# ---- design 1 ----
==> design_1/placed.png <==
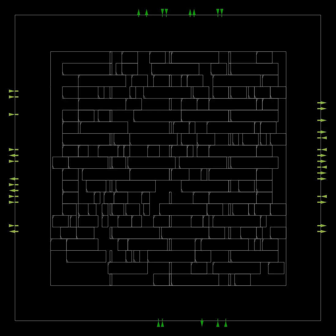
==> design_1/port_trees.png <==
The bar under the picture is 20 um long.
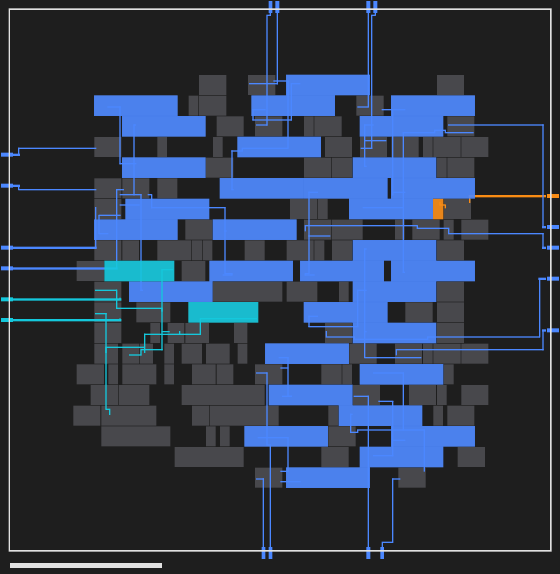
<file path="src/rtl/fifo_rd_stream_pkg.sv">
// ---------------------------------------------------------------------------
// fifo_rd_stream_pkg
// Shared constants for the FIFO read-side stream adapter.
//   BUF_DEPTH : number of entries in the output skid buffer
//   OCC_W     : width of the occupancy count (holds 0..BUF_DEPTH)
// ---------------------------------------------------------------------------
package fifo_rd_stream_pkg;

  localparam int BUF_DEPTH = 2;
  localparam int OCC_W     = $clog2(BUF_DEPTH + 1);

endpackage

</file>
<file path="src/rtl/fifo_rd_stream_if.sv">
// ---------------------------------------------------------------------------
// fifo_rd_stream_if
// Groups the FIFO read-port signals and the downstream valid/ready stream.
//   fifo_empty, fifo_data : from the FIFO read side
//   fifo_rd_en            : read request to the FIFO
//   flush                 : synchronous discard of buffered/in-flight words
//   m_valid, m_ready      : downstream stream handshake
//   m_data                : head word of the stream
//   occupancy             : words currently held in the output buffer
// Modport master is the adapter; modport slave is the surrounding system.
// ---------------------------------------------------------------------------
interface fifo_rd_stream_if
  import fifo_rd_stream_pkg::*;
#(
  parameter int width = 16
);

  logic             fifo_empty;
  logic [width-1:0] fifo_data;
  logic             fifo_rd_en;
  logic             flush;
  logic             m_valid;
  logic             m_ready;
  logic [width-1:0] m_data;
  logic [OCC_W-1:0] occupancy;

  modport master (
    input  fifo_empty,
    input  fifo_data,
    input  flush,
    input  m_ready,
    output fifo_rd_en,
    output m_valid,
    output m_data,
    output occupancy
  );

  modport slave (
    output fifo_empty,
    output fifo_data,
    output flush,
    output m_ready,
    input  fifo_rd_en,
    input  m_valid,
    input  m_data,
    input  occupancy
  );

endinterface

</file>
<file path="src/rtl/fifo_rd_skid_buf.sv">
// ---------------------------------------------------------------------------
// fifo_rd_skid_buf
// Two-entry pointer-based output buffer.
//   clk_r     : clock
//   reset     : asynchronous, active-low reset
//   wr_en     : write wr_data at the tail
//   wr_data   : word to store
//   pop       : head word consumed this cycle
//   flush     : empty the buffer (occupancy to 0, head realigned to tail)
//   occ       : words held (0..2)
//   head_data : word at the head, 0 when empty
// ---------------------------------------------------------------------------
module fifo_rd_skid_buf
  import fifo_rd_stream_pkg::*;
#(
  parameter int width = 16
) (
  input  logic             clk_r,
  input  logic             reset,
  input  logic             wr_en,
  input  logic [width-1:0] wr_data,
  input  logic             pop,
  input  logic             flush,
  output logic [OCC_W-1:0] occ,
  output logic [width-1:0] head_data
);

  logic [width-1:0] mem [BUF_DEPTH];
  logic             head;
  logic             tail;

  // Pointer and count update. Flush wins over pop so a pop in the flush
  // cycle is ignored; moving head onto tail keeps the pointers coherent
  // without having to touch the storage.
  always_ff @(posedge clk_r or negedge reset) begin
    if (!reset) begin
      occ  <= '0;
      head <= 1'b0;
      tail <= 1'b0;
    end else if (flush) begin
      occ  <= '0;
      head <= tail;
    end else begin
      if (wr_en) tail <= ~tail;
      if (pop)   head <= ~head;
      occ <= occ + OCC_W'(wr_en) - OCC_W'(pop);
    end
  end

  // Storage has no reset; contents are only visible through head_data,
  // which is masked while the buffer is empty.
  always_ff @(posedge clk_r) begin
    if (wr_en && !flush) mem[tail] <= wr_data;
  end

  assign head_data = (occ == '0) ? '0 : mem[head];

endmodule

</file>
<file path="src/rtl/fifo_rd_stream.sv">
// ---------------------------------------------------------------------------
// fifo_rd_stream
// Converts the FIFO rd_en/empty port (read data valid one cycle after the
// request) into a first-word-fall-through valid/ready stream.
//   clk_r : read-domain clock
//   reset : asynchronous, active-low reset
//   bus   : fifo_rd_stream_if.master (FIFO read port, flush, stream side)
// ---------------------------------------------------------------------------
module fifo_rd_stream
  import fifo_rd_stream_pkg::*;
#(
  parameter int width = 16
) (
  input  logic             clk_r,
  input  logic             reset,
  fifo_rd_stream_if.master bus
);

  logic             inflight;
  logic             discard;
  logic             pop;
  logic             issue;
  logic             capture;
  logic [2:0]       pending;
  logic [OCC_W-1:0] occ;
  logic [width-1:0] head_data;

  assign pop = bus.m_valid & bus.m_ready;

  // A read may only be issued if the word it returns is guaranteed a slot:
  // words held plus the one still in flight, less the one leaving now.
  // pop implies occ >= 1, so the subtraction cannot underflow.
  assign pending = {1'b0, occ} + {2'b00, inflight} - {2'b00, pop};
  assign issue   = reset & ~bus.flush & ~bus.fifo_empty & (pending < 3'd2);
  assign capture = inflight & ~discard & ~bus.flush;

  assign bus.fifo_rd_en = issue;

  // inflight marks that fifo_data carries a requested word this cycle.
  // discard remembers a flush so a word returning right after it is never
  // taken as part of the post-flush stream.
  always_ff @(posedge clk_r or negedge reset) begin
    if (!reset) begin
      inflight <= 1'b0;
      discard  <= 1'b0;
    end else begin
      inflight <= issue;
      discard  <= bus.flush;
    end
  end

  fifo_rd_skid_buf #(
    .width(width)
  ) u_buf (
    .clk_r    (clk_r),
    .reset    (reset),
    .wr_en    (capture),
    .wr_data  (bus.fifo_data),
    .pop      (pop),
    .flush    (bus.flush),
    .occ      (occ),
    .head_data(head_data)
  );

  assign bus.m_valid   = (occ != '0);
  assign bus.m_data    = head_data;
  assign bus.occupancy = occ;

endmodule
</file>
<file path="src/flat_wrapper.sv">
// flat-port wrapper written by rule: the top's interface ports become plain ports
module fifo_rd_stream_flat import fifo_rd_stream_pkg::*;
#(
  parameter int width = 16
)
  (clk_r, reset, bus_fifo_empty, bus_fifo_data, bus_flush, bus_m_ready, bus_fifo_rd_en, bus_m_valid, bus_m_data, bus_occupancy);
  fifo_rd_stream_if #(.width(width)) bus_i ();
  input  logic clk_r;
  input  logic reset;
  input wire logic [$bits(bus_i.fifo_empty)-1:0] bus_fifo_empty;
  input wire logic [$bits(bus_i.fifo_data)-1:0] bus_fifo_data;
  input wire logic [$bits(bus_i.flush)-1:0] bus_flush;
  input wire logic [$bits(bus_i.m_ready)-1:0] bus_m_ready;
  output wire logic [$bits(bus_i.fifo_rd_en)-1:0] bus_fifo_rd_en;
  output wire logic [$bits(bus_i.m_valid)-1:0] bus_m_valid;
  output wire logic [$bits(bus_i.m_data)-1:0] bus_m_data;
  output wire logic [$bits(bus_i.occupancy)-1:0] bus_occupancy;
  assign bus_i.fifo_empty = bus_fifo_empty;
  assign bus_i.fifo_data = bus_fifo_data;
  assign bus_i.flush = bus_flush;
  assign bus_i.m_ready = bus_m_ready;
  assign bus_fifo_rd_en = bus_i.fifo_rd_en;
  assign bus_m_valid = bus_i.m_valid;
  assign bus_m_data = bus_i.m_data;
  assign bus_occupancy = bus_i.occupancy;
  fifo_rd_stream #(.width(width)) u_core (.clk_r(clk_r), .reset(reset), .bus(bus_i));
endmodule
</file>
<file path="config.mk">
export PLATFORM = sky130hd
export DESIGN_NAME = fifo_rd_stream_flat
export DESIGN_NICKNAME = d
export VERILOG_FILES = /design/src/rtl/fifo_rd_stream_pkg.sv /design/src/rtl/fifo_rd_stream_if.sv /design/src/rtl/fifo_rd_skid_buf.sv /design/src/rtl/fifo_rd_stream.sv /design/src/flat_wrapper.sv
export SDC_FILE = /design/constraint.sdc
export NUM_CORES = 1
export LEC_CHECK = 0
export CORE_MARGIN = 8
export CORE_UTILIZATION = 51
export DETAILED_ROUTE_END_ITERATION = 10
export GPL_TIMING_DRIVEN = 0
export PLACE_DENSITY = 0.83
export SYNTH_ARGS = -nofsm -noshare
export SYNTH_HDL_FRONTEND = slang
export SYNTH_SLANG_ARGS = --single-unit
</file>
<file path="constraint.sdc">
create_clock -name clk_r -period 6.85 [get_ports clk_r]
set_clock_uncertainty 0.1 [all_clocks]
set_input_delay 1.7125 -clock clk_r [delete_from_list [all_inputs] [get_ports clk_r]]
set_output_delay 1.7125 -clock clk_r [all_outputs]
set_load 0.03 [all_outputs]
</file>
==> results.toml <==
# physical design summary
[timing]
setup_ws_ps = 829

[final_layout]
top_regs = "u_core.u_buf.mem: 32 flops, u_core.u_buf.occ: 2 flops"
dominant_cells = "sequential cells"
buf_share_pct = 20.8

[critical_path]
cpPeakStageDelay_ps = 690
crit_path_start = "bus_m_ready"
cp_slowest_cell = "clkdlybuf4s50_1"
cp-endpoint = "bus_fifo_rd_en"

[global_route]
grt_start_max_net_pins = 17
grtUsageTotal_pct = 12.3
grtUsageMet1_pct = 13.2

[status]
status = "finished clean"

[detailed_routing]
vias = 925

[floorplanning]
coreArea_mm2 = 0.00298

[cts]
clk_path_buf_depth = 2
post_cts_buffers = 0

[power_and_ir_drop]
total_power_w = 0.000681

[synthesis]
netlist_area_mm2 = 0.00155
Notes on design_1/placed.png above:
final non-filler cell total: 180
Layout Utilization: 69.4%
Seq/total area: 53.8%
Well Taps: 33

Notes on design_1/port_trees.png above:
| port | color | bits | direction | edge | end cells | buffers | wire |
|---|---|---|---|---|---|---|---|
| bus_occupancy | cyan | 2 | output | left | 2 | 2 | 98.0 um |
| bus_fifo_data | blue | 16 | input | 4 left, 4 bottom, 4 right, 4 top | 32 | 16 | 598 um |
| bus_m_valid | orange | 1 | output | right | 1 | 1 | 12.1 um |

[layout by cell type (no fill, tap or decap)]
| master | n |
|---|---|
| ha_1 | 3 |
| nand4bb_1 | 1 |
| fa_1 | 1 |
| buf_6 | 2 |
| xor2_1 | 3 |
| bufinv_16 | 1 |
| nor2_1 | 19 |
| nand2_1 | 2 |
| inv_1 | 4 |
| o21ai_0 | 2 |
| and3_1 | 1 |
| nand2b_1 | 1 |
| xnor2_1 | 2 |
| clkbuf_4 | 5 |
| dfrtp_1 | 6 |
| clkdlybuf4s50_1 | 40 |
| clkbuf_1 | 2 |
| buf_4 | 1 |
| mux2i_1 | 16 |
| nor2b_1 | 1 |
| nor2_2 | 2 |
| edfxtp_1 | 32 |
[worst register-to-register path: cells and delay by family, from the launching register on]
| kind | cells | cell delay (ps) |
|---|---|---|
| compound gates | 1 | 290 |
| fa+ha+maj | 2 | 750 |
| buf+inv | 1 | 130 |
| flops | 1 | 490 |
| simple gates | 3 | 400 |
[report_power, final]
group / total [W] / internal, W / switching [W]
registers: 0.000276 / 0.000264 / 0.0000115
logic: 0.000259 / 0.000118 / 0.000141
clock network: 0.000146 / 0.0000775 / 0.0000685

# ---- design 2 ----
File: src/rtl/dbg_run_ctl_if.sv
// Host/CPU-side signal bundle for the debug run controller.
// The master drives commands and CPU observation inputs. The slave returns the run controls and status.
interface dbg_run_ctl_if #(
  parameter int PC_W   = 12,
  parameter int NUM_BP = 2,
  parameter int CYC_W  = 16
);
  logic                     cmd_valid;
  logic [1:0]               cmd_op;
  logic [7:0]               cmd_step_cnt;
  logic [NUM_BP-1:0]        bp_en;
  logic [NUM_BP*PC_W-1:0]   bp_addr;
  logic                     cpu_rst;
  logic [PC_W-1:0]          pc;
  logic                     instr_done;
  logic                     cpu_en;
  logic [1:0]               run_state;
  logic                     halt_pend;
  logic [NUM_BP-1:0]        bp_hit;
  logic [CYC_W-1:0]         cycle_cnt;

  modport master (
    output cmd_valid, cmd_op, cmd_step_cnt, bp_en, bp_addr, cpu_rst, pc, instr_done,
    input  cpu_en, run_state, halt_pend, bp_hit, cycle_cnt
  );

  modport slave (
    input  cmd_valid, cmd_op, cmd_step_cnt, bp_en, bp_addr, cpu_rst, pc, instr_done,
    output cpu_en, run_state, halt_pend, bp_hit, cycle_cnt
  );
endinterface

File: src/rtl/dbg_run_ctl.sv
// Debug run controller for the MCS-4 CPU.
// Provides run, halt-at-boundary, N-step and PC breakpoints through a registered clock enable.
module dbg_run_ctl #(
  parameter int PC_W   = 12,
  parameter int NUM_BP = 2,
  parameter int CYC_W  = 16
) (
  input  logic          clk,
  input  logic          rst,
  dbg_run_ctl_if.slave  dbg
);

  typedef enum logic [1:0] {
    ST_HALT = 2'd0,
    ST_RUN  = 2'd1,
    ST_STEP = 2'd2,
    ST_BRK  = 2'd3
  } state_t;

  state_t             state_r, state_nxt_s;
  logic [7:0]         step_cnt_r, step_nxt_s, step_load_s;
  logic               halt_pend_r, pend_nxt_s;
  logic [NUM_BP-1:0]  bp_hit_r, match_s;
  logic [CYC_W-1:0]   cycle_cnt_r;
  logic               cpu_en_r;
  logic               retire_s, match_any_s;
  logic               cmd_run_s, cmd_halt_s, cmd_step_s, cmd_clr_s;

  // Command decode, retire qualification and breakpoint comparators
  always_comb begin
    cmd_run_s   = dbg.cmd_valid && (dbg.cmd_op == 2'd0);
    cmd_halt_s  = dbg.cmd_valid && (dbg.cmd_op == 2'd1);
    cmd_step_s  = dbg.cmd_valid && (dbg.cmd_op == 2'd2);
    cmd_clr_s   = dbg.cmd_valid && (dbg.cmd_op == 2'd3);
    step_load_s = (dbg.cmd_step_cnt == 8'd0) ? 8'd1 : dbg.cmd_step_cnt;
    retire_s    = dbg.instr_done && !dbg.cpu_rst && cpu_en_r;
    match_s     = '0;
    for (int i = 0; i < NUM_BP; i++) begin
      match_s[i] = retire_s && dbg.bp_en[i] &&
                   (dbg.pc == dbg.bp_addr[i*PC_W +: PC_W]);
    end
    match_any_s = |match_s;
  end

  // Next-state logic: a stop on a retire outranks any coincident command
  always_comb begin
    state_nxt_s = state_r;
    step_nxt_s  = step_cnt_r;
    pend_nxt_s  = halt_pend_r;
    case (state_r)
      ST_RUN, ST_STEP: begin
        if (match_any_s) begin
          state_nxt_s = ST_BRK;
          pend_nxt_s  = 1'b0;
          step_nxt_s  = 8'd0;
        end else if (retire_s &&
                     (halt_pend_r || ((state_r == ST_STEP) && (step_cnt_r == 8'd1)))) begin
          state_nxt_s = ST_HALT;
          pend_nxt_s  = 1'b0;
          step_nxt_s  = 8'd0;
        end else begin
          if ((state_r == ST_STEP) && retire_s) begin
            step_nxt_s = step_cnt_r - 8'd1;
          end else begin
            step_nxt_s = step_cnt_r;
          end
          if (cmd_halt_s) begin
            pend_nxt_s = 1'b1;
          end else begin
            pend_nxt_s = halt_pend_r;
          end
          if (cmd_run_s && (state_r == ST_STEP)) begin
            state_nxt_s = ST_RUN;
            step_nxt_s  = 8'd0;
          end else begin
            state_nxt_s = state_r;
          end
        end
      end
      ST_HALT, ST_BRK: begin
        pend_nxt_s = 1'b0;
        if (cmd_run_s) begin
          state_nxt_s = ST_RUN;
        end else if (cmd_step_s) begin
          state_nxt_s = ST_STEP;
          step_nxt_s  = step_load_s;
        end else if (cmd_halt_s || cmd_clr_s) begin
          state_nxt_s = ST_HALT;
        end else begin
          state_nxt_s = state_r;
        end
      end
      default: begin
        state_nxt_s = ST_HALT;
        pend_nxt_s  = 1'b0;
        step_nxt_s  = 8'd0;
      end
    endcase
  end

  // State, status and clock-enable registers
  always_ff @(posedge clk) begin
    if (rst) begin
      state_r     <= ST_HALT;
      step_cnt_r  <= 8'd0;
      halt_pend_r <= 1'b0;
      bp_hit_r    <= '0;
      cycle_cnt_r <= '0;
      cpu_en_r    <= 1'b0;
    end else begin
      state_r     <= state_nxt_s;
      step_cnt_r  <= step_nxt_s;
      halt_pend_r <= pend_nxt_s;
      cpu_en_r    <= (state_nxt_s == ST_RUN) || (state_nxt_s == ST_STEP);
      // current-cycle hits survive a coincident clear
      bp_hit_r    <= (cmd_clr_s ? '0 : bp_hit_r) | match_s;
      if (cmd_clr_s) begin
        cycle_cnt_r <= '0;
      end else if (cpu_en_r && !dbg.cpu_rst && (cycle_cnt_r != {CYC_W{1'b1}})) begin
        cycle_cnt_r <= cycle_cnt_r + CYC_W'(1);
      end else begin
        cycle_cnt_r <= cycle_cnt_r;
      end
    end
  end

  assign dbg.cpu_en    = cpu_en_r;
  assign dbg.run_state = state_r;
  assign dbg.halt_pend = halt_pend_r;
  assign dbg.bp_hit    = bp_hit_r;
  assign dbg.cycle_cnt = cycle_cnt_r;

endmodule
File: src/flat_wrapper.sv
// flat-port wrapper written by rule: the top's interface ports become plain ports
module dbg_run_ctl_flat 
#(
  parameter int PC_W   = 12,
  parameter int NUM_BP = 2,
  parameter int CYC_W  = 16
)
  (clk, rst, dbg_cmd_valid, dbg_cmd_op, dbg_cmd_step_cnt, dbg_bp_en, dbg_bp_addr, dbg_cpu_rst, dbg_pc, dbg_instr_done, dbg_cpu_en, dbg_run_state, dbg_halt_pend, dbg_bp_hit, dbg_cycle_cnt);
  dbg_run_ctl_if #(.PC_W(PC_W), .NUM_BP(NUM_BP), .CYC_W(CYC_W)) dbg_i ();
  input  logic clk;
  input  logic rst;
  input wire logic [$bits(dbg_i.cmd_valid)-1:0] dbg_cmd_valid;
  input wire logic [$bits(dbg_i.cmd_op)-1:0] dbg_cmd_op;
  input wire logic [$bits(dbg_i.cmd_step_cnt)-1:0] dbg_cmd_step_cnt;
  input wire logic [$bits(dbg_i.bp_en)-1:0] dbg_bp_en;
  input wire logic [$bits(dbg_i.bp_addr)-1:0] dbg_bp_addr;
  input wire logic [$bits(dbg_i.cpu_rst)-1:0] dbg_cpu_rst;
  input wire logic [$bits(dbg_i.pc)-1:0] dbg_pc;
  input wire logic [$bits(dbg_i.instr_done)-1:0] dbg_instr_done;
  output wire logic [$bits(dbg_i.cpu_en)-1:0] dbg_cpu_en;
  output wire logic [$bits(dbg_i.run_state)-1:0] dbg_run_state;
  output wire logic [$bits(dbg_i.halt_pend)-1:0] dbg_halt_pend;
  output wire logic [$bits(dbg_i.bp_hit)-1:0] dbg_bp_hit;
  output wire logic [$bits(dbg_i.cycle_cnt)-1:0] dbg_cycle_cnt;
  assign dbg_i.cmd_valid = dbg_cmd_valid;
  assign dbg_i.cmd_op = dbg_cmd_op;
  assign dbg_i.cmd_step_cnt = dbg_cmd_step_cnt;
  assign dbg_i.bp_en = dbg_bp_en;
  assign dbg_i.bp_addr = dbg_bp_addr;
  assign dbg_i.cpu_rst = dbg_cpu_rst;
  assign dbg_i.pc = dbg_pc;
  assign dbg_i.instr_done = dbg_instr_done;
  assign dbg_cpu_en = dbg_i.cpu_en;
  assign dbg_run_state = dbg_i.run_state;
  assign dbg_halt_pend = dbg_i.halt_pend;
  assign dbg_bp_hit = dbg_i.bp_hit;
  assign dbg_cycle_cnt = dbg_i.cycle_cnt;
  dbg_run_ctl #(.PC_W(PC_W), .NUM_BP(NUM_BP), .CYC_W(CYC_W)) u_core (.clk(clk), .rst(rst), .dbg(dbg_i));
endmodule
File: config.mk
export PLATFORM = sky130hd
export DESIGN_NAME = dbg_run_ctl_flat
export DESIGN_NICKNAME = d
export VERILOG_FILES = /design/src/rtl/dbg_run_ctl_if.sv /design/src/rtl/dbg_run_ctl.sv /design/src/flat_wrapper.sv
export SDC_FILE = /design/constraint.sdc
export NUM_CORES = 1
export LEC_CHECK = 0
export CAP_MARGIN = 30
export CELL_PAD_IN_SITES_DETAIL_PLACEMENT = 0
export CELL_PAD_IN_SITES_GLOBAL_PLACEMENT = 1
export CORE_MARGIN = 2
export CORE_UTILIZATION = 32
export DETAILED_ROUTE_END_ITERATION = 10
export PLACE_DENSITY = 0.84
export RECOVER_POWER = 100
export SLEW_MARGIN = 40
export SYNTH_ARGS = -nofsm -noshare
export SYNTH_HDL_FRONTEND = slang
export SYNTH_SLANG_ARGS = --single-unit
File: constraint.sdc
create_clock -name clk -period 2.6 [get_ports clk]
set_input_delay 0.78 -clock clk [delete_from_list [all_inputs] [get_ports clk]]
set_output_delay 0.78 -clock clk [all_outputs]
set_load 0.05 [all_outputs]
==> design_2/layers.png <==
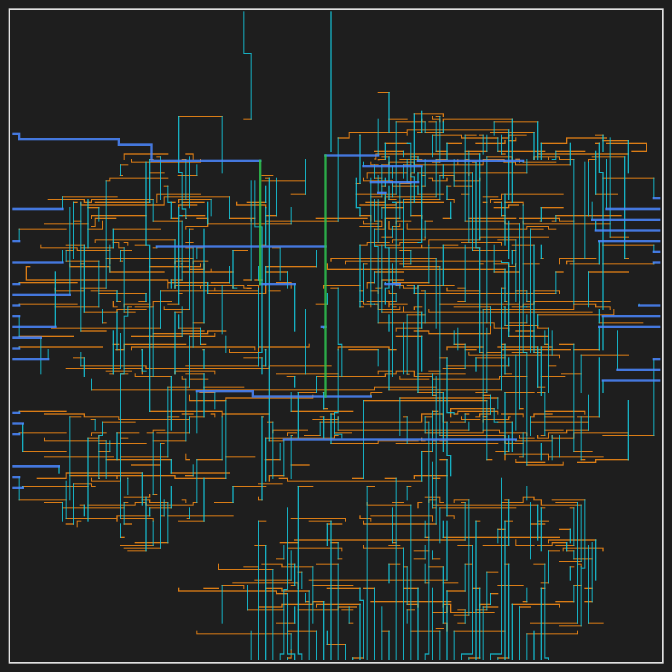
| layer | color | wire length |
|---|---|---|
| M4 | green | 46.2 um |
| M1 | orange | 2690 um |
| M2 | cyan | 2530 um |
| M3 | blue | 259 um |

==> design_2/sizing.png <==
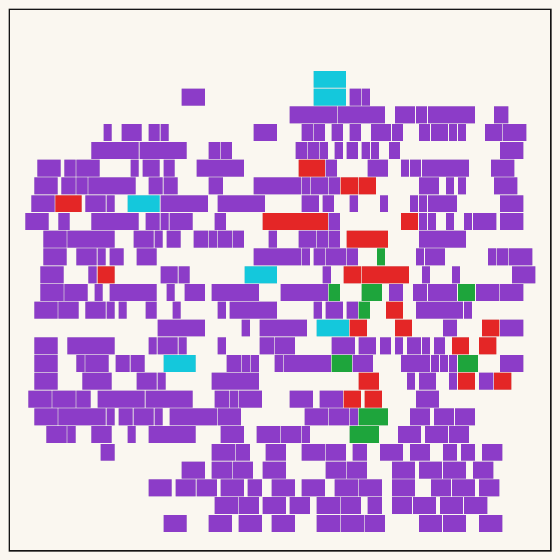
| size | color | cells | share | most used |
|---|---|---|---|---|
| x6 and larger | cyan | 6 | 1.8% | clkbuf_8 |
| x3 and x4 | red | 21 | 6.3% | buf_4 |
| x1 and smaller | purple | 296 | 89% | clkdlybuf4s50_1 |
| x2 | green | 9 | 2.7% | nor4_2 |

==> results.toml <==
# physical design summary
[power_and_ir_drop]
total_power_w = 0.00212
power.switching_w = 0.000895

[critical_path]
start_kind = "input pin"
crit_family = "simple AND/OR/NAND/NOR gates"
rr_startpoint = "u_core.step_cnt_r[2]"

[floorplanning]
chip_area_mm2 = 0.00684
die_w_um = 82.7
fp_util_pct = 33.3
num_rows = 28

[cts]
clk_path_buf_depth = 2
clkSinkCount = 30
h-tree-depth = 2
cts-root-buf = "clkbuf_8"

[status]
status = "finished clean"

[final_layout]
synthToLayoutAreaGrowth_pct = 48.7
inverters = 13
fin_area_mm2 = 0.00295

[timing]
setup_tns_ps = 0
setup_viol = 0
clock_skew_ps = 2.20

[detailed_routing]
via_per_inst = 4.95
first_pass_iters = 4
==> design_2/class_map.png <==
Fill, decap, tap and diode cells in gray.
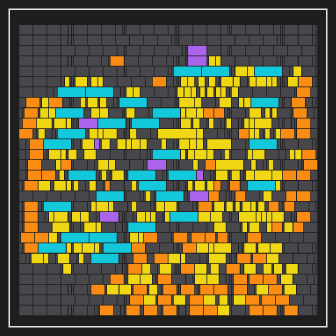
| class | color | cells | share of their area |
|---|---|---|---|
| remaining buffers and delay cells | orange | 91 | 30% |
| clock drivers and dummy loads | purple | 8 | 3.2% |
| remaining logic cells | yellow | 203 | 46% |
| registers | cyan | 30 | 21% |

## worst paths after layout
path | end | slack [ps] | cells past startpoint
worst max register to register | u_core.dbg.cpu_en | 430 | 7
worst min-delay path | u_core.dbg.bp_hit[1] | 470 | 2
worst min register to register | u_core.dbg.bp_hit[1] | 470 | 2
worst max-delay path | u_core.step_cnt_r[0] | 150 | 8
## layout by cell type (no fill, tap or decap), drive strengths merged, types with 2 or more instances in the layout
cell type / instances
xor2: 7
a221oi: 2
a21o: 2
nor4: 4
o221ai: 2
inv: 13
nand4: 11
clkbuf: 11
and4: 2
buf: 13
nand2: 24
or4: 2
nor3: 3
ha: 4
a21oi: 8
nand3b: 2
o22ai: 3
mux2i: 2
o21ai: 15
clkdlybuf4s50: 52
nand3: 11
dfxtp: 30
nor2: 28
xnor2: 28
dlygate4sd3: 22
a22oi: 3
nor2b: 2
and3: 6
or3: 3
a311oi: 2
o31a: 2
## worst reg2reg max path: stages (launching register included)
cell and delay (ps):
dfxtp_1 360, or4_4 570, o41ai_4 410, a21o_2 220
o22ai_1 90, a21oi_2 190, xor2_1 170, nor2_1 50

# ---- design 3 ----
**config.mk**
```make
export PLATFORM = sky130hd
export DESIGN_NAME = fastclkdiv_pwm_flat
export DESIGN_NICKNAME = d
export VERILOG_FILES = /design/src/rtl/fastclkdiv_pkg.sv /design/src/rtl/fastclkdiv_pwm_if.sv /design/src/rtl/fastclkdiv_stage.sv /design/src/rtl/fastclkdiv_pwm.sv /design/src/flat_wrapper.sv
export SDC_FILE = /design/constraint.sdc
export NUM_CORES = 1
export LEC_CHECK = 0
export ABC_AREA = 1
export CORE_ASPECT_RATIO = 0.75
export CORE_MARGIN = 2
export CORE_UTILIZATION = 52
export DETAILED_ROUTE_END_ITERATION = 8
export PLACE_DENSITY = 0.79
export SLEW_MARGIN = 20
export SYNTH_ARGS = -nofsm -noshare
export SYNTH_HDL_FRONTEND = slang
export SYNTH_SLANG_ARGS = --single-unit
```
**constraint.sdc**
```tcl
create_clock -name i_clk -period 1.4 [get_ports i_clk]
set_input_delay 0.21 -clock i_clk [delete_from_list [all_inputs] [get_ports i_clk]]
set_output_delay 0.21 -clock i_clk [all_outputs]
set_load 0.02 [all_outputs]
```
**src/rtl/fastclkdiv_pkg.sv**
```systemverilog
// ---------------------------------------------------------------------------
// fastclkdiv_pkg
// Shared definitions for the fastclkdiv_pwm tick generator:
//   state_t          - FSM state encoding (ST_IDLE, ST_RUN)
//   num_stages       - number of cascaded counter slices for a given width
//   last_stage_width - width of the top (possibly narrower) counter slice
// ---------------------------------------------------------------------------
package fastclkdiv_pkg;

    typedef enum logic {
        ST_IDLE = 1'b0,
        ST_RUN  = 1'b1
    } state_t;

    function automatic int num_stages(input int nbits, input int stage_bits);
        return (nbits + stage_bits - 1) / stage_bits;
    endfunction

    function automatic int last_stage_width(input int nbits, input int stage_bits);
        return nbits - (num_stages(nbits, stage_bits) - 1) * stage_bits;
    endfunction

endpackage

```
**src/rtl/fastclkdiv_pwm_if.sv**
```systemverilog
// ---------------------------------------------------------------------------
// fastclkdiv_pwm_if
// Control/status bundle of the fastclkdiv_pwm tick generator.
//   i_en, i_start, i_stop, i_oneshot, i_shadow_wr, i_period, i_cmp : to DUT
//   o_q, o_tc, o_pwm, o_running                                    : from DUT
// modport master : the controlling side (drives the i_* signals)
// modport slave  : the divider itself (drives the o_* signals)
// ---------------------------------------------------------------------------
interface fastclkdiv_pwm_if #(
    parameter int NBITS = 16
);
    logic             i_en;
    logic             i_start;
    logic             i_stop;
    logic             i_oneshot;
    logic             i_shadow_wr;
    logic [NBITS-1:0] i_period;
    logic [NBITS-1:0] i_cmp;
    logic [NBITS-1:0] o_q;
    logic             o_tc;
    logic             o_pwm;
    logic             o_running;

    modport master (
        output i_en, i_start, i_stop, i_oneshot, i_shadow_wr, i_period, i_cmp,
        input  o_q, o_tc, o_pwm, o_running
    );

    modport slave (
        input  i_en, i_start, i_stop, i_oneshot, i_shadow_wr, i_period, i_cmp,
        output o_q, o_tc, o_pwm, o_running
    );
endinterface

```
**src/rtl/fastclkdiv_stage.sv**
```systemverilog
// ---------------------------------------------------------------------------
// fastclkdiv_stage
// One narrow slice of the cascaded down-counter.
//   i_clk      : clock
//   i_rst_n    : synchronous active-low reset (value 0, zero flag 1)
//   i_load     : load i_load_val (has priority over i_dec)
//   i_load_val : slice of the value to load
//   i_dec      : decrement this slice (borrow-in from the stage below)
//   o_q        : current slice value
//   o_zero     : registered "slice == 0" flag
// ---------------------------------------------------------------------------
module fastclkdiv_stage #(
    parameter int WIDTH = 9
) (
    input  logic             i_clk,
    input  logic             i_rst_n,
    input  logic             i_load,
    input  logic [WIDTH-1:0] i_load_val,
    input  logic             i_dec,
    output logic [WIDTH-1:0] o_q,
    output logic             o_zero
);

    localparam logic [WIDTH-1:0] ONE = WIDTH'(1);

    logic [WIDTH-1:0] q;
    logic             zero;

    // The zero flag is computed one step ahead (q == 1 before a decrement)
    // so the cascade never needs a wide compare in the critical path.
    always_ff @(posedge i_clk) begin
        if (!i_rst_n) begin
            q    <= '0;
            zero <= 1'b1;
        end else if (i_load) begin
            q    <= i_load_val;
            zero <= (i_load_val == '0);
        end else if (i_dec) begin
            q    <= q - ONE;
            zero <= (q == ONE);
        end
    end

    assign o_q    = q;
    assign o_zero = zero;

endmodule

```
**src/rtl/fastclkdiv_pwm.sv**
```systemverilog
// ---------------------------------------------------------------------------
// fastclkdiv_pwm
// Programmable clock-enable divider with double-buffered period/compare,
// one-shot or auto-reload operation and a registered PWM output.
//   i_clk   : system clock
//   i_rst_n : synchronous active-low reset
//   bus     : fastclkdiv_pwm_if.slave
//             i_en (tick qualifier), i_start, i_stop, i_oneshot,
//             i_shadow_wr, i_period (P = period-1), i_cmp (C = high count),
//             o_q (counter), o_tc (terminal count, combinational),
//             o_pwm (registered), o_running (state == RUN)
// ---------------------------------------------------------------------------
module fastclkdiv_pwm
    import fastclkdiv_pkg::*;
#(
    parameter int NBITS       = 16,
    parameter int NBITS_STAGE = 9
) (
    input  logic          i_clk,
    input  logic          i_rst_n,
    fastclkdiv_pwm_if.slave bus
);

    localparam int NSTAGES = num_stages(NBITS, NBITS_STAGE);
    localparam int LAST_W  = last_stage_width(NBITS, NBITS_STAGE);

    state_t           state_q;
    state_t           state_d;
    logic [NBITS-1:0] shadow_p;
    logic [NBITS-1:0] shadow_c;
    logic [NBITS-1:0] active_c;
    logic [NBITS-1:0] q;
    logic             pwm_q;
    logic [NSTAGES-1:0] zero_flags;
    logic [NSTAGES-1:0] dec_chain;

    logic run;
    logic cnt_zero;
    logic tc;
    logic do_start;
    logic do_reload;
    logic load;
    logic count_en;

    // Counter zero comes only from the registered per-stage flags, so the
    // terminal-count path is a small AND regardless of NBITS.
    always_comb begin
        run       = (state_q == ST_RUN);
        cnt_zero  = &zero_flags;
        tc        = run & bus.i_en & cnt_zero;
        do_start  = ~bus.i_stop & bus.i_start;
        do_reload = ~bus.i_stop & ~bus.i_start & tc & ~bus.i_oneshot;
        load      = do_start | do_reload;
        count_en  = ~bus.i_stop & ~bus.i_start & run & bus.i_en & ~cnt_zero;
    end

    always_ff @(posedge i_clk) begin
        if (!i_rst_n) begin
            state_q <= ST_IDLE;
        end else begin
            state_q <= state_d;
        end
    end

    // Stop beats start; a one-shot terminal count drops back to IDLE.
    always_comb begin
        state_d = state_q;
        if (bus.i_stop) begin
            state_d = ST_IDLE;
        end else if (bus.i_start) begin
            state_d = ST_RUN;
        end else if (tc && bus.i_oneshot) begin
            state_d = ST_IDLE;
        end
    end

    // Loads read the shadow value from before this edge, so a shadow write
    // colliding with a start/reload only shows up at the following boundary.
    // The active period lives in the counter itself; only C needs a copy.
    always_ff @(posedge i_clk) begin
        if (!i_rst_n) begin
            shadow_p <= '0;
            shadow_c <= '0;
            active_c <= '0;
        end else begin
            if (bus.i_shadow_wr) begin
                shadow_p <= bus.i_period;
                shadow_c <= bus.i_cmp;
            end
            if (load) begin
                active_c <= shadow_c;
            end
        end
    end

    // Borrow chain: a stage decrements only when every stage below it is
    // zero and the counter as a whole is counting, so lower stages wrap.
    assign dec_chain[0] = count_en;

    for (genvar k = 0; k < NSTAGES; k++) begin : g_stage
        localparam int W   = (k == NSTAGES - 1) ? LAST_W : NBITS_STAGE;
        localparam int LSB = k * NBITS_STAGE;

        if (k > 0) begin : g_borrow
            assign dec_chain[k] = dec_chain[k-1] & zero_flags[k-1];
        end

        fastclkdiv_stage #(
            .WIDTH (W)
        ) u_stage (
            .i_clk      (i_clk),
            .i_rst_n    (i_rst_n),
            .i_load     (load),
            .i_load_val (shadow_p[LSB +: W]),
            .i_dec      (dec_chain[k]),
            .o_q        (q[LSB +: W]),
            .o_zero     (zero_flags[k])
        );
    end

    always_ff @(posedge i_clk) begin
        if (!i_rst_n) begin
            pwm_q <= 1'b0;
        end else begin
            pwm_q <= run & (q < active_c);
        end
    end

    assign bus.o_q       = q;
    assign bus.o_tc      = tc;
    assign bus.o_pwm     = pwm_q;
    assign bus.o_running = run;

endmodule

```
**src/flat_wrapper.sv**
```systemverilog
// flat-port wrapper written by rule: the top's interface ports become plain ports
module fastclkdiv_pwm_flat import fastclkdiv_pkg::*;
#(
    parameter int NBITS       = 16,
    parameter int NBITS_STAGE = 9
)
  (i_clk, i_rst_n, bus_i_en, bus_i_start, bus_i_stop, bus_i_oneshot, bus_i_shadow_wr, bus_i_period, bus_i_cmp, bus_o_q, bus_o_tc, bus_o_pwm, bus_o_running);
  fastclkdiv_pwm_if #(.NBITS(NBITS)) bus_i ();
  input  logic i_clk;
  input  logic i_rst_n;
  input wire logic [$bits(bus_i.i_en)-1:0] bus_i_en;
  input wire logic [$bits(bus_i.i_start)-1:0] bus_i_start;
  input wire logic [$bits(bus_i.i_stop)-1:0] bus_i_stop;
  input wire logic [$bits(bus_i.i_oneshot)-1:0] bus_i_oneshot;
  input wire logic [$bits(bus_i.i_shadow_wr)-1:0] bus_i_shadow_wr;
  input wire logic [$bits(bus_i.i_period)-1:0] bus_i_period;
  input wire logic [$bits(bus_i.i_cmp)-1:0] bus_i_cmp;
  output wire logic [$bits(bus_i.o_q)-1:0] bus_o_q;
  output wire logic [$bits(bus_i.o_tc)-1:0] bus_o_tc;
  output wire logic [$bits(bus_i.o_pwm)-1:0] bus_o_pwm;
  output wire logic [$bits(bus_i.o_running)-1:0] bus_o_running;
  assign bus_i.i_en = bus_i_en;
  assign bus_i.i_start = bus_i_start;
  assign bus_i.i_stop = bus_i_stop;
  assign bus_i.i_oneshot = bus_i_oneshot;
  assign bus_i.i_shadow_wr = bus_i_shadow_wr;
  assign bus_i.i_period = bus_i_period;
  assign bus_i.i_cmp = bus_i_cmp;
  assign bus_o_q = bus_i.o_q;
  assign bus_o_tc = bus_i.o_tc;
  assign bus_o_pwm = bus_i.o_pwm;
  assign bus_o_running = bus_i.o_running;
  fastclkdiv_pwm #(.NBITS(NBITS), .NBITS_STAGE(NBITS_STAGE)) u_core (.i_clk(i_clk), .i_rst_n(i_rst_n), .bus(bus_i));
endmodule
```
==> design_3/port_trees.png <==
The bar under the picture is 20 um long.
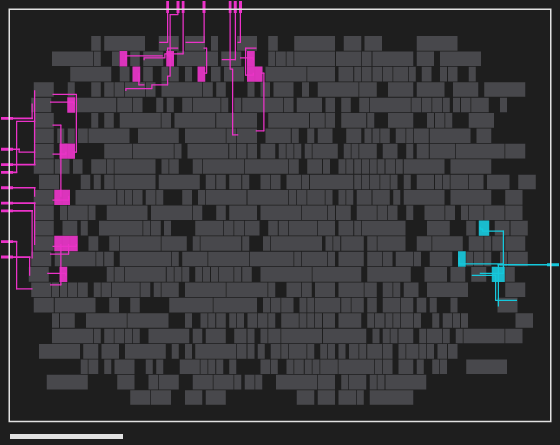
| port | color | bits | direction | edge | end cells | buffers | wire |
|---|---|---|---|---|---|---|---|
| bus_i_start | cyan | 1 | input | right | 3 | 2 | 53.8 um |
| bus_i_cmp | magenta | 16 | input | 9 left, 7 top | 16 | 16 | 285 um |

==> results.toml <==
# physical design summary
[status]
status = "complete, but fails checks"
violations = "negative setup slack"

[floorplanning]
num_io_pins = 58

[synthesis]
simple_gate_share_pct = 26.0
ys_sh_xor_pct = 2.15
numSynthFlops = 68

[cts]
cts-hold-fix-buffers = 0

[timing]
setup_ws_ps = -0.442
setup_viol = 1

[final_layout]
clkbuf_count = 9
post_route_cells_drive_above_1_share_pct = 17.4
ff_latch_area_mm2 = 0.00138

[detailed_routing]
vias = 3284

[global_route]
grt_pass1_wl_um = 13500
antenna_found_initial = 0

[power_and_ir_drop]
p_leak_nw = 2.05
worst min-delay path, delay by kind of cell:
family	cells	cell delay [ps]
AND/OR/NAND/NOR	2	150
buffers and inverters	1	400
metal layers:
metal	up-vias	part of all wire, %	GRT usage [%]
met2	140	44	39.7
met1	1506	47	35.5
met3	16	7.7	5.71
met4	0	1.6	5.24
li1	1622	-	-
met5	-	0	0
synth_stat cells:
master,instances
o21ai_0,56
nand3_1,20
o211ai_1,2
dfxtp_1,68
clkinv_1,1
nor2_4,2
nand2_2,2
ha_1,19
buf_2,1
nand4_1,1
nor2_1,87
a22oi_1,1
nand2_4,2
nor3_1,8
buf_6,2
nor3b_1,3
nand3_2,2
inv_1,44
buf_4,2
a21oi_1,30
clkbuf_1,13
xnor2_1,2
a21oi_2,1
clkbuf_2,1
xor2_1,6
o21bai_1,1
nand2_1,68
inv_4,1
nor4_1,3
power by group:
group / total, W / switching, W / internal, W / leakage, nW
Combinational: 0.000925 / 0.000501 / 0.000424 / 1.41
Clock: 0.00138 / 0.000751 / 0.000630 / 0.0811
Sequential: 0.00215 / 0.0000900 / 0.00206 / 0.566
Total: 0.00446 / 0.00134 / 0.00312 / 2.05

# ---- design 4 ----
==> design_4/port_trees.png <==
The bar under the picture is 20 um long.
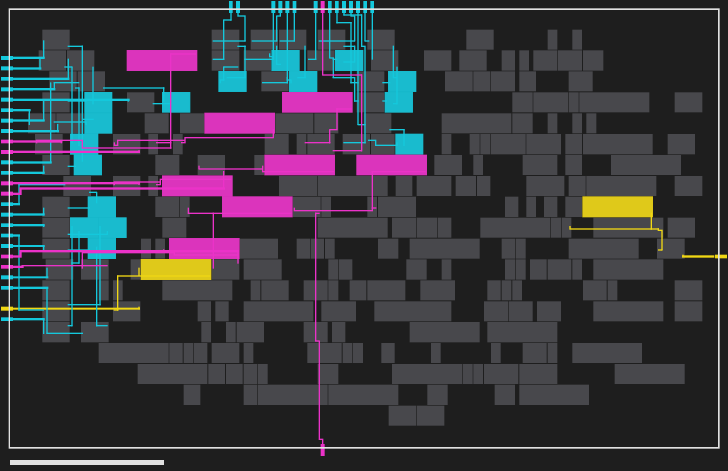
==> design_4/sizing.png <==
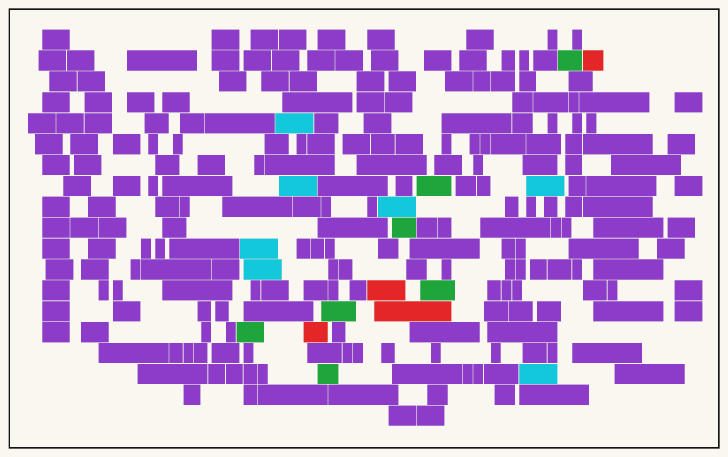
--- config.mk ---
export PLATFORM = sky130hd
export DESIGN_NAME = uart_tx_arbiter
export DESIGN_NICKNAME = d
export VERILOG_FILES = /design/src/rtl/uart_tx_arbiter.sv
export SDC_FILE = /design/constraint.sdc
export NUM_CORES = 1
export LEC_CHECK = 0
export CORE_ASPECT_RATIO = 0.6
export CORE_MARGIN = 2
export CORE_UTILIZATION = 40
export DETAILED_ROUTE_END_ITERATION = 6
export PLACE_DENSITY = 0.7
export RECOVER_POWER = 25
export SETUP_SLACK_MARGIN = 0.4
export SYNTH_ARGS = -nofsm -noshare
export SYNTH_HDL_FRONTEND = slang
export SYNTH_SLANG_ARGS = --single-unit
--- constraint.sdc ---
create_clock -name sysclk -period 4.1 [get_ports sysclk]
set_input_delay 0.41 -clock sysclk [delete_from_list [all_inputs] [get_ports sysclk]]
set_output_delay 0.41 -clock sysclk [all_outputs]
set_load 0.01 [all_outputs]
--- src/rtl/uart_tx_arbiter.sv ---
// uart_tx_arbiter
// Round-robin arbiter that shares one UART transmitter between NUM_REQ byte
// producers. One byte is taken per grant. The transmitter is then launched, and
// the block waits for its done strobe. A watchdog aborts the wait if the
// transmitter never answers. All outputs are registered.

`ifndef DATA_WIDTH
`define DATA_WIDTH 8
`endif
`ifndef CLKS_PER_BIT
`define CLKS_PER_BIT 1085
`endif

module uart_tx_arbiter #(
   parameter int NUM_REQ     = 4,
   parameter int DATA_WIDTH  = `DATA_WIDTH,
   parameter int TIMEOUT_CYC = 12*`CLKS_PER_BIT
) (
   input  logic                            sysclk,
   input  logic                            rst,
   input  logic [NUM_REQ-1:0]              i_req,
   input  logic [NUM_REQ*DATA_WIDTH-1:0]   i_req_byte,
   output logic [NUM_REQ-1:0]              o_grant,
   output logic [$clog2(NUM_REQ)-1:0]      o_owner,
   output logic                            o_busy,
   output logic                            o_err,
   output logic                            o_tx_start,
   output logic [DATA_WIDTH-1:0]           o_tx_byte,
   input  logic                            i_tx_busy,
   input  logic                            i_tx_done
);

   localparam int              PW        = $clog2(NUM_REQ);
   localparam int              CW        = $clog2(TIMEOUT_CYC+1);
   localparam int unsigned     NREQ_U    = unsigned'(NUM_REQ);
   localparam logic [PW-1:0]   LAST_IDX  = PW'(NUM_REQ-1);
   localparam logic [CW-1:0]   WD_LIMIT  = CW'(TIMEOUT_CYC);

   typedef enum logic [1:0] {
      S_IDLE,
      S_LAUNCH,
      S_WAIT,
      S_GAP
   } state_t;

   state_t                 r_state;
   state_t                 w_next_state;
   logic [PW-1:0]          r_ptr;
   logic [CW-1:0]          r_wd;

   logic                   w_found;
   logic [PW-1:0]          w_pick;
   logic [NUM_REQ-1:0]     w_pick_onehot;
   logic [DATA_WIDTH-1:0]  w_pick_byte;
   logic                   w_grant_go;
   logic                   w_start_go;
   logic                   w_err_go;
   logic                   w_wd_clr;

   // Round-robin search: first set request starting at r_ptr, wrapping modulo NUM_REQ.
   always_comb begin
      int unsigned v_idx;
      v_idx         = 0;
      w_found       = 1'b0;
      w_pick        = '0;
      w_pick_onehot = '0;
      for (int unsigned i = 0; i < NREQ_U; i++) begin
         v_idx = 32'(r_ptr) + i;
         if (v_idx >= NREQ_U) begin
            v_idx = v_idx - NREQ_U;
         end
         if (!w_found && i_req[PW'(v_idx)]) begin
            w_found = 1'b1;
            w_pick  = PW'(v_idx);
         end
      end
      w_pick_onehot[w_pick] = 1'b1;
      w_pick_byte           = i_req_byte[32'(w_pick)*DATA_WIDTH +: DATA_WIDTH];
   end

   // State register.
   always_ff @(posedge sysclk or posedge rst) begin
      if (rst) begin
         r_state <= S_IDLE;
      end else begin
         r_state <= w_next_state;
      end
   end

   // Next-state and per-cycle action decode.
   // A done strobe is tested before the watchdog, so a done strobe and a
   // timeout in the same cycle count as a normal completion.
   always_comb begin
      w_next_state = r_state;
      w_grant_go   = 1'b0;
      w_start_go   = 1'b0;
      w_err_go     = 1'b0;
      w_wd_clr     = 1'b0;
      case (r_state)
         S_IDLE: begin
            if (w_found && !i_tx_busy) begin
               w_grant_go   = 1'b1;
               w_next_state = S_LAUNCH;
            end
         end
         S_LAUNCH: begin
            w_start_go   = 1'b1;
            w_wd_clr     = 1'b1;
            w_next_state = S_WAIT;
         end
         S_WAIT: begin
            if (i_tx_done) begin
               w_next_state = S_GAP;
            end else if (r_wd == WD_LIMIT) begin
               w_err_go     = 1'b1;
               w_next_state = S_GAP;
            end
         end
         S_GAP: begin
            w_next_state = S_IDLE;
         end
         default: begin
            w_next_state = S_IDLE;
         end
      endcase
   end

   // Watchdog: cleared on launch, counts while waiting, and saturates at the limit.
   always_ff @(posedge sysclk or posedge rst) begin
      if (rst) begin
         r_wd <= '0;
      end else if (w_wd_clr) begin
         r_wd <= '0;
      end else if (r_state == S_WAIT && r_wd != WD_LIMIT) begin
         r_wd <= r_wd + 1'b1;
      end
   end

   // Registered outputs, priority pointer and latched byte.
   always_ff @(posedge sysclk or posedge rst) begin
      if (rst) begin
         o_grant    <= '0;
         o_owner    <= '0;
         o_busy     <= 1'b0;
         o_err      <= 1'b0;
         o_tx_start <= 1'b0;
         o_tx_byte  <= '0;
         r_ptr      <= '0;
      end else begin
         o_grant    <= w_grant_go ? w_pick_onehot : '0;
         o_tx_start <= w_start_go;
         o_err      <= w_err_go;
         o_busy     <= (w_next_state != S_IDLE);
         if (w_grant_go) begin
            o_owner   <= w_pick;
            o_tx_byte <= w_pick_byte;
            r_ptr     <= (w_pick == LAST_IDX) ? '0 : w_pick + 1'b1;
         end
      end
   end

endmodule

==> results.toml <==
# physical design summary
[placement]
dp_slack_ps = 1770

[timing]
setup_viol = 0
drv_slew = 36
clock_skew_ps = 4.14
relSlewSlack_pct = -22.2

[floorplanning]
die_height_um = 56.9

[synthesis]
yosys_warnings = 0

[cts]
cts_resized = 0

[detailed_routing]
initialDrtViolationCount = 39
met2WireLength_um = 1750

[status]
violations = "max-capacitance violations, max-slew violations"
status = "complete, but fails checks"

[run]
maxCapViolCount = 1

[final_layout]
seq_share_pct = 34.1
lay_top_cells = "clkdlybuf4s50_1, dfrtp_1, nand2_1, mux2i_1, inv_1"

[min_path]
holdPathStages = 2
min_delay_worst_endpoint = "o_owner[1]"

[power_and_ir_drop]
pwr_density_cell_mw_per_mm2 = 538
About design_4/port_trees.png:
| port | color | bits | direction | edge | end cells | buffers | wire |
|---|---|---|---|---|---|---|---|
| i_req_byte | cyan | 32 | input | 18 left, 14 top | 16 | 32 | 454 um |
| o_tx_byte | magenta | 8 | output | 6 left, 1 top, 1 bottom | 8 | 8 | 344 um |
| o_owner | yellow | 2 | output | 1 right, 1 left | 2 | 2 | 56.0 um |

About design_4/sizing.png:
| size | color | cells | share |
|---|---|---|---|
| x2 | green | 7 | 2.9% |
| x1 and smaller | purple | 222 | 93% |
| x6 and larger | cyan | 7 | 2.9% |
| x3 and x4 | red | 4 | 1.7% |

==> flip-flops by register name, indices dropped and copies added, names as in the netlist <==
signal / flops
r_wd: 14
o_tx_byte: 8
o_grant: 4
o_owner: 2
r_ptr: 2
r_state: 2
o_busy: 1
o_err: 1
o_tx_start: 1
==> synthesized netlist by cell type, types with 2 or more instances <==
cell | number | share of area [%]
a21oi_1 | 2 | 0.54
and2_1 | 4 | 1.3
buf_6 | 2 | 1.2
dfrtp_1 | 35 | 47
ha_1 | 6 | 4.0
inv_1 | 11 | 2.2
mux2i_1 | 18 | 9.7
nand2_1 | 29 | 5.8
nand3_1 | 3 | 0.80
nand4_1 | 4 | 1.3
nor2_1 | 9 | 1.8
nor3_1 | 2 | 0.54
nor4_2 | 3 | 2.0
o211ai_1 | 2 | 0.80
o21ai_0 | 3 | 0.80
o21ai_1 | 8 | 2.1
o221ai_1 | 9 | 4.2
o31ai_1 | 2 | 0.80
xor2_1 | 3 | 1.4
==> report_power, final <==
| group | internal, W | leakage (nW) | switching, W |
|---|---|---|---|
| logic | 0.000301 | 0.622 | 0.000304 |
| registers | 0.000439 | 0.459 | 0.0000712 |
| clock network | 0.000153 | 0.0515 | 0.000117 |

# ---- design 5 ----
File: src/rtl/mpt_pkg.sv
// rtl/mpt_pkg.sv - shared types for the MPT walker request arbiter
package mpt_pkg;

    localparam int MPT_SPA_MAX_W = 64;

    typedef enum logic [1:0] {
        MPT_ACCESS_NONE  = 2'd0,
        MPT_ACCESS_READ  = 2'd1,
        MPT_ACCESS_WRITE = 2'd2,
        MPT_ACCESS_EXEC  = 2'd3
    } mpt_access_e;

    typedef enum logic [2:0] {
        FORMAT_NO_FAULT     = 3'd0,
        FORMAT_RSVD_BITS    = 3'd1,
        FORMAT_INVALID_PERM = 3'd2,
        FORMAT_BAD_MODE     = 3'd3,
        FORMAT_LEAF_LEVEL   = 3'd4,
        FORMAT_RSVD_5       = 3'd5,
        FORMAT_RSVD_6       = 3'd6,
        FORMAT_RSVD_7       = 3'd7
    } page_format_fault_e;

    typedef struct packed {
        logic [MPT_SPA_MAX_W-1:0] spa;
        mpt_access_e              access_type;
    } mptw_arb_req_t;

    typedef struct packed {
        logic               fault;
        page_format_fault_e format;
    } mptw_arb_resp_t;

    function automatic int rr_next(input int idx, input int n);
        return (idx + 1 >= n) ? 0 : idx + 1;
    endfunction

endpackage

File: src/rtl/mptw_tag_fifo.sv
// rtl/mptw_tag_fifo.sv - in-order FIFO of requester tags for outstanding walks
module mptw_tag_fifo
    import mpt_pkg::*;
#(
    parameter int DEPTH  = 4,
    parameter int DATA_W = 2
) (
    input  logic                     clk_i,
    input  logic                     rst_i,
    input  logic                     flush_i,
    input  logic                     push_i,
    input  logic [DATA_W-1:0]        push_data_i,
    input  logic                     pop_i,
    output logic [DATA_W-1:0]        pop_data_o,
    output logic                     full_o,
    output logic                     empty_o,
    output logic [$clog2(DEPTH):0]   count_o
);

    localparam int PTR_W = $clog2(DEPTH);

    logic [DATA_W-1:0] r_mem [DEPTH];
    logic [PTR_W-1:0]  r_wr_ptr;
    logic [PTR_W-1:0]  r_rd_ptr;
    logic [PTR_W:0]    r_count;
    logic              w_push;
    logic              w_pop;

    assign full_o     = (r_count == (PTR_W+1)'(DEPTH));
    assign empty_o    = (r_count == '0);
    assign count_o    = r_count;
    assign pop_data_o = r_mem[r_rd_ptr];
    assign w_push     = push_i & ~full_o;
    assign w_pop      = pop_i & ~empty_o;

    // DEPTH is a power of two, so the pointers wrap naturally.
    always_ff @(posedge clk_i or posedge rst_i) begin
        if (rst_i) begin
            r_wr_ptr <= '0;
            r_rd_ptr <= '0;
            r_count  <= '0;
        end else if (flush_i) begin
            r_wr_ptr <= '0;
            r_rd_ptr <= '0;
            r_count  <= '0;
        end else begin
            if (w_push) r_wr_ptr <= r_wr_ptr + 1'b1;
            if (w_pop)  r_rd_ptr <= r_rd_ptr + 1'b1;
            r_count <= r_count + {{PTR_W{1'b0}}, w_push} - {{PTR_W{1'b0}}, w_pop};
        end
    end

    always_ff @(posedge clk_i) begin
        if (w_push && !flush_i) r_mem[r_wr_ptr] <= push_data_i;
    end

endmodule

File: src/rtl/mptw_req_arbiter.sv
// rtl/mptw_req_arbiter.sv - round-robin arbiter sharing one MPT walker port
module mptw_req_arbiter
    import mpt_pkg::*;
#(
    parameter int NUM_REQ         = 3,
    parameter int MAX_OUTSTANDING = 4,
    parameter int SPA_WIDTH       = 64
) (
    input  logic                               clk_i,
    input  logic                               rst_i,
    input  logic                               flush_i,
    input  logic [NUM_REQ-1:0]                 req_valid_i,
    output logic [NUM_REQ-1:0]                 req_ready_o,
    input  logic [NUM_REQ*SPA_WIDTH-1:0]       req_spa_i,
    input  logic [NUM_REQ*2-1:0]               req_access_i,
    output logic                               walk_valid_o,
    input  logic                               walk_ready_i,
    output logic [SPA_WIDTH-1:0]               walk_spa_o,
    output logic [1:0]                         walk_access_o,
    input  logic                               walk_resp_valid_i,
    input  logic                               walk_resp_fault_i,
    input  logic [2:0]                         walk_resp_format_i,
    output logic [NUM_REQ-1:0]                 resp_valid_o,
    output logic                               resp_fault_o,
    output logic [2:0]                         resp_format_o,
    output logic [$clog2(MAX_OUTSTANDING):0]   outstanding_o,
    output logic                               orphan_err_o
);

    localparam int IDX_W = $clog2(NUM_REQ);

    logic [IDX_W-1:0]   r_rr;
    logic               r_lock;
    logic [IDX_W-1:0]   r_lock_idx;
    logic [NUM_REQ-1:0] r_resp_valid;
    mptw_arb_resp_t     r_resp;
    logic               r_orphan;

    logic               w_grant_found;
    logic [IDX_W-1:0]   w_grant_idx;
    logic               w_handshake;
    logic               w_full;
    logic               w_empty;
    logic               w_pop;
    logic [IDX_W-1:0]   w_head;
    mptw_arb_req_t      w_sel_req;

    // A held lock wins outright; otherwise search upward from r_rr with wrap.
    always_comb begin
        int               c;
        logic [IDX_W-1:0] c_idx;
        c             = 0;
        c_idx         = '0;
        w_grant_found = 1'b0;
        w_grant_idx   = '0;
        if (r_lock) begin
            w_grant_found = 1'b1;
            w_grant_idx   = r_lock_idx;
        end else if (!w_full) begin
            for (int k = 0; k < NUM_REQ; k++) begin
                c = int'(r_rr) + k;
                if (c >= NUM_REQ) c = c - NUM_REQ;
                c_idx = IDX_W'(c);
                if (!w_grant_found && req_valid_i[c_idx]) begin
                    w_grant_found = 1'b1;
                    w_grant_idx   = c_idx;
                end
            end
        end
    end

    always_comb begin
        w_sel_req.spa         = MPT_SPA_MAX_W'(req_spa_i[w_grant_idx*SPA_WIDTH +: SPA_WIDTH]);
        w_sel_req.access_type = mpt_access_e'(req_access_i[w_grant_idx*2 +: 2]);
    end

    assign walk_valid_o  = w_grant_found & ~flush_i & ~rst_i;
    assign walk_spa_o    = w_sel_req.spa[SPA_WIDTH-1:0];
    assign walk_access_o = w_sel_req.access_type;
    assign w_handshake   = walk_valid_o & walk_ready_i;
    assign w_pop         = walk_resp_valid_i & ~w_empty & ~flush_i;

    always_comb begin
        req_ready_o = '0;
        if (walk_valid_o) req_ready_o[w_grant_idx] = walk_ready_i;
    end

    mptw_tag_fifo #(
        .DEPTH  (MAX_OUTSTANDING),
        .DATA_W (IDX_W)
    ) u_tag_fifo (
        .clk_i       (clk_i),
        .rst_i       (rst_i),
        .flush_i     (flush_i),
        .push_i      (w_handshake),
        .push_data_i (w_grant_idx),
        .pop_i       (w_pop),
        .pop_data_o  (w_head),
        .full_o      (w_full),
        .empty_o     (w_empty),
        .count_o     (outstanding_o)
    );

    always_ff @(posedge clk_i or posedge rst_i) begin
        if (rst_i) begin
            r_rr         <= '0;
            r_lock       <= 1'b0;
            r_lock_idx   <= '0;
            r_resp_valid <= '0;
            r_resp       <= '{fault: 1'b0, format: FORMAT_NO_FAULT};
            r_orphan     <= 1'b0;
        end else if (flush_i) begin
            r_rr         <= '0;
            r_lock       <= 1'b0;
            r_resp_valid <= '0;
        end else begin
            if (walk_valid_o && !walk_ready_i) begin
                r_lock     <= 1'b1;
                r_lock_idx <= w_grant_idx;
            end
            if (w_handshake) begin
                r_lock <= 1'b0;
                r_rr   <= IDX_W'(rr_next(int'(w_grant_idx), NUM_REQ));
            end
            r_resp_valid <= '0;
            if (w_pop) begin
                r_resp_valid <= NUM_REQ'(1) << w_head;
                r_resp       <= '{fault: walk_resp_fault_i,
                                  format: page_format_fault_e'(walk_resp_format_i)};
            end
            if (walk_resp_valid_i && w_empty) r_orphan <= 1'b1;
        end
    end

    assign resp_valid_o  = r_resp_valid;
    assign resp_fault_o  = r_resp.fault;
    assign resp_format_o = r_resp.format;
    assign orphan_err_o  = r_orphan;

endmodule

File: config.mk
export PLATFORM = sky130hd
export DESIGN_NAME = mptw_req_arbiter
export DESIGN_NICKNAME = d
export VERILOG_FILES = /design/src/rtl/mpt_pkg.sv /design/src/rtl/mptw_tag_fifo.sv /design/src/rtl/mptw_req_arbiter.sv
export SDC_FILE = /design/constraint.sdc
export NUM_CORES = 1
export LEC_CHECK = 0
export ABC_CLOCK_PERIOD_IN_PS = 4780
export CELL_PAD_IN_SITES_DETAIL_PLACEMENT = 1
export CELL_PAD_IN_SITES_GLOBAL_PLACEMENT = 1
export CORE_ASPECT_RATIO = 0.7
export CORE_MARGIN = 2
export CORE_UTILIZATION = 26
export DETAILED_ROUTE_END_ITERATION = 10
export PLACE_DENSITY = 0.95
export SYNTH_ARGS = -nofsm -noshare
export SYNTH_HDL_FRONTEND = slang
export SYNTH_HIERARCHICAL = 1
export SYNTH_SLANG_ARGS = --single-unit
export TNS_END_PERCENT = 20
File: constraint.sdc
create_clock -name clk_i -period 4.78 [get_ports clk_i]
set_input_delay 0.717 -clock clk_i [delete_from_list [all_inputs] [get_ports clk_i]]
set_output_delay 0.717 -clock clk_i [all_outputs]
set_load 0.01 [all_outputs]
==> design_5/layers.png <==
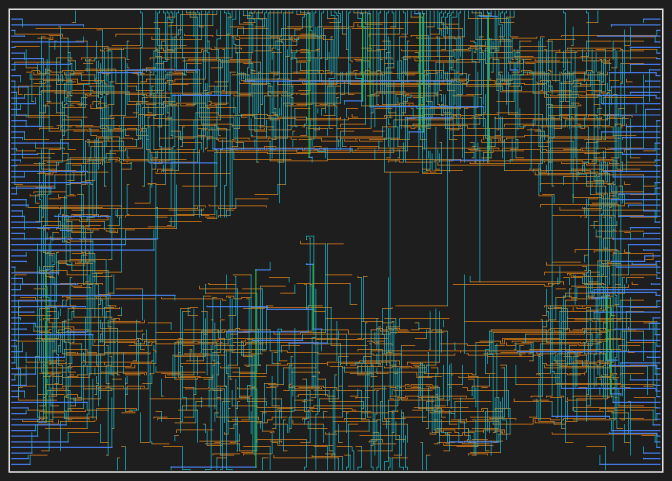
| layer | color | wire length |
|---|---|---|
| M2 | cyan | 10100 um |
| M4 | green | 309 um |
| M1 | orange | 8770 um |
| M3 | blue | 1530 um |

==> design_5/class_map.png <==
Fill, decap, tap and diode cells in gray.
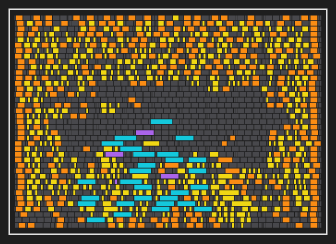
| class | color | cells | share of their area |
|---|---|---|---|
| remaining logic cells | yellow | 519 | 46% |
| remaining buffers and delay cells | orange | 302 | 43% |
| clock drivers and dummy loads | purple | 4 | 1.1% |
| registers | cyan | 28 | 10% |

==> results.toml <==
# physical design summary
[timing]
tightest_slew_ps = 1150
whs_ps = 477
clock_skew_ps = 2.83

[power_and_ir_drop]
clkPwrFrac_pct = 8.4
powerClk_w = 0.000193
powerComb_w = 0.00180

[synthesis]
netlist_area_mm2 = 0.00428
ys_cells = 617

[min_path]
holdPathStages = 2
min_delay_worst_endpoint = "resp_format_o[0]"

[global_route]
antenna_found_initial = 0
grt_pass1_vias = 5884

[floorplanning]
coreArea_mm2 = 0.0162

[cts]
post_cts_buffers = 0
cts_tree = "built"
cts_inserted_buffers = 3

[detailed_routing]
vias = 5764
initialDrtViolationCount = 303
first_pass_iters = 4

[final_layout]
top_register = "u_tag_fifo/r_mem"

[status]
status = "finished clean"
==> design_5/port_trees.png <==
The bar under the picture is 50 um long.
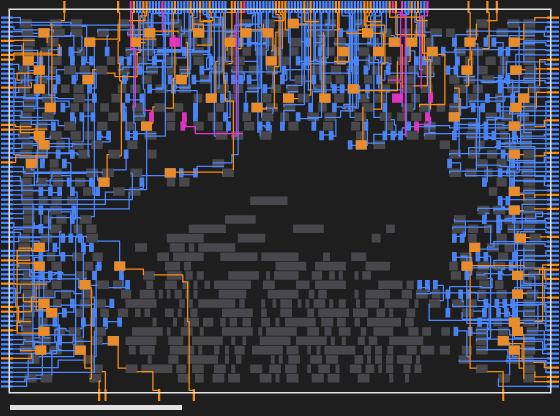
| port | color | bits | direction | edge | end cells | buffers | wire |
|---|---|---|---|---|---|---|---|
| walk_spa_o | orange | 64 | output | 30 top, 16 right, 13 left, 5 bottom | 64 | 64 | 1430 um |
| req_access_i | magenta | 6 | input | top | 8 | 6 | 213 um |
| req_spa_i | blue | 192 | input | 66 left, 64 right, 62 top | 256 | 192 | 6000 um |

## cell type report
type / count / area (um2) / area share (%)
Tap cell: 225 / 282 / 3.80
Multi-Input combinational cell: 501 / 3200 / 43.2
Inverter: 18 / 67.6 / 0.912
Sequential cell: 28 / 741 / 9.99
Clock buffer: 4 / 78.8 / 1.06
Timing Repair Buffer: 302 / 3040 / 41.1
## critical path: stages
cell and delay (ps):
clkdlybuf4s50_1 620, nand2_1 140, o22ai_2 230, a32oi_4 80, a2111oi_4 430, buf_12 280
buf_4 350, o211ai_1 170, a22o_1 210, clkdlybuf4s50_1 510
## how the worst max path moves through the flow
stage | startpoint | end | slack, ps | cells past startpoint
global placement | req_valid_i[2] | walk_spa_o[45] | 390 | 10
finish | req_valid_i[2] | walk_spa_o[45] | 320 | 10
detailed placement | req_valid_i[2] | walk_spa_o[45] | 300 | 10
floorplan | r_rr[0] | walk_access_o[0] | 1620 | 11
CTS | req_valid_i[2] | walk_spa_o[45] | 300 | 10
global route | req_valid_i[2] | walk_spa_o[45] | 170 | 10

# ---- design 6 ----
==> design_6/sizing.png <==
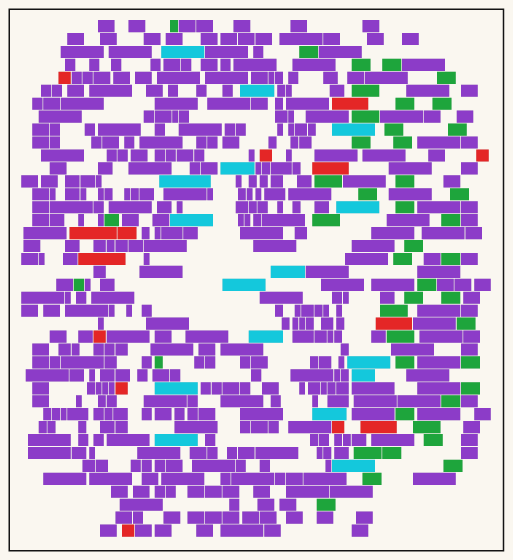
==> design_6/port_trees.png <==
The bar under the picture is 20 um long.
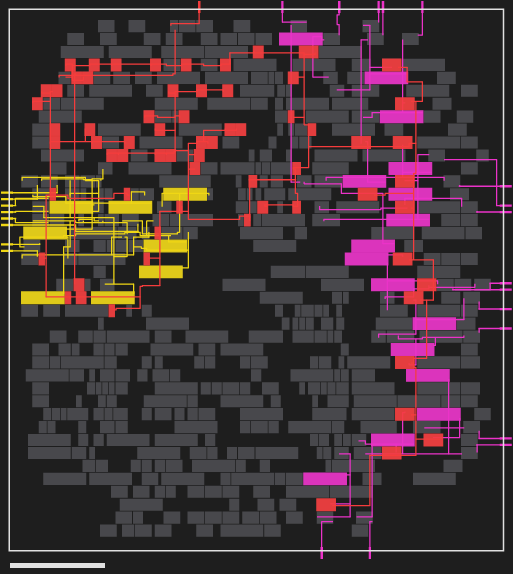
**src/rtl/gba_mosaic_pkg.sv**
```systemverilog
// Shared types and raster limits for the mosaic coordinate scheduler.
package gba_mosaic_pkg;

   localparam int MOSAIC_H_VISIBLE = 240;
   localparam int MOSAIC_V_TOTAL   = 228;

   typedef logic [7:0] coord_t;

   typedef struct packed {
      logic [3:0] obj_v;
      logic [3:0] obj_h;
      logic [3:0] bg_v;
      logic [3:0] bg_h;
   } mosaic_reg_t;

endpackage

```
**src/rtl/mosaic_axis_counter.sv**
```systemverilog
// One mosaic axis: base tracks coord - (coord mod (size+1)) with a small step counter.
module mosaic_axis_counter
   import gba_mosaic_pkg::*;
(
   input  logic       clk,
   input  logic       rst_n,
   input  logic       restart,
   input  logic       advance,
   input  logic [3:0] size,
   input  coord_t     coord_next,
   output coord_t     base
);

   logic [3:0] step;

   // A full block of size+1 coordinates has elapsed when step reaches size;
   // the coordinate arriving then starts the next block.
   always_ff @(posedge clk or negedge rst_n) begin
      if (!rst_n) begin
         step <= 4'd0;
         base <= 8'd0;
      end else if (restart) begin
         step <= 4'd0;
         base <= 8'd0;
      end else if (advance) begin
         if (step == size) begin
            step <= 4'd0;
            base <= coord_next;
         end else begin
            step <= step + 4'd1;
         end
      end
   end

endmodule

```
**src/rtl/mosaic_coord_scheduler.sv**
```systemverilog
// Raster position tracker with frame-shadowed MOSAIC register and snapped BG/OBJ coordinates.
module mosaic_coord_scheduler
   import gba_mosaic_pkg::*;
#(
   parameter int H_VISIBLE = MOSAIC_H_VISIBLE,
   parameter int V_TOTAL   = MOSAIC_V_TOTAL
) (
   input  logic        clk,
   input  logic        rst_n,
   input  logic        frame_start,
   input  logic        line_start,
   input  logic        pix_adv,
   input  logic        mosaic_wr,
   input  logic [15:0] mosaic_wdata,
   output logic [15:0] mosaic_active,
   output logic [7:0]  raw_x,
   output logic [7:0]  raw_y,
   output logic [7:0]  bg_x,
   output logic [7:0]  bg_y,
   output logic [7:0]  obj_x,
   output logic [7:0]  obj_y
);

   localparam coord_t X_MAX = coord_t'(H_VISIBLE - 1);
   localparam coord_t Y_MAX = coord_t'(V_TOTAL - 1);

   mosaic_reg_t pending;
   mosaic_reg_t active;
   logic        running;
   coord_t      x_next;
   coord_t      y_next;
   logic        h_restart;
   logic        h_adv;
   logic        v_restart;
   logic        v_adv;

   assign x_next    = raw_x + 8'd1;
   assign y_next    = raw_y + 8'd1;
   assign h_restart = frame_start | line_start;
   assign h_adv     = pix_adv & running & ~h_restart & (raw_x < X_MAX);
   assign v_restart = frame_start;
   assign v_adv     = line_start & ~frame_start & running & (raw_y < Y_MAX);

   assign mosaic_active = active;

   // The pending copy absorbs writes; a write coinciding with frame_start goes straight through.
   always_ff @(posedge clk or negedge rst_n) begin
      if (!rst_n) begin
         pending <= '0;
         active  <= '0;
      end else begin
         if (mosaic_wr) begin
            pending <= mosaic_wdata;
         end
         if (frame_start) begin
            active <= mosaic_wr ? mosaic_reg_t'(mosaic_wdata) : pending;
         end
      end
   end

   // After reset nothing counts until a start pulse re-synchronises us to the raster.
   always_ff @(posedge clk or negedge rst_n) begin
      if (!rst_n) begin
         running <= 1'b0;
         raw_x   <= 8'd0;
         raw_y   <= 8'd0;
      end else begin
         if (h_restart) begin
            running <= 1'b1;
            raw_x   <= 8'd0;
         end else if (h_adv) begin
            raw_x   <= x_next;
         end
         if (v_restart) begin
            raw_y <= 8'd0;
         end else if (v_adv) begin
            raw_y <= y_next;
         end
      end
   end

   mosaic_axis_counter u_bg_h (
      .clk        (clk),
      .rst_n      (rst_n),
      .restart    (h_restart),
      .advance    (h_adv),
      .size       (active.bg_h),
      .coord_next (x_next),
      .base       (bg_x)
   );

   mosaic_axis_counter u_bg_v (
      .clk        (clk),
      .rst_n      (rst_n),
      .restart    (v_restart),
      .advance    (v_adv),
      .size       (active.bg_v),
      .coord_next (y_next),
      .base       (bg_y)
   );

   mosaic_axis_counter u_obj_h (
      .clk        (clk),
      .rst_n      (rst_n),
      .restart    (h_restart),
      .advance    (h_adv),
      .size       (active.obj_h),
      .coord_next (x_next),
      .base       (obj_x)
   );

   mosaic_axis_counter u_obj_v (
      .clk        (clk),
      .rst_n      (rst_n),
      .restart    (v_restart),
      .advance    (v_adv),
      .size       (active.obj_v),
      .coord_next (y_next),
      .base       (obj_y)
   );

endmodule

```
**config.mk**
```make
export PLATFORM = sky130hd
export DESIGN_NAME = mosaic_coord_scheduler
export DESIGN_NICKNAME = d
export VERILOG_FILES = /design/src/rtl/gba_mosaic_pkg.sv /design/src/rtl/mosaic_axis_counter.sv /design/src/rtl/mosaic_coord_scheduler.sv
export SDC_FILE = /design/constraint.sdc
export NUM_CORES = 1
export LEC_CHECK = 0
export ABC_AREA = 0
export CAP_MARGIN = 20
export CORE_ASPECT_RATIO = 1.1
export CORE_MARGIN = 2
export CORE_UTILIZATION = 45
export DETAILED_ROUTE_END_ITERATION = 8
export PLACE_DENSITY = 0.7
export SETUP_SLACK_MARGIN = 0.2
export SLEW_MARGIN = 20
export SYNTH_ARGS = -nofsm -noshare
export SYNTH_HDL_FRONTEND = slang
export SYNTH_HIERARCHICAL = 1
export SYNTH_SLANG_ARGS = --single-unit
```
**constraint.sdc**
```tcl
create_clock -name clk -period 3.19 [get_ports clk]
set_clock_uncertainty 0.15 [all_clocks]
set_input_delay 0.4785 -clock clk [delete_from_list [all_inputs] [get_ports clk]]
set_output_delay 0.4785 -clock clk [all_outputs]
set_load 0.02 [all_outputs]
```
==> results.toml <==
# physical design summary
[critical_path]
cp-endpoint = "u_obj_v/base[2]"
cpPeakStageDelay_ps = 490
start_kind = "flop"

[timing]
drv_slew = 0
fmax_mhz = 381
timing.final.crit_share_pct = 82.4
relSlewSlack_pct = 42.3
setup_tns_ps = 0

[detailed_routing]
wl_um = 9760
drc = 0
initialDrtViolationCount = 142

[min_path]
hold_path.class = "reg -> reg"

[cts]
clkSinkCount = 97

[status]
status = "finished clean"

[global_route]
antenna_found_initial = 0
grt_start_max_net_pins = 67
grt_overflow = 0

[synthesis]
ys_cells = 423
avgSynthCellArea_um2 = 11.6

[floorplanning]
num_io_pins = 86
die_height_um = 114
chip_area_mm2 = 0.0118

[run]
maxCapViolCount = 0
log.warning_count = 26
About design_6/sizing.png:
| size | color | cells | share | most used |
|---|---|---|---|---|
| x2 | green | 44 | 8.6% | mux2_2 |
| x6 and larger | cyan | 16 | 3.1% | clkbuf_16 |
| x3 and x4 | red | 14 | 2.7% | buf_4 |
| x1 and smaller | purple | 440 | 86% | dfrtp_1 |

About design_6/port_trees.png:
| port | color | bits | direction | edge | end cells | buffers | wire |
|---|---|---|---|---|---|---|---|
| raw_y | yellow | 8 | output | left | 8 | 8 | 429 um |
| mosaic_active | magenta | 16 | output | 9 right, 5 top, 2 bottom | 16 | 16 | 633 um |
| frame_start | red | 1 | input | top | 67 | 2 | 643 um |

## layout make-up
type	count	area, um2
inverter	13	48.8
multi-input combinational	298	2380
clock inverter	3	42.5
clock buffer	11	243
timing repair buffer	92	911
tap	147	184
sequential	97	2430
fill	887	4530
## power by group
| part | switching [W] | internal (W) |
|---|---|---|
| Sequential | 0.0000548 | 0.00129 |
| Combinational | 0.000200 | 0.000202 |
| Clock | 0.000441 | 0.000619 |
| Total | 0.000695 | 0.00211 |
## cells by family after synthesis
| kind of cell | Yosys count | synth area share, % |
|---|---|---|
| AND-OR/OR-AND | 36 | 5.48 |
| XOR/XNOR | 34 | 7.29 |
| adder cells (fa/ha/maj) | 6 | 1.53 |
| multiplexers | 65 | 14.1 |
| AND/OR/NAND/NOR | 157 | 20.0 |
| buffers and inverters | 28 | 2.17 |
| flip-flops | 97 | 49.4 |
## what timing repair did
action,4_1_cts,5_1_grt
resized,0,0
endpoints found under the hold margin,39,0
hold buffers,1,0
## per-stage QoR
stage               setup WS, ps  instances  area [um2]  hold WS [ps]
floorplan                    493        423        4910          32.9
global placement             574        646        5940           327
detailed placement           466        646        5940           335
CTS                          529        661        6230           349
global route                 333        661        6230           358
finish                       562        661        6230           344

# ---- design 7 ----
--- src/rtl/player_object_mixer_pkg.sv ---
// Purpose: shared constants, player register bundle and FSM state type for the player/object mixer.
// Latency: n/a (types and constants only).
// Backpressure: n/a; the pixel pipeline never stalls.
package player_object_mixer_pkg;

    localparam int IMAGE_WIDTH_DEF = 640;
    localparam int BASE_PIX_DEF    = 4;   // 640 pixels / 160 colour clocks

    localparam logic [1:0] SIZE_1X = 2'd0;
    localparam logic [1:0] SIZE_2X = 2'd1;
    localparam logic [1:0] SIZE_4X = 2'd2;

    localparam int CX_P0P1 = 0;
    localparam int CX_P0PF = 1;
    localparam int CX_P1PF = 2;

    typedef enum logic {
        SER_IDLE = 1'b0,
        SER_DRAW = 1'b1
    } ser_state_t;

    // One player's CPU-visible registers, shadowed per line.
    typedef struct packed {
        logic [7:0] grp;
        logic [9:0] pos;
        logic [6:0] color;
        logic       refl;
        logic [1:0] size;
    } player_cfg_t;

    // Width multiplier; size code 3 aliases to 4x.
    function automatic int size_scale(input logic [1:0] size);
        case (size)
            SIZE_1X: size_scale = 1;
            SIZE_2X: size_scale = 2;
            SIZE_4X: size_scale = 4;
            default: size_scale = 4;
        endcase
    endfunction

endpackage

--- src/rtl/player_object_mixer_if.sv ---
// Purpose: pixel-stream, player-register and result bundle between playfield stage, mixer and hdmi.
// Latency: n/a (wiring only).
// Backpressure: none; master drives one pixel per clock, slave returns colour and collision flags.
interface player_object_mixer_if;
    logic       in_image;
    logic [9:0] pos_x;
    logic [6:0] pf_color;
    logic       pf_is_fg;
    logic [7:0] grp0;
    logic [7:0] grp1;
    logic [9:0] pos_p0;
    logic [9:0] pos_p1;
    logic [6:0] color_p0;
    logic [6:0] color_p1;
    logic       refp0;
    logic       refp1;
    logic [1:0] size_p0;
    logic [1:0] size_p1;
    logic       pf_priority;
    logic       cxclr_toggle;
    logic [6:0] color_out;
    logic [2:0] collisions;

    modport master (
        output in_image, pos_x, pf_color, pf_is_fg, grp0, grp1, pos_p0, pos_p1,
               color_p0, color_p1, refp0, refp1, size_p0, size_p1, pf_priority,
               cxclr_toggle,
        input  color_out, collisions
    );

    modport slave (
        input  in_image, pos_x, pf_color, pf_is_fg, grp0, grp1, pos_p0, pos_p1,
               color_p0, color_p1, refp0, refp1, size_p0, size_p1, pf_priority,
               cxclr_toggle,
        output color_out, collisions
    );
endinterface

--- src/rtl/player_object_mixer_serializer.sv ---
// Purpose: one player sprite serialiser (shadow regs, IDLE/DRAW FSM, bit/sub counters, reflect select).
// Latency: combinational active for the current pos_x; draw state advances each clock.
// Backpressure: none; ports clk_pixel/reset, in_image/pos_x stream, cfg_in registers -> active, color.
module player_serializer
    import player_object_mixer_pkg::*;
#(
    parameter int IMAGE_WIDTH = IMAGE_WIDTH_DEF,
    parameter int BASE_PIX    = BASE_PIX_DEF
) (
    input  logic        clk_pixel,
    input  logic        reset,
    input  logic        in_image,
    input  logic [9:0]  pos_x,
    input  player_cfg_t cfg_in,
    output logic        active,
    output logic [6:0]  color
);

    localparam int          SUB_W = $clog2(BASE_PIX * 4);
    localparam logic [10:0] IW    = 11'(IMAGE_WIDTH);

    player_cfg_t      cfg_q, cfg_d;
    ser_state_t       state_q, state_d;
    logic [2:0]       bit_q, bit_d;
    logic [SUB_W-1:0] sub_q, sub_d;

    logic             trigger;
    logic             drawing;
    logic [2:0]       cur_bit;
    logic [2:0]       sel_idx;
    logic [SUB_W-1:0] cur_sub;
    logic [SUB_W-1:0] sub_last;

    always_comb begin
        cfg_d    = in_image ? cfg_q : cfg_in;
        state_d  = state_q;
        bit_d    = bit_q;
        sub_d    = sub_q;

        // A position match starts (or restarts) the draw on this very pixel,
        // so the sprite's first bit is visible at pos_x == pos.
        trigger  = in_image && (pos_x == cfg_q.pos) && ({1'b0, cfg_q.pos} < IW);
        drawing  = trigger || (in_image && (state_q == SER_DRAW));
        cur_bit  = trigger ? 3'd0 : bit_q;
        cur_sub  = trigger ? '0 : sub_q;
        sub_last = SUB_W'(BASE_PIX * size_scale(cfg_q.size) - 1);
        sel_idx  = cfg_q.refl ? cur_bit : (3'd7 - cur_bit);
        active   = drawing && cfg_q.grp[sel_idx];

        if (!in_image) begin
            // Leaving the visible region kills any draw: no wrap to the next line.
            state_d = SER_IDLE;
            bit_d   = 3'd0;
            sub_d   = '0;
        end else if (drawing) begin
            if (cur_sub == sub_last) begin
                sub_d = '0;
                if (cur_bit == 3'd7) begin
                    state_d = SER_IDLE;
                    bit_d   = 3'd0;
                end else begin
                    state_d = SER_DRAW;
                    bit_d   = cur_bit + 3'd1;
                end
            end else begin
                state_d = SER_DRAW;
                bit_d   = cur_bit;
                sub_d   = cur_sub + SUB_W'(1);
            end
        end
    end

    assign color = cfg_q.color;

    always_ff @(posedge clk_pixel) begin
        if (reset) begin
            cfg_q   <= '0;
            state_q <= SER_IDLE;
            bit_q   <= 3'd0;
            sub_q   <= '0;
        end else begin
            cfg_q   <= cfg_d;
            state_q <= state_d;
            bit_q   <= bit_d;
            sub_q   <= sub_d;
        end
    end

endmodule

--- src/rtl/player_object_mixer.sv ---
// Purpose: merges P0/P1 sprites with playfield colour by priority and latches sticky collision flags.
// Latency: 1 clock from pos_x/pf inputs to color_out; collisions clear 3 clocks after a toggle edge.
// Backpressure: none; ports clk_pixel, reset, bus (slave: pixel stream + player regs in, colour/flags out).
module player_object_mixer
    import player_object_mixer_pkg::*;
#(
    parameter int IMAGE_WIDTH = IMAGE_WIDTH_DEF,
    parameter int BASE_PIX    = BASE_PIX_DEF
) (
    input  logic                  clk_pixel,
    input  logic                  reset,
    player_object_mixer_if.slave  bus
);

    player_cfg_t cfg0, cfg1;
    logic        active0, active1;
    logic [6:0]  col0, col1;

    logic        pfp_q, pfp_d;
    logic        tog_meta_q, tog_meta_d;
    logic        tog_sync_q, tog_sync_d;
    logic        tog_prev_q, tog_prev_d;
    logic [6:0]  color_q, color_d;
    logic [2:0]  cx_q, cx_d;

    logic        clear_pulse;
    logic [2:0]  set_bits;

    assign cfg0 = '{grp: bus.grp0, pos: bus.pos_p0, color: bus.color_p0,
                    refl: bus.refp0, size: bus.size_p0};
    assign cfg1 = '{grp: bus.grp1, pos: bus.pos_p1, color: bus.color_p1,
                    refl: bus.refp1, size: bus.size_p1};

    player_serializer #(.IMAGE_WIDTH(IMAGE_WIDTH), .BASE_PIX(BASE_PIX)) u_p0 (
        .clk_pixel (clk_pixel),
        .reset     (reset),
        .in_image  (bus.in_image),
        .pos_x     (bus.pos_x),
        .cfg_in    (cfg0),
        .active    (active0),
        .color     (col0)
    );

    player_serializer #(.IMAGE_WIDTH(IMAGE_WIDTH), .BASE_PIX(BASE_PIX)) u_p1 (
        .clk_pixel (clk_pixel),
        .reset     (reset),
        .in_image  (bus.in_image),
        .pos_x     (bus.pos_x),
        .cfg_in    (cfg1),
        .active    (active1),
        .color     (col1)
    );

    always_comb begin
        pfp_d      = bus.in_image ? pfp_q : bus.pf_priority;
        tog_meta_d = bus.cxclr_toggle;
        tog_sync_d = tog_meta_q;
        tog_prev_d = tog_sync_q;
        // Either edge of the synchronised toggle level is one clear request.
        clear_pulse = tog_sync_q ^ tog_prev_q;

        set_bits = 3'b000;
        if (bus.in_image) begin
            set_bits[CX_P0P1] = active0 && active1;
            set_bits[CX_P0PF] = active0 && bus.pf_is_fg;
            set_bits[CX_P1PF] = active1 && bus.pf_is_fg;
        end
        // A hit in the clear cycle survives the clear.
        cx_d = clear_pulse ? set_bits : (cx_q | set_bits);

        color_d = 7'd0;
        if (bus.in_image) begin
            if (pfp_q && bus.pf_is_fg) color_d = bus.pf_color;
            else if (active0)          color_d = col0;
            else if (active1)          color_d = col1;
            else                       color_d = bus.pf_color;
        end
    end

    assign bus.color_out  = color_q;
    assign bus.collisions = cx_q;

    always_ff @(posedge clk_pixel) begin
        if (reset) begin
            pfp_q      <= 1'b0;
            tog_meta_q <= 1'b0;
            tog_sync_q <= 1'b0;
            tog_prev_q <= 1'b0;
            color_q    <= 7'd0;
            cx_q       <= 3'b000;
        end else begin
            pfp_q      <= pfp_d;
            tog_meta_q <= tog_meta_d;
            tog_sync_q <= tog_sync_d;
            tog_prev_q <= tog_prev_d;
            color_q    <= color_d;
            cx_q       <= cx_d;
        end
    end

endmodule

--- src/flat_wrapper.sv ---
// flat-port wrapper written by rule: the top's interface ports become plain ports
module player_object_mixer_flat import player_object_mixer_pkg::*;
#(
    parameter int IMAGE_WIDTH = IMAGE_WIDTH_DEF,
    parameter int BASE_PIX    = BASE_PIX_DEF
)
  (clk_pixel, reset, bus_in_image, bus_pos_x, bus_pf_color, bus_pf_is_fg, bus_grp0, bus_grp1, bus_pos_p0, bus_pos_p1, bus_color_p0, bus_color_p1, bus_refp0, bus_refp1, bus_size_p0, bus_size_p1, bus_pf_priority, bus_cxclr_toggle, bus_color_out, bus_collisions);
  player_object_mixer_if bus_i ();
  input  logic clk_pixel;
  input  logic reset;
  input wire logic [$bits(bus_i.in_image)-1:0] bus_in_image;
  input wire logic [$bits(bus_i.pos_x)-1:0] bus_pos_x;
  input wire logic [$bits(bus_i.pf_color)-1:0] bus_pf_color;
  input wire logic [$bits(bus_i.pf_is_fg)-1:0] bus_pf_is_fg;
  input wire logic [$bits(bus_i.grp0)-1:0] bus_grp0;
  input wire logic [$bits(bus_i.grp1)-1:0] bus_grp1;
  input wire logic [$bits(bus_i.pos_p0)-1:0] bus_pos_p0;
  input wire logic [$bits(bus_i.pos_p1)-1:0] bus_pos_p1;
  input wire logic [$bits(bus_i.color_p0)-1:0] bus_color_p0;
  input wire logic [$bits(bus_i.color_p1)-1:0] bus_color_p1;
  input wire logic [$bits(bus_i.refp0)-1:0] bus_refp0;
  input wire logic [$bits(bus_i.refp1)-1:0] bus_refp1;
  input wire logic [$bits(bus_i.size_p0)-1:0] bus_size_p0;
  input wire logic [$bits(bus_i.size_p1)-1:0] bus_size_p1;
  input wire logic [$bits(bus_i.pf_priority)-1:0] bus_pf_priority;
  input wire logic [$bits(bus_i.cxclr_toggle)-1:0] bus_cxclr_toggle;
  output wire logic [$bits(bus_i.color_out)-1:0] bus_color_out;
  output wire logic [$bits(bus_i.collisions)-1:0] bus_collisions;
  assign bus_i.in_image = bus_in_image;
  assign bus_i.pos_x = bus_pos_x;
  assign bus_i.pf_color = bus_pf_color;
  assign bus_i.pf_is_fg = bus_pf_is_fg;
  assign bus_i.grp0 = bus_grp0;
  assign bus_i.grp1 = bus_grp1;
  assign bus_i.pos_p0 = bus_pos_p0;
  assign bus_i.pos_p1 = bus_pos_p1;
  assign bus_i.color_p0 = bus_color_p0;
  assign bus_i.color_p1 = bus_color_p1;
  assign bus_i.refp0 = bus_refp0;
  assign bus_i.refp1 = bus_refp1;
  assign bus_i.size_p0 = bus_size_p0;
  assign bus_i.size_p1 = bus_size_p1;
  assign bus_i.pf_priority = bus_pf_priority;
  assign bus_i.cxclr_toggle = bus_cxclr_toggle;
  assign bus_color_out = bus_i.color_out;
  assign bus_collisions = bus_i.collisions;
  player_object_mixer #(.IMAGE_WIDTH(IMAGE_WIDTH), .BASE_PIX(BASE_PIX)) u_core (.clk_pixel(clk_pixel), .reset(reset), .bus(bus_i));
endmodule
--- config.mk ---
export PLATFORM = sky130hd
export DESIGN_NAME = player_object_mixer_flat
export DESIGN_NICKNAME = d
export VERILOG_FILES = /design/src/rtl/player_object_mixer_pkg.sv /design/src/rtl/player_object_mixer_if.sv /design/src/rtl/player_object_mixer_serializer.sv /design/src/rtl/player_object_mixer.sv /design/src/flat_wrapper.sv
export SDC_FILE = /design/constraint.sdc
export NUM_CORES = 1
export LEC_CHECK = 0
export CAP_MARGIN = 10
export CORE_MARGIN = 8
export CORE_UTILIZATION = 50
export CTS_CLUSTER_SIZE = 40
export DETAILED_ROUTE_END_ITERATION = 10
export GPL_TIMING_DRIVEN = 0
export PLACE_DENSITY = 0.79
export SYNTH_ARGS = -nofsm -noshare
export SYNTH_HDL_FRONTEND = slang
export SYNTH_SLANG_ARGS = --single-unit
--- constraint.sdc ---
create_clock -name clk_pixel -period 5.22 [get_ports clk_pixel]
set_clock_uncertainty 0.05 [all_clocks]
set_input_delay 0.522 -clock clk_pixel [delete_from_list [all_inputs] [get_ports clk_pixel]]
set_output_delay 0.522 -clock clk_pixel [all_outputs]
set_load 0.02 [all_outputs]
==> design_7/sizing.png <==
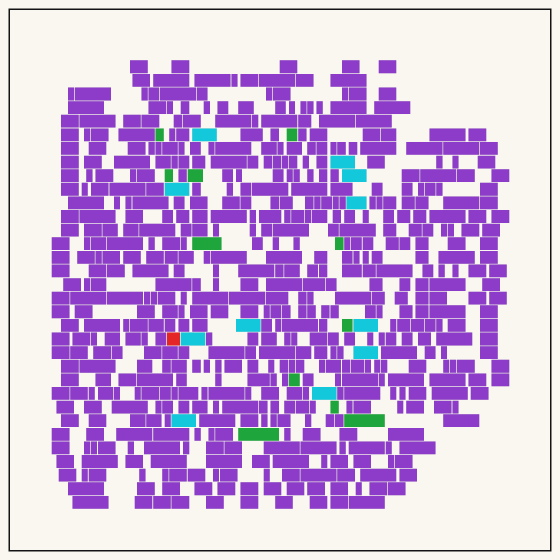
| size | color | cells | share |
|---|---|---|---|
| x3 and x4 | red | 1 | 0.17% |
| x2 | green | 11 | 1.9% |
| x1 and smaller | purple | 550 | 96% |
| x6 and larger | cyan | 11 | 1.9% |

==> design_7/placed.png <==
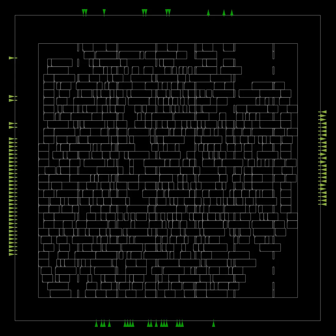
FP Rows: 33
Well Taps: 105
core box area: 0.00822 mm2

==> results.toml <==
# physical design summary
[final_layout]
clkbuf_count = 12
antenna_cells = 0
fin_area_mm2 = 0.00539

[cts]
cts-hold-fix-buffers = 0

[detailed_routing]
drc = 0

[status]
status = "finished clean"

[power_and_ir_drop]
p_comb_share_pct = 14.5
pwr_density_cell_mw_per_mm2 = 244
ir_drop_mv = 0.156

[placement]
place_hpwl_um = 8750

[critical_path]
path_depth = 8
cp.required_ps = 5440
worstSetupPathType = "in -> reg"
start_kind = "input pin"

[global_route]
grtUsageTotal_pct = 19.9

[synthesis]
yosys_warnings = 0
ys_cells = 470
synthAoiAreaFrac_pct = 13.3
yosysChipArea_mm2 = 0.00422
avgSynthCellArea_um2 = 8.98

[timing]
whs_ps = 394
==> design_7/class_map.png <==
Fill, decap, tap and diode cells in gray.
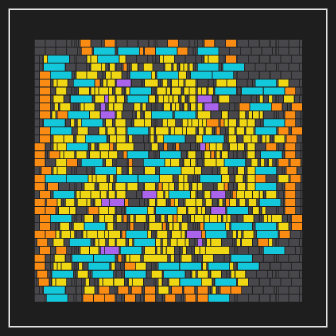
| class | color | cells | share of their area |
|---|---|---|---|
| registers | cyan | 86 | 33% |
| remaining buffers and delay cells | orange | 114 | 19% |
| remaining logic cells | yellow | 357 | 45% |
| clock drivers and dummy loads | purple | 16 | 3.2% |

cell usage after synthesis (all sizes together), types with 9 or more instances:
cell / number / area [um2]
a211oi: 16 / 120
a21oi: 15 / 75.1
and2: 19 / 119
clkbuf: 21 / 78.8
dfxtp: 86 / 1720
mux2i: 65 / 651
nand2: 27 / 101
nand2b: 9 / 56.3
nand3: 9 / 45.0
nor2: 79 / 297
or3: 10 / 62.6
xor2: 13 / 114
layout by cell type (no fill, tap or decap), types with 3 or more instances in the layout:
cell type,count
a21boi_0,3
o22ai_1,5
a22oi_1,7
and3_1,5
or3_1,10
nor4_1,5
clkinv_2,3
inv_1,5
nand2_1,27
a21oi_1,15
clkdlybuf4s50_1,87
nand3_1,9
clkbuf_1,23
and2_1,18
xnor2_1,6
nand2b_1,9
buf_1,4
ha_1,6
mux2i_1,65
clkbuf_8,10
nor2b_1,4
o21ai_0,7
or2_2,3
nor2_1,79
a32o_1,3
dfxtp_1,86
nor3_1,5
a211oi_1,16
xor2_1,13
routing by layer:
metal	wire (um)	share of wire, %
met1	4990	44
met2	5350	47
met3	676	6.0
met4	321	2.8
met5	0	0

# ---- design 8 ----
<file path="config.mk">
export PLATFORM = sky130hd
export DESIGN_NAME = freq_div
export DESIGN_NICKNAME = d
export VERILOG_FILES = /design/src/rtl/freq_div_pkg.sv /design/src/rtl/div3_half_duty.sv /design/src/rtl/freq_div.sv
export SDC_FILE = /design/constraint.sdc
export NUM_CORES = 1
export LEC_CHECK = 0
export CAP_MARGIN = 20
export CELL_PAD_IN_SITES_DETAIL_PLACEMENT = 0
export CELL_PAD_IN_SITES_GLOBAL_PLACEMENT = 1
export CORE_AREA = 2 2 39 41
export DETAILED_ROUTE_END_ITERATION = 16
export DIE_AREA = 0 0 41 43
export PLACE_DENSITY = 0.34
export SYNTH_ARGS = -nofsm -noshare
export SYNTH_HDL_FRONTEND = slang
export SYNTH_SLANG_ARGS = --single-unit
</file>
<file path="constraint.sdc">
create_clock -name clk_in -period 0.85 [get_ports clk_in]
set_input_delay 0.17 -clock clk_in [delete_from_list [all_inputs] [get_ports clk_in]]
set_output_delay 0.17 -clock clk_in [all_outputs]
set_load 0.02 [all_outputs]
</file>
<file path="src/rtl/freq_div_pkg.sv">
// Shared divide ratios for the freq_div clock divider and its divide-by-3 stage.
// Counter widths are derived from the ratios so the RTL tracks them automatically.
package freq_div_pkg;

  localparam int DIV2 = 2;
  localparam int DIV3 = 3;
  localparam int DIV4 = 4;

  localparam int C4_W = $clog2(DIV4);
  localparam int C3_W = $clog2(DIV3);

  // Last value of the modulo-3 counter before it wraps back to zero.
  localparam logic [C3_W-1:0] C3_WRAP = C3_W'(DIV3 - 1);

endpackage

</file>
<file path="src/rtl/div3_half_duty.sv">
// Divide-by-3 stage: modulo-3 counter, registered pulse p3 and optional half-cycle stretch n3.
// With HALF_DUTY=1 the output is p3 OR n3; the two flops change on opposite clock edges.
module div3_half_duty
  import freq_div_pkg::*;
#(
  parameter bit HALF_DUTY = 1'b1
) (
  input  logic clk,
  input  logic rst,
  output logic clk_out
);

  logic [C3_W-1:0] c3;
  logic [C3_W-1:0] c3_next;
  logic            p3;

  always_comb begin
    c3_next = c3 + 2'd1;
    if (c3 == C3_WRAP) begin
      c3_next = '0;
    end
  end

  // p3 is decoded from the next count so the output comes straight off a flop.
  always_ff @(posedge clk) begin
    if (!rst) begin
      c3 <= '0;
      p3 <= 1'b0;
    end else begin
      c3 <= c3_next;
      p3 <= (c3_next == 2'd1);
    end
  end

  generate
    if (HALF_DUTY) begin : g_half
      logic n3;

      always_ff @(negedge clk) begin
        if (!rst) begin
          n3 <= 1'b0;
        end else begin
          n3 <= p3;
        end
      end

      assign clk_out = p3 | n3;
    end else begin : g_third
      assign clk_out = p3;
    end
  endgenerate

endmodule

</file>
<file path="src/rtl/freq_div.sv">
// Phase-aligned divide-by-2, -3 and -4 clock generator from a single source clock.
// Divide-by-2 and -4 are the bits of a free-running 2-bit counter; divide-by-3 is a sub-module.
module freq_div
  import freq_div_pkg::*;
#(
  parameter bit DIV3_HALF_DUTY = 1'b1
) (
  input  logic clk_in,
  input  logic rst,
  output logic clk_out_2x,
  output logic clk_out_3x,
  output logic clk_out_4x
);

  logic [C4_W-1:0] c4;

  always_ff @(posedge clk_in) begin
    if (!rst) begin
      c4 <= '0;
    end else begin
      c4 <= c4 + 2'd1;
    end
  end

  // Each power-of-two output is the counter bit whose period matches its ratio.
  assign clk_out_2x = c4[$clog2(DIV2)-1];
  assign clk_out_4x = c4[$clog2(DIV4)-1];

  div3_half_duty #(
    .HALF_DUTY(DIV3_HALF_DUTY)
  ) u_div3 (
    .clk    (clk_in),
    .rst    (rst),
    .clk_out(clk_out_3x)
  );

endmodule

</file>
==> design_8/port_trees.png <==
The bar under the picture is 10 um long.
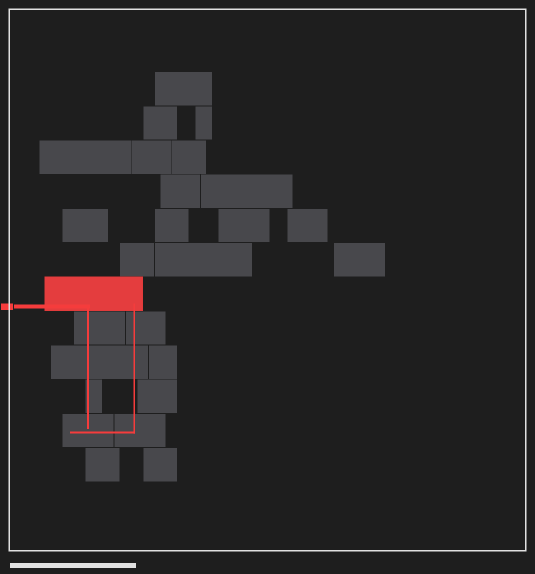
| port | color | bits | direction | edge | end cells | buffers | wire |
|---|---|---|---|---|---|---|---|
| clk_out_2x | red | 1 | output | left | 1 | 1 | 30.7 um |

==> design_8/sizing.png <==
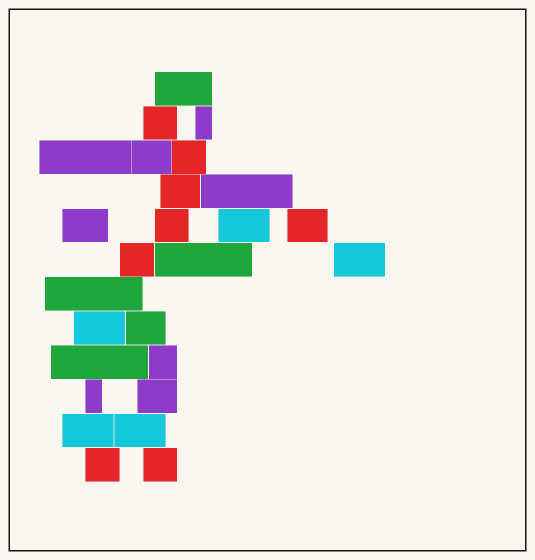
| size | color | cells | share |
|---|---|---|---|
| x1 and smaller | purple | 8 | 31% |
| x2 | green | 5 | 19% |
| x3 and x4 | red | 8 | 31% |
| x6 and larger | cyan | 5 | 19% |

==> results.toml <==
# physical design summary
[timing]
rsz0062_at_grt = "yes"
setup_viol = 4
setup_ws_ps = -676
tightest_slew_ps = 125

[floorplanning]
die_w_um = 41

[synthesis]
area_leaders = "dfxtp_1, and2_1, and2b_2"
top_area_cell = "dfxtp_1"
netlist_area_um2 = 156
avgSynthCellArea_um2 = 12.0

[final_layout]
fin_cells = 42
flops = 5
comb_share_pct = 20.5
n_fill_cell = 141

[detailed_routing]
drc = 0

[global_route]
grt_start_max_net_pins = 5
grtUsageTotal_pct = 4.92

[status]
violations = "negative setup slack"
status = "complete, but fails checks"

[placement]
dp_slack_ps = -770

[cts]
cts_resized = 21
[layer usage]
layer	vias to the layer above	wire length [um]
li1	66	-
met1	57	111
met2	7	159
met3	2	24
met4	0	14
met5	-	0
[power breakdown]
group / total, W / internal [W] / switching (W)
Combinational: 0.000126 / 0.0000824 / 0.0000438
Clock: 0.000286 / 0.000172 / 0.000114
Sequential: 0.000270 / 0.000258 / 0.0000122
Total: 0.000682 / 0.000512 / 0.000170
[worst paths after layout]
| kind | cells after the start | startpoint | endpoint |
|---|---|---|---|
| max | 2 | u_div3.g_half.n3 | clk_out_3x |
| min | 1 | u_div3.c3[1] | u_div3.p3 |
| max reg2reg | 2 | u_div3.p3 | u_div3.g_half.n3 |
| min reg2reg | 1 | u_div3.c3[1] | u_div3.p3 |
[cells by family (layout without fill, tap and decap cells)]
group                     Yosys count  after routing
and+or+nand+nor                     6              6
buffers and inverters               1             14
DFF                                 5              5
xor gates and xnor gates            1              1
[sequential cells by signal, summed over array words and instances (netlist names)]
signal            count
u_div3.c3             1
c4                    2
u_div3.p3             1
u_div3.g_half.n3      1
[synth_stat cells (all sizes together)]
master  n
or2     1
dfxtp   5
nor3b   1
inv     1
and2b   1
and3b   1
and2    2
xor2    1

# ---- design 9 ----
==> src/rtl/muldiv_unit.sv <==
// Iterative signed/unsigned multiply/divide unit owning the HI/LO registers.
// Latency WIDTH+1 cycles from the accepting edge to the done pulse; one op per WIDTH+1 cycles.
// No queueing: start is ignored while busy; hazard logic stalls on busy; flush aborts in-flight work.
module muldiv_unit #(
    parameter int WIDTH = 32
) (
    input  logic             clk,
    input  logic             reset,
    input  logic             start,
    input  logic [1:0]       op,
    input  logic [WIDTH-1:0] a,
    input  logic [WIDTH-1:0] b,
    input  logic             flush,
    output logic             busy,
    output logic             done,
    output logic             div_zero,
    output logic [WIDTH-1:0] hi,
    output logic [WIDTH-1:0] lo
);

    localparam int CW = $clog2(WIDTH + 1);

    localparam logic [1:0] S_IDLE   = 2'd0;
    localparam logic [1:0] S_RUN    = 2'd1;
    localparam logic [1:0] S_FINISH = 2'd2;

    // op[1] selects divide, op[0] selects signed
    localparam logic [CW-1:0] LAST_ITER = CW'(WIDTH - 1);

    logic [1:0]       state_q,   state_d;
    logic [CW-1:0]    cnt_q,     cnt_d;
    logic [1:0]       op_q,      op_d;
    logic [WIDTH-1:0] opnd_q,    opnd_d;     // multiplicand or divisor magnitude
    logic [WIDTH-1:0] acc_hi_q,  acc_hi_d;   // partial product high half / partial remainder
    logic [WIDTH-1:0] acc_lo_q,  acc_lo_d;   // multiplier bits / dividend bits then quotient
    logic             neg_res_q, neg_res_d;  // product or quotient needs negation
    logic             neg_rem_q, neg_rem_d;  // remainder takes the dividend sign
    logic             b_zero_q,  b_zero_d;
    logic [WIDTH-1:0] a_raw_q,   a_raw_d;    // unmodified dividend for the divide-by-zero result
    logic             busy_q,    busy_d;
    logic             done_q,    done_d;
    logic             dz_q,      dz_d;
    logic [WIDTH-1:0] hi_q,      hi_d;
    logic [WIDTH-1:0] lo_q,      lo_d;

    // Operand conditioning at the accept point
    logic             op_signed;
    logic             op_is_div;
    logic             a_neg;
    logic             b_neg;
    logic [WIDTH-1:0] mag_a;
    logic [WIDTH-1:0] mag_b;

    // Per-iteration datapath
    logic [WIDTH:0]   mul_sum;
    logic [WIDTH:0]   div_shift;
    logic [WIDTH:0]   div_diff;
    logic             div_ge;

    // Final sign correction
    logic [2*WIDTH-1:0] prod_raw;
    logic [2*WIDTH-1:0] prod_fix;
    logic [WIDTH-1:0]   quot_fix;
    logic [WIDTH-1:0]   rem_fix;

    // Operand magnitudes and result signs derived from the incoming request
    always_comb begin
        op_signed = op[0];
        op_is_div = op[1];
        a_neg     = op_signed & a[WIDTH-1];
        b_neg     = op_signed & b[WIDTH-1];
        mag_a     = a_neg ? (~a + 1'b1) : a;
        mag_b     = b_neg ? (~b + 1'b1) : b;
    end

    // One shift-add (multiply) or restoring shift-subtract (divide) step
    always_comb begin
        mul_sum   = {1'b0, acc_hi_q} + {1'b0, (acc_lo_q[0] ? opnd_q : {WIDTH{1'b0}})};
        div_shift = {acc_hi_q, acc_lo_q[WIDTH-1]};
        div_ge    = (div_shift >= {1'b0, opnd_q});
        div_diff  = div_shift - {1'b0, opnd_q};
    end

    // Sign-corrected results presented in the FINISH cycle
    always_comb begin
        prod_raw = {acc_hi_q, acc_lo_q};
        prod_fix = (op_q[0] && neg_res_q) ? (~prod_raw + 1'b1) : prod_raw;
        quot_fix = (op_q[0] && neg_res_q) ? (~acc_lo_q + 1'b1) : acc_lo_q;
        rem_fix  = (op_q[0] && neg_rem_q) ? (~acc_hi_q + 1'b1) : acc_hi_q;
    end

    // Control FSM and datapath next-state
    always_comb begin
        state_d   = state_q;
        cnt_d     = cnt_q;
        op_d      = op_q;
        opnd_d    = opnd_q;
        acc_hi_d  = acc_hi_q;
        acc_lo_d  = acc_lo_q;
        neg_res_d = neg_res_q;
        neg_rem_d = neg_rem_q;
        b_zero_d  = b_zero_q;
        a_raw_d   = a_raw_q;
        busy_d    = busy_q;
        done_d    = 1'b0;
        dz_d      = dz_q;
        hi_d      = hi_q;
        lo_d      = lo_q;

        case (state_q)
            S_IDLE: begin
                // flush outranks start so a squashed instruction never begins
                if (start && !flush) begin
                    state_d   = S_RUN;
                    busy_d    = 1'b1;
                    cnt_d     = '0;
                    op_d      = op;
                    opnd_d    = op_is_div ? mag_b : mag_a;
                    acc_hi_d  = '0;
                    acc_lo_d  = op_is_div ? mag_a : mag_b;
                    neg_res_d = a_neg ^ b_neg;
                    neg_rem_d = a_neg;
                    b_zero_d  = (b == {WIDTH{1'b0}});
                    a_raw_d   = a;
                end
            end

            S_RUN: begin
                if (flush) begin
                    state_d = S_IDLE;
                    busy_d  = 1'b0;
                end else begin
                    if (op_q[1]) begin
                        acc_hi_d = div_ge ? div_diff[WIDTH-1:0] : div_shift[WIDTH-1:0];
                        acc_lo_d = {acc_lo_q[WIDTH-2:0], div_ge};
                    end else begin
                        acc_hi_d = mul_sum[WIDTH:1];
                        acc_lo_d = {mul_sum[0], acc_lo_q[WIDTH-1:1]};
                    end
                    cnt_d = cnt_q + 1'b1;
                    if (cnt_q == LAST_ITER) begin
                        state_d = S_FINISH;
                    end
                end
            end

            S_FINISH: begin
                state_d = S_IDLE;
                busy_d  = 1'b0;
                if (!flush) begin
                    done_d = 1'b1;
                    if (!op_q[1]) begin
                        hi_d = prod_fix[2*WIDTH-1:WIDTH];
                        lo_d = prod_fix[WIDTH-1:0];
                        dz_d = 1'b0;
                    end else if (b_zero_q) begin
                        hi_d = a_raw_q;
                        lo_d = {WIDTH{1'b1}};
                        dz_d = 1'b1;
                    end else begin
                        hi_d = rem_fix;
                        lo_d = quot_fix;
                        dz_d = 1'b0;
                    end
                end
            end

            default: begin
                state_d = S_IDLE;
                busy_d  = 1'b0;
            end
        endcase
    end

    // State registers with asynchronous reset
    always_ff @(posedge clk or posedge reset) begin
        if (reset) begin
            state_q   <= S_IDLE;
            cnt_q     <= '0;
            op_q      <= '0;
            opnd_q    <= '0;
            acc_hi_q  <= '0;
            acc_lo_q  <= '0;
            neg_res_q <= 1'b0;
            neg_rem_q <= 1'b0;
            b_zero_q  <= 1'b0;
            a_raw_q   <= '0;
            busy_q    <= 1'b0;
            done_q    <= 1'b0;
            dz_q      <= 1'b0;
            hi_q      <= '0;
            lo_q      <= '0;
        end else begin
            state_q   <= state_d;
            cnt_q     <= cnt_d;
            op_q      <= op_d;
            opnd_q    <= opnd_d;
            acc_hi_q  <= acc_hi_d;
            acc_lo_q  <= acc_lo_d;
            neg_res_q <= neg_res_d;
            neg_rem_q <= neg_rem_d;
            b_zero_q  <= b_zero_d;
            a_raw_q   <= a_raw_d;
            busy_q    <= busy_d;
            done_q    <= done_d;
            dz_q      <= dz_d;
            hi_q      <= hi_d;
            lo_q      <= lo_d;
        end
    end

    assign busy     = busy_q;
    assign done     = done_q;
    assign div_zero = dz_q;
    assign hi       = hi_q;
    assign lo       = lo_q;

endmodule

==> config.mk <==
export PLATFORM = sky130hd
export DESIGN_NAME = muldiv_unit
export DESIGN_NICKNAME = d
export VERILOG_FILES = /design/src/rtl/muldiv_unit.sv
export SDC_FILE = /design/constraint.sdc
export NUM_CORES = 1
export LEC_CHECK = 0
export CAP_MARGIN = 30
export CORE_MARGIN = 2
export CORE_UTILIZATION = 50
export DETAILED_ROUTE_END_ITERATION = 7
export HOLD_SLACK_MARGIN = 0.05
export MAX_ROUTING_LAYER = met4
export PLACE_DENSITY = 0.72
export SLEW_MARGIN = 20
export SYNTH_ARGS = -nofsm -noshare
export SYNTH_HDL_FRONTEND = slang
export SYNTH_SLANG_ARGS = --single-unit
==> constraint.sdc <==
create_clock -name clk -period 8.6 [get_ports clk]
set_input_delay 1.72 -clock clk [delete_from_list [all_inputs] [get_ports clk]]
set_output_delay 1.72 -clock clk [all_outputs]
set_load 0.02 [all_outputs]
==> design_9/port_trees.png <==
The bar under the picture is 50 um long.
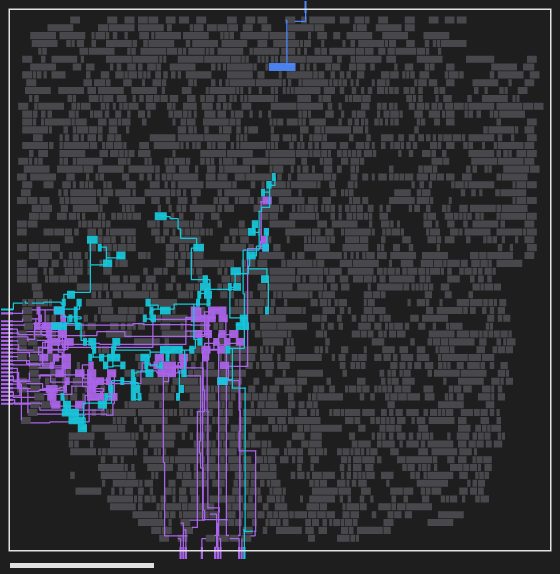
| port | color | bits | direction | edge | end cells | buffers | wire |
|---|---|---|---|---|---|---|---|
| b | purple | 32 | input | 23 left, 9 bottom | 69 | 32 | 1860 um |
| done | blue | 1 | output | top | 1 | 1 | 25.8 um |
| op | cyan | 2 | input | 1 bottom, 1 left | 101 | 3 | 654 um |

==> power by group <==
part | total (W) | switching, W | internal, W
registers | 0.00155 | 0.000420 | 0.00113
clock network | 0.00108 | 0.000428 | 0.000649
logic | 0.00259 | 0.00155 | 0.00105
total | 0.00522 | 0.00239 | 0.00283
==> area by class of cell <==
| cell class | count | area (um2) | area share (%) |
|---|---|---|---|
| Clock buffer | 33 | 694 | 3.61 |
| Clock inverter | 6 | 119 | 0.618 |
| Inverter | 71 | 274 | 1.42 |
| Multi-Input combinational cell | 1744 | 10700 | 55.9 |
| Sequential cell | 208 | 5210 | 27.1 |
| Tap cell | 448 | 561 | 2.91 |
| Timing Repair Buffer | 160 | 1640 | 8.51 |
==> cells by family after synthesis <==
group	count (synthesis)
multiplexers	71
buffers and inverters	213
flip-flops	208
adder cells (fa/ha/maj)	71
XOR/XNOR	192
AND-OR/OR-AND	650
AND/OR/NAND/NOR	760
==> worst min-delay path, stage by stage, from the launching register on <==
cell,delay [ps]
dfrtp_1,340
nand2_1,50
o21ai_0,60
==> results.toml <==
# physical design summary
[status]
status = "finished clean"

[synthesis]
synthArstFlopShare_pct = 100
top_cell = "nand2_1"
top_area_cell = "dfrtp_1"

[detailed_routing]
via_per_inst = 6.33
vias = 16900
first_pass_iters = 6

[placement]
place.gp.congestion = 1.01

[floorplanning]
fp_util_pct = 50.3
chip_area_mm2 = 0.0350

[final_layout]
post_route_cells_drive_above_1_share_pct = 4.64
antenna_cells = 0
fin_cells = 2670

[critical_path]
start_kind = "flop"
cp-endpoint = "acc_hi_q[25]"
path_depth = 13

[timing]
final-hold-violation-count = 0
timing.final.crit_share_pct = 52.9

[global_route]
grt_pass1_vias = 16000

[min_path]
holdPathStages = 2

# ---- design 10 ----
==> design_10/class_map.png <==
Fill, decap, tap and diode cells in gray.
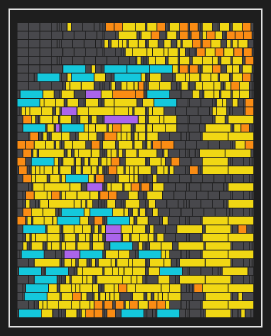
==> design_10/sizing.png <==
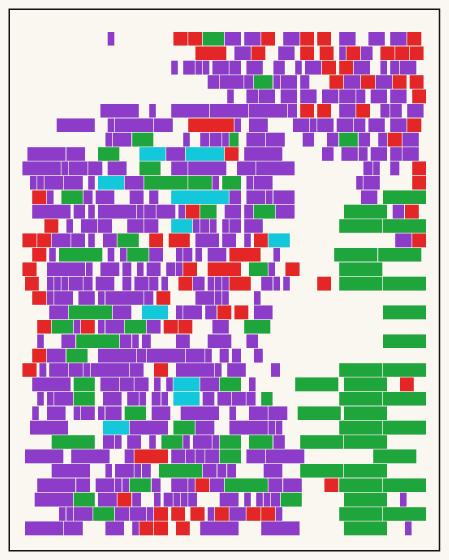
## config.mk

```make
export PLATFORM = sky130hd
export DESIGN_NAME = riscv_lsu_split
export DESIGN_NICKNAME = d
export VERILOG_FILES = /design/src/rtl/riscv_lsu_split.sv
export SDC_FILE = /design/constraint.sdc
export NUM_CORES = 1
export LEC_CHECK = 0
export CORE_AREA = 2 2 79 100
export DETAILED_ROUTE_END_ITERATION = 10
export DIE_AREA = 0 0 81 102
export DONT_BUFFER_PORTS = 1
export MAX_ROUTING_LAYER = met4
export PLACE_DENSITY = 0.86
export SLEW_MARGIN = 5
export SYNTH_ARGS = -nofsm -noshare
export SYNTH_HDL_FRONTEND = slang
export SYNTH_SLANG_ARGS = --single-unit
```

## constraint.sdc

```tcl
create_clock -name clk_i -period 2.5 [get_ports clk_i]
set_input_delay 0.375 -clock clk_i [delete_from_list [all_inputs] [get_ports clk_i]]
set_output_delay 0.375 -clock clk_i [all_outputs]
set_load 0.03 [all_outputs]
```

## src/rtl/riscv_lsu_split.sv

```systemverilog
// Load/store unit between the core data port and a word-wide memory.
// Word-crossing accesses take two aligned beats; strict mode rejects misaligned accesses.
module riscv_lsu_split #(
    parameter bit          MISALIGN_SPLIT = 1'b1,
    parameter int unsigned TIMEOUT_CYC    = 0
) (
    input  logic        clk_i,
    input  logic        rst_i,
    input  logic        core_req_i,
    input  logic        core_we_i,
    input  logic [2:0]  core_size_i,
    input  logic [31:0] core_addr_i,
    input  logic [31:0] core_wd_i,
    output logic [31:0] core_rd_o,
    output logic        core_stall_o,
    output logic        core_err_o,
    output logic        mem_req_o,
    output logic        mem_we_o,
    output logic [3:0]  mem_be_o,
    output logic [31:0] mem_addr_o,
    output logic [31:0] mem_wd_o,
    input  logic [31:0] mem_rd_i,
    input  logic        mem_ready_i
);
    localparam logic [2:0] LDST_B  = 3'd0;
    localparam logic [2:0] LDST_H  = 3'd1;
    localparam logic [2:0] LDST_W  = 3'd2;
    localparam logic [2:0] LDST_BU = 3'd4;
    localparam logic [2:0] LDST_HU = 3'd5;
    localparam logic [31:0] TMO_LAST = (TIMEOUT_CYC == 0) ? 32'd0 : 32'(TIMEOUT_CYC - 1);

    typedef enum logic {BEAT0 = 1'b0, BEAT1 = 1'b1} state_t;

    state_t      state_r;
    logic [31:0] lo_r;
    logic [31:0] tmo_cnt_r;

    logic [1:0]  off_s;
    logic [2:0]  nbytes_s;
    logic [3:0]  mask_s;
    logic [7:0]  be_span_s;
    logic        misaligned_s;
    logic        crossing_s;
    logic        strict_err_s;
    logic        tmo_err_s;
    logic        err_s;
    logic        mem_req_s;
    logic        beat_done_s;
    logic        final_s;
    logic        complete_s;
    logic [31:0] word_addr_s;
    logic [31:0] wd_rot_s;
    logic [63:0] pair_s;
    logic [63:0] pair_shift_s;
    logic [31:0] raw_s;
    logic [31:0] ext_s;

    assign off_s = core_addr_i[1:0];

    // Access width and byte mask from the size code (unknown codes act as word)
    always_comb begin
        nbytes_s = 3'd4;
        mask_s   = 4'b1111;
        case (core_size_i)
            LDST_B, LDST_BU: begin
                nbytes_s = 3'd1;
                mask_s   = 4'b0001;
            end
            LDST_H, LDST_HU: begin
                nbytes_s = 3'd2;
                mask_s   = 4'b0011;
            end
            default: begin
                nbytes_s = 3'd4;
                mask_s   = 4'b1111;
            end
        endcase
    end

    assign misaligned_s = ((nbytes_s == 3'd2) && off_s[0]) || ((nbytes_s == 3'd4) && (off_s != 2'd0));
    assign crossing_s   = (({1'b0, off_s} + nbytes_s) > 3'd4);
    assign be_span_s    = {4'b0000, mask_s} << off_s;

    assign strict_err_s = (MISALIGN_SPLIT == 1'b0) && misaligned_s && (state_r == BEAT0)
                          && core_req_i && !rst_i;
    assign mem_req_s    = !rst_i && ((state_r == BEAT1) || (core_req_i && !strict_err_s));
    assign tmo_err_s    = (TIMEOUT_CYC != 0) && mem_req_s && !mem_ready_i && (tmo_cnt_r == TMO_LAST);
    assign err_s        = strict_err_s || tmo_err_s;
    assign beat_done_s  = mem_req_s && mem_ready_i;
    assign final_s      = beat_done_s && ((state_r == BEAT1) || !crossing_s);
    assign complete_s   = final_s || err_s;

    assign word_addr_s  = {core_addr_i[31:2], 2'b00};

    // Store data rotated so each byte lands on its lane in either beat
    always_comb begin
        wd_rot_s = core_wd_i;
        case (off_s)
            2'd0:    wd_rot_s = core_wd_i;
            2'd1:    wd_rot_s = {core_wd_i[23:0], core_wd_i[31:24]};
            2'd2:    wd_rot_s = {core_wd_i[15:0], core_wd_i[31:16]};
            2'd3:    wd_rot_s = {core_wd_i[7:0],  core_wd_i[31:8]};
            default: wd_rot_s = core_wd_i;
        endcase
    end

    assign pair_s       = (state_r == BEAT1) ? {mem_rd_i, lo_r} : {32'd0, mem_rd_i};
    assign pair_shift_s = pair_s >> {off_s, 3'b000};
    assign raw_s        = pair_shift_s[31:0];

    // Sign/zero extension of the assembled load data
    always_comb begin
        ext_s = raw_s;
        case (core_size_i)
            LDST_B:  ext_s = {{24{raw_s[7]}}, raw_s[7:0]};
            LDST_H:  ext_s = {{16{raw_s[15]}}, raw_s[15:0]};
            LDST_BU: ext_s = {24'd0, raw_s[7:0]};
            LDST_HU: ext_s = {16'd0, raw_s[15:0]};
            LDST_W:  ext_s = raw_s;
            default: ext_s = raw_s;
        endcase
    end

    assign mem_req_o    = mem_req_s;
    assign mem_we_o     = core_we_i;
    assign mem_be_o     = (state_r == BEAT1) ? be_span_s[7:4] : be_span_s[3:0];
    assign mem_addr_o   = (state_r == BEAT1) ? (word_addr_s + 32'd4) : word_addr_s;
    assign mem_wd_o     = wd_rot_s;
    assign core_stall_o = !rst_i && core_req_i && !complete_s;
    assign core_err_o   = !rst_i && err_s;
    assign core_rd_o    = rst_i ? 32'd0 : ext_s;

    // Beat sequencing, beat-0 read capture and per-beat timeout counter
    always_ff @(posedge clk_i) begin
        if (rst_i) begin
            state_r   <= BEAT0;
            lo_r      <= 32'd0;
            tmo_cnt_r <= 32'd0;
        end else begin
            case (state_r)
                BEAT0: begin
                    if (err_s) begin
                        tmo_cnt_r <= 32'd0;
                    end else if (beat_done_s) begin
                        tmo_cnt_r <= 32'd0;
                        if (crossing_s) begin
                            lo_r    <= mem_rd_i;
                            state_r <= BEAT1;
                        end
                    end else if (mem_req_s) begin
                        tmo_cnt_r <= tmo_cnt_r + 32'd1;
                    end else begin
                        tmo_cnt_r <= 32'd0;
                    end
                end
                BEAT1: begin
                    if (err_s || beat_done_s) begin
                        state_r   <= BEAT0;
                        tmo_cnt_r <= 32'd0;
                    end else begin
                        tmo_cnt_r <= tmo_cnt_r + 32'd1;
                    end
                end
                default: begin
                    state_r   <= BEAT0;
                    tmo_cnt_r <= 32'd0;
                end
            endcase
        end
    end
endmodule

```

==> results.toml <==
# physical design summary
[status]
status = "finished clean"

[placement]
dp_cells = 578
port_buffers = 0

[final_layout]
n_fill_cell = 558
final_nets = 604
inverters = 6
antenna_cells = 0

[detailed_routing]
drc = 0

[power_and_ir_drop]
p_comb_share_pct = 42.9

[timing]
rsz0062_at_grt = "no"
setup_viol = 0
timing.final.crit_share_pct = 98.2
setup_tns_ps = 0
relSlewSlack_pct = 52.2

[synthesis]
avgSynthCellArea_um2 = 9.09
synth_seq_share_pct = 15.7
top_cell = "nor2_1"
flop_cell = "dfxtp_1"

[critical_path]
rr_startpoint = "state_r"

[cts]
cts-hold-fix-buffers = 0
## Picture notes: design_10/class_map.png
| class | color | cells | share of their area |
|---|---|---|---|
| remaining buffers and delay cells | orange | 72 | 12% |
| clock drivers and dummy loads | purple | 8 | 2.5% |
| registers | cyan | 33 | 14% |
| remaining logic cells | yellow | 384 | 71% |

## Picture notes: design_10/sizing.png
| size | color | cells | share | most used |
|---|---|---|---|---|
| x1 and smaller | purple | 340 | 68% | nor2_1 |
| x3 and x4 | red | 75 | 15% | buf_4 |
| x2 | green | 72 | 14% | mux4_2 |
| x6 and larger | cyan | 10 | 2.0% | clkbuf_8 |

how the worst max path moves through the flow:
stage / from / endpoint / slack (ps) / depth (start not counted)
3_3_place_gp: core_size_i[1] / core_stall_o / 190 / 8
3_5_place_dp: core_size_i[1] / core_stall_o / 150 / 8
5_1_grt: state_r / core_rd_o[15] / 2 / 6
2_1_floorplan: core_size_i[1] / lo_r[0] / -30 / 12
6_report: state_r / core_rd_o[25] / 40 / 7
4_1_cts: state_r / core_rd_o[22] / 6 / 5
layer usage:
metal  track usage (%)  vias up  part of all wire (%)
li1                  -     1812                     -
met1              31.9     1987                    33
met2              53.9      263                    52
met3              8.66       43                    12
met4              10.2        0                   2.9
met5                 -        -                     0
layout by cell type, fill, tap and decap left out, types with 4 or more instances in the layout:
cell	count
a211oi_1	21
a21oi_1	18
a221oi_1	7
a22oi_1	7
and3_1	6
and4_1	8
buf_4	68
clkbuf_8	6
dfxtp_1	32
inv_1	4
mux2_2	16
mux2i_1	52
mux4_2	39
nand2_1	17
nand2b_1	4
nand3_1	10
nand4_1	7
nor2_1	77
nor2b_1	7
o21ai_0	11
o221a_2	7
xnor2_1	26
xor2_1	4
flip-flops by register name, summed over array words and instances, names as in the netlist:
name	cells
lo_r	32
state_r	1

# ---- design 11 ----
[config.mk]
export PLATFORM = sky130hd
export DESIGN_NAME = fetch_buffer_flat
export DESIGN_NICKNAME = d
export VERILOG_FILES = /design/src/rtl/fetch_buffer_if.sv /design/src/rtl/fetch_buffer.sv /design/src/flat_wrapper.sv
export SDC_FILE = /design/constraint.sdc
export NUM_CORES = 1
export LEC_CHECK = 0
export CORE_ASPECT_RATIO = 1.5
export CORE_MARGIN = 2
export CORE_UTILIZATION = 40
export CTS_CLUSTER_DIAMETER = 60
export DETAILED_ROUTE_END_ITERATION = 12
export PLACE_DENSITY = 0.64
export SLEW_MARGIN = 20
export SYNTH_ARGS = -nofsm -noshare
export SYNTH_HDL_FRONTEND = slang
export SYNTH_SLANG_ARGS = --single-unit
[constraint.sdc]
create_clock -name clock -period 14 [get_ports clock]
set_input_delay 2.8 -clock clock [delete_from_list [all_inputs] [get_ports clock]]
set_output_delay 2.8 -clock clock [all_outputs]
set_load 0.02 [all_outputs]
[src/rtl/fetch_buffer_if.sv]
// Bus bundle for fetch_buffer: instruction-memory request/response and the
// fetched-entry output stream. master = the fetch buffer, slave = its environment.
interface fetch_buffer_if;
   // Handshakes: a memory request is one cycle of mem_valid with mem_addr and is
   // answered by a later one-cycle mem_ready with mem_rdata; the output entry
   // moves only in a cycle where out_valid and out_ready are both high.
   logic        mem_valid;
   logic        mem_instr;
   logic [31:0] mem_addr;
   logic [31:0] mem_rdata;
   logic        mem_ready;
   logic        out_valid;
   logic [31:0] out_pc;
   logic [31:0] out_instr;
   logic        out_ready;

   modport master (
      output mem_valid, mem_instr, mem_addr,
      input  mem_rdata, mem_ready,
      output out_valid, out_pc, out_instr,
      input  out_ready
   );

   modport slave (
      input  mem_valid, mem_instr, mem_addr,
      output mem_rdata, mem_ready,
      input  out_valid, out_pc, out_instr,
      output out_ready
   );
endinterface

[src/rtl/fetch_buffer.sv]
// Instruction fetch buffer: one outstanding memory request, DEPTH-entry FIFO of {pc, instr}.
// Optional same-cycle bypass of a response into an empty FIFO: define FETCH_BUFFER_BYPASS_EN.
module fetch_buffer #(
   parameter int unsigned DEPTH      = 4,
   parameter logic [31:0] RESET_ADDR = 32'h0000_0000
) (
   input  logic          clock,
   input  logic          reset,
   input  logic          redirect_valid,
   input  logic [31:0]   redirect_addr,
   fetch_buffer_if.master bus,
   output logic [1:0]    dbg_state
);
   localparam int unsigned AW = (DEPTH > 1) ? $clog2(DEPTH) : 1;
   localparam int unsigned CW = AW + 1;

   typedef enum logic [1:0] {
      IDLE = 2'd0,
      WAIT = 2'd1,
      DROP = 2'd2
   } state_t;

   state_t        state_q, state_d;
   logic [31:0]   pc_q, pc_d;
   logic [31:0]   req_pc_q, req_pc_d;
   logic [AW-1:0] rd_ptr_q, rd_ptr_d;
   logic [AW-1:0] wr_ptr_q, wr_ptr_d;
   logic [CW-1:0] count_q, count_d;
   logic [63:0]   ent_q [DEPTH];
   logic [63:0]   ent_d [DEPTH];

   logic          fifo_empty;
   logic          resp_keep;
   logic          bypass_hit;
   logic          pop;
   logic          fifo_pop;
   logic          wr_en;
   logic          issue;
   logic [CW:0]   room_need;

   always_comb begin
      fifo_empty = (count_q == '0);
      resp_keep  = (state_q == WAIT) && bus.mem_ready && !redirect_valid;
`ifdef FETCH_BUFFER_BYPASS_EN
      bypass_hit = resp_keep && fifo_empty;
`else
      bypass_hit = 1'b0;
`endif

      bus.out_valid = !fifo_empty || bypass_hit;
      bus.out_pc    = '0;
      bus.out_instr = '0;
      if (bypass_hit) begin
         bus.out_pc    = req_pc_q;
         bus.out_instr = bus.mem_rdata;
      end else if (!fifo_empty) begin
         bus.out_pc    = ent_q[rd_ptr_q][63:32];
         bus.out_instr = ent_q[rd_ptr_q][31:0];
      end

      pop      = bus.out_valid && bus.out_ready && !redirect_valid;
      fifo_pop = pop && !fifo_empty;
      wr_en    = resp_keep && !(bypass_hit && bus.out_ready);

      // Reserve a slot for the response still in flight so the FIFO cannot overflow.
      room_need = {1'b0, count_q} + {{CW{1'b0}}, (state_q == WAIT)} - {{CW{1'b0}}, pop};
      issue     = !reset && !redirect_valid &&
                  ((state_q == IDLE) || bus.mem_ready) &&
                  (room_need < (CW+1)'(DEPTH));

      bus.mem_valid = issue;
      bus.mem_instr = 1'b1;
      bus.mem_addr  = pc_q;
      dbg_state     = state_q;
   end

   always_comb begin
      state_d = state_q;
      if (redirect_valid) begin
         state_d = ((state_q != IDLE) && !bus.mem_ready) ? DROP : IDLE;
      end else begin
         case (state_q)
            IDLE:       if (issue) state_d = WAIT;
            WAIT, DROP: if (bus.mem_ready) state_d = issue ? WAIT : IDLE;
            default:    state_d = IDLE;
         endcase
      end
   end

   always_comb begin
      pc_d     = pc_q;
      req_pc_d = req_pc_q;
      rd_ptr_d = rd_ptr_q;
      wr_ptr_d = wr_ptr_q;
      count_d  = count_q;
      ent_d    = ent_q;
      if (redirect_valid) begin
         pc_d     = redirect_addr;
         rd_ptr_d = '0;
         wr_ptr_d = '0;
         count_d  = '0;
      end else begin
         if (issue) begin
            req_pc_d = pc_q;
            pc_d     = pc_q + 32'd4;
         end
         if (wr_en) begin
            ent_d[wr_ptr_q] = {req_pc_q, bus.mem_rdata};
            wr_ptr_d        = wr_ptr_q + 1'b1;
         end
         if (fifo_pop) rd_ptr_d = rd_ptr_q + 1'b1;
         count_d = count_q + CW'(wr_en) - CW'(fifo_pop);
      end
   end

   always_ff @(posedge clock or posedge reset) begin
      if (reset) begin
         state_q  <= IDLE;
         pc_q     <= RESET_ADDR;
         req_pc_q <= RESET_ADDR;
         rd_ptr_q <= '0;
         wr_ptr_q <= '0;
         count_q  <= '0;
         for (int i = 0; i < int'(DEPTH); i++) ent_q[i] <= '0;
      end else begin
         state_q  <= state_d;
         pc_q     <= pc_d;
         req_pc_q <= req_pc_d;
         rd_ptr_q <= rd_ptr_d;
         wr_ptr_q <= wr_ptr_d;
         count_q  <= count_d;
         ent_q    <= ent_d;
      end
   end
endmodule

[src/flat_wrapper.sv]
// flat-port wrapper written by rule: the top's interface ports become plain ports
module fetch_buffer_flat 
#(
   parameter int unsigned DEPTH      = 4,
   parameter logic [31:0] RESET_ADDR = 32'h0000_0000
)
  (clock, reset, redirect_valid, redirect_addr, dbg_state, bus_mem_valid, bus_mem_instr, bus_mem_addr, bus_mem_rdata, bus_mem_ready, bus_out_valid, bus_out_pc, bus_out_instr, bus_out_ready);
  fetch_buffer_if bus_i ();
  input  logic clock;
  input  logic reset;
  input  logic redirect_valid;
  input  logic [31:0] redirect_addr;
  output logic [1:0] dbg_state;
  output wire logic [$bits(bus_i.mem_valid)-1:0] bus_mem_valid;
  output wire logic [$bits(bus_i.mem_instr)-1:0] bus_mem_instr;
  output wire logic [$bits(bus_i.mem_addr)-1:0] bus_mem_addr;
  input wire logic [$bits(bus_i.mem_rdata)-1:0] bus_mem_rdata;
  input wire logic [$bits(bus_i.mem_ready)-1:0] bus_mem_ready;
  output wire logic [$bits(bus_i.out_valid)-1:0] bus_out_valid;
  output wire logic [$bits(bus_i.out_pc)-1:0] bus_out_pc;
  output wire logic [$bits(bus_i.out_instr)-1:0] bus_out_instr;
  input wire logic [$bits(bus_i.out_ready)-1:0] bus_out_ready;
  assign bus_mem_valid = bus_i.mem_valid;
  assign bus_mem_instr = bus_i.mem_instr;
  assign bus_mem_addr = bus_i.mem_addr;
  assign bus_i.mem_rdata = bus_mem_rdata;
  assign bus_i.mem_ready = bus_mem_ready;
  assign bus_out_valid = bus_i.out_valid;
  assign bus_out_pc = bus_i.out_pc;
  assign bus_out_instr = bus_i.out_instr;
  assign bus_i.out_ready = bus_out_ready;
  fetch_buffer #(.DEPTH(DEPTH), .RESET_ADDR(RESET_ADDR)) u_core (.clock(clock), .reset(reset), .redirect_valid(redirect_valid), .redirect_addr(redirect_addr), .bus(bus_i), .dbg_state(dbg_state));
endmodule
==> results.toml <==
# physical design summary
[final_layout]
final-clk-cell-share_pct = 6.58
buf_share_pct = 10.0
synthToLayoutAreaGrowth_pct = 23.0
lay_top_cells = "dfrtp_1, mux2_2, clkdlybuf4s50_1, and2_1, mux4_2"

[synthesis]
netlist_top_cells_count = "dfrtp_1, mux2_2, and2_1"

[global_route]
top_usage_layer = "met2"
antenna_found_initial = 0
grtUsageTotal_pct = 18.5
grt_use_met2_pct = 31.7

[detailed_routing]
wl_per_cell_um = 20.5

[floorplanning]
die_height_um = 242

[cts]
clk_latency_ps = 530

[status]
status = "finished clean"

[critical_path]
worstSetupPathType = "in -> out"

[run]
maxCapViolCount = 0
flip-flops by register name (all words and copies together) (netlist names):
register	flops
u_core.ent_q	256
u_core.rd_ptr_q	2
u_core.dbg_state	2
u_core.count_q	3
u_core.bus.mem_addr	32
u_core.req_pc_q	32
u_core.wr_ptr_q	2
worst max path at each step:
stage	from	to	slack (ps)
3_5_place_dp	redirect_valid	bus_mem_valid	5560
6_report	redirect_valid	bus_mem_valid	5570
3_3_place_gp	redirect_valid	bus_mem_valid	5600
2_1_floorplan	reset	u_core.bus.mem_addr[19]	2010
4_1_cts	redirect_valid	bus_mem_valid	5550
5_1_grt	redirect_valid	bus_mem_valid	5380
worst max-delay path: stages:
cell and delay [ps]:
clkdlybuf4s50_1 460, buf_4 380, nor2_1 100, ha_1 190, inv_1 60, ha_1 190
xor2_1 170, a32oi_1 140, o32a_2 470, inv_1 70, clkdlybuf4s50_1 590
power breakdown:
group	total [W]	leakage, nW	internal [W]	switching [W]
sequential	0.00134	4.31	0.00116	0.000175
clock	0.000985	0.594	0.000595	0.000390
combinational	0.00101	3.42	0.000559	0.000447
total	0.00333	8.32	0.00232	0.00101
==> design_11/class_map.png <==
Fill, decap, tap and diode cells in gray.
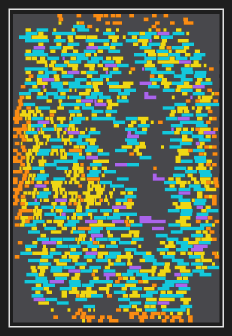
| class | color | cells | share of their area |
|---|---|---|---|
| remaining logic cells | yellow | 668 | 37% |
| registers | cyan | 329 | 46% |
| remaining buffers and delay cells | orange | 185 | 10% |
| clock drivers and dummy loads | purple | 64 | 6.8% |

==> design_11/placed.png <==
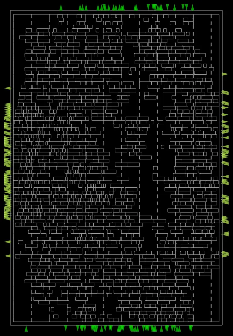
FP Rows: 87
Seq/total area: 44.2%
Well Taps: 489
final non-filler cell total: 1735

==> design_11/port_trees.png <==
The bar under the picture is 50 um long.
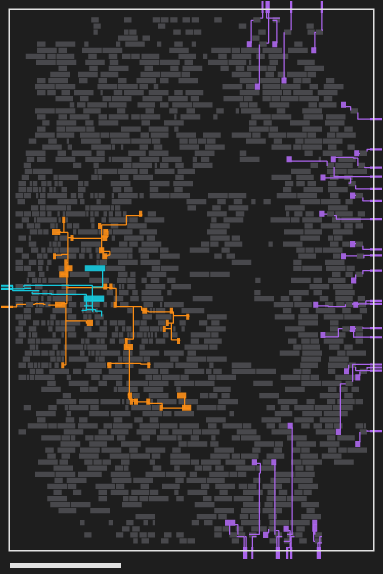
| port | color | bits | direction | edge | end cells | buffers | wire |
|---|---|---|---|---|---|---|---|
| redirect_valid | orange | 1 | input | left | 39 | 2 | 378 um |
| dbg_state | cyan | 2 | output | left | 2 | 2 | 137 um |
| bus_out_instr | purple | 32 | output | 18 right, 9 bottom, 5 top | 32 | 32 | 597 um |


# ---- design 12 ----
$ cat src/rtl/lsu_pkg.sv
// lsu_pkg: shared definitions for the load/store unit.
//   - RV32I load/store funct3 encodings
//   - FSM state encoding
//   - DATA_W (fixed 32 for RV32I)
//   - f3_legal(): tells whether a funct3 is a real load or store encoding
package lsu_pkg;

    localparam int DATA_W = 32;

    localparam logic [2:0] F3_B  = 3'b000;
    localparam logic [2:0] F3_H  = 3'b001;
    localparam logic [2:0] F3_W  = 3'b010;
    localparam logic [2:0] F3_BU = 3'b100;
    localparam logic [2:0] F3_HU = 3'b101;

    typedef enum logic [2:0] {
        IDLE     = 3'd0,
        LOAD     = 3'd1,
        STORE_RD = 3'd2,
        STORE_WR = 3'd3,
        ERR      = 3'd4
    } lsu_state_t;

    // Stores only have the signed encodings; the unsigned variants exist
    // for loads alone.
    function automatic logic f3_legal(input logic we, input logic [2:0] f3);
        if (we) begin
            return (f3 == F3_B) || (f3 == F3_H) || (f3 == F3_W);
        end
        return (f3 == F3_B) || (f3 == F3_H) || (f3 == F3_W) ||
               (f3 == F3_BU) || (f3 == F3_HU);
    endfunction

endpackage

$ cat src/rtl/lsu_load_align.sv
// lsu_load_align: picks the addressed byte/halfword lane out of a memory
// word (little-endian) and sign- or zero-extends it to 32 bits.
// Ports:
//   word   in  DATA_W  memory word
//   lane   in  2       byte offset within the word (addr[1:0])
//   funct3 in  3       load type
//   ext    out DATA_W  extended load value
module lsu_load_align
    import lsu_pkg::*;
(
    input  logic [DATA_W-1:0] word,
    input  logic [1:0]        lane,
    input  logic [2:0]        funct3,
    output logic [DATA_W-1:0] ext
);

    logic [7:0]               byte_u;
    logic [15:0]              half_u;
    logic signed [7:0]        byte_s;
    logic signed [15:0]       half_s;
    logic signed [DATA_W-1:0] byte_sx;
    logic signed [DATA_W-1:0] half_sx;

    always_comb begin
        byte_u  = word[{lane, 3'b000} +: 8];
        half_u  = word[{lane[1], 4'b0000} +: 16];
        byte_s  = $signed(byte_u);
        half_s  = $signed(half_u);
        // Signed-to-wider-signed assignment replicates the sign bit.
        byte_sx = byte_s;
        half_sx = half_s;

        ext = word;
        case (funct3)
            F3_B:    ext = byte_sx;
            F3_H:    ext = half_sx;
            F3_BU:   ext = {{(DATA_W-8){1'b0}}, byte_u};
            F3_HU:   ext = {{(DATA_W-16){1'b0}}, half_u};
            default: ext = word;
        endcase
    end

endmodule

$ cat src/rtl/load_store_unit.sv
// load_store_unit: converts byte-addressed RV32I loads/stores into accesses
// on a word-organised Data_Memory. Sub-word stores use read-modify-write.
// Misaligned, out-of-range and illegal-funct3 requests complete with rsp_err.
// Ports:
//   clk, rst_n              clock, asynchronous active-low reset
//   req_valid/req_ready     request handshake (accept on valid && ready)
//   req_we, req_funct3      store flag, RV32I funct3
//   req_addr, req_wdata     byte address, store data
//   rsp_valid               one-cycle completion pulse
//   rsp_err, rsp_rdata      error flag, extended load data (held)
//   mem_w_en, mem_addr      Data_Memory write enable, word index
//   mem_din, mem_dout       Data_Memory write data, read data (comb.)
module load_store_unit #(
    parameter int ADDR_W = 16,
    parameter int DATA_W = 32
) (
    input  logic              clk,
    input  logic              rst_n,
    input  logic              req_valid,
    output logic              req_ready,
    input  logic              req_we,
    input  logic [2:0]        req_funct3,
    input  logic [31:0]       req_addr,
    input  logic [DATA_W-1:0] req_wdata,
    output logic              rsp_valid,
    output logic              rsp_err,
    output logic [DATA_W-1:0] rsp_rdata,
    output logic              mem_w_en,
    output logic [ADDR_W-1:0] mem_addr,
    output logic [DATA_W-1:0] mem_din,
    input  logic [DATA_W-1:0] mem_dout
);

    import lsu_pkg::*;

    lsu_state_t        state_q, state_d;
    logic [ADDR_W+1:0] addr_q;
    logic [2:0]        funct3_q;
    logic [15:0]       wdata_q;
    logic [DATA_W-1:0] merge_q;

    logic              req_illegal, req_misaligned, req_range, req_bad;
    logic [DATA_W-1:0] load_val;
    logic [DATA_W-1:0] merged;

    // Request classification (only consulted on the accepting edge)
    always_comb begin
        req_illegal    = !f3_legal(req_we, req_funct3);
        req_misaligned = ((req_funct3[1:0] == 2'b01) && req_addr[0]) ||
                         ((req_funct3[1:0] == 2'b10) && (req_addr[1:0] != 2'b00));
        req_range      = (req_addr >> (ADDR_W + 2)) != 32'd0;
        req_bad        = req_illegal || req_misaligned || req_range;
    end

    // FSM next state
    always_comb begin
        state_d = state_q;
        unique case (state_q)
            IDLE: begin
                if (req_valid) begin
                    if (req_bad)                  state_d = ERR;
                    else if (!req_we)             state_d = LOAD;
                    else if (req_funct3 == F3_W)  state_d = STORE_WR;
                    else                          state_d = STORE_RD;
                end
            end
            LOAD:     state_d = IDLE;
            STORE_RD: state_d = STORE_WR;
            STORE_WR: state_d = IDLE;
            ERR:      state_d = IDLE;
            default:  state_d = IDLE;
        endcase
    end

    always_ff @(posedge clk or negedge rst_n) begin
        if (!rst_n) state_q <= IDLE;
        else        state_q <= state_d;
    end

    // Decoded from the state register so reset removes the write at once.
    assign req_ready = (state_q == IDLE);
    assign mem_w_en  = (state_q == STORE_WR);
    assign mem_addr  = addr_q[ADDR_W+1:2];
    assign mem_din   = merge_q;

    lsu_load_align u_align (
        .word   (mem_dout),
        .lane   (addr_q[1:0]),
        .funct3 (funct3_q),
        .ext    (load_val)
    );

    // Sub-word store lane merge onto the word read back in STORE_RD
    always_comb begin
        merged = mem_dout;
        if (funct3_q[1:0] == 2'b00) merged[{addr_q[1:0], 3'b000} +: 8] = wdata_q[7:0];
        else                        merged[{addr_q[1], 4'b0000} +: 16]  = wdata_q;
    end

    // Captured request, merge register and response
    always_ff @(posedge clk or negedge rst_n) begin
        if (!rst_n) begin
            addr_q    <= '0;
            funct3_q  <= '0;
            wdata_q   <= '0;
            merge_q   <= '0;
            rsp_valid <= 1'b0;
            rsp_err   <= 1'b0;
            rsp_rdata <= '0;
        end else begin
            rsp_valid <= 1'b0;
            unique case (state_q)
                IDLE: begin
                    if (req_valid) begin
                        addr_q   <= req_addr[ADDR_W+1:0];
                        funct3_q <= req_funct3;
                        wdata_q  <= req_wdata[15:0];
                        // SW writes rs2 straight through; RMW overwrites this.
                        merge_q  <= req_wdata;
                    end
                end
                LOAD: begin
                    rsp_valid <= 1'b1;
                    rsp_err   <= 1'b0;
                    rsp_rdata <= load_val;
                end
                STORE_RD: merge_q <= merged;
                STORE_WR: begin
                    rsp_valid <= 1'b1;
                    rsp_err   <= 1'b0;
                    rsp_rdata <= '0;
                end
                ERR: begin
                    rsp_valid <= 1'b1;
                    rsp_err   <= 1'b1;
                    rsp_rdata <= '0;
                end
                default: ;
            endcase
        end
    end

endmodule
$ cat config.mk
export PLATFORM = sky130hd
export DESIGN_NAME = load_store_unit
export DESIGN_NICKNAME = d
export VERILOG_FILES = /design/src/rtl/lsu_pkg.sv /design/src/rtl/lsu_load_align.sv /design/src/rtl/load_store_unit.sv
export SDC_FILE = /design/constraint.sdc
export NUM_CORES = 1
export LEC_CHECK = 0
export CAP_MARGIN = 20
export CORE_UTILIZATION = 47
export CTS_BUF_LIST = sky130_fd_sc_hd__clkbuf_8
export CTS_CLUSTER_SIZE = 16
export DETAILED_ROUTE_END_ITERATION = 16
export PLACE_DENSITY = 0.82
export SETUP_SLACK_MARGIN = 0.1
export SYNTH_ARGS = -nofsm -noshare
export SYNTH_HDL_FRONTEND = slang
export SYNTH_SLANG_ARGS = --single-unit
$ cat constraint.sdc
create_clock -name clk -period 2.95 [get_ports clk]
set_clock_uncertainty 0.15 [all_clocks]
set_input_delay 0.295 -clock clk [delete_from_list [all_inputs] [get_ports clk]]
set_output_delay 0.295 -clock clk [all_outputs]
set_load 0.02 [all_outputs]
==> design_12/sizing.png <==
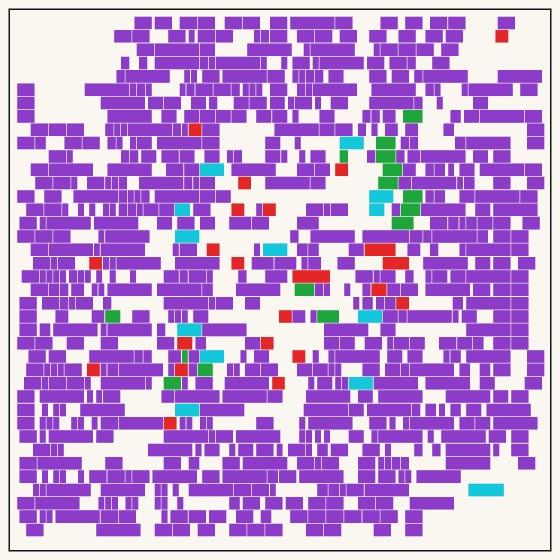
| size | color | cells | share | most used |
|---|---|---|---|---|
| x1 and smaller | purple | 686 | 93% | clkdlybuf4s50_1 |
| x2 | green | 15 | 2.0% | mux2_2 |
| x3 and x4 | red | 22 | 3.0% | buf_4 |
| x6 and larger | cyan | 13 | 1.8% | clkbuf_8 |

==> design_12/port_trees.png <==
The bar under the picture is 20 um long.
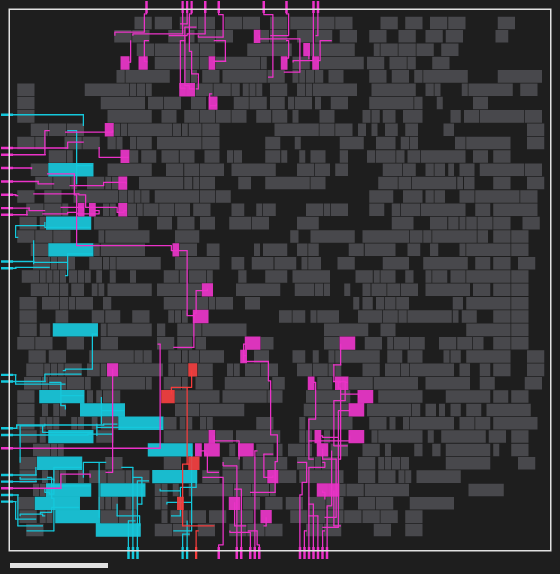
| port | color | bits | direction | edge | end cells | buffers | wire |
|---|---|---|---|---|---|---|---|
| req_wdata | magenta | 32 | input | 13 bottom, 10 top, 9 left | 40 | 32 | 901 um |
| mem_addr | cyan | 16 | output | 11 left, 5 bottom | 16 | 16 | 458 um |
| req_valid | red | 1 | input | bottom | 4 | 1 | 49.0 um |

## state kept, by name, indices dropped and copies added, names as in the netlist
name / flops
addr_q: 18
funct3_q: 3
mem_din: 32
rsp_err: 1
rsp_rdata: 32
rsp_valid: 1
state_q: 3
wdata_q: 16
## layout make-up
type,instances,area (um2)
tap,143,179
fill,954,3870
inverter,8,30.0
multi-input combinational,403,2490
timing repair buffer,203,2000
clock inverter,6,47.5
clock buffer,10,138
sequential,106,2650
## worst max-delay path, delay by kind of cell, from the launching register on
family                     cells  cell delay, ps
DFF                            1             660
AOI/OAI and AO/OA              3             540
buffers and inverters          2             390
adders and majority gates      1             390
and+or+nand+nor                1             270
## per-stage QoR
step | area [um2] | utilization, % | std cells | total power, W | setup slack [ps]
after floorplan | 5490 | - | 573 | 0.00226 | 686
after global placement | 7350 | 64.4 | 862 | 0.00271 | 608
after detailed placement | 7350 | 64.4 | 862 | 0.00273 | 534
after CTS | 7540 | 66.1 | 879 | 0.00359 | 509
after global routing | 7540 | 66.1 | 879 | 0.00375 | 331
final | 7540 | 66.1 | 879 | 0.00360 | 493
==> results.toml <==
# physical design summary
[run]
maxCapViolCount = 0
log.warning_count = 30

[synthesis]
fa_ha_area_share_pct = 1.14
ys_cells = 573
ys_sh_xor_pct = 0
synth_seq_share_pct = 48.3
top_cell = "nand2_1"

[critical_path]
cpPeakStageDelay_ps = 660
start_kind = "flop"
cp_slowest_cell = "dfrtp_1"
cp.required_ps = 3100
crit_path_start = "addr_q[0]"

[detailed_routing]
highest_layer = "met4"

[global_route]
grt_overflow = 0
grtUsageMet1_pct = 39.3
grt_pass1_vias = 5040
antenna_found_initial = 0

[power_and_ir_drop]
powerClk_w = 0.000877
p_leak_nw = 3.27
internal_power_w = 0.00239

[cts]
cts_resized = 0
cts_tree = "built"

[placement]
place.gp.congestion = 0.888
place_hpwl_um = 13000

[final_layout]
lay_top_cells = "clkdlybuf4s50_1, nand2_1, dfrtp_1, nor2_1, o21ai_0"
final_nets = 839

[timing]
drv_slew = 0
timing.final.crit_share_pct = 83.3

[floorplanning]
chip_area_mm2 = 0.0121

[status]
status = "finished clean"

# ---- design 13 ----
==> design_13/class_map.png <==
Fill, decap, tap and diode cells in gray.
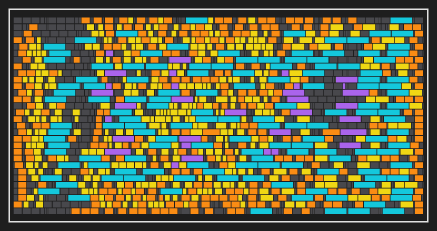
==> design_13/layers.png <==
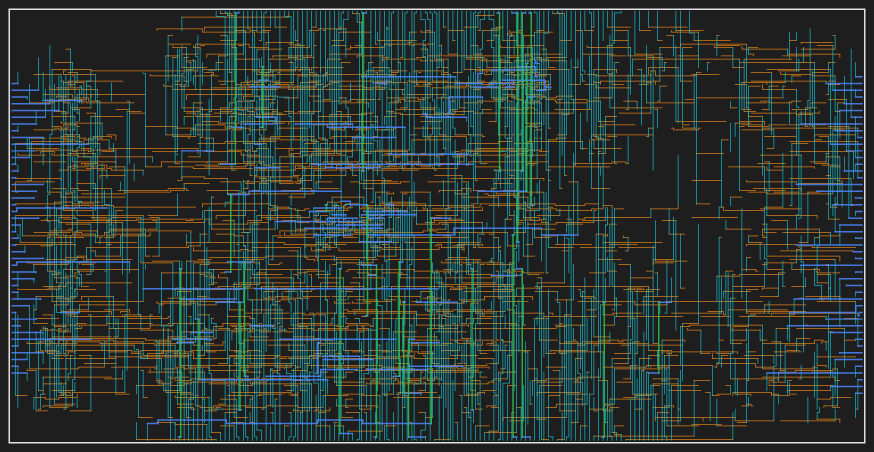
===== src/rtl/mem_port_arbiter.sv =====
// Round-robin arbiter sharing one single-ported memory between the CPU (port C) and the
// debug/loader master (port D); accesses are serialised with a req/ack handshake.
module mem_port_arbiter #(
  parameter int AW      = 32,
  parameter int DW      = 32,
  parameter int MEM_LAT = 1
) (
  input  logic          clk,
  input  logic          reset,
  input  logic          c_req,
  input  logic          c_we,
  input  logic [AW-1:0] c_addr,
  input  logic [DW-1:0] c_wdata,
  output logic          c_ack,
  output logic [DW-1:0] c_rdata,
  input  logic          d_req,
  input  logic          d_we,
  input  logic [AW-1:0] d_addr,
  input  logic [DW-1:0] d_wdata,
  output logic          d_ack,
  output logic [DW-1:0] d_rdata,
  output logic [AW-1:0] mem_addr,
  output logic [DW-1:0] mem_wdata,
  output logic          mem_wd,
  output logic          mem_rd,
  input  logic [DW-1:0] mem_rdata,
  output logic          busy,
  output logic          owner
);

  typedef enum logic [1:0] {
    IDLE   = 2'd0,
    ACCESS = 2'd1,
    ACK    = 2'd2
  } state_e;

  localparam logic [3:0] LAT_LOAD = 4'(MEM_LAT - 1);

  state_e          state_q, state_d;
  logic [3:0]      cnt_q, cnt_d;
  logic            we_q, we_d;
  logic [AW-1:0]   addr_q, addr_d;
  logic [DW-1:0]   wdata_q, wdata_d;
  logic            owner_q, owner_d;
  logic            rr_q, rr_d;
  logic [DW-1:0]   c_rdata_q, c_rdata_d;
  logic [DW-1:0]   d_rdata_q, d_rdata_d;
  logic            pick_dbg;

  // Debug wins when it is the only requester or when the rr pointer favours it.
  assign pick_dbg = d_req & (~c_req | rr_q);

  // NOTE: sequential state uses non-blocking assignments so every register samples
  // pre-edge values; blocking here would create order-dependent simulation races.
  always_ff @(posedge clk or negedge reset) begin
    if (!reset) begin
      state_q   <= IDLE;
      cnt_q     <= '0;
      we_q      <= 1'b0;
      addr_q    <= '0;
      wdata_q   <= '0;
      owner_q   <= 1'b0;
      rr_q      <= 1'b0;
      c_rdata_q <= '0;
      d_rdata_q <= '0;
    end else begin
      state_q   <= state_d;
      cnt_q     <= cnt_d;
      we_q      <= we_d;
      addr_q    <= addr_d;
      wdata_q   <= wdata_d;
      owner_q   <= owner_d;
      rr_q      <= rr_d;
      c_rdata_q <= c_rdata_d;
      d_rdata_q <= d_rdata_d;
    end
  end

  // NOTE: every signal gets a hold default before the case so no path leaves one
  // unassigned, which would otherwise infer a latch.
  always_comb begin
    state_d   = state_q;
    cnt_d     = cnt_q;
    we_d      = we_q;
    addr_d    = addr_q;
    wdata_d   = wdata_q;
    owner_d   = owner_q;
    rr_d      = rr_q;
    c_rdata_d = c_rdata_q;
    d_rdata_d = d_rdata_q;
    unique case (state_q)
      IDLE: begin
        if (c_req || d_req) begin
          state_d = ACCESS;
          owner_d = pick_dbg;
          we_d    = pick_dbg ? d_we    : c_we;
          addr_d  = pick_dbg ? d_addr  : c_addr;
          wdata_d = pick_dbg ? d_wdata : c_wdata;
          cnt_d   = LAT_LOAD;
        end
      end
      ACCESS: begin
        if (cnt_q == 4'd0) begin
          state_d = ACK;
          if (!we_q) begin
            if (owner_q) d_rdata_d = mem_rdata;
            else         c_rdata_d = mem_rdata;
          end
        end else begin
          cnt_d = cnt_q - 4'd1;
        end
      end
      ACK: begin
        rr_d    = ~owner_q;
        state_d = IDLE;
      end
      default: state_d = IDLE;
    endcase
  end

  always_comb begin
    busy      = (state_q != IDLE);
    mem_addr  = '0;
    mem_wdata = '0;
    mem_rd    = 1'b0;
    mem_wd    = 1'b0;
    c_ack     = 1'b0;
    d_ack     = 1'b0;
    if (state_q == ACCESS) begin
      mem_addr  = addr_q;
      mem_wdata = wdata_q;
      mem_rd    = ~we_q;
      mem_wd    = we_q;
    end
    if (state_q == ACK) begin
      c_ack = ~owner_q;
      d_ack = owner_q;
    end
  end

  assign owner   = owner_q;
  assign c_rdata = c_rdata_q;
  assign d_rdata = d_rdata_q;

endmodule


===== config.mk =====
export PLATFORM = sky130hd
export DESIGN_NAME = mem_port_arbiter
export DESIGN_NICKNAME = d
export VERILOG_FILES = /design/src/rtl/mem_port_arbiter.sv
export SDC_FILE = /design/constraint.sdc
export NUM_CORES = 1
export LEC_CHECK = 0
export CAP_MARGIN = 5
export CORE_ASPECT_RATIO = 0.5
export CORE_UTILIZATION = 46
export DETAILED_ROUTE_END_ITERATION = 8
export HOLD_SLACK_MARGIN = 0.05
export PLACE_DENSITY = 0.87
export SLEW_MARGIN = 20
export SYNTH_ARGS = -nofsm -noshare
export SYNTH_HDL_FRONTEND = slang
export SYNTH_SLANG_ARGS = --single-unit

===== constraint.sdc =====
create_clock -name clk -period 3.2 [get_ports clk]
set_input_delay 0.96 -clock clk [delete_from_list [all_inputs] [get_ports clk]]
set_output_delay 0.96 -clock clk [all_outputs]
set_load 0.005 [all_outputs]

==> results.toml <==
# physical design summary
[synthesis]
avgSynthCellArea_um2 = 11.8
area_leaders = "dfrtp_1, a2bb2oi_1, a311oi_1"
edf_count = 0

[run]
log.warning_count = 27

[cts]
cts_inserted_buffers = 17
cts_tree = "built"
clk_latency_ps = 410

[floorplanning]
num_rows = 30
coreArea_mm2 = 0.0139

[detailed_routing]
via_per_inst = 5.75
met2WireLength_um = 10900
highest_layer = "met4"

[final_layout]
n_fill_cell = 928
comb_share_pct = 28.5
comb_area_mm2 = 0.00298
ff_latch_area_mm2 = 0.00343

[power_and_ir_drop]
pg_seq_w = 0.00317
p_comb_share_pct = 48.7
clkPwrFrac_pct = 20.1
swShare_pct = 31.1

[placement]
dp_slack_ps = 594
port_buffers = 299

[critical_path]
crit_fanout = 47
start_kind = "flop"

[timing]
clock_skew_ps = 12.8
whs_ps = 504

[status]
status = "finished clean"

[min_path]
hold_path.class = "reg -> reg"

[global_route]
grt_pass1_vias = 6266
About design_13/class_map.png:
| class | color | cells | share of their area |
|---|---|---|---|
| clock drivers and dummy loads | purple | 32 | 6.0% |
| registers | cyan | 137 | 34% |
| remaining buffers and delay cells | orange | 318 | 31% |
| remaining logic cells | yellow | 365 | 29% |

About design_13/layers.png:
| layer | color | wire length |
|---|---|---|
| M3 | blue | 1210 um |
| M1 | orange | 8380 um |
| M2 | cyan | 10900 um |
| M4 | green | 696 um |

kinds of logic after synthesis:
family | count (synthesis) | synth area share [%]
adders and majority gates | 2 | 0.374
buffers and inverters | 69 | 4.79
muxes | 66 | 12.8
DFF | 137 | 51.2
and+or+nand+nor | 88 | 8.21
AOI/OAI and AO/OA | 204 | 22.6
per-stage QoR:
stage,util (%),cell area (um2),cells,power (W)
after floorplan,-,6690,566,0.00545
after global placement,70.9,9820,1012,0.00792
after detailed placement,70.9,9820,1012,0.00810
after CTS,75.3,10400,1044,0.0102
after global routing,75.3,10400,1044,0.0107
final,75.3,10400,1044,0.0101
worst max-delay path: stages, from the launching register on:
cell and delay [ps]:
dfrtp_1 460, nor2b_4 140, buf_4 340, and2_1 190
clkdlybuf4s50_1 510
path summary, 6_finish.rpt:
path | slack (ps) | to | start
setup / recovery | 170 | mem_addr[22] | state_q[1]
hold / removal | 500 | d_rdata[19] | d_rdata[19]
setup reg to reg | 840 | c_rdata[11] | cnt_q[0]
hold reg to reg | 500 | d_rdata[19] | d_rdata[19]
max in group asynchronous | 1900 | cnt_q[1] | reset
min in group asynchronous | 570 | c_rdata[27] | reset

# ---- design 14 ----
==> design_14/class_map.png <==
Fill, decap, tap and diode cells in gray.
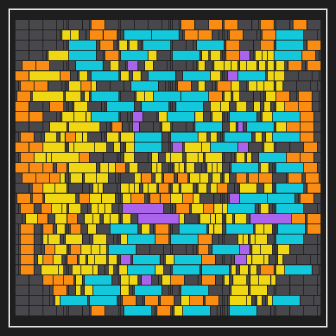
==> design_14/sizing.png <==
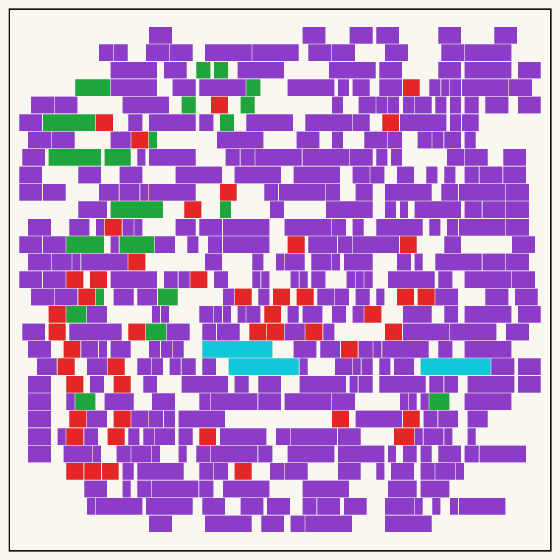
$ cat src/rtl/vga_board_renderer.sv
// Pixel pipeline for an N x N sprite board. It looks up the cell, fetches the sprite pixel,
// selects the colour and delays HS/VS, so HC/VC map to vga_color three clocks later.
module vga_board_renderer #(
   parameter int          GRID_N       = 3,
   parameter int          CELL_LOG2    = 7,
   parameter int          SPR_W        = 2,
   parameter int          L_EDGE       = 144,
   parameter int          R_EDGE       = 784,
   parameter int          U_EDGE       = 35,
   parameter int          D_EDGE       = 515,
   parameter int          H_MIN        = 271,
   parameter int          V_MIN        = 82,
   parameter int          BLINK_PERIOD = 50,
   parameter int          BLINK_ON     = 25,
   parameter logic [11:0] GRID_COL     = 12'h000,
   parameter logic [11:0] BG_COL       = 12'hfff,
   parameter logic [11:0] CUR_COL      = 12'hfff,
   parameter logic [11:0] WIN_COL      = 12'hf00,
   localparam int         AW           = $clog2(GRID_N * GRID_N),
   localparam int         CW           = $clog2(GRID_N),
   localparam int         RW           = SPR_W + 2 * CELL_LOG2
) (
   input  logic                     clk,
   input  logic                     rst,
   input  logic [9:0]               HC,
   input  logic [9:0]               VC,
   input  logic                     hs_in,
   input  logic                     vs_in,
   input  logic                     frame_tick,
   input  logic [CW-1:0]            cur_row,
   input  logic [CW-1:0]            cur_col,
   input  logic                     game_over,
   input  logic [GRID_N*GRID_N-1:0] win_mask,
   output logic [AW-1:0]            cell_addr,
   input  logic [SPR_W-1:0]         cell_sprite,
   output logic [RW-1:0]            rom_addr,
   input  logic [11:0]              rom_data,
   output logic [11:0]              vga_color,
   output logic                     hs_out,
   output logic                     vs_out
);

   localparam int BW    = $clog2(BLINK_PERIOD);
   localparam int H_END = H_MIN + (GRID_N << CELL_LOG2);
   localparam int V_END = V_MIN + (GRID_N << CELL_LOG2);
   localparam int MW    = 2 ** AW;
   localparam int NF    = 5;
   localparam int F_ON  = 4;
   localparam int F_RNG = 3;
   localparam int F_GRD = 2;
   localparam int F_CUR = 1;
   localparam int F_WIN = 0;

   logic [9:0]           dx, dy, col, row;
   logic [CELL_LOG2-1:0] hoff, voff;
   logic                 in_range, on_screen, grid, cur_hit, win_bit;
   logic [AW-1:0]        cell_idx;
   logic [MW-1:0]        win_pad;
   logic [NF-1:0]        flags_s0;

   logic [AW-1:0]        cell_addr_d, cell_addr_q;
   logic [CELL_LOG2-1:0] hoff_d, hoff_q, voff_d, voff_q;
   logic [RW-1:0]        rom_addr_d, rom_addr_q;
   logic [11:0]          color_d, color_q;
   logic [BW-1:0]        blink_cnt_d, blink_cnt_q;
   logic                 blink_on;
   logic [NF-1:0]        flag_d [2];
   logic [NF-1:0]        flag_q [2];
   logic [1:0]           sync_d [3];
   logic [1:0]           sync_q [3];

   // Stage 0: cell coordinates, window tests and per-pixel flags
   always_comb begin
      dx        = HC - 10'(H_MIN);
      dy        = VC - 10'(V_MIN);
      col       = dx >> CELL_LOG2;
      row       = dy >> CELL_LOG2;
      hoff      = dx[CELL_LOG2-1:0];
      voff      = dy[CELL_LOG2-1:0];
      in_range  = ({22'd0, HC} >= H_MIN) && ({22'd0, HC} < H_END) &&
                  ({22'd0, VC} >= V_MIN) && ({22'd0, VC} < V_END);
      on_screen = ({22'd0, HC} > L_EDGE) && ({22'd0, HC} <= R_EDGE) &&
                  ({22'd0, VC} > U_EDGE) && ({22'd0, VC} <= D_EDGE);
      grid      = (HC == 10'(H_MIN)) || (VC == 10'(V_MIN)) || (&hoff) || (&voff);
      cell_idx  = AW'(row * GRID_N + col);
      win_pad   = MW'(win_mask);
      cur_hit   = in_range && (row == 10'(cur_row)) && (col == 10'(cur_col));
      win_bit   = in_range && win_pad[cell_idx];
      flags_s0  = {on_screen, in_range, grid, cur_hit, win_bit};
      cell_addr_d = in_range ? cell_idx : '0;
      hoff_d      = hoff;
      voff_d      = voff;
   end

   // Stage 1: the board store answers for cell_addr; form the sprite ROM address
   always_comb begin
      rom_addr_d = {cell_sprite, voff_q, hoff_q};
   end

   always_comb begin
      flag_d[0] = flags_s0;
      flag_d[1] = flag_q[0];
      sync_d[0] = {hs_in, vs_in};
      sync_d[1] = sync_q[0];
      sync_d[2] = sync_q[1];
   end

   generate
      for (genvar gi = 0; gi < 2; gi++) begin : g_flag_pipe
         always_ff @(posedge clk) begin
            if (rst) flag_q[gi] <= '0;
            else     flag_q[gi] <= flag_d[gi];
         end
      end
      for (genvar gi = 0; gi < 3; gi++) begin : g_sync_pipe
         always_ff @(posedge clk) begin
            if (rst) sync_q[gi] <= 2'b11;
            else     sync_q[gi] <= sync_d[gi];
         end
      end
   endgenerate

   always_comb begin
      blink_cnt_d = blink_cnt_q;
      if (frame_tick)
         blink_cnt_d = (blink_cnt_q == BW'(BLINK_PERIOD - 1)) ? '0 : blink_cnt_q + BW'(1);
   end

   assign blink_on = blink_cnt_q < BW'(BLINK_ON);

   // Stage 2: colour priority, rom_data of 0 is transparent
   always_comb begin
      color_d = rom_data;
      if (!flag_q[1][F_ON])
         color_d = 12'h000;
      else if (!flag_q[1][F_RNG])
         color_d = BG_COL;
      else if (flag_q[1][F_GRD])
         color_d = GRID_COL;
      else if (flag_q[1][F_CUR] && blink_on && !game_over)
         color_d = CUR_COL;
      else if (rom_data == 12'h000 && game_over && flag_q[1][F_WIN] && blink_on)
         color_d = WIN_COL;
      else if (rom_data == 12'h000)
         color_d = BG_COL;
   end

   always_ff @(posedge clk) begin
      if (rst) begin
         cell_addr_q <= '0;
         hoff_q      <= '0;
         voff_q      <= '0;
         rom_addr_q  <= '0;
         color_q     <= '0;
         blink_cnt_q <= '0;
      end else begin
         cell_addr_q <= cell_addr_d;
         hoff_q      <= hoff_d;
         voff_q      <= voff_d;
         rom_addr_q  <= rom_addr_d;
         color_q     <= color_d;
         blink_cnt_q <= blink_cnt_d;
      end
   end

   assign cell_addr = cell_addr_q;
   assign rom_addr  = rom_addr_q;
   assign vga_color = color_q;
   assign hs_out    = sync_q[2][1];
   assign vs_out    = sync_q[2][0];

endmodule

$ cat config.mk
export PLATFORM = sky130hd
export DESIGN_NAME = vga_board_renderer
export DESIGN_NICKNAME = d
export VERILOG_FILES = /design/src/rtl/vga_board_renderer.sv
export SDC_FILE = /design/constraint.sdc
export NUM_CORES = 1
export LEC_CHECK = 0
export CAP_MARGIN = 40
export CORE_UTILIZATION = 44
export CTS_BUF_LIST = sky130_fd_sc_hd__clkbuf_4
export CTS_CLUSTER_DIAMETER = 120
export DETAILED_ROUTE_END_ITERATION = 7
export PLACE_DENSITY_LB_ADDON = 0.15
export SLEW_MARGIN = 10
export SYNTH_ARGS = -nofsm -noshare
export SYNTH_HDL_FRONTEND = slang
export SYNTH_SLANG_ARGS = --single-unit
export TNS_END_PERCENT = 20
$ cat constraint.sdc
create_clock -name clk -period 3.7 [get_ports clk]
set_input_delay 0.74 -clock clk [delete_from_list [all_inputs] [get_ports clk]]
set_output_delay 0.74 -clock clk [all_outputs]
set_load 0.02 [all_outputs]
==> results.toml <==
# physical design summary
[detailed_routing]
drc = 14
highest_layer = "met4"
via_per_inst = 4.97

[synthesis]
top_area_cell = "dfxtp_1"
fp_nets = 380

[critical_path]
crit_path_start = "VC[1]"
r2r_cells = 8
critPathCaptureType = "flop"

[placement]
place_hpwl_um = 4710
port_buffers = 86
place.gp.congestion = 0.834

[power_and_ir_drop]
power-top-group = "registers"

[status]
status = "complete, but fails checks"
violations = "design-rule violations"

[timing]
drv_slew = 0
About design_14/class_map.png:
| class | color | cells | share of their area |
|---|---|---|---|
| clock drivers and dummy loads | purple | 16 | 4.3% |
| remaining buffers and delay cells | orange | 122 | 27% |
| registers | cyan | 68 | 32% |
| remaining logic cells | yellow | 229 | 37% |

About design_14/sizing.png:
| size | color | cells | share | most used |
|---|---|---|---|---|
| x1 and smaller | purple | 364 | 84% | clkdlybuf4s50_1 |
| x6 and larger | cyan | 3 | 0.69% | bufinv_16 |
| x3 and x4 | red | 47 | 11% | buf_4 |
| x2 | green | 21 | 4.8% | or2_2 |

==> metal layers <==
| metal | up-vias | track usage [%] |
|---|---|---|
| li1 | 1298 | - |
| met1 | 1171 | 24.0 |
| met2 | 70 | 30.6 |
| met3 | 6 | 4.92 |
| met4 | 0 | 7.68 |
| met5 | - | 0 |
==> layout make-up <==
class | instances | area, um2 | area share [%]
Clock inverter | 7 | 115 | 2.66
Clock buffer | 9 | 67.6 | 1.56
Inverter | 11 | 41.3 | 0.954
Tap cell | 77 | 96.3 | 2.23
Multi-Input combinational cell | 218 | 1520 | 35.0
Timing Repair Buffer | 122 | 1130 | 26.1
Sequential cell | 68 | 1360 | 31.5
==> metrics by stage <==
step / utilization (%) / worst slack, ps / power, W / hold slack (ps)
6_report: 67.4 / 92.1 / 0.00174 / 421
2_1_floorplan: - / 213 / 0.000983 / 389
3_3_place_gp: 64.1 / -304 / 0.00114 / 393
4_1_cts: 67.0 / 65.5 / 0.00175 / 428
5_1_grt: 67.4 / -9.49 / 0.00183 / 432
3_5_place_dp: 64.1 / -391 / 0.00115 / 401
==> repair_timing <==
action                                  CTS  global route
endpoints found under the setup margin    0             1
resized                                   0             6
setup buffers                             0             1

# ---- design 15 ----
==> design_15/class_map.png <==
Fill, decap, tap and diode cells in gray.
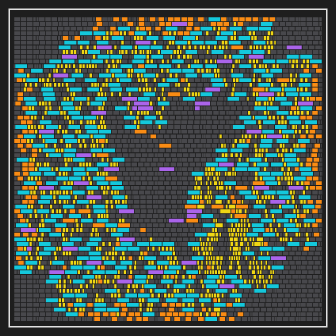
==> design_15/layers.png <==
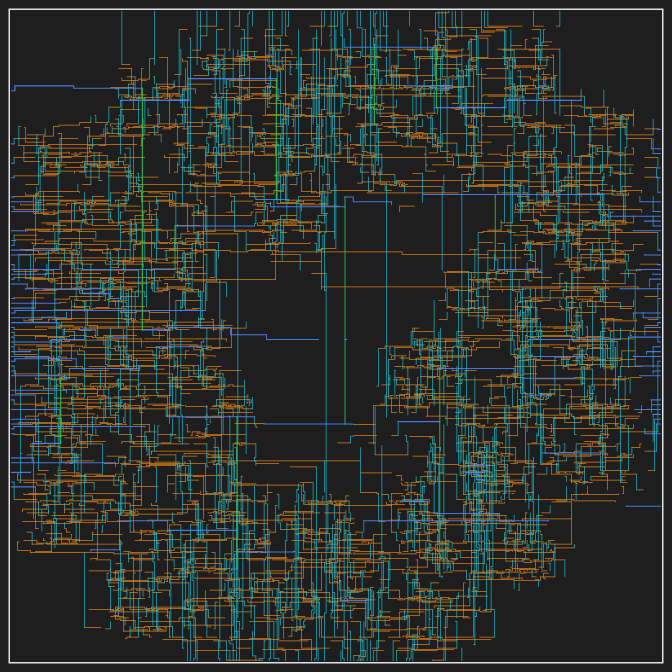
## src/rtl/adc_result_reader.sv

```systemverilog
// SPI master that reads one 168-bit conversion record from the converter and presents it as parallel registers.
// Optional build macro ADC_READER_RESIDUE_EN adds the signed combined residue output.
module adc_result_reader #(
    parameter int          CLKDIV = 4,
    parameter logic [7:0]  CMD    = 8'hA5
) (
    input  logic        clk,
    input  logic        rst,
    input  logic        start,
    output logic        busy,
    output logic        done,
    output logic        sck,
    output logic        cs,
    output logic        mosi,
    input  logic        miso,
    output logic [31:0] pwm_na,
    output logic [31:0] pwm_nb,
    output logic [31:0] pwm_pa,
    output logic [31:0] pwm_pb,
    output logic [11:0] rundown,
    output logic [7:0]  n64,
    output logic [7:0]  p8,
    output logic [7:0]  n1,
    output logic        frame_err
`ifdef ADC_READER_RESIDUE_EN
    ,
    output logic [22:0] residue
`endif
);

    typedef enum logic [2:0] {IDLE, SETUP, SHIFT, HOLD, GAP} state_t;

    localparam logic [7:0] HALF_LAST = 8'(CLKDIV - 1);
    localparam logic [7:0] BIT_LAST  = 8'd175;
    localparam logic [7:0] CMD_BITS  = 8'd8;

    state_t       state;
    logic [7:0]   halfCnt;
    logic [7:0]   bitCnt;
    logic [7:0]   cmdSr;
    logic [167:0] dataSr;
    logic         halfEnd;

    assign halfEnd = (halfCnt == HALF_LAST);

`ifdef ADC_READER_RESIDUE_EN
    // rundown*512 - n64*64 + p8*8 - n1, operands zero-extended into 23 bits
    logic [22:0] residueNext;
    always_comb begin
        residueNext = {2'b0, dataSr[35:24], 9'b0}
                    - {9'b0, dataSr[23:16], 6'b0}
                    + {12'b0, dataSr[15:8], 3'b0}
                    - {15'b0, dataSr[7:0]};
    end
`endif

    always_ff @(posedge clk) begin
        if (rst) begin
            state     <= IDLE;
            halfCnt   <= 8'd0;
            bitCnt    <= 8'd0;
            cmdSr     <= 8'd0;
            dataSr    <= '0;
            busy      <= 1'b0;
            done      <= 1'b0;
            sck       <= 1'b0;
            cs        <= 1'b1;
            mosi      <= 1'b0;
            pwm_na    <= 32'd0;
            pwm_nb    <= 32'd0;
            pwm_pa    <= 32'd0;
            pwm_pb    <= 32'd0;
            rundown   <= 12'd0;
            n64       <= 8'd0;
            p8        <= 8'd0;
            n1        <= 8'd0;
            frame_err <= 1'b0;
`ifdef ADC_READER_RESIDUE_EN
            residue   <= 23'd0;
`endif
        end else begin
            done <= 1'b0;
            case (state)
                IDLE: begin
                    if (start) begin
                        state   <= SETUP;
                        cs      <= 1'b0;
                        busy    <= 1'b1;
                        mosi    <= CMD[7];
                        cmdSr   <= {CMD[6:0], 1'b0};
                        halfCnt <= 8'd0;
                    end
                end
                SETUP: begin
                    if (halfEnd) begin
                        state   <= SHIFT;
                        halfCnt <= 8'd0;
                        bitCnt  <= 8'd0;
                    end else begin
                        halfCnt <= halfCnt + 8'd1;
                    end
                end
                SHIFT: begin
                    if (!halfEnd) begin
                        halfCnt <= halfCnt + 8'd1;
                    end else begin
                        halfCnt <= 8'd0;
                        if (!sck) begin
                            // rising transition: capture data bits, the command period is discarded
                            sck <= 1'b1;
                            if (bitCnt >= CMD_BITS) begin
                                dataSr <= {dataSr[166:0], miso};
                            end
                        end else begin
                            sck <= 1'b0;
                            if (bitCnt == BIT_LAST) begin
                                state <= HOLD;
                                mosi  <= 1'b0;
                            end else begin
                                bitCnt <= bitCnt + 8'd1;
                                mosi   <= cmdSr[7];
                                cmdSr  <= {cmdSr[6:0], 1'b0};
                            end
                        end
                    end
                end
                HOLD: begin
                    if (halfEnd) begin
                        state     <= GAP;
                        halfCnt   <= 8'd0;
                        cs        <= 1'b1;
                        done      <= 1'b1;
                        pwm_na    <= dataSr[167:136];
                        pwm_nb    <= dataSr[135:104];
                        pwm_pa    <= dataSr[103:72];
                        pwm_pb    <= dataSr[71:40];
                        frame_err <= (dataSr[39:36] != 4'd0);
                        rundown   <= dataSr[35:24];
                        n64       <= dataSr[23:16];
                        p8        <= dataSr[15:8];
                        n1        <= dataSr[7:0];
`ifdef ADC_READER_RESIDUE_EN
                        residue   <= residueNext;
`endif
                    end else begin
                        halfCnt <= halfCnt + 8'd1;
                    end
                end
                GAP: begin
                    if (halfEnd) begin
                        state   <= IDLE;
                        halfCnt <= 8'd0;
                        busy    <= 1'b0;
                    end else begin
                        halfCnt <= halfCnt + 8'd1;
                    end
                end
                default: state <= IDLE;
            endcase
        end
    end

endmodule
```

## config.mk

```make
export PLATFORM = sky130hd
export DESIGN_NAME = adc_result_reader
export DESIGN_NICKNAME = d
export VERILOG_FILES = /design/src/rtl/adc_result_reader.sv
export SDC_FILE = /design/constraint.sdc
export NUM_CORES = 1
export LEC_CHECK = 0
export ABC_AREA = 1
export CAP_MARGIN = 10
export CORE_MARGIN = 2
export CORE_UTILIZATION = 40
export CTS_CLUSTER_DIAMETER = 100
export CTS_CLUSTER_SIZE = 10
export DETAILED_ROUTE_END_ITERATION = 10
export PLACE_DENSITY = 0.65
export SLEW_MARGIN = 0
export SYNTH_ARGS = -nofsm -noshare
export SYNTH_HDL_FRONTEND = slang
export SYNTH_SLANG_ARGS = --single-unit
```

## constraint.sdc

```tcl
create_clock -name clk -period 2.1 [get_ports clk]
set_clock_uncertainty 0.1 [all_clocks]
set_input_delay 0.21 -clock clk [delete_from_list [all_inputs] [get_ports clk]]
set_output_delay 0.21 -clock clk [all_outputs]
set_load 0.01 [all_outputs]
```

==> results.toml <==
# physical design summary
[synthesis]
netlist_top_cells_count = "dfxtp_1, a21oi_1, o21ai_0"
numSynthFlops = 364
top_cell = "dfxtp_1"
flop_cell = "dfxtp_1"
mux_area_share_pct = 0

[status]
status = "finished clean"

[power_and_ir_drop]
ir_drop_mv = 0.564

[timing]
timing.final.crit_share_pct = 91.6
setup_ws_ps = 177
tightest_slew_ps = 338
whs_ps = 251

[global_route]
grt_pass1_vias = 9673
grt_pass1_wl_um = 46400

[detailed_routing]
via_per_inst = 4.90

[critical_path]
cp-endpoint = "dataSr[95]"
path_common_cell = "buf_12"
r2r_cells = 8

[floorplanning]
num_io_pins = 174

[final_layout]
final_nets = 1677
Notes on design_15/class_map.png above:
| class | color | cells | share of their area |
|---|---|---|---|
| clock drivers and dummy loads | purple | 46 | 7.0% |
| registers | cyan | 364 | 47% |
| remaining logic cells | yellow | 1046 | 32% |
| remaining buffers and delay cells | orange | 216 | 15% |

Notes on design_15/layers.png above:
| layer | color | wire length |
|---|---|---|
| M2 | cyan | 12500 um |
| M4 | green | 363 um |
| M3 | blue | 1340 um |
| M1 | orange | 13300 um |

[where the power goes]
part / internal [W] / leakage [nW] / switching, W / total (W)
combinational: 0.000383 / 2.35 / 0.000663 / 0.00105
sequential: 0.00702 / 2.93 / 0.0000782 / 0.00710
clock: 0.00354 / 0.538 / 0.00258 / 0.00612
[area by class of cell]
type | instances | area, um2 | share of cell area, %
clock buffers | 42 | 1050 | 6.51
multi-input cells | 849 | 4200 | 26.0
flip-flops and latches | 364 | 7290 | 45.2
well taps | 402 | 503 | 3.12
repair buffers | 216 | 2300 | 14.2
inverters | 197 | 757 | 4.69
clock inverters | 4 | 42.5 | 0.264
[cells in the final DEF (no fill, tap or decap), types with 19 or more instances in the layout]
cell type,n
a21oi_1,349
buf_12,19
buf_4,23
clkbuf_16,42
clkdlybuf4s50_1,173
dfxtp_1,364
inv_1,191
nand2_1,62
nor2_1,48
o21ai_0,304
o21ai_1,40
[routing by layer]
layer / vias up / share of wire, % / track usage, % / wire, um
met3: 29 / 4.9 / 3.76 / 1340
met1: 4607 / 48 / 21.7 / 13300
met4: 0 / 1.3 / 3.65 / 363
met5: - / 0 / 0 / 0
li1: 5335 / - / - / -
met2: 186 / 45 / 26.8 / 12500

# ---- design 16 ----
==> design_16/placed.png <==
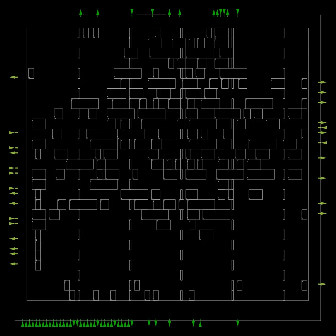
File: config.mk
export PLATFORM = sky130hd
export DESIGN_NAME = ext_int_ctrl
export DESIGN_NICKNAME = d
export VERILOG_FILES = /design/src/rtl/ext_int_ctrl.sv
export SDC_FILE = /design/constraint.sdc
export NUM_CORES = 1
export LEC_CHECK = 0
export CAP_MARGIN = 20
export CELL_PAD_IN_SITES_DETAIL_PLACEMENT = 1
export CELL_PAD_IN_SITES_GLOBAL_PLACEMENT = 2
export CORE_MARGIN = 3
export CORE_UTILIZATION = 21
export CTS_BUF_LIST = sky130_fd_sc_hd__clkbuf_2 sky130_fd_sc_hd__clkbuf_4 sky130_fd_sc_hd__clkbuf_8
export CTS_CLUSTER_SIZE = 10
export DETAILED_ROUTE_END_ITERATION = 16
export PLACE_DENSITY = 0.87
export SETUP_SLACK_MARGIN = 0.5
export SLEW_MARGIN = 5
export SYNTH_ARGS = -nofsm -noshare
export SYNTH_HDL_FRONTEND = slang
export SYNTH_SLANG_ARGS = --single-unit
File: constraint.sdc
create_clock -name Sys_Clock -period 3.11 [get_ports Sys_Clock]
set_input_delay 0.311 -clock Sys_Clock [delete_from_list [all_inputs] [get_ports Sys_Clock]]
set_output_delay 0.311 -clock Sys_Clock [all_outputs]
set_load 0.01 [all_outputs]
File: src/rtl/ext_int_ctrl.sv
// External interrupt controller: edge-latched, masked sources arbitrated onto the core's EIC request/ack port.
// Optional round-robin arbitration is enabled with `define EIC_ROUND_ROBIN_EN.
module ext_int_ctrl #(
  parameter int unsigned NUM_SRC = 4,
  parameter int unsigned ID_W    = 2
) (
  input  logic                Sys_Clock,
  input  logic                Sys_Reset,
  input  logic [NUM_SRC-1:0]  Irq_Src,
  input  logic                Cfg_EnW,
  input  logic                Cfg_EnR,
  input  logic [1:0]          Cfg_Addr,
  input  logic [31:0]         Cfg_DataW,
  output logic [31:0]         Cfg_DataR,
  output logic                EIC_I_Req,
  output logic [ID_W-1:0]     EIC_I_Id,
  input  logic                EIC_I_Ack
);

  localparam int unsigned ST_W = 2;
  localparam logic [ST_W-1:0] ST_IDLE    = 2'd0;
  localparam logic [ST_W-1:0] ST_REQ     = 2'd1;
  localparam logic [ST_W-1:0] ST_SERVICE = 2'd2;

  localparam logic [1:0] A_MASK    = 2'd0;
  localparam logic [1:0] A_PENDING = 2'd1;
  localparam logic [1:0] A_EOI     = 2'd2;
  localparam logic [1:0] A_STATUS  = 2'd3;

  logic [ST_W-1:0]    state, state_nxt;
  logic [NUM_SRC-1:0] src_d;
  logic [NUM_SRC-1:0] mask;
  logic [NUM_SRC-1:0] pending, pend_nxt;
  logic [NUM_SRC-1:0] eligible;
  logic [ID_W-1:0]    win;
  logic               grant;
  logic               ack_ok;
  logic               eoi_wr;
  logic [31:0]        rd_data;
  logic               cfg_unused;

  // Upper write-data bits beyond NUM_SRC are don't-care for every register.
  assign cfg_unused = ^Cfg_DataW;

  assign eligible = pending & mask;
  assign grant    = (state == ST_IDLE) && (|eligible);
  assign ack_ok   = (state == ST_REQ) && EIC_I_Ack;
  assign eoi_wr   = Cfg_EnW && (Cfg_Addr == A_EOI);

`ifdef EIC_ROUND_ROBIN_EN
  logic [ID_W-1:0] rr_ptr;
  logic            hi_found, lo_found;
  logic [ID_W-1:0] hi_win, lo_win;

  always_ff @(posedge Sys_Clock) begin
    if (Sys_Reset) begin
      rr_ptr <= '0;
    end else if (ack_ok) begin
      rr_ptr <= (EIC_I_Id == ID_W'(NUM_SRC - 1)) ? '0 : EIC_I_Id + 1'b1;
    end
  end

  // First eligible at or above the pointer, else wrap to the lowest eligible.
  always_comb begin
    hi_found = 1'b0;
    hi_win   = '0;
    lo_found = 1'b0;
    lo_win   = '0;
    for (int i = 0; i < NUM_SRC; i++) begin
      if (eligible[i] && (ID_W'(i) >= rr_ptr) && !hi_found) begin
        hi_found = 1'b1;
        hi_win   = ID_W'(i);
      end
      if (eligible[i] && !lo_found) begin
        lo_found = 1'b1;
        lo_win   = ID_W'(i);
      end
    end
    win = hi_found ? hi_win : lo_win;
  end
`else
  logic found;

  // Fixed priority: lowest eligible index wins.
  always_comb begin
    found = 1'b0;
    win   = '0;
    for (int i = 0; i < NUM_SRC; i++) begin
      if (eligible[i] && !found) begin
        found = 1'b1;
        win   = ID_W'(i);
      end
    end
  end
`endif

  // Clears first, then new rising edges so a coincident edge keeps the bit set.
  always_comb begin
    pend_nxt = pending;
    if (Cfg_EnW && (Cfg_Addr == A_PENDING)) begin
      pend_nxt = pend_nxt & ~Cfg_DataW[NUM_SRC-1:0];
    end
    for (int i = 0; i < NUM_SRC; i++) begin
      if (ack_ok && (EIC_I_Id == ID_W'(i))) begin
        pend_nxt[i] = 1'b0;
      end
    end
    pend_nxt = pend_nxt | (Irq_Src & ~src_d);
  end

  always_comb begin
    rd_data = '0;
    case (Cfg_Addr)
      A_MASK:    rd_data = 32'(mask);
      A_PENDING: rd_data = 32'(pending);
      A_EOI:     rd_data = '0;
      A_STATUS:  rd_data = 32'(state) | (32'(EIC_I_Id) << 8);
      default:   rd_data = '0;
    endcase
  end

  always_ff @(posedge Sys_Clock) begin
    if (Sys_Reset) begin
      state <= ST_IDLE;
    end else begin
      state <= state_nxt;
    end
  end

  always_comb begin
    state_nxt = state;
    case (state)
      ST_IDLE:    if (|eligible) state_nxt = ST_REQ;
      ST_REQ:     if (EIC_I_Ack) state_nxt = ST_SERVICE;
      ST_SERVICE: if (eoi_wr)    state_nxt = ST_IDLE;
      default:    state_nxt = ST_IDLE;
    endcase
  end

  always_ff @(posedge Sys_Clock) begin
    if (Sys_Reset) begin
      src_d     <= '0;
      mask      <= '0;
      pending   <= '0;
      EIC_I_Req <= 1'b0;
      EIC_I_Id  <= '0;
      Cfg_DataR <= '0;
    end else begin
      src_d   <= Irq_Src;
      pending <= pend_nxt;
      if (Cfg_EnW && (Cfg_Addr == A_MASK)) begin
        mask <= Cfg_DataW[NUM_SRC-1:0];
      end
      if (grant) begin
        EIC_I_Req <= 1'b1;
        EIC_I_Id  <= win;
      end else if (ack_ok) begin
        EIC_I_Req <= 1'b0;
      end
      if (Cfg_EnR) begin
        Cfg_DataR <= rd_data;
      end
    end
  end

endmodule

==> results.toml <==
# physical design summary
[timing]
setup_tns_ps = 0
setup_viol = 0

[status]
status = "finished clean"

[detailed_routing]
wl_um = 2630

[synthesis]
synth_top_area_share_pct = 37.6
yosys_warnings = 0
ys_cells = 132
area_leaders = "dfxtp_1, buf_4, nor2b_1"
yosysUniqueCellTypes = 32
edf_count = 0
netlist_area_mm2 = 0.00122

[final_layout]
comb_cells = 101
layout_top_cell = "conb_1"
ff_latch_area_um2 = 460
signal_buffers = 24

[cts]
h-tree-depth = 1
clkSinkCount = 23
path_clk_slew_ps = 80

[power_and_ir_drop]
ir_drop_mv = 0.121
total_power_w = 0.000605

[run]
maxCapViolCount = 0

[critical_path]
crit_chain = "clkdlybuf4s50_1"

[floorplanning]
chip_area_mm2 = 0.00679
die_height_um = 82.4

[global_route]
grt_start_max_net_pins = 19
## Picture notes: design_16/placed.png
Well Taps: 72
Fill cells: 659
Layout Utilization: 26.3%

## flip-flops by register name (all words and copies together) (netlist names)
name,flops
Cfg_DataR,6
mask,4
pending,4
src_d,4
EIC_I_Id,2
state,2
EIC_I_Req,1
## worst reg2reg max path: stages, from the launching register on
cell      delay (ps)
dfxtp_1          520
nand3b_4         120
or3_1            320
a41o_1           230
## path summary, 6_finish.rpt
check,startpoint,end,slack (ps)
setup reg to reg,state[0],pending[0],1820
setup / recovery,EIC_I_Id[0],EIC_I_Id[0],1440
hold reg to reg,Cfg_DataR[9],Cfg_DataR[9],470
hold / removal,Cfg_DataR[9],Cfg_DataR[9],470
## per-stage QoR
step	hold slack (ps)	cells
after CTS	479	225
after global routing	492	225
after detailed placement	462	221
after floorplan	433	157
after global placement	457	221
final	473	225
## cells in the mapped netlist (all sizes together) (2+ instances only)
cell type and n:
buf 31, dfxtp 23, nor2b 11, nor2 8, a21oi 7, nand2 7, mux2i 6, nand3b 5
a41o 4, nand3 4, a22o 2, and3b 2, mux2 2, nand2b 2, nand4 2, o211a 2
o211ai 2
## report_power, final
group          switching, W  internal [W]  total [W]
logic             0.0000484     0.0000456  0.0000941
clock network     0.0000979     0.0000895   0.000187
registers         0.0000143      0.000309   0.000324

# ---- design 17 ----
==> src/rtl/uart_tx_fifo.sv <==
// Byte FIFO that feeds uart_top's transmitter one frame at a time. A byte leaves the FIFO only after donetx confirms its frame.
// Optional build macro UART_TX_FIFO_OVF_CNT_EN adds a saturating dropped-write counter output (ovf_cnt).
module uart_tx_fifo #(
  parameter int CLK_FREQ   = 1000000,
  parameter int BAUD_RATE  = 9600,
  parameter int DEPTH      = 16,
  parameter int GAP_CYCLES = CLK_FREQ / BAUD_RATE
) (
  input  logic                       clk,
  input  logic                       rst,
  input  logic                       wr_en,
  input  logic [7:0]                 wr_data,
  output logic                       full,
  output logic                       empty,
  output logic [$clog2(DEPTH):0]     count,
  output logic [7:0]                 dintx,
  output logic                       newd,
  input  logic                       donetx,
`ifdef UART_TX_FIFO_OVF_CNT_EN
  output logic [15:0]                ovf_cnt,
`endif
  output logic                       ovf
);

  localparam int AW = $clog2(DEPTH);
  localparam int CW = AW + 1;
  localparam int GW = ($clog2(GAP_CYCLES + 1) < 1) ? 1 : $clog2(GAP_CYCLES + 1);

  typedef enum logic [1:0] {S_IDLE, S_SEND, S_GAP} state_e;

  logic [7:0]    mem_q [DEPTH];
  logic [AW-1:0] wr_ptr_q, rd_ptr_q;
  logic [CW-1:0] count_q;
  logic [7:0]    dintx_q;
  logic          ovf_q;
  logic          done_q;
  logic [GW-1:0] gap_q, gap_d;
  state_e        state_q, state_d;

  logic push, drop, pop, load_head, done_rise;

  assign full      = (count_q == CW'(DEPTH));
  assign empty     = (count_q == '0);
  assign count     = count_q;
  assign dintx     = dintx_q;
  assign ovf       = ovf_q;
  assign done_rise = donetx & ~done_q;

  // full is the pre-cycle value, so a write while full is dropped even if a pop lands this cycle
  assign push = wr_en & ~full;
  assign drop = wr_en & full;

  always_ff @(posedge clk) begin
    if (push) begin
      mem_q[wr_ptr_q] <= wr_data;
    end
  end

  always_ff @(posedge clk) begin
    if (rst) begin
      wr_ptr_q <= '0;
      rd_ptr_q <= '0;
      count_q  <= '0;
      dintx_q  <= 8'h00;
      ovf_q    <= 1'b0;
      done_q   <= 1'b0;
    end else begin
      done_q <= donetx;
      if (push) begin
        wr_ptr_q <= wr_ptr_q + AW'(1);
      end
      if (pop) begin
        rd_ptr_q <= rd_ptr_q + AW'(1);
      end
      case ({push, pop})
        2'b10:   count_q <= count_q + CW'(1);
        2'b01:   count_q <= count_q - CW'(1);
        default: count_q <= count_q;
      endcase
      if (drop) begin
        ovf_q <= 1'b1;
      end
      if (load_head) begin
        dintx_q <= mem_q[rd_ptr_q];
      end
    end
  end

`ifdef UART_TX_FIFO_OVF_CNT_EN
  logic [15:0] ovf_cnt_q;

  always_ff @(posedge clk) begin
    if (rst) begin
      ovf_cnt_q <= 16'h0000;
    end else if (drop && (ovf_cnt_q != 16'hFFFF)) begin
      ovf_cnt_q <= ovf_cnt_q + 16'd1;
    end
  end

  assign ovf_cnt = ovf_cnt_q;
`endif

  always_ff @(posedge clk) begin
    if (rst) begin
      state_q <= S_IDLE;
      gap_q   <= '0;
    end else begin
      state_q <= state_d;
      gap_q   <= gap_d;
    end
  end

  always_comb begin
    state_d = state_q;
    gap_d   = gap_q;
    case (state_q)
      S_IDLE: begin
        if (!empty) begin
          state_d = S_SEND;
        end
      end
      S_SEND: begin
        if (done_rise) begin
          state_d = S_GAP;
          gap_d   = GW'(GAP_CYCLES - 1);
        end
      end
      S_GAP: begin
        if (gap_q == '0) begin
          state_d = S_IDLE;
        end else begin
          gap_d = gap_q - GW'(1);
        end
      end
      default: begin
        state_d = S_IDLE;
      end
    endcase
  end

  // The head stays in the FIFO for the whole frame; it is popped only when the frame completes
  always_comb begin
    newd      = 1'b0;
    load_head = 1'b0;
    pop       = 1'b0;
    case (state_q)
      S_IDLE: load_head = ~empty;
      S_SEND: begin
        newd = 1'b1;
        pop  = done_rise;
      end
      default: ;
    endcase
  end

endmodule

==> config.mk <==
export PLATFORM = sky130hd
export DESIGN_NAME = uart_tx_fifo
export DESIGN_NICKNAME = d
export VERILOG_FILES = /design/src/rtl/uart_tx_fifo.sv
export SDC_FILE = /design/constraint.sdc
export NUM_CORES = 1
export LEC_CHECK = 0
export ABC_CLOCK_PERIOD_IN_PS = 5400
export CAP_MARGIN = 15
export CORE_MARGIN = 2
export CORE_UTILIZATION = 64
export DETAILED_ROUTE_END_ITERATION = 8
export GPL_TIMING_DRIVEN = 0
export PLACE_DENSITY = 0.88
export SYNTH_ARGS = -nofsm -noshare
export SYNTH_HDL_FRONTEND = slang
export SYNTH_SLANG_ARGS = --single-unit
==> constraint.sdc <==
create_clock -name clk -period 5.4 [get_ports clk]
set_clock_uncertainty 0.1 [all_clocks]
set_input_delay 0.54 -clock clk [delete_from_list [all_inputs] [get_ports clk]]
set_output_delay 0.54 -clock clk [all_outputs]
set_load 0.03 [all_outputs]
==> design_17/sizing.png <==
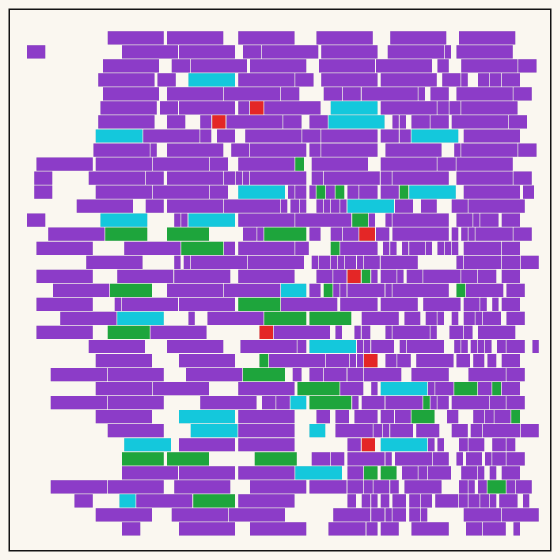
| size | color | cells | share | most used |
|---|---|---|---|---|
| x2 | green | 34 | 7.0% | mux4_2 |
| x6 and larger | cyan | 22 | 4.5% | clkbuf_16 |
| x1 and smaller | purple | 426 | 87% | edfxtp_1 |
| x3 and x4 | red | 7 | 1.4% | clkinvlp_4 |

==> results.toml <==
# physical design summary
[critical_path]
critPathCaptureType = "output port"
cp-endpoint = "full"
r2r_cells = 11
crit_fanout = 9

[placement]
placed_cell_area_mm2 = 0.00692
place_hpwl_um = 8840
dp_slack_ps = 1980

[final_layout]
synthToLayoutAreaGrowth_pct = 15.7
signal_buffers = 54
final_nets = 499

[power_and_ir_drop]
pwr_density_cell_mw_per_mm2 = 436

[synthesis]
fa_ha_area_share_pct = 2.12
numSynthFlops = 160
mux_area_share_pct = 11.0
avgSynthCellArea_um2 = 15.2
synthAoiAreaFrac_pct = 6.95

[floorplanning]
die_w_um = 105
tapCellCount = 133
chip_area_mm2 = 0.0110
num_rows = 36
num_io_pins = 29

[detailed_routing]
initialDrtViolationCount = 417
wl_per_cell_um = 22.9

[timing]
relSlewSlack_pct = 44.7

[status]
status = "finished clean"

[run]
log.warning_count = 32
maxCapViolCount = 0

[min_path]
hold_path.class = "reg -> reg"
==> design_17/layers.png <==
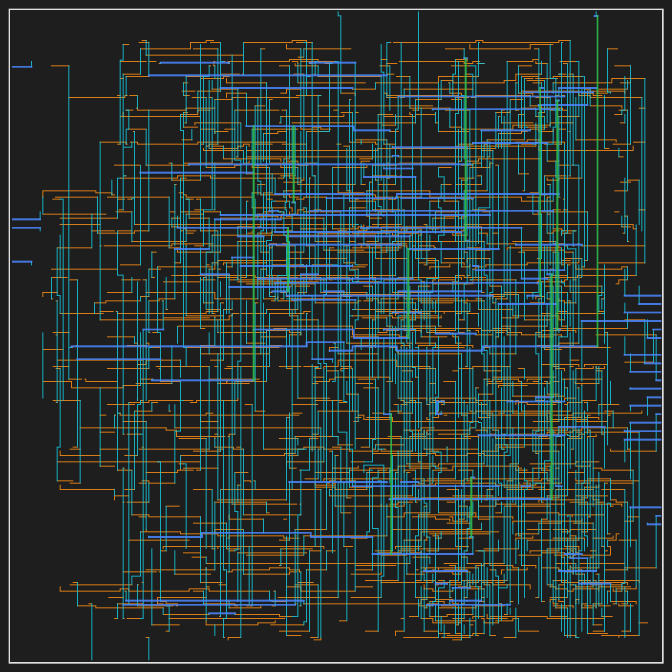
| layer | color | wire length |
|---|---|---|
| M1 | orange | 5370 um |
| M2 | cyan | 7260 um |
| M3 | blue | 1320 um |
| M4 | green | 298 um |

-- report_power, final --
part           internal, W  total (W)  switching, W
Combinational     0.000262   0.000665      0.000403
Sequential         0.00141    0.00147     0.0000566
Clock             0.000656    0.00114      0.000484
Total              0.00233    0.00327      0.000943
-- critical path: cells and delay by family, from the launching register on --
kind / cells / cell delay [ps]
buffers and inverters: 2 / 870
flip-flops: 1 / 320
AND/OR/NAND/NOR: 2 / 800
-- Yosys cell counts (2+ instances only) --
master	number
nor3_1	10
a211oi_1	4
clkbuf_1	11
dfxtp_1	32
or4_1	2
a22oi_1	8
nand2b_1	5
buf_1	3
or3_1	3
ha_1	11
nor4_1	2
xor2_1	6
a31oi_1	2
a21o_1	2
nor2b_1	5
inv_1	8
nand3b_1	2
xnor2_1	5
nand3_1	2
mux4_2	16
a211o_1	3
nor2_1	46
o22ai_1	16
edfxtp_1	128
buf_2	9
a311oi_1	9
nand2_1	12
o21ai_0	2
mux2i_1	35
a21oi_1	10
-- registers in the layout, indices dropped and copies added, names as in the netlist --
name	flops
mem_q	128
dintx	8
gap_q	7
count	5
rd_ptr_q	4
wr_ptr_q	4
state_q	2
done_q	1
ovf	1

# ---- design 18 ----
`src/rtl/glitch_mon_pkg.sv`:
```
// Shared types and defaults for the glitch monitor.
// Optional build macro: GLITCH_MON_SYNC_EN (input synchronizers).
package glitch_mon_pkg;

  localparam int unsigned DEF_DELAY_W = 64;
  localparam int unsigned DEF_WIDTH_W = 32;
  localparam logic [63:0] DEF_TIMEOUT = 64'd1_000_000;

  typedef enum logic [2:0] {
    ST_IDLE   = 3'd0,
    ST_DELAY  = 3'd1,
    ST_WIDTH  = 3'd2,
    ST_REPORT = 3'd3,
    ST_REARM  = 3'd4
  } state_t;

endpackage

```
`src/rtl/glitch_monitor_if.sv`:
```
// Measurement result handshake between monitor and readout logic.
// Master drives the result, slave drives meas_ready.
interface glitch_monitor_if
  import glitch_mon_pkg::*;
#(
  parameter int unsigned DELAY_W = DEF_DELAY_W,
  parameter int unsigned WIDTH_W = DEF_WIDTH_W
) ();

  logic               meas_valid;
  logic               meas_ready;
  logic [DELAY_W-1:0] meas_delay;
  logic [WIDTH_W-1:0] meas_width;
  logic               meas_timeout;

  modport master (
    output meas_valid,
    output meas_delay,
    output meas_width,
    output meas_timeout,
    input  meas_ready
  );

  modport slave (
    input  meas_valid,
    input  meas_delay,
    input  meas_width,
    input  meas_timeout,
    output meas_ready
  );

endinterface

```
`src/rtl/glitch_sync.sv`:
```
// Two-flop synchronizer, asynchronously reset to 0.
// Used on trigger/glitch lines when GLITCH_MON_SYNC_EN is defined.
module glitch_sync (
  input  logic clk,
  input  logic rst,
  input  logic i_d,
  output logic o_q
);

  logic r_meta;
  logic r_q;

  // shift the raw input through two flops
  always_ff @(posedge clk or posedge rst) begin
    if (rst) begin
      r_meta <= 1'b0;
      r_q    <= 1'b0;
    end else begin
      r_meta <= i_d;
      r_q    <= r_meta;
    end
  end

  assign o_q = r_q;

endmodule

```
`src/rtl/glitch_monitor.sv`:
```
// Measures trigger-to-glitch delay and glitch width in clk cycles.
// Define GLITCH_MON_SYNC_EN to synchronize both input lines.
module glitch_monitor
  import glitch_mon_pkg::*;
#(
  parameter int unsigned        DELAY_W        = DEF_DELAY_W,
  parameter int unsigned        WIDTH_W        = DEF_WIDTH_W,
  parameter logic [DELAY_W-1:0] TIMEOUT_CYCLES = DELAY_W'(DEF_TIMEOUT)
) (
  input  logic              clk,
  input  logic              rst,
  input  logic              trigger,
  input  logic              glitch_in,
  output logic              busy,
  glitch_monitor_if.master  meas
);

  logic w_trig_in;
  logic w_glt_in;

`ifdef GLITCH_MON_SYNC_EN
  glitch_sync u_sync_trig (
    .clk (clk),
    .rst (rst),
    .i_d (trigger),
    .o_q (w_trig_in)
  );

  glitch_sync u_sync_glt (
    .clk (clk),
    .rst (rst),
    .i_d (glitch_in),
    .o_q (w_glt_in)
  );
`else
  assign w_trig_in = trigger;
  assign w_glt_in  = glitch_in;
`endif

  logic r_trig_s;
  logic r_trig_d;
  logic r_glt_s;
  logic r_glt_d;

  // sample lines and keep one-cycle history for edges
  always_ff @(posedge clk or posedge rst) begin
    if (rst) begin
      r_trig_s <= 1'b0;
      r_trig_d <= 1'b0;
      r_glt_s  <= 1'b0;
      r_glt_d  <= 1'b0;
    end else begin
      r_trig_s <= w_trig_in;
      r_trig_d <= r_trig_s;
      r_glt_s  <= w_glt_in;
      r_glt_d  <= r_glt_s;
    end
  end

  logic w_trig_rise;
  logic w_glt_rise;

  assign w_trig_rise = r_trig_s & ~r_trig_d;
  assign w_glt_rise  = r_glt_s & ~r_glt_d;

  state_t             r_state;
  logic [DELAY_W-1:0] r_dcnt;
  logic [WIDTH_W-1:0] r_wcnt;
  logic [WIDTH_W-1:0] w_wnext;
  logic               r_valid;
  logic [DELAY_W-1:0] r_delay;
  logic [WIDTH_W-1:0] r_width;
  logic               r_timeout;
  logic               r_busy;

  // width count sticks at all-ones instead of wrapping
  assign w_wnext = (&r_wcnt) ? r_wcnt : r_wcnt + 1'b1;

  // measurement FSM with registered results and busy
  always_ff @(posedge clk or posedge rst) begin
    if (rst) begin
      r_state   <= ST_IDLE;
      r_dcnt    <= '0;
      r_wcnt    <= '0;
      r_valid   <= 1'b0;
      r_delay   <= '0;
      r_width   <= '0;
      r_timeout <= 1'b0;
      r_busy    <= 1'b0;
    end else begin
      unique case (r_state)
        ST_IDLE: begin
          r_dcnt <= '0;
          r_wcnt <= '0;
          if (w_trig_rise) begin
            r_timeout <= 1'b0;
            r_busy    <= 1'b1;
            if (w_glt_rise) begin
              r_delay <= '0;
              r_wcnt  <= WIDTH_W'(1);
              r_state <= ST_WIDTH;
            end else begin
              r_dcnt  <= DELAY_W'(1);
              r_state <= ST_DELAY;
            end
          end
        end
        ST_DELAY: begin
          if (w_glt_rise) begin
            r_delay <= r_dcnt;
            r_wcnt  <= WIDTH_W'(1);
            r_state <= ST_WIDTH;
          end else if (r_dcnt == TIMEOUT_CYCLES) begin
            r_delay   <= TIMEOUT_CYCLES;
            r_width   <= '0;
            r_timeout <= 1'b1;
            r_valid   <= 1'b1;
            r_state   <= ST_REPORT;
          end else begin
            r_dcnt <= r_dcnt + 1'b1;
          end
        end
        ST_WIDTH: begin
          if (r_glt_s) begin
            r_wcnt <= w_wnext;
          end else begin
            r_width <= r_wcnt;
            r_valid <= 1'b1;
            r_state <= ST_REPORT;
          end
        end
        ST_REPORT: begin
          if (meas.meas_ready) begin
            r_valid <= 1'b0;
            r_state <= ST_REARM;
          end
        end
        ST_REARM: begin
          if (!r_trig_s) begin
            r_dcnt  <= '0;
            r_wcnt  <= '0;
            r_busy  <= 1'b0;
            r_state <= ST_IDLE;
          end
        end
        default: begin
          r_valid <= 1'b0;
          r_busy  <= 1'b0;
          r_state <= ST_IDLE;
        end
      endcase
    end
  end

  assign meas.meas_valid   = r_valid;
  assign meas.meas_delay   = r_delay;
  assign meas.meas_width   = r_width;
  assign meas.meas_timeout = r_timeout;
  assign busy              = r_busy;

endmodule
```
`src/flat_wrapper.sv`:
```
// flat-port wrapper written by rule: the top's interface ports become plain ports
module glitch_monitor_flat import glitch_mon_pkg::*;
#(
  parameter int unsigned        DELAY_W        = DEF_DELAY_W,
  parameter int unsigned        WIDTH_W        = DEF_WIDTH_W,
  parameter logic [DELAY_W-1:0] TIMEOUT_CYCLES = DELAY_W'(DEF_TIMEOUT)
)
  (clk, rst, trigger, glitch_in, busy, meas_meas_valid, meas_meas_delay, meas_meas_width, meas_meas_timeout, meas_meas_ready);
  glitch_monitor_if #(.DELAY_W(DELAY_W), .WIDTH_W(WIDTH_W)) meas_i ();
  input  logic clk;
  input  logic rst;
  input  logic trigger;
  input  logic glitch_in;
  output logic busy;
  output wire logic [$bits(meas_i.meas_valid)-1:0] meas_meas_valid;
  output wire logic [$bits(meas_i.meas_delay)-1:0] meas_meas_delay;
  output wire logic [$bits(meas_i.meas_width)-1:0] meas_meas_width;
  output wire logic [$bits(meas_i.meas_timeout)-1:0] meas_meas_timeout;
  input wire logic [$bits(meas_i.meas_ready)-1:0] meas_meas_ready;
  assign meas_meas_valid = meas_i.meas_valid;
  assign meas_meas_delay = meas_i.meas_delay;
  assign meas_meas_width = meas_i.meas_width;
  assign meas_meas_timeout = meas_i.meas_timeout;
  assign meas_i.meas_ready = meas_meas_ready;
  glitch_monitor #(.DELAY_W(DELAY_W), .WIDTH_W(WIDTH_W), .TIMEOUT_CYCLES(TIMEOUT_CYCLES)) u_core (.clk(clk), .rst(rst), .trigger(trigger), .glitch_in(glitch_in), .busy(busy), .meas(meas_i));
endmodule
```
`config.mk`:
```
export PLATFORM = sky130hd
export DESIGN_NAME = glitch_monitor_flat
export DESIGN_NICKNAME = d
export VERILOG_FILES = /design/src/rtl/glitch_mon_pkg.sv /design/src/rtl/glitch_monitor_if.sv /design/src/rtl/glitch_sync.sv /design/src/rtl/glitch_monitor.sv /design/src/flat_wrapper.sv
export SDC_FILE = /design/constraint.sdc
export NUM_CORES = 1
export LEC_CHECK = 0
export ABC_AREA = 1
export CORE_MARGIN = 5
export CORE_UTILIZATION = 58
export DETAILED_ROUTE_END_ITERATION = 6
export GPL_TIMING_DRIVEN = 0
export PLACE_DENSITY = 0.84
export SLEW_MARGIN = 10
export SYNTH_ARGS = -nofsm -noshare
export SYNTH_HDL_FRONTEND = slang
export SYNTH_HIERARCHICAL = 1
export SYNTH_SLANG_ARGS = --single-unit
```
`constraint.sdc`:
```
create_clock -name clk -period 8.6 [get_ports clk]
set_clock_uncertainty 0.05 [all_clocks]
set_input_delay 1.29 -clock clk [delete_from_list [all_inputs] [get_ports clk]]
set_output_delay 1.29 -clock clk [all_outputs]
set_load 0.02 [all_outputs]
```
==> design_18/placed.png <==
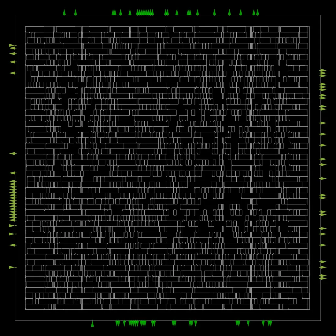
FF+latch count: 202
final non-filler cell total: 2036
core box area: 0.0193 mm2
Fill cells: 1668
Well Taps: 265

==> registers in the layout, summed over array words and instances, names as in the netlist, 3 cells and up <==
register                flops
u_core/r_wcnt              32
u_core/r_state              3
u_core/meas.meas_width     32
u_core/meas.meas_delay     64
u_core/r_dcnt              64
==> power groups by stage <==
| stage | registers (W) | clock network (W) | logic [W] |
|---|---|---|---|
| 2_1_floorplan | 0.00106 | 0 | 0.000678 |
| 3_3_place_gp | 0.00104 | 0 | 0.00104 |
| 3_5_place_dp | 0.00104 | 0 | 0.00106 |
| 4_1_cts | 0.00103 | 0.00106 | 0.00107 |
| 5_1_grt | 0.00103 | 0.00111 | 0.00117 |
| 6_report | 0.00103 | 0.00105 | 0.00108 |
==> through the flow <==
stage,total power [W],instance area [um2]
finish,0.00316,13500
global route,0.00330,13500
CTS,0.00316,13500
detailed placement,0.00211,12700
global placement,0.00209,12700
floorplan,0.00174,11300
==> routing by layer <==
layer / up-vias / track usage, % / part of all wire, %
met1: 5267 / 41.5 / 40
met2: 465 / 55.2 / 49
met4: 0 / 13.8 / 4.4
met3: 89 / 4.48 / 6.7
met5: - / 0 / 0
li1: 5365 / - / -
==> results.toml <==
# physical design summary
[status]
status = "finished clean"

[cts]
cts-root-buf = "clkbuf_16"
clk_latency_ps = 520

[timing]
fmax_mhz = 349
relSlewSlack_pct = 47.9
tightest_slew_ps = 776

[detailed_routing]
drc = 0
first_pass_iters = 5

[critical_path]
cp_slowest_cell = "clkdlybuf4s50_1"
crit_family = "buffers and inverters"
critPathCaptureType = "output port"
crit_chain = "clkdlybuf4s50_1"
crit_fanout = 2

[synthesis]
simple_gate_share_pct = 40.1
top_logic_kind = "simple AND/OR/NAND/NOR gates"
top_cell = "nand2_1"
edf_count = 0
flop_cell = "dfrtp_1"
synth_top_area_share_pct = 44.6
ys_sh_xor_pct = 2.86
ys_cells = 1629

[global_route]
grtUsageTotal_pct = 32.4
grt_overflow = 0

[floorplanning]
num_rows = 51
fp_util_pct = 58.7
num_io_pins = 104

[power_and_ir_drop]
swShare_pct = 38.3

[final_layout]
lay_top_cells = "nand2_1, nor2_1, dfrtp_1, inv_1, clkdlybuf4s50_1"
comb_share_pct = 40.9

# ---- design 19 ----
==> design_19/placed.png <==
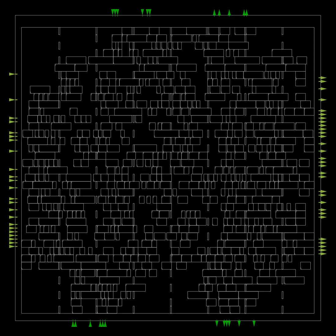
==> design_19/layers.png <==
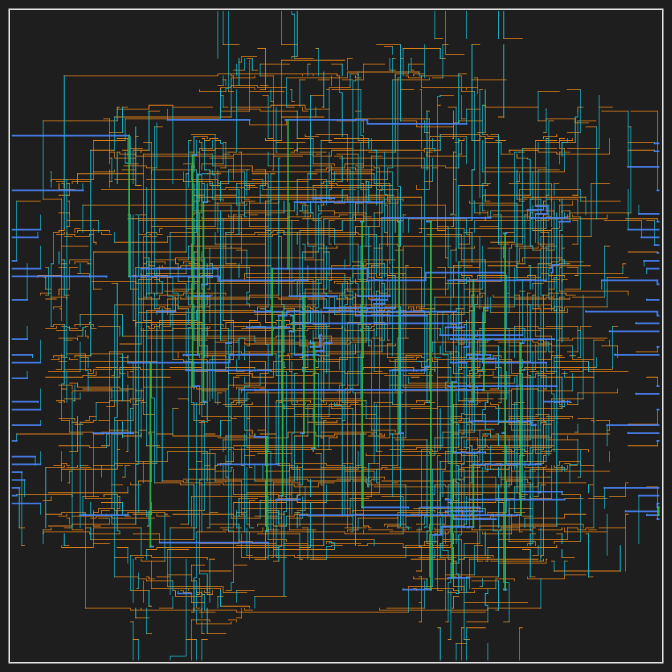
### src/rtl/lzd_norm32.sv
// lzd_norm32: 32-bit leading-zero count and left normalize built around
// a single 8-bit LZD that is time-shared across the bytes, MSB first.

module lzd8 (
    input  logic [7:0] byteIn,
    output logic [3:0] lz
);

    always_comb begin
        lz = 4'd8;
        unique casez (byteIn)
            8'b1???????: lz = 4'd0;
            8'b01??????: lz = 4'd1;
            8'b001?????: lz = 4'd2;
            8'b0001????: lz = 4'd3;
            8'b00001???: lz = 4'd4;
            8'b000001??: lz = 4'd5;
            8'b0000001?: lz = 4'd6;
            8'b00000001: lz = 4'd7;
            8'b00000000: lz = 4'd8;
        endcase
    end

endmodule

module lzd_norm32 (
    input  logic        clk,
    input  logic        reset,
    input  logic        start,
    input  logic [31:0] din,
    output logic        busy,
    output logic        done,
    output logic [5:0]  count,
    output logic [31:0] norm,
    output logic        zero
);

    typedef enum logic {
        IDLE,
        SCAN
    } state_t;

    state_t      state;
    state_t      stateNext;

    logic [31:0] dataReg;
    logic [1:0]  idx;
    logic [5:0]  acc;

    logic [7:0]  sliceByte;
    logic [3:0]  lz;
    logic [5:0]  sum;
    logic        accept;
    logic        finish;
    logic [31:0] shifted;

    always_comb begin
        sliceByte = dataReg[31:24];
        unique case (idx)
            2'd3: sliceByte = dataReg[31:24];
            2'd2: sliceByte = dataReg[23:16];
            2'd1: sliceByte = dataReg[15:8];
            2'd0: sliceByte = dataReg[7:0];
        endcase
    end

    lzd8 uLzd (
        .byteIn (sliceByte),
        .lz     (lz)
    );

    assign sum    = acc + {2'b00, lz};
    assign accept = (state == IDLE) && start;
    assign finish = (state == SCAN) &&
                    ((lz != 4'd8) || (idx == 2'd0));

    // sum tops out at 32, so bit 5 alone marks the all-zero case
    assign shifted = sum[5] ? 32'd0 : (dataReg << sum[4:0]);

    assign busy = (state == SCAN);

    always_comb begin
        stateNext = state;
        unique case (state)
            IDLE: if (start)  stateNext = SCAN;
            SCAN: if (finish) stateNext = IDLE;
        endcase
    end

    always_ff @(posedge clk) begin
        if (reset) begin
            state <= IDLE;
        end else begin
            state <= stateNext;
        end
    end

    always_ff @(posedge clk) begin
        if (reset) begin
            dataReg <= 32'd0;
            idx     <= 2'd0;
            acc     <= 6'd0;
        end else if (accept) begin
            dataReg <= din;
            idx     <= 2'd3;
            acc     <= 6'd0;
        end else if ((state == SCAN) && !finish) begin
            acc     <= acc + 6'd8;
            idx     <= idx - 2'd1;
        end
    end

    always_ff @(posedge clk) begin
        if (reset) begin
            done  <= 1'b0;
            count <= 6'd0;
            norm  <= 32'd0;
            zero  <= 1'b0;
        end else begin
            done <= finish;
            if (finish) begin
                count <= sum;
                norm  <= shifted;
                zero  <= sum[5];
            end
        end
    end

endmodule
### config.mk
export PLATFORM = sky130hd
export DESIGN_NAME = lzd_norm32
export DESIGN_NICKNAME = d
export VERILOG_FILES = /design/src/rtl/lzd_norm32.sv
export SDC_FILE = /design/constraint.sdc
export NUM_CORES = 1
export LEC_CHECK = 0
export CORE_MARGIN = 2
export CORE_UTILIZATION = 40
export CTS_CLUSTER_SIZE = 10
export DETAILED_ROUTE_END_ITERATION = 8
export PLACE_DENSITY = 0.67
export SLEW_MARGIN = 10
export SYNTH_ARGS = -nofsm -noshare
export SYNTH_HDL_FRONTEND = slang
export SYNTH_SLANG_ARGS = --single-unit
### constraint.sdc
create_clock -name clk -period 4.3 [get_ports clk]
set_input_delay 0.86 -clock clk [delete_from_list [all_inputs] [get_ports clk]]
set_output_delay 0.86 -clock clk [all_outputs]
set_load 0.05 [all_outputs]
==> results.toml <==
# physical design summary
[critical_path]
crit_fanout = 14
crit_path_start = "idx[0]"
cpPeakStageDelay_ps = 700

[global_route]
antenna_found_initial = 0
grt_start_max_net_pins = 49
grt_pass1_wl_um = 24400
grtUsageMet1_pct = 31.2

[timing]
tightest_slew_ps = 1120
fin_crit_ps = 3970
relSlewSlack_pct = 25.2

[min_path]
hold_start = "norm[10]"

[final_layout]
final_nets = 696
antenna_cells = 0
n_fill_cell = 1143

[power_and_ir_drop]
p_leak_nw = 2.32

[detailed_routing]
via_per_inst = 6.06
initialDrtViolationCount = 354

[placement]
place.gp.congestion = 0.969
port_buffers = 75

[cts]
cts-hold-fix-buffers = 0

[synthesis]
fp_nets = 627
synth_seq_share_pct = 32.3
fa_ha_area_share_pct = 1.83
ys_cells = 585

[status]
status = "finished clean"
About design_19/placed.png:
final non-filler cell total: 799
Well Taps: 143
Layout Utilization: 51.5%

About design_19/layers.png:
| layer | color | wire length |
|---|---|---|
| M3 | blue | 952 um |
| M2 | cyan | 6980 um |
| M1 | orange | 6850 um |
| M4 | green | 620 um |

-- Yosys cell counts (10+ instances only) --
library cell	n	area [um2]
a211oi_1	11	82.6
a21oi_1	62	310
a22oi_1	29	218
buf_2	10	50.1
clkbuf_1	22	82.6
dfxtp_1	77	1540
inv_1	17	63.8
mux2i_1	55	551
nand2_1	99	372
nor2_1	39	146
o21ai_0	16	80.1
-- per-stage QoR --
| stage | std cells | power, W | instance area (um2) | setup WS [ps] |
|---|---|---|---|---|
| 2_1_floorplan | 585 | 0.00174 | 4780 | 705 |
| 5_1_grt | 799 | 0.00292 | 5930 | 35.7 |
| 3_5_place_dp | 786 | 0.00211 | 5680 | 351 |
| 4_1_cts | 799 | 0.00278 | 5930 | 332 |
| 6_report | 799 | 0.00279 | 5930 | 326 |
| 3_3_place_gp | 786 | 0.00210 | 5680 | 556 |
-- what timing repair did --
| action | CTS | global route |
|---|---|---|
| endpoints found under the hold margin | 0 | 0 |
| setup endpoints to repair | 0 | 2 |
| resized | 0 | 1 |
-- flip-flops by register name (all words and copies together) (netlist names) --
signal   flops
idx          2
count        6
busy         1
acc          3
done         1
dataReg     32
norm        32

# ---- design 20 ----
==> design_20/port_trees.png <==
The bar under the picture is 20 um long.
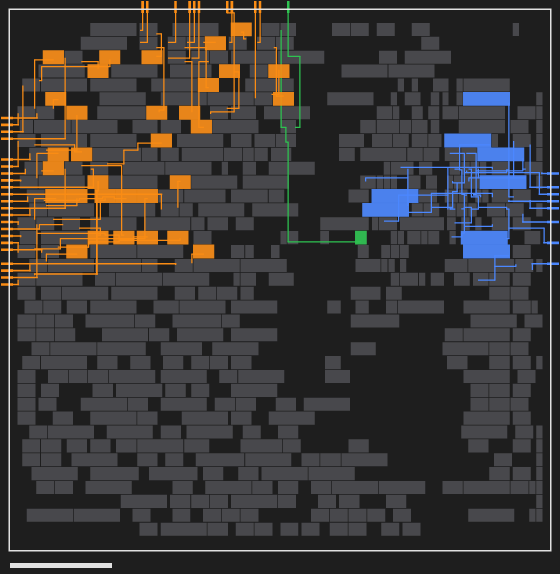
==> design_20/sizing.png <==
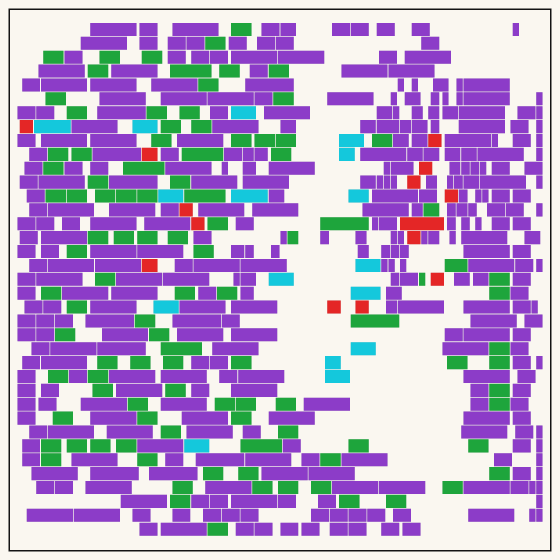
[src/rtl/dna_ec_pkg.sv]
// Shared definitions for the DNA error-correction controllers: query FSM states,
// default k-mer count and SRAM control idle levels (all SRAM controls are active-low).
package dna_ec_pkg;

  localparam int unsigned NUM_KMERS_DEFAULT = 212;

  localparam logic CSB_IDLE   = 1'b0;
  localparam logic WEB_IDLE   = 1'b1;
  localparam logic OEB_IDLE   = 1'b1;
  localparam logic OEB_ACTIVE = 1'b0;

  typedef enum logic [2:0] {
    ST_IDLE      = 3'd0,
    ST_WAIT_HASH = 3'd1,
    ST_SET_ADDR  = 3'd2,
    ST_READ      = 3'd3,
    ST_CHECK     = 3'd4,
    ST_EMIT      = 3'd5,
    ST_DONE      = 3'd6
  } kq_state_e;

endpackage

[src/rtl/kmer_bit_check.sv]
// Registers the two SRAM rows at the end of the read cycle, then registers the AND of
// the two selected bits as the solid flag on the following cycle.
module kmer_bit_check #(
  parameter int ROW_W = 32,
  parameter int BIT_W = 5
) (
  input  logic             clk,
  input  logic             reset,
  input  logic             capture,
  input  logic             check,
  input  logic [ROW_W-1:0] dout1,
  input  logic [ROW_W-1:0] dout2,
  input  logic [BIT_W-1:0] bit1,
  input  logic [BIT_W-1:0] bit2,
  output logic             solid
);

  logic [ROW_W-1:0] row1_q;
  logic [ROW_W-1:0] row2_q;

  // NOTE: non-blocking assignments so the check stage reads the rows captured on a
  // previous edge, never the value being written on this one.
  always_ff @(posedge clk or negedge reset) begin
    if (!reset) begin
      row1_q <= '0;
      row2_q <= '0;
      solid  <= 1'b0;
    end else begin
      if (capture) begin
        row1_q <= dout1;
        row2_q <= dout2;
      end
      if (check) begin
        solid <= row1_q[bit1] & row2_q[bit2];
      end
    end
  end

endmodule

[src/rtl/kmer_query_controller.sv]
// K-mer query controller: accepts hashed addresses, reads two SRAM rows, emits a solid flag
// per k-mer and keeps pass counts. Define KMER_QUERY_STATS_EN for weak-k-mer statistics.
module kmer_query_controller
  import dna_ec_pkg::*;
#(
  parameter int NUM_KMERS = NUM_KMERS_DEFAULT,
  parameter int ROW_AW    = 8,
  parameter int ROW_W     = 32,
  localparam int BIT_W    = $clog2(ROW_W)
) (
  input  logic                    clk,
  input  logic                    reset,
  input  logic                    start_query,
  input  logic                    hash_valid,
  output logic                    hash_ready,
  input  logic [ROW_AW+BIT_W-1:0] hash1,
  input  logic [ROW_AW+BIT_W-1:0] hash2,
  output logic [ROW_AW-1:0]       A1,
  output logic [ROW_AW-1:0]       A2,
  output logic                    CSB1,
  output logic                    CSB2,
  output logic                    WEB1,
  output logic                    WEB2,
  output logic                    OEB1,
  output logic                    OEB2,
  input  logic [ROW_W-1:0]        DOUT1,
  input  logic [ROW_W-1:0]        DOUT2,
  output logic                    kmer_valid,
  input  logic                    kmer_ready,
  output logic                    kmer_solid,
  output logic [7:0]              kmer_idx,
  output logic [7:0]              solid_count,
  output logic                    query_done,
  output logic [7:0]              weak_count,
  output logic [7:0]              first_weak_idx
);

  localparam logic [7:0] LAST_IDX = 8'(NUM_KMERS - 1);

  kq_state_e state_q;
  kq_state_e state_d;

  logic [ROW_AW+BIT_W-1:0] hash1_q;
  logic [ROW_AW+BIT_W-1:0] hash2_q;

  logic start_accept;
  logic hash_accept;
  logic emit_hs;
  logic sram_read;

  assign start_accept = (state_q == ST_IDLE) && start_query;
  assign hash_accept  = (state_q == ST_WAIT_HASH) && hash_valid;
  assign emit_hs      = (state_q == ST_EMIT) && kmer_ready;
  assign sram_read    = (state_q == ST_SET_ADDR) || (state_q == ST_READ);

  always_comb begin
    // NOTE: default first so every path assigns state_d and no latch is inferred.
    state_d = state_q;
    unique case (state_q)
      ST_IDLE:      if (start_query) state_d = ST_WAIT_HASH;
      ST_WAIT_HASH: if (hash_valid)  state_d = ST_SET_ADDR;
      ST_SET_ADDR:  state_d = ST_READ;
      ST_READ:      state_d = ST_CHECK;
      ST_CHECK:     state_d = ST_EMIT;
      ST_EMIT:      if (kmer_ready) state_d = (kmer_idx == LAST_IDX) ? ST_DONE : ST_WAIT_HASH;
      ST_DONE:      state_d = ST_IDLE;
      default:      state_d = ST_IDLE;
    endcase
  end

  always_ff @(posedge clk or negedge reset) begin
    if (!reset) state_q <= ST_IDLE;
    else        state_q <= state_d;
  end

  always_ff @(posedge clk or negedge reset) begin
    if (!reset) begin
      hash1_q <= '0;
      hash2_q <= '0;
    end else if (hash_accept) begin
      hash1_q <= hash1;
      hash2_q <= hash2;
    end
  end

  // Rows stay on the address bus between reads; only OEB marks an actual access.
  assign A1   = hash1_q[ROW_AW+BIT_W-1:BIT_W];
  assign A2   = hash2_q[ROW_AW+BIT_W-1:BIT_W];
  assign CSB1 = CSB_IDLE;
  assign CSB2 = CSB_IDLE;
  assign WEB1 = WEB_IDLE;
  assign WEB2 = WEB_IDLE;
  assign OEB1 = sram_read ? OEB_ACTIVE : OEB_IDLE;
  assign OEB2 = sram_read ? OEB_ACTIVE : OEB_IDLE;

  assign hash_ready = (state_q == ST_WAIT_HASH);
  assign kmer_valid = (state_q == ST_EMIT);
  assign query_done = (state_q == ST_DONE);

  kmer_bit_check #(
    .ROW_W (ROW_W),
    .BIT_W (BIT_W)
  ) u_bit_check (
    .clk     (clk),
    .reset   (reset),
    .capture (state_q == ST_READ),
    .check   (state_q == ST_CHECK),
    .dout1   (DOUT1),
    .dout2   (DOUT2),
    .bit1    (hash1_q[BIT_W-1:0]),
    .bit2    (hash2_q[BIT_W-1:0]),
    .solid   (kmer_solid)
  );

  always_ff @(posedge clk or negedge reset) begin
    if (!reset) begin
      kmer_idx    <= '0;
      solid_count <= '0;
    end else if (start_accept) begin
      kmer_idx    <= '0;
      solid_count <= '0;
    end else if (emit_hs) begin
      kmer_idx <= kmer_idx + 8'd1;
      if (kmer_solid) solid_count <= solid_count + 8'd1;
    end
  end

`ifdef KMER_QUERY_STATS_EN
  always_ff @(posedge clk or negedge reset) begin
    if (!reset) begin
      weak_count     <= '0;
      first_weak_idx <= 8'hFF;
    end else if (start_accept) begin
      weak_count     <= '0;
      first_weak_idx <= 8'hFF;
    end else if (emit_hs && !kmer_solid) begin
      weak_count <= weak_count + 8'd1;
      if (first_weak_idx == 8'hFF) first_weak_idx <= kmer_idx;
    end
  end
`else
  assign weak_count     = 8'h00;
  assign first_weak_idx = 8'hFF;
`endif

endmodule

[config.mk]
export PLATFORM = sky130hd
export DESIGN_NAME = kmer_query_controller
export DESIGN_NICKNAME = d
export VERILOG_FILES = /design/src/rtl/dna_ec_pkg.sv /design/src/rtl/kmer_bit_check.sv /design/src/rtl/kmer_query_controller.sv
export SDC_FILE = /design/constraint.sdc
export NUM_CORES = 1
export LEC_CHECK = 0
export ABC_AREA = 0
export CORE_UTILIZATION = 49
export CTS_BUF_LIST = sky130_fd_sc_hd__clkbuf_4 sky130_fd_sc_hd__clkbuf_8
export CTS_CLUSTER_DIAMETER = 40
export DETAILED_ROUTE_END_ITERATION = 12
export GPL_ROUTABILITY_DRIVEN = 0
export GPL_TIMING_DRIVEN = 1
export PLACE_DENSITY = 0.92
export SYNTH_ARGS = -nofsm -noshare
export SYNTH_HDL_FRONTEND = slang
export SYNTH_SLANG_ARGS = --single-unit
[constraint.sdc]
create_clock -name clk -period 2.25 [get_ports clk]
set_input_delay 0.5625 -clock clk [delete_from_list [all_inputs] [get_ports clk]]
set_output_delay 0.5625 -clock clk [all_outputs]
set_load 0.02 [all_outputs]
==> results.toml <==
# physical design summary
[synthesis]
synthAoiAreaFrac_pct = 2.11
top_logic_kind = "multiplexers"
ys_cells = 373
top_cell = "dfrtp_1"

[min_path]
hold_path.class = "in -> async"

[critical_path]
cp.required_ps = 1690
crit_chain = "clkdlybuf4s50_1"
crit_fanout = 5
path_depth = 1
cp.arrival_ps = 1510

[status]
status = "finished clean"

[power_and_ir_drop]
pwr_density_cell_mw_per_mm2 = 1220

[cts]
h-tree-depth = 3
cts-root-buf = "clkbuf_8"
post_cts_buffers = 0

[detailed_routing]
vias = 3344
via_per_inst = 5.32

[placement]
place_hpwl_um = 7590

[timing]
fin_crit_ps = 2080
Notes on design_20/port_trees.png above:
| port | color | bits | direction | edge | end cells | buffers | wire |
|---|---|---|---|---|---|---|---|
| DOUT1 | orange | 32 | input | 22 left, 10 top | 32 | 32 | 708 um |
| OEB2 | green | 1 | output | top | 1 | 1 | 83.1 um |
| solid_count | blue | 8 | output | right | 8 | 8 | 318 um |

Notes on design_20/sizing.png above:
| size | color | cells | share | most used |
|---|---|---|---|---|
| x6 and larger | cyan | 16 | 3.2% | clkbuf_8 |
| x2 | green | 104 | 21% | mux2_2 |
| x1 and smaller | purple | 359 | 73% | clkdlybuf4s50_1 |
| x3 and x4 | red | 14 | 2.8% | buf_4 |

==> registers in the layout (all words and copies together) (netlist names) <==
name and cells:
u_bit_check.row2_q 32, u_bit_check.row1_q 32, kmer_idx 8, hash2_q 13, hash1_q 13, u_bit_check.solid 1
state_q 3, solid_count 8
==> timing repair <==
item                                    in CTS  in global routing
endpoints found under the setup margin       5                  0
gates resized                                7                  0
endpoints found under the hold margin        0                  0
==> per-layer routing <==
layer  track usage, %  wire length [um]
met1             24.4              4310
met3             4.89               662
met4             7.04               172
met5                0                 0
met2             32.8              5120
==> cell type report <==
| type | count | area, um2 | share of cell area, % |
|---|---|---|---|
| inverter | 2 | 7.51 | 0.112 |
| tap | 136 | 170 | 2.54 |
| clock buffer | 10 | 138 | 2.06 |
| multi-input combinational | 221 | 2130 | 31.8 |
| timing repair buffer | 144 | 1430 | 21.4 |
| clock inverter | 6 | 62.6 | 0.936 |
| sequential | 110 | 2760 | 41.2 |
==> report_power, final <==
part	internal, W	switching, W
combinational	0.00211	0.00134
clock	0.000463	0.000729
sequential	0.00287	0.000649

# ---- design 21 ----
`config.mk`:
```
export PLATFORM = sky130hd
export DESIGN_NAME = check_node_minsum_serial
export DESIGN_NICKNAME = d
export VERILOG_FILES = /design/src/rtl/check_node_minsum_serial.sv
export SDC_FILE = /design/constraint.sdc
export NUM_CORES = 1
export LEC_CHECK = 0
export ABC_AREA = 0
export CORE_MARGIN = 3
export CORE_UTILIZATION = 56
export CTS_CLUSTER_DIAMETER = 40
export CTS_CLUSTER_SIZE = 24
export DETAILED_ROUTE_END_ITERATION = 8
export DONT_BUFFER_PORTS = 1
export PLACE_DENSITY = 0.74
export SKIP_CTS_REPAIR_TIMING = 1
export SYNTH_ARGS = -nofsm -noshare
export SYNTH_HDL_FRONTEND = slang
export SYNTH_SLANG_ARGS = --single-unit
```
`constraint.sdc`:
```
create_clock -name clk -period 2.59 [get_ports clk]
set_clock_uncertainty 0.2 [all_clocks]
set_input_delay 0.6475 -clock clk [delete_from_list [all_inputs] [get_ports clk]]
set_output_delay 0.6475 -clock clk [all_outputs]
set_load 0.02 [all_outputs]
```
`src/rtl/check_node_minsum_serial.sv`:
```
// check_node_minsum_serial
//   Serial min-sum check-node unit. Collects DEG sign-magnitude
//   variable-to-check messages (one per handshake), tracking the smallest
//   magnitude with its index, the second smallest magnitude and the XOR of
//   all signs. It then emits DEG check-to-variable messages, one per
//   handshake, with an optional saturating offset on the magnitudes.
// Ports
//   clk, rst_n          rising-edge clock, synchronous active-low reset
//   in_valid/in_ready   input handshake; in_msg = {sign, magnitude[MW-1:0]}
//   out_valid/out_ready output handshake; out_msg same format as in_msg
//   out_index           edge index 0..DEG-1 of out_msg
//   out_last            out_msg is edge DEG-1
module check_node_minsum_serial #(
  parameter int DEG    = 4,
  parameter int IDXW   = $clog2(DEG),
  parameter int MW     = 6,
  parameter int OFFSET = 0
) (
  input  logic            clk,
  input  logic            rst_n,
  input  logic            in_valid,
  output logic            in_ready,
  input  logic [MW:0]     in_msg,
  output logic            out_valid,
  input  logic            out_ready,
  output logic [MW:0]     out_msg,
  output logic [IDXW-1:0] out_index,
  output logic            out_last
);

  typedef enum logic {COLLECT, EMIT} state_t;

  state_t          state, state_nxt;
  logic [IDXW-1:0] cnt;
  logic [MW-1:0]   min1, min2;
  logic [IDXW-1:0] min1_idx;
  logic            sgn_acc;
  logic [DEG-1:0]  sign_r;

  logic            in_fire, out_fire, cnt_last;
  logic [MW-1:0]   m;
  logic            s;
  logic [MW-1:0]   sel_mag, mag_out;
  logic [MW:0]     diff;

  assign m        = in_msg[MW-1:0];
  assign s        = in_msg[MW];
  assign cnt_last = (cnt == IDXW'(DEG-1));
  assign in_fire  = in_valid & in_ready;
  assign out_fire = out_valid & out_ready;

  // State register
  always_ff @(posedge clk) begin
    if (!rst_n) state <= COLLECT;
    else        state <= state_nxt;
  end

  // Next-state logic
  always_comb begin
    state_nxt = state;
    case (state)
      COLLECT: if (in_fire && cnt_last)  state_nxt = EMIT;
      EMIT:    if (out_fire && cnt_last) state_nxt = COLLECT;
      default: state_nxt = COLLECT;
    endcase
  end

  // Datapath registers
  always_ff @(posedge clk) begin
    if (!rst_n) begin
      cnt      <= '0;
      min1     <= '1;
      min2     <= '1;
      min1_idx <= '0;
      sgn_acc  <= 1'b0;
      sign_r   <= '0;
    end else begin
      case (state)
        COLLECT: begin
          if (in_fire) begin
            sign_r[cnt] <= s;
            sgn_acc     <= sgn_acc ^ s;
            // Strict compares: ties keep the earlier entry
            if (m < min1) begin
              min2     <= min1;
              min1     <= m;
              min1_idx <= cnt;
            end else if (m < min2) begin
              min2 <= m;
            end
            cnt <= cnt_last ? '0 : cnt + 1'b1;
          end
        end
        EMIT: begin
          if (out_fire) begin
            if (cnt_last) begin
              cnt      <= '0;
              min1     <= '1;
              min2     <= '1;
              min1_idx <= '0;
              sgn_acc  <= 1'b0;
            end else begin
              cnt <= cnt + 1'b1;
            end
          end
        end
        default: cnt <= '0;
      endcase
    end
  end

  // Outputs depend only on registered state, so out_msg holds steady
  // for as long as the downstream stalls.
  always_comb begin
    in_ready  = 1'b0;
    out_valid = 1'b0;
    out_msg   = '0;
    out_index = '0;
    out_last  = 1'b0;
    sel_mag   = '0;
    diff      = '0;
    mag_out   = '0;
    case (state)
      COLLECT: in_ready = 1'b1;
      EMIT: begin
        out_valid = 1'b1;
        sel_mag   = (cnt == min1_idx) ? min2 : min1;
        // One extra bit so an oversized offset shows up as a borrow
        diff      = {1'b0, sel_mag} - (MW+1)'(OFFSET);
        mag_out   = diff[MW] ? '0 : diff[MW-1:0];
        out_msg   = {sgn_acc ^ sign_r[cnt], mag_out};
        out_index = cnt;
        out_last  = cnt_last;
      end
      default: in_ready = 1'b0;
    endcase
  end

endmodule

```
==> design_21/port_trees.png <==
The bar under the picture is 20 um long.
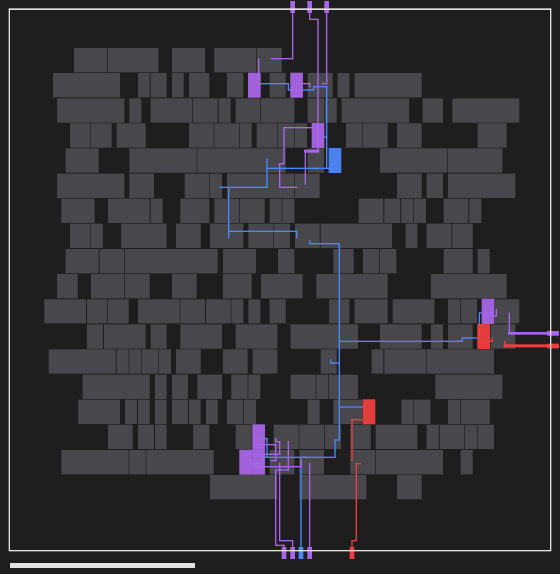
| port | color | bits | direction | edge | end cells | buffers | wire |
|---|---|---|---|---|---|---|---|
| in_ready | blue | 1 | output | bottom | 1 | 1 | 122 um |
| out_msg | purple | 7 | output | 3 top, 3 bottom, 1 right | 7 | 7 | 110 um |
| out_index | red | 2 | output | 1 bottom, 1 right | 2 | 2 | 22.0 um |

==> results.toml <==
# physical design summary
[status]
status = "finished clean"

[synthesis]
avgSynthCellArea_um2 = 8.33
fa_ha_area_share_pct = 11.4
synthAoiAreaFrac_pct = 22.2
fp_nets = 210
ys_cells = 185
yosysChipArea_mm2 = 0.00154
yosysUniqueCellTypes = 36
synth_cells = 185

[floorplanning]
die_height_um = 58.5
chip_area_mm2 = 0.00342
fp_util_pct = 60.6
tapCellCount = 30
die_w_um = 58.5

[final_layout]
post_route_cells_drive_above_1_share_pct = 17.9
n_fill_cell = 241

[power_and_ir_drop]
internal_power_w = 0.000553
p_seq_share_pct = 47.6

[global_route]
grt_start_max_net_pins = 24
grtUsageMet1_pct = 25.3

[critical_path]
cpPeakStageDelay_ps = 540
critPathCaptureType = "output port"

[timing]
tightest_slew_ps = 442

[cts]
path_clk_slew_ps = 120

[detailed_routing]
drc = 0

[placement]
dp_cells = 222
==> design_21/placed.png <==
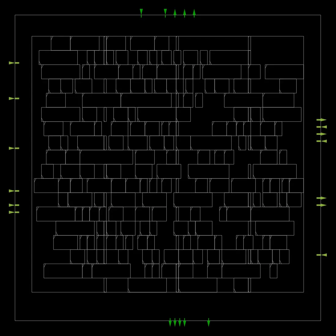
FP Rows: 18
Layout Utilization: 66.1%
FF+latch count: 22

[flip-flops by register name, indices dropped and copies added (netlist names)]
name and flops:
min1_idx 2, cnt 2, min1 6, state 1, sgn_acc 1, min2 6
sign_r 4
[power groups by stage]
stage	Sequential, W	Combinational, W	Clock (W)
4_1_cts	0.000385	0.000231	0.000202
3_5_place_dp	0.000392	0.000229	0
2_1_floorplan	0.000385	0.000193	0
5_1_grt	0.000390	0.000258	0.000221
6_report	0.000385	0.000232	0.000192
3_3_place_gp	0.000391	0.000219	0
[final timing paths]
check                           cells past startpoint  startpoint          to  slack, ps
worst max-delay path                                4      cnt[0]  out_msg[6]         80
worst min register to register                      2   sign_r[3]   sign_r[3]        280
worst min-delay path                                1       rst_n     min1[1]        210
worst max register to register                      8     min2[3]     min2[2]        300
[cell usage after synthesis (all sizes together)]
cell type  number
a211o           1
a211oi         11
a21boi          6
a21o            3
a21oi          12
a221o           1
a221oi          1
a22oi           1
and2            1
and2b           2
and3            1
buf             2
clkbuf          7
dfxtp          22
ha             14
inv            14
mux2            1
mux2i           7
mux4            1
nand2          17
nand2b          2
nand3           6
nand4           1
nor2           22
nor2b           8
nor3            8
o21ai           7
o41ai           1
or2b            1
xnor2           4

# ---- design 22 ----
==> design_22/placed.png <==
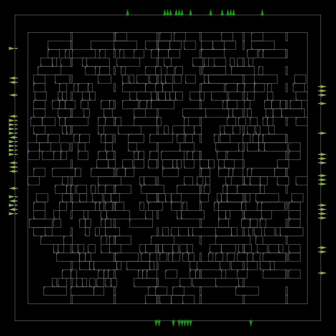
==> design_22/class_map.png <==
Fill, decap, tap and diode cells in gray.
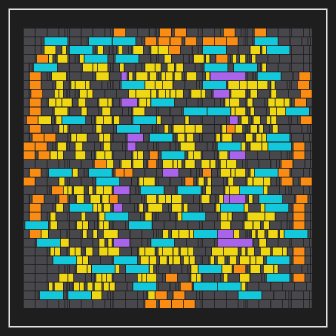
===== src/rtl/symbol_hist_if.sv =====
// Stream, ordering-handshake and count bundle between the gray-level source,
// the histogram stage and the ordering stage.
interface symbol_hist_if #(
    parameter int unsigned CNT_W = 8
);
    logic             gray_valid;
    logic [7:0]       gray_data;
    logic             gray_ready;
    logic             ord_done;
    logic [CNT_W-1:0] CNT1;
    logic [CNT_W-1:0] CNT2;
    logic [CNT_W-1:0] CNT3;
    logic [CNT_W-1:0] CNT4;
    logic [CNT_W-1:0] CNT5;
    logic [CNT_W-1:0] CNT6;
    logic             start_order_flg;
    logic             busy;
    logic             err_sym;

    modport master (
        output gray_valid, gray_data, ord_done,
        input  gray_ready, CNT1, CNT2, CNT3, CNT4, CNT5, CNT6,
               start_order_flg, busy, err_sym
    );

    modport slave (
        input  gray_valid, gray_data, ord_done,
        output gray_ready, CNT1, CNT2, CNT3, CNT4, CNT5, CNT6,
               start_order_flg, busy, err_sym
    );
endinterface


===== src/rtl/symbol_hist.sv =====
// Per-frame occurrence counter for gray-level symbols 1..6; freezes the counts
// and pulses start_order_flg until the ordering stage acknowledges.
module symbol_hist #(
    parameter int unsigned FRAME_LEN = 100,
    parameter int unsigned CNT_W     = 8
) (
    input  logic          clk,
    input  logic          reset,
    symbol_hist_if.slave  bus
);
    localparam int unsigned SC_W = $clog2(FRAME_LEN + 1);
    localparam logic [SC_W-1:0] LAST_M1 = SC_W'(FRAME_LEN - 1);

    typedef enum logic [1:0] {
        IDLE,
        COUNT,
        DONE
    } state_t;

    state_t           state_q, state_d;
    logic [SC_W-1:0]  sample_cnt_q, sample_cnt_d;
    logic [CNT_W-1:0] cnt_q [6];
    logic [CNT_W-1:0] cnt_d [6];
    logic             err_q, err_d;
    logic             start_q, start_d;
    logic             accept;
    logic             legal;

    always_ff @(posedge clk) begin
        if (reset) begin
            state_q      <= IDLE;
            sample_cnt_q <= '0;
            cnt_q        <= '{default: '0};
            err_q        <= 1'b0;
            start_q      <= 1'b0;
        end else begin
            state_q      <= state_d;
            sample_cnt_q <= sample_cnt_d;
            cnt_q        <= cnt_d;
            err_q        <= err_d;
            start_q      <= start_d;
        end
    end

    always_comb begin
        state_d      = state_q;
        sample_cnt_d = sample_cnt_q;
        cnt_d        = cnt_q;
        err_d        = err_q;
        start_d      = 1'b0;
        accept       = bus.gray_valid && (state_q != DONE);
        legal        = (bus.gray_data >= 8'd1) && (bus.gray_data <= 8'd6);

        case (state_q)
            IDLE: begin
                if (accept) begin
                    cnt_d        = '{default: '0};
                    err_d        = 1'b0;
                    sample_cnt_d = SC_W'(1);
                    if (FRAME_LEN == 1) begin
                        state_d = DONE;
                        start_d = 1'b1;
                    end else begin
                        state_d = COUNT;
                    end
                end
            end
            COUNT: begin
                if (accept) begin
                    sample_cnt_d = sample_cnt_q + 1'b1;
                    if (sample_cnt_q == LAST_M1) begin
                        state_d = DONE;
                        start_d = 1'b1;
                    end
                end
            end
            DONE: begin
                // The acknowledge is only honoured once the start pulse has retired.
                if (bus.ord_done && !start_q) begin
                    state_d = IDLE;
                end
            end
            default: begin
                state_d = IDLE;
            end
        endcase

        // Sample application runs on top of the IDLE clear so the first sample counts.
        if (accept) begin
            if (!legal) begin
                err_d = 1'b1;
            end
            for (int unsigned i = 0; i < 6; i++) begin
                if (legal && (bus.gray_data == 8'(i + 1)) && (cnt_d[i] != '1)) begin
                    cnt_d[i] = cnt_d[i] + 1'b1;
                end
            end
        end
    end

    assign bus.gray_ready      = (state_q != DONE);
    assign bus.busy            = (state_q != IDLE);
    assign bus.start_order_flg = start_q;
    assign bus.err_sym         = err_q;
    assign bus.CNT1            = cnt_q[0];
    assign bus.CNT2            = cnt_q[1];
    assign bus.CNT3            = cnt_q[2];
    assign bus.CNT4            = cnt_q[3];
    assign bus.CNT5            = cnt_q[4];
    assign bus.CNT6            = cnt_q[5];
endmodule


===== src/flat_wrapper.sv =====
// flat-port wrapper written by rule: the top's interface ports become plain ports
module symbol_hist_flat 
#(
    parameter int unsigned FRAME_LEN = 100,
    parameter int unsigned CNT_W     = 8
)
  (clk, reset, bus_gray_valid, bus_gray_data, bus_ord_done, bus_gray_ready, bus_CNT1, bus_CNT2, bus_CNT3, bus_CNT4, bus_CNT5, bus_CNT6, bus_start_order_flg, bus_busy, bus_err_sym);
  symbol_hist_if #(.CNT_W(CNT_W)) bus_i ();
  input  logic clk;
  input  logic reset;
  input wire logic [$bits(bus_i.gray_valid)-1:0] bus_gray_valid;
  input wire logic [$bits(bus_i.gray_data)-1:0] bus_gray_data;
  input wire logic [$bits(bus_i.ord_done)-1:0] bus_ord_done;
  output wire logic [$bits(bus_i.gray_ready)-1:0] bus_gray_ready;
  output wire logic [$bits(bus_i.CNT1)-1:0] bus_CNT1;
  output wire logic [$bits(bus_i.CNT2)-1:0] bus_CNT2;
  output wire logic [$bits(bus_i.CNT3)-1:0] bus_CNT3;
  output wire logic [$bits(bus_i.CNT4)-1:0] bus_CNT4;
  output wire logic [$bits(bus_i.CNT5)-1:0] bus_CNT5;
  output wire logic [$bits(bus_i.CNT6)-1:0] bus_CNT6;
  output wire logic [$bits(bus_i.start_order_flg)-1:0] bus_start_order_flg;
  output wire logic [$bits(bus_i.busy)-1:0] bus_busy;
  output wire logic [$bits(bus_i.err_sym)-1:0] bus_err_sym;
  assign bus_i.gray_valid = bus_gray_valid;
  assign bus_i.gray_data = bus_gray_data;
  assign bus_i.ord_done = bus_ord_done;
  assign bus_gray_ready = bus_i.gray_ready;
  assign bus_CNT1 = bus_i.CNT1;
  assign bus_CNT2 = bus_i.CNT2;
  assign bus_CNT3 = bus_i.CNT3;
  assign bus_CNT4 = bus_i.CNT4;
  assign bus_CNT5 = bus_i.CNT5;
  assign bus_CNT6 = bus_i.CNT6;
  assign bus_start_order_flg = bus_i.start_order_flg;
  assign bus_busy = bus_i.busy;
  assign bus_err_sym = bus_i.err_sym;
  symbol_hist #(.FRAME_LEN(FRAME_LEN), .CNT_W(CNT_W)) u_core (.clk(clk), .reset(reset), .bus(bus_i));
endmodule

===== config.mk =====
export PLATFORM = sky130hd
export DESIGN_NAME = symbol_hist_flat
export DESIGN_NICKNAME = d
export VERILOG_FILES = /design/src/rtl/symbol_hist_if.sv /design/src/rtl/symbol_hist.sv /design/src/flat_wrapper.sv
export SDC_FILE = /design/constraint.sdc
export NUM_CORES = 1
export LEC_CHECK = 0
export CORE_MARGIN = 4
export CORE_UTILIZATION = 38
export DETAILED_ROUTE_END_ITERATION = 8
export PLACE_DENSITY_LB_ADDON = 0.05
export SETUP_SLACK_MARGIN = 0.3
export SYNTH_ARGS = -nofsm -noshare
export SYNTH_HDL_FRONTEND = slang
export SYNTH_SLANG_ARGS = --single-unit
export TNS_END_PERCENT = 20

===== constraint.sdc =====
create_clock -name clk -period 3.8 [get_ports clk]
set_input_delay 0.57 -clock clk [delete_from_list [all_inputs] [get_ports clk]]
set_output_delay 0.57 -clock clk [all_outputs]
set_load 0.05 [all_outputs]

==> results.toml <==
# physical design summary
[timing]
tightest_slew_ps = 567
timing.final.crit_share_pct = 87.0
drv_slew = 0

[critical_path]
r2r_cells = 8
rr_startpoint = "u_core.state_q[1]"

[synthesis]
flop_cell = "dfxtp_1"
avgSynthCellArea_um2 = 8.14

[min_path]
hold_path.class = "reg -> reg"

[floorplanning]
die_w_um = 98.1
tapCellCount = 102

[placement]
dp_cells = 531

[cts]
clk_path_buf_depth = 2

[run]
log.warning_count = 26

[status]
status = "finished clean"

[final_layout]
antenna_cells = 0

[detailed_routing]
first_pass_iters = 4
About design_22/placed.png:
FF+latch count: 59
final non-filler cell total: 547

About design_22/class_map.png:
| class | color | cells | share of their area |
|---|---|---|---|
| registers | cyan | 59 | 30% |
| remaining logic cells | yellow | 298 | 47% |
| remaining buffers and delay cells | orange | 72 | 18% |
| clock drivers and dummy loads | purple | 16 | 5.5% |

[per-layer routing]
layer,share of wire (%),global-route usage [%]
met1,49,21.6
met2,45,25.8
met3,4.6,3.14
met4,1.3,6.18
met5,0,0
[kinds of logic after synthesis]
family / count (synthesis) / share of synthesized area, %
AND/OR/NAND/NOR: 213 / 36.9
buffers and inverters: 28 / 3.49
flip-flops: 59 / 38.3
XOR/XNOR: 29 / 8.23
multiplexers: 8 / 2.64
adder cells (fa/ha/maj): 7 / 2.84
AND-OR/OR-AND: 35 / 7.58
[metrics by stage]
| step | power, W | hold slack, ps | util [%] |
|---|---|---|---|
| after CTS | 0.00134 | 483 | 51.8 |
| after global routing | 0.00137 | 516 | 51.9 |
| after floorplan | 0.000681 | 449 | - |
| final | 0.00132 | 480 | 51.9 |
| after global placement | 0.000715 | 463 | 49.0 |
| after detailed placement | 0.000716 | 473 | 49.0 |
[flip-flops by register name, indices dropped and copies added, names as in the netlist, 2 cells and up]
name	flops
u_core.bus.CNT6	8
u_core.bus.CNT2	8
u_core.bus.CNT4	8
u_core.bus.CNT3	8
u_core.sample_cnt_q	7
u_core.bus.CNT5	8
u_core.state_q	2
u_core.bus.CNT1	8

# ---- design 23 ----
==> design_23/port_trees.png <==
The bar under the picture is 50 um long.
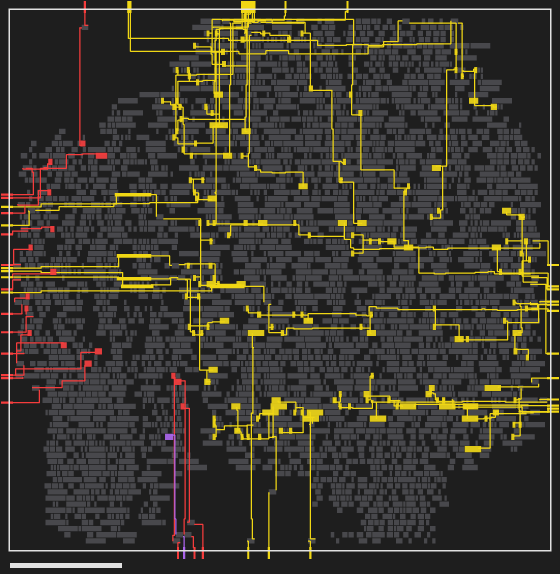
==> design_23/sizing.png <==
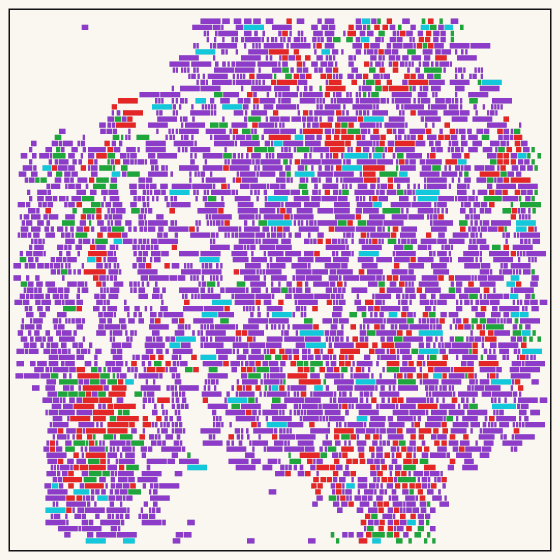
`config.mk`:
```
export PLATFORM = sky130hd
export DESIGN_NAME = edge_acc_param
export DESIGN_NICKNAME = d
export VERILOG_FILES = /design/src/rtl/edge_acc_param.sv
export SDC_FILE = /design/constraint.sdc
export NUM_CORES = 1
export LEC_CHECK = 0
export CAP_MARGIN = 30
export CELL_PAD_IN_SITES_DETAIL_PLACEMENT = 0
export CELL_PAD_IN_SITES_GLOBAL_PLACEMENT = 1
export CORE_UTILIZATION = 45
export DETAILED_ROUTE_END_ITERATION = 16
export PLACE_DENSITY = 0.83
export SLEW_MARGIN = 20
export SYNTH_ARGS = -nofsm -noshare
export SYNTH_HDL_FRONTEND = slang
export SYNTH_SLANG_ARGS = --single-unit
```
`constraint.sdc`:
```
create_clock -name clk -period 7.8 [get_ports clk]
set_input_delay 1.17 -clock clk [delete_from_list [all_inputs] [get_ports clk]]
set_output_delay 1.17 -clock clk [all_outputs]
set_load 0.01 [all_outputs]
```
`src/rtl/edge_acc_param.sv`:
```
// edge_acc_param: Sobel edge-magnitude accelerator sharing a single-port word memory with the CPU.
// Reads an IMG_W x IMG_H 8-bit image (four pixels per word), writes the full-size magnitude image.
// Optional build macro EDGE_ACC_THRESH_EN: adds parameter THRESH and binarises interior pixels.
module edge_acc_param #(
    parameter int IMG_W    = 352,
    parameter int IMG_H    = 288,
    parameter int ADDR_W   = 16,
    parameter int SRC_BASE = 0,
    parameter int DST_BASE = IMG_W*IMG_H/4
`ifdef EDGE_ACC_THRESH_EN
    ,
    parameter int THRESH   = 128
`endif
) (
    input  logic              clk,
    input  logic              reset,
    output logic [ADDR_W-1:0] addr,
    input  logic [31:0]       dataR,
    output logic [31:0]       dataW,
    output logic              en,
    output logic              we,
    input  logic              start,
    output logic              finish
);

    localparam int WPR = IMG_W/4;
    localparam logic [ADDR_W-1:0] C_WPR     = ADDR_W'(WPR);
    localparam logic [ADDR_W-1:0] C_LASTCOL = ADDR_W'(WPR-1);
    localparam logic [ADDR_W-1:0] C_LASTINT = ADDR_W'(IMG_H-2);
    localparam logic [ADDR_W-1:0] C_SRC     = ADDR_W'(SRC_BASE);
    localparam logic [ADDR_W-1:0] C_DST     = ADDR_W'(DST_BASE);
    localparam logic [ADDR_W-1:0] C_BOTOFF  = ADDR_W'((IMG_H-1)*WPR);
    localparam logic [ADDR_W-1:0] C_ONE     = ADDR_W'(1);

    typedef enum logic [3:0] {
        S_IDLE, S_TOP, S_LT, S_LM, S_LB, S_LC,
        S_RDT, S_RDM, S_RDB, S_WR, S_BOT, S_DONE
    } state_t;

    state_t            r_state;
    logic [ADDR_W-1:0] r_row;
    logic [ADDR_W-1:0] r_col;
    logic              r_finish;

    logic [7:0]        r_topPrev, r_midPrev, r_botPrev;
    logic [31:0]       r_topCur,  r_midCur,  r_botCur;
    logic [31:0]       r_topNext, r_midNext;

    logic [ADDR_W-1:0] w_topOff, w_midOff, w_botOff, w_colNext;
    logic              w_lastCol;
    logic [47:0]       w_topWin, w_midWin, w_botWin;
    logic [31:0]       w_outWord;

    // One Sobel output pixel from its 3x3 neighbourhood (centre pixel unused), saturated to 8 bits.
    function automatic logic [7:0] sobelPix(input logic [7:0] t0, input logic [7:0] t1,
                                            input logic [7:0] t2, input logic [7:0] m0,
                                            input logic [7:0] m2, input logic [7:0] b0,
                                            input logic [7:0] b1, input logic [7:0] b2);
        logic [9:0]         sumL, sumR, sumT, sumB;
        logic signed [10:0] gx, gy;
        logic [10:0]        ax, ay;
        logic [11:0]        mag;
        logic [7:0]         sat;
        sumL = {2'b00, t0} + {1'b0, m0, 1'b0} + {2'b00, b0};
        sumR = {2'b00, t2} + {1'b0, m2, 1'b0} + {2'b00, b2};
        sumT = {2'b00, t0} + {1'b0, t1, 1'b0} + {2'b00, t2};
        sumB = {2'b00, b0} + {1'b0, b1, 1'b0} + {2'b00, b2};
        gx   = $signed({1'b0, sumR}) - $signed({1'b0, sumL});
        gy   = $signed({1'b0, sumB}) - $signed({1'b0, sumT});
        ax   = gx[10] ? $unsigned(-gx) : $unsigned(gx);
        ay   = gy[10] ? $unsigned(-gy) : $unsigned(gy);
        mag  = {1'b0, ax} + {1'b0, ay};
        sat  = (mag > 12'd255) ? 8'hFF : mag[7:0];
`ifdef EDGE_ACC_THRESH_EN
        sobelPix = (int'(sat) >= THRESH) ? 8'hFF : 8'h00;
`else
        sobelPix = sat;
`endif
    endfunction

    // Row offsets of the three window rows and the column-boundary flags used by the decodes.
    always_comb begin
        w_topOff  = (r_row - C_ONE) * C_WPR;
        w_midOff  = w_topOff + C_WPR;
        w_botOff  = w_midOff + C_WPR;
        w_colNext = r_col + C_ONE;
        w_lastCol = (r_col == C_LASTCOL);
    end

    // Build the output word; the bottom row's right neighbour comes straight off the read bus.
    always_comb begin
        w_topWin  = {r_topNext[7:0], r_topCur, r_topPrev};
        w_midWin  = {r_midNext[7:0], r_midCur, r_midPrev};
        w_botWin  = {dataR[7:0],     r_botCur, r_botPrev};
        w_outWord = '0;
        for (int k = 0; k < 4; k++) begin
            if (!((k == 0) && (r_col == '0)) && !((k == 3) && w_lastCol)) begin
                w_outWord[8*k +: 8] = sobelPix(w_topWin[8*k +: 8], w_topWin[8*(k+1) +: 8],
                                               w_topWin[8*(k+2) +: 8], w_midWin[8*k +: 8],
                                               w_midWin[8*(k+2) +: 8], w_botWin[8*k +: 8],
                                               w_botWin[8*(k+1) +: 8], w_botWin[8*(k+2) +: 8]);
            end
        end
    end

    // Bus decode: at most one transaction per cycle; last-column read slots stay off the bus.
    always_comb begin
        en    = 1'b0;
        we    = 1'b0;
        addr  = '0;
        dataW = '0;
        case (r_state)
            S_TOP: begin
                en   = 1'b1;
                we   = 1'b1;
                addr = C_DST + r_col;
            end
            S_LT: begin
                en   = 1'b1;
                addr = C_SRC + w_topOff;
            end
            S_LM: begin
                en   = 1'b1;
                addr = C_SRC + w_midOff;
            end
            S_LB: begin
                en   = 1'b1;
                addr = C_SRC + w_botOff;
            end
            S_RDT: if (!w_lastCol) begin
                en   = 1'b1;
                addr = C_SRC + w_topOff + w_colNext;
            end
            S_RDM: if (!w_lastCol) begin
                en   = 1'b1;
                addr = C_SRC + w_midOff + w_colNext;
            end
            S_RDB: if (!w_lastCol) begin
                en   = 1'b1;
                addr = C_SRC + w_botOff + w_colNext;
            end
            S_WR: begin
                en    = 1'b1;
                we    = 1'b1;
                addr  = C_DST + w_midOff + r_col;
                dataW = w_outWord;
            end
            S_BOT: begin
                en   = 1'b1;
                we   = 1'b1;
                addr = C_DST + C_BOTOFF + r_col;
            end
            default: ;
        endcase
    end

    // Sequencer: border rows, per-row window load, per-column read/read/read/write, handshake.
    always_ff @(posedge clk or negedge reset) begin
        if (!reset) begin
            r_state   <= S_IDLE;
            r_row     <= '0;
            r_col     <= '0;
            r_finish  <= 1'b0;
            r_topPrev <= '0;
            r_midPrev <= '0;
            r_botPrev <= '0;
            r_topCur  <= '0;
            r_midCur  <= '0;
            r_botCur  <= '0;
            r_topNext <= '0;
            r_midNext <= '0;
        end else begin
            case (r_state)
                S_IDLE: if (start) begin
                    r_state <= S_TOP;
                    r_col   <= '0;
                end
                S_TOP: begin
                    if (w_lastCol) begin
                        r_col   <= '0;
                        r_row   <= C_ONE;
                        r_state <= S_LT;
                    end else begin
                        r_col <= w_colNext;
                    end
                end
                S_LT: r_state <= S_LM;
                S_LM: begin
                    r_topCur <= dataR;
                    r_state  <= S_LB;
                end
                S_LB: begin
                    r_midCur <= dataR;
                    r_state  <= S_LC;
                end
                S_LC: begin
                    r_botCur <= dataR;
                    r_state  <= S_RDT;
                end
                S_RDT: r_state <= S_RDM;
                S_RDM: begin
                    r_topNext <= dataR;
                    r_state   <= S_RDB;
                end
                S_RDB: begin
                    r_midNext <= dataR;
                    r_state   <= S_WR;
                end
                S_WR: begin
                    r_topPrev <= r_topCur[31:24];
                    r_midPrev <= r_midCur[31:24];
                    r_botPrev <= r_botCur[31:24];
                    r_topCur  <= r_topNext;
                    r_midCur  <= r_midNext;
                    r_botCur  <= dataR;
                    if (w_lastCol) begin
                        r_col <= '0;
                        if (r_row == C_LASTINT) begin
                            r_state <= S_BOT;
                        end else begin
                            r_row   <= r_row + C_ONE;
                            r_state <= S_LT;
                        end
                    end else begin
                        r_col   <= w_colNext;
                        r_state <= S_RDT;
                    end
                end
                S_BOT: begin
                    if (w_lastCol) begin
                        r_col    <= '0;
                        r_finish <= 1'b1;
                        r_state  <= S_DONE;
                    end else begin
                        r_col <= w_colNext;
                    end
                end
                S_DONE: if (!start) begin
                    r_finish <= 1'b0;
                    r_state  <= S_IDLE;
                end
                default: r_state <= S_IDLE;
            endcase
        end
    end

    assign finish = r_finish;

endmodule
```
==> results.toml <==
# physical design summary
[status]
status = "complete, but fails checks"
violations = "negative setup slack"

[timing]
tightest_slew_ps = 938
setup_tns_ps = -8670
fin_crit_ps = 8180
setup_ws_ps = -383
setup_viol = 32

[final_layout]
buf_share_pct = 11.6
seq_share_pct = 17.2
ff_latch_area_mm2 = 0.00553

[cts]
clk_path_buf_depth = 3
clk_latency_ps = 580

[global_route]
use_met3_pct = 4.00

[placement]
place_hpwl_um = 59700

[synthesis]
synth_seq_share_pct = 21.6
netlist_top_cells_count = "inv_1, nand2_1, ha_1"
netlist_area_mm2 = 0.0256

[floorplanning]
num_rows = 86

[detailed_routing]
met2WireLength_um = 39400
About design_23/port_trees.png:
| port | color | bits | direction | edge | end cells | buffers | wire |
|---|---|---|---|---|---|---|---|
| en | purple | 1 | output | bottom | 1 | 1 | 52.6 um |
| addr | red | 16 | output | 12 left, 3 bottom, 1 top | 16 | 16 | 696 um |
| dataR | yellow | 32 | input | 12 right, 11 top, 6 left, 3 bottom | 168 | 40 | 4140 um |

About design_23/sizing.png:
| size | color | cells | share | most used |
|---|---|---|---|---|
| x2 | green | 229 | 6.8% | a21oi_2 |
| x1 and smaller | purple | 2632 | 78% | inv_1 |
| x6 and larger | cyan | 73 | 2.2% | buf_6 |
| x3 and x4 | red | 433 | 13% | buf_4 |

## worst max-delay path by stage
stage | start | to | cells after the start
3_3_place_gp | dataR[2] | dataW[31] | 27
5_1_grt | r_botCur[17] | dataW[29] | 32
6_report | r_botCur[9] | dataW[18] | 32
4_1_cts | r_botCur[9] | dataW[19] | 33
2_1_floorplan | r_topCur[9] | dataW[18] | 29
3_5_place_dp | dataR[2] | dataW[27] | 27
## cell usage in the layout, fill, tap and decap left out, types with 41 or more instances in the layout
cell and n:
dfrtp_1 220, buf_4 354, o21bai_1 61, xnor2_1 148
a31oi_1 56, fa_1 210, nor2_1 198, inv_1 386
nand2_1 380, clkdlybuf4s50_1 48, a21o_1 44, ha_1 236
o21ai_0 118, o21a_1 41, xor2_1 84, a21oi_1 120
## what timing repair did
item,4_1_cts,5_1_grt
setup buffers,50,28
endpoints found under the setup margin,36,38
pin swaps,142,123
endpoints found under the hold margin,0,0
gates resized,286,122


==> notes/layouts.md <==
Pictures saved along the way, in no particular order.

Cell outlines without signal wires.
(a)
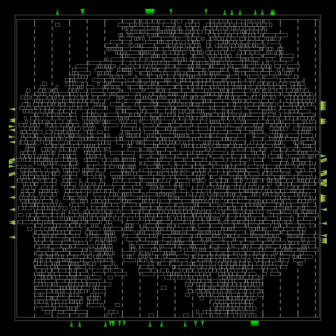
(b)
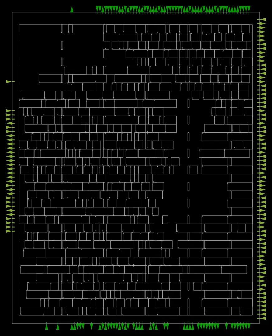
(c)
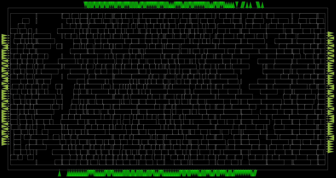
(d)
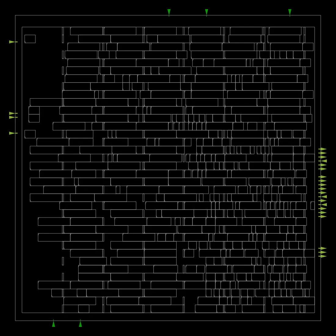
(e)
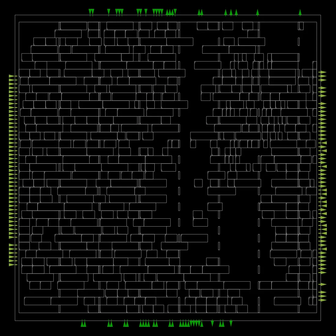
(f)
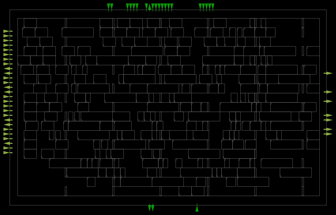
(c) comes from design 13.
(a) comes from design 23.
(e) comes from design 20.
(b) comes from design 10.
(f) comes from design 4.
(d) comes from design 17.
- most cells: (a)
- fewest cells: (f)


==> gallery <==
Placed cells, one color a class.
Fill, decap, tap and diode cells in gray.
shot_01.png
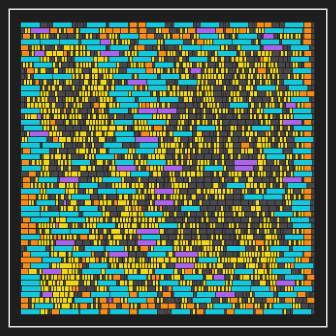
shot_02.png
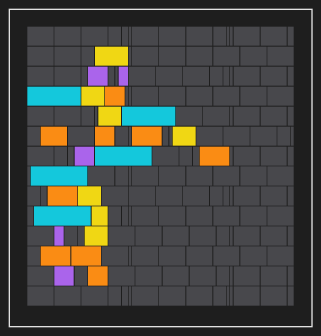
shot_03.png
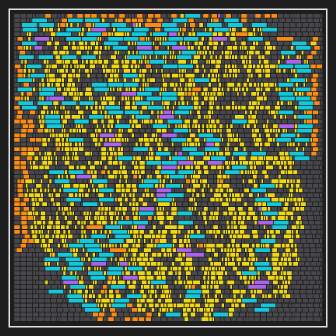
shot_04.png
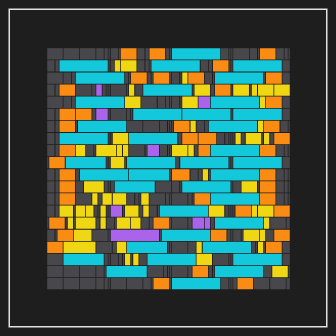
shot_05.png
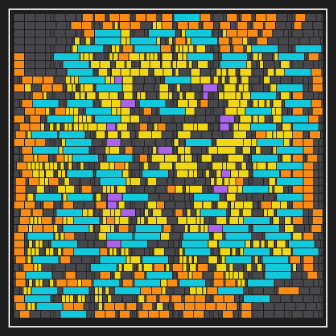
shot_06.png
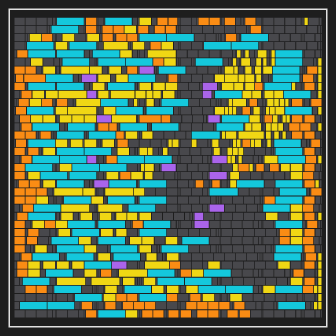
- shot_06.png = design 20
- shot_04.png = design 1
- shot_05.png = design 12
- shot_02.png = design 8
- shot_03.png = design 9
- shot_01.png = design 18
- lowest utilization: shot_02.png
- fewest cells: shot_02.png

Power and IR drop assume default switching activity.
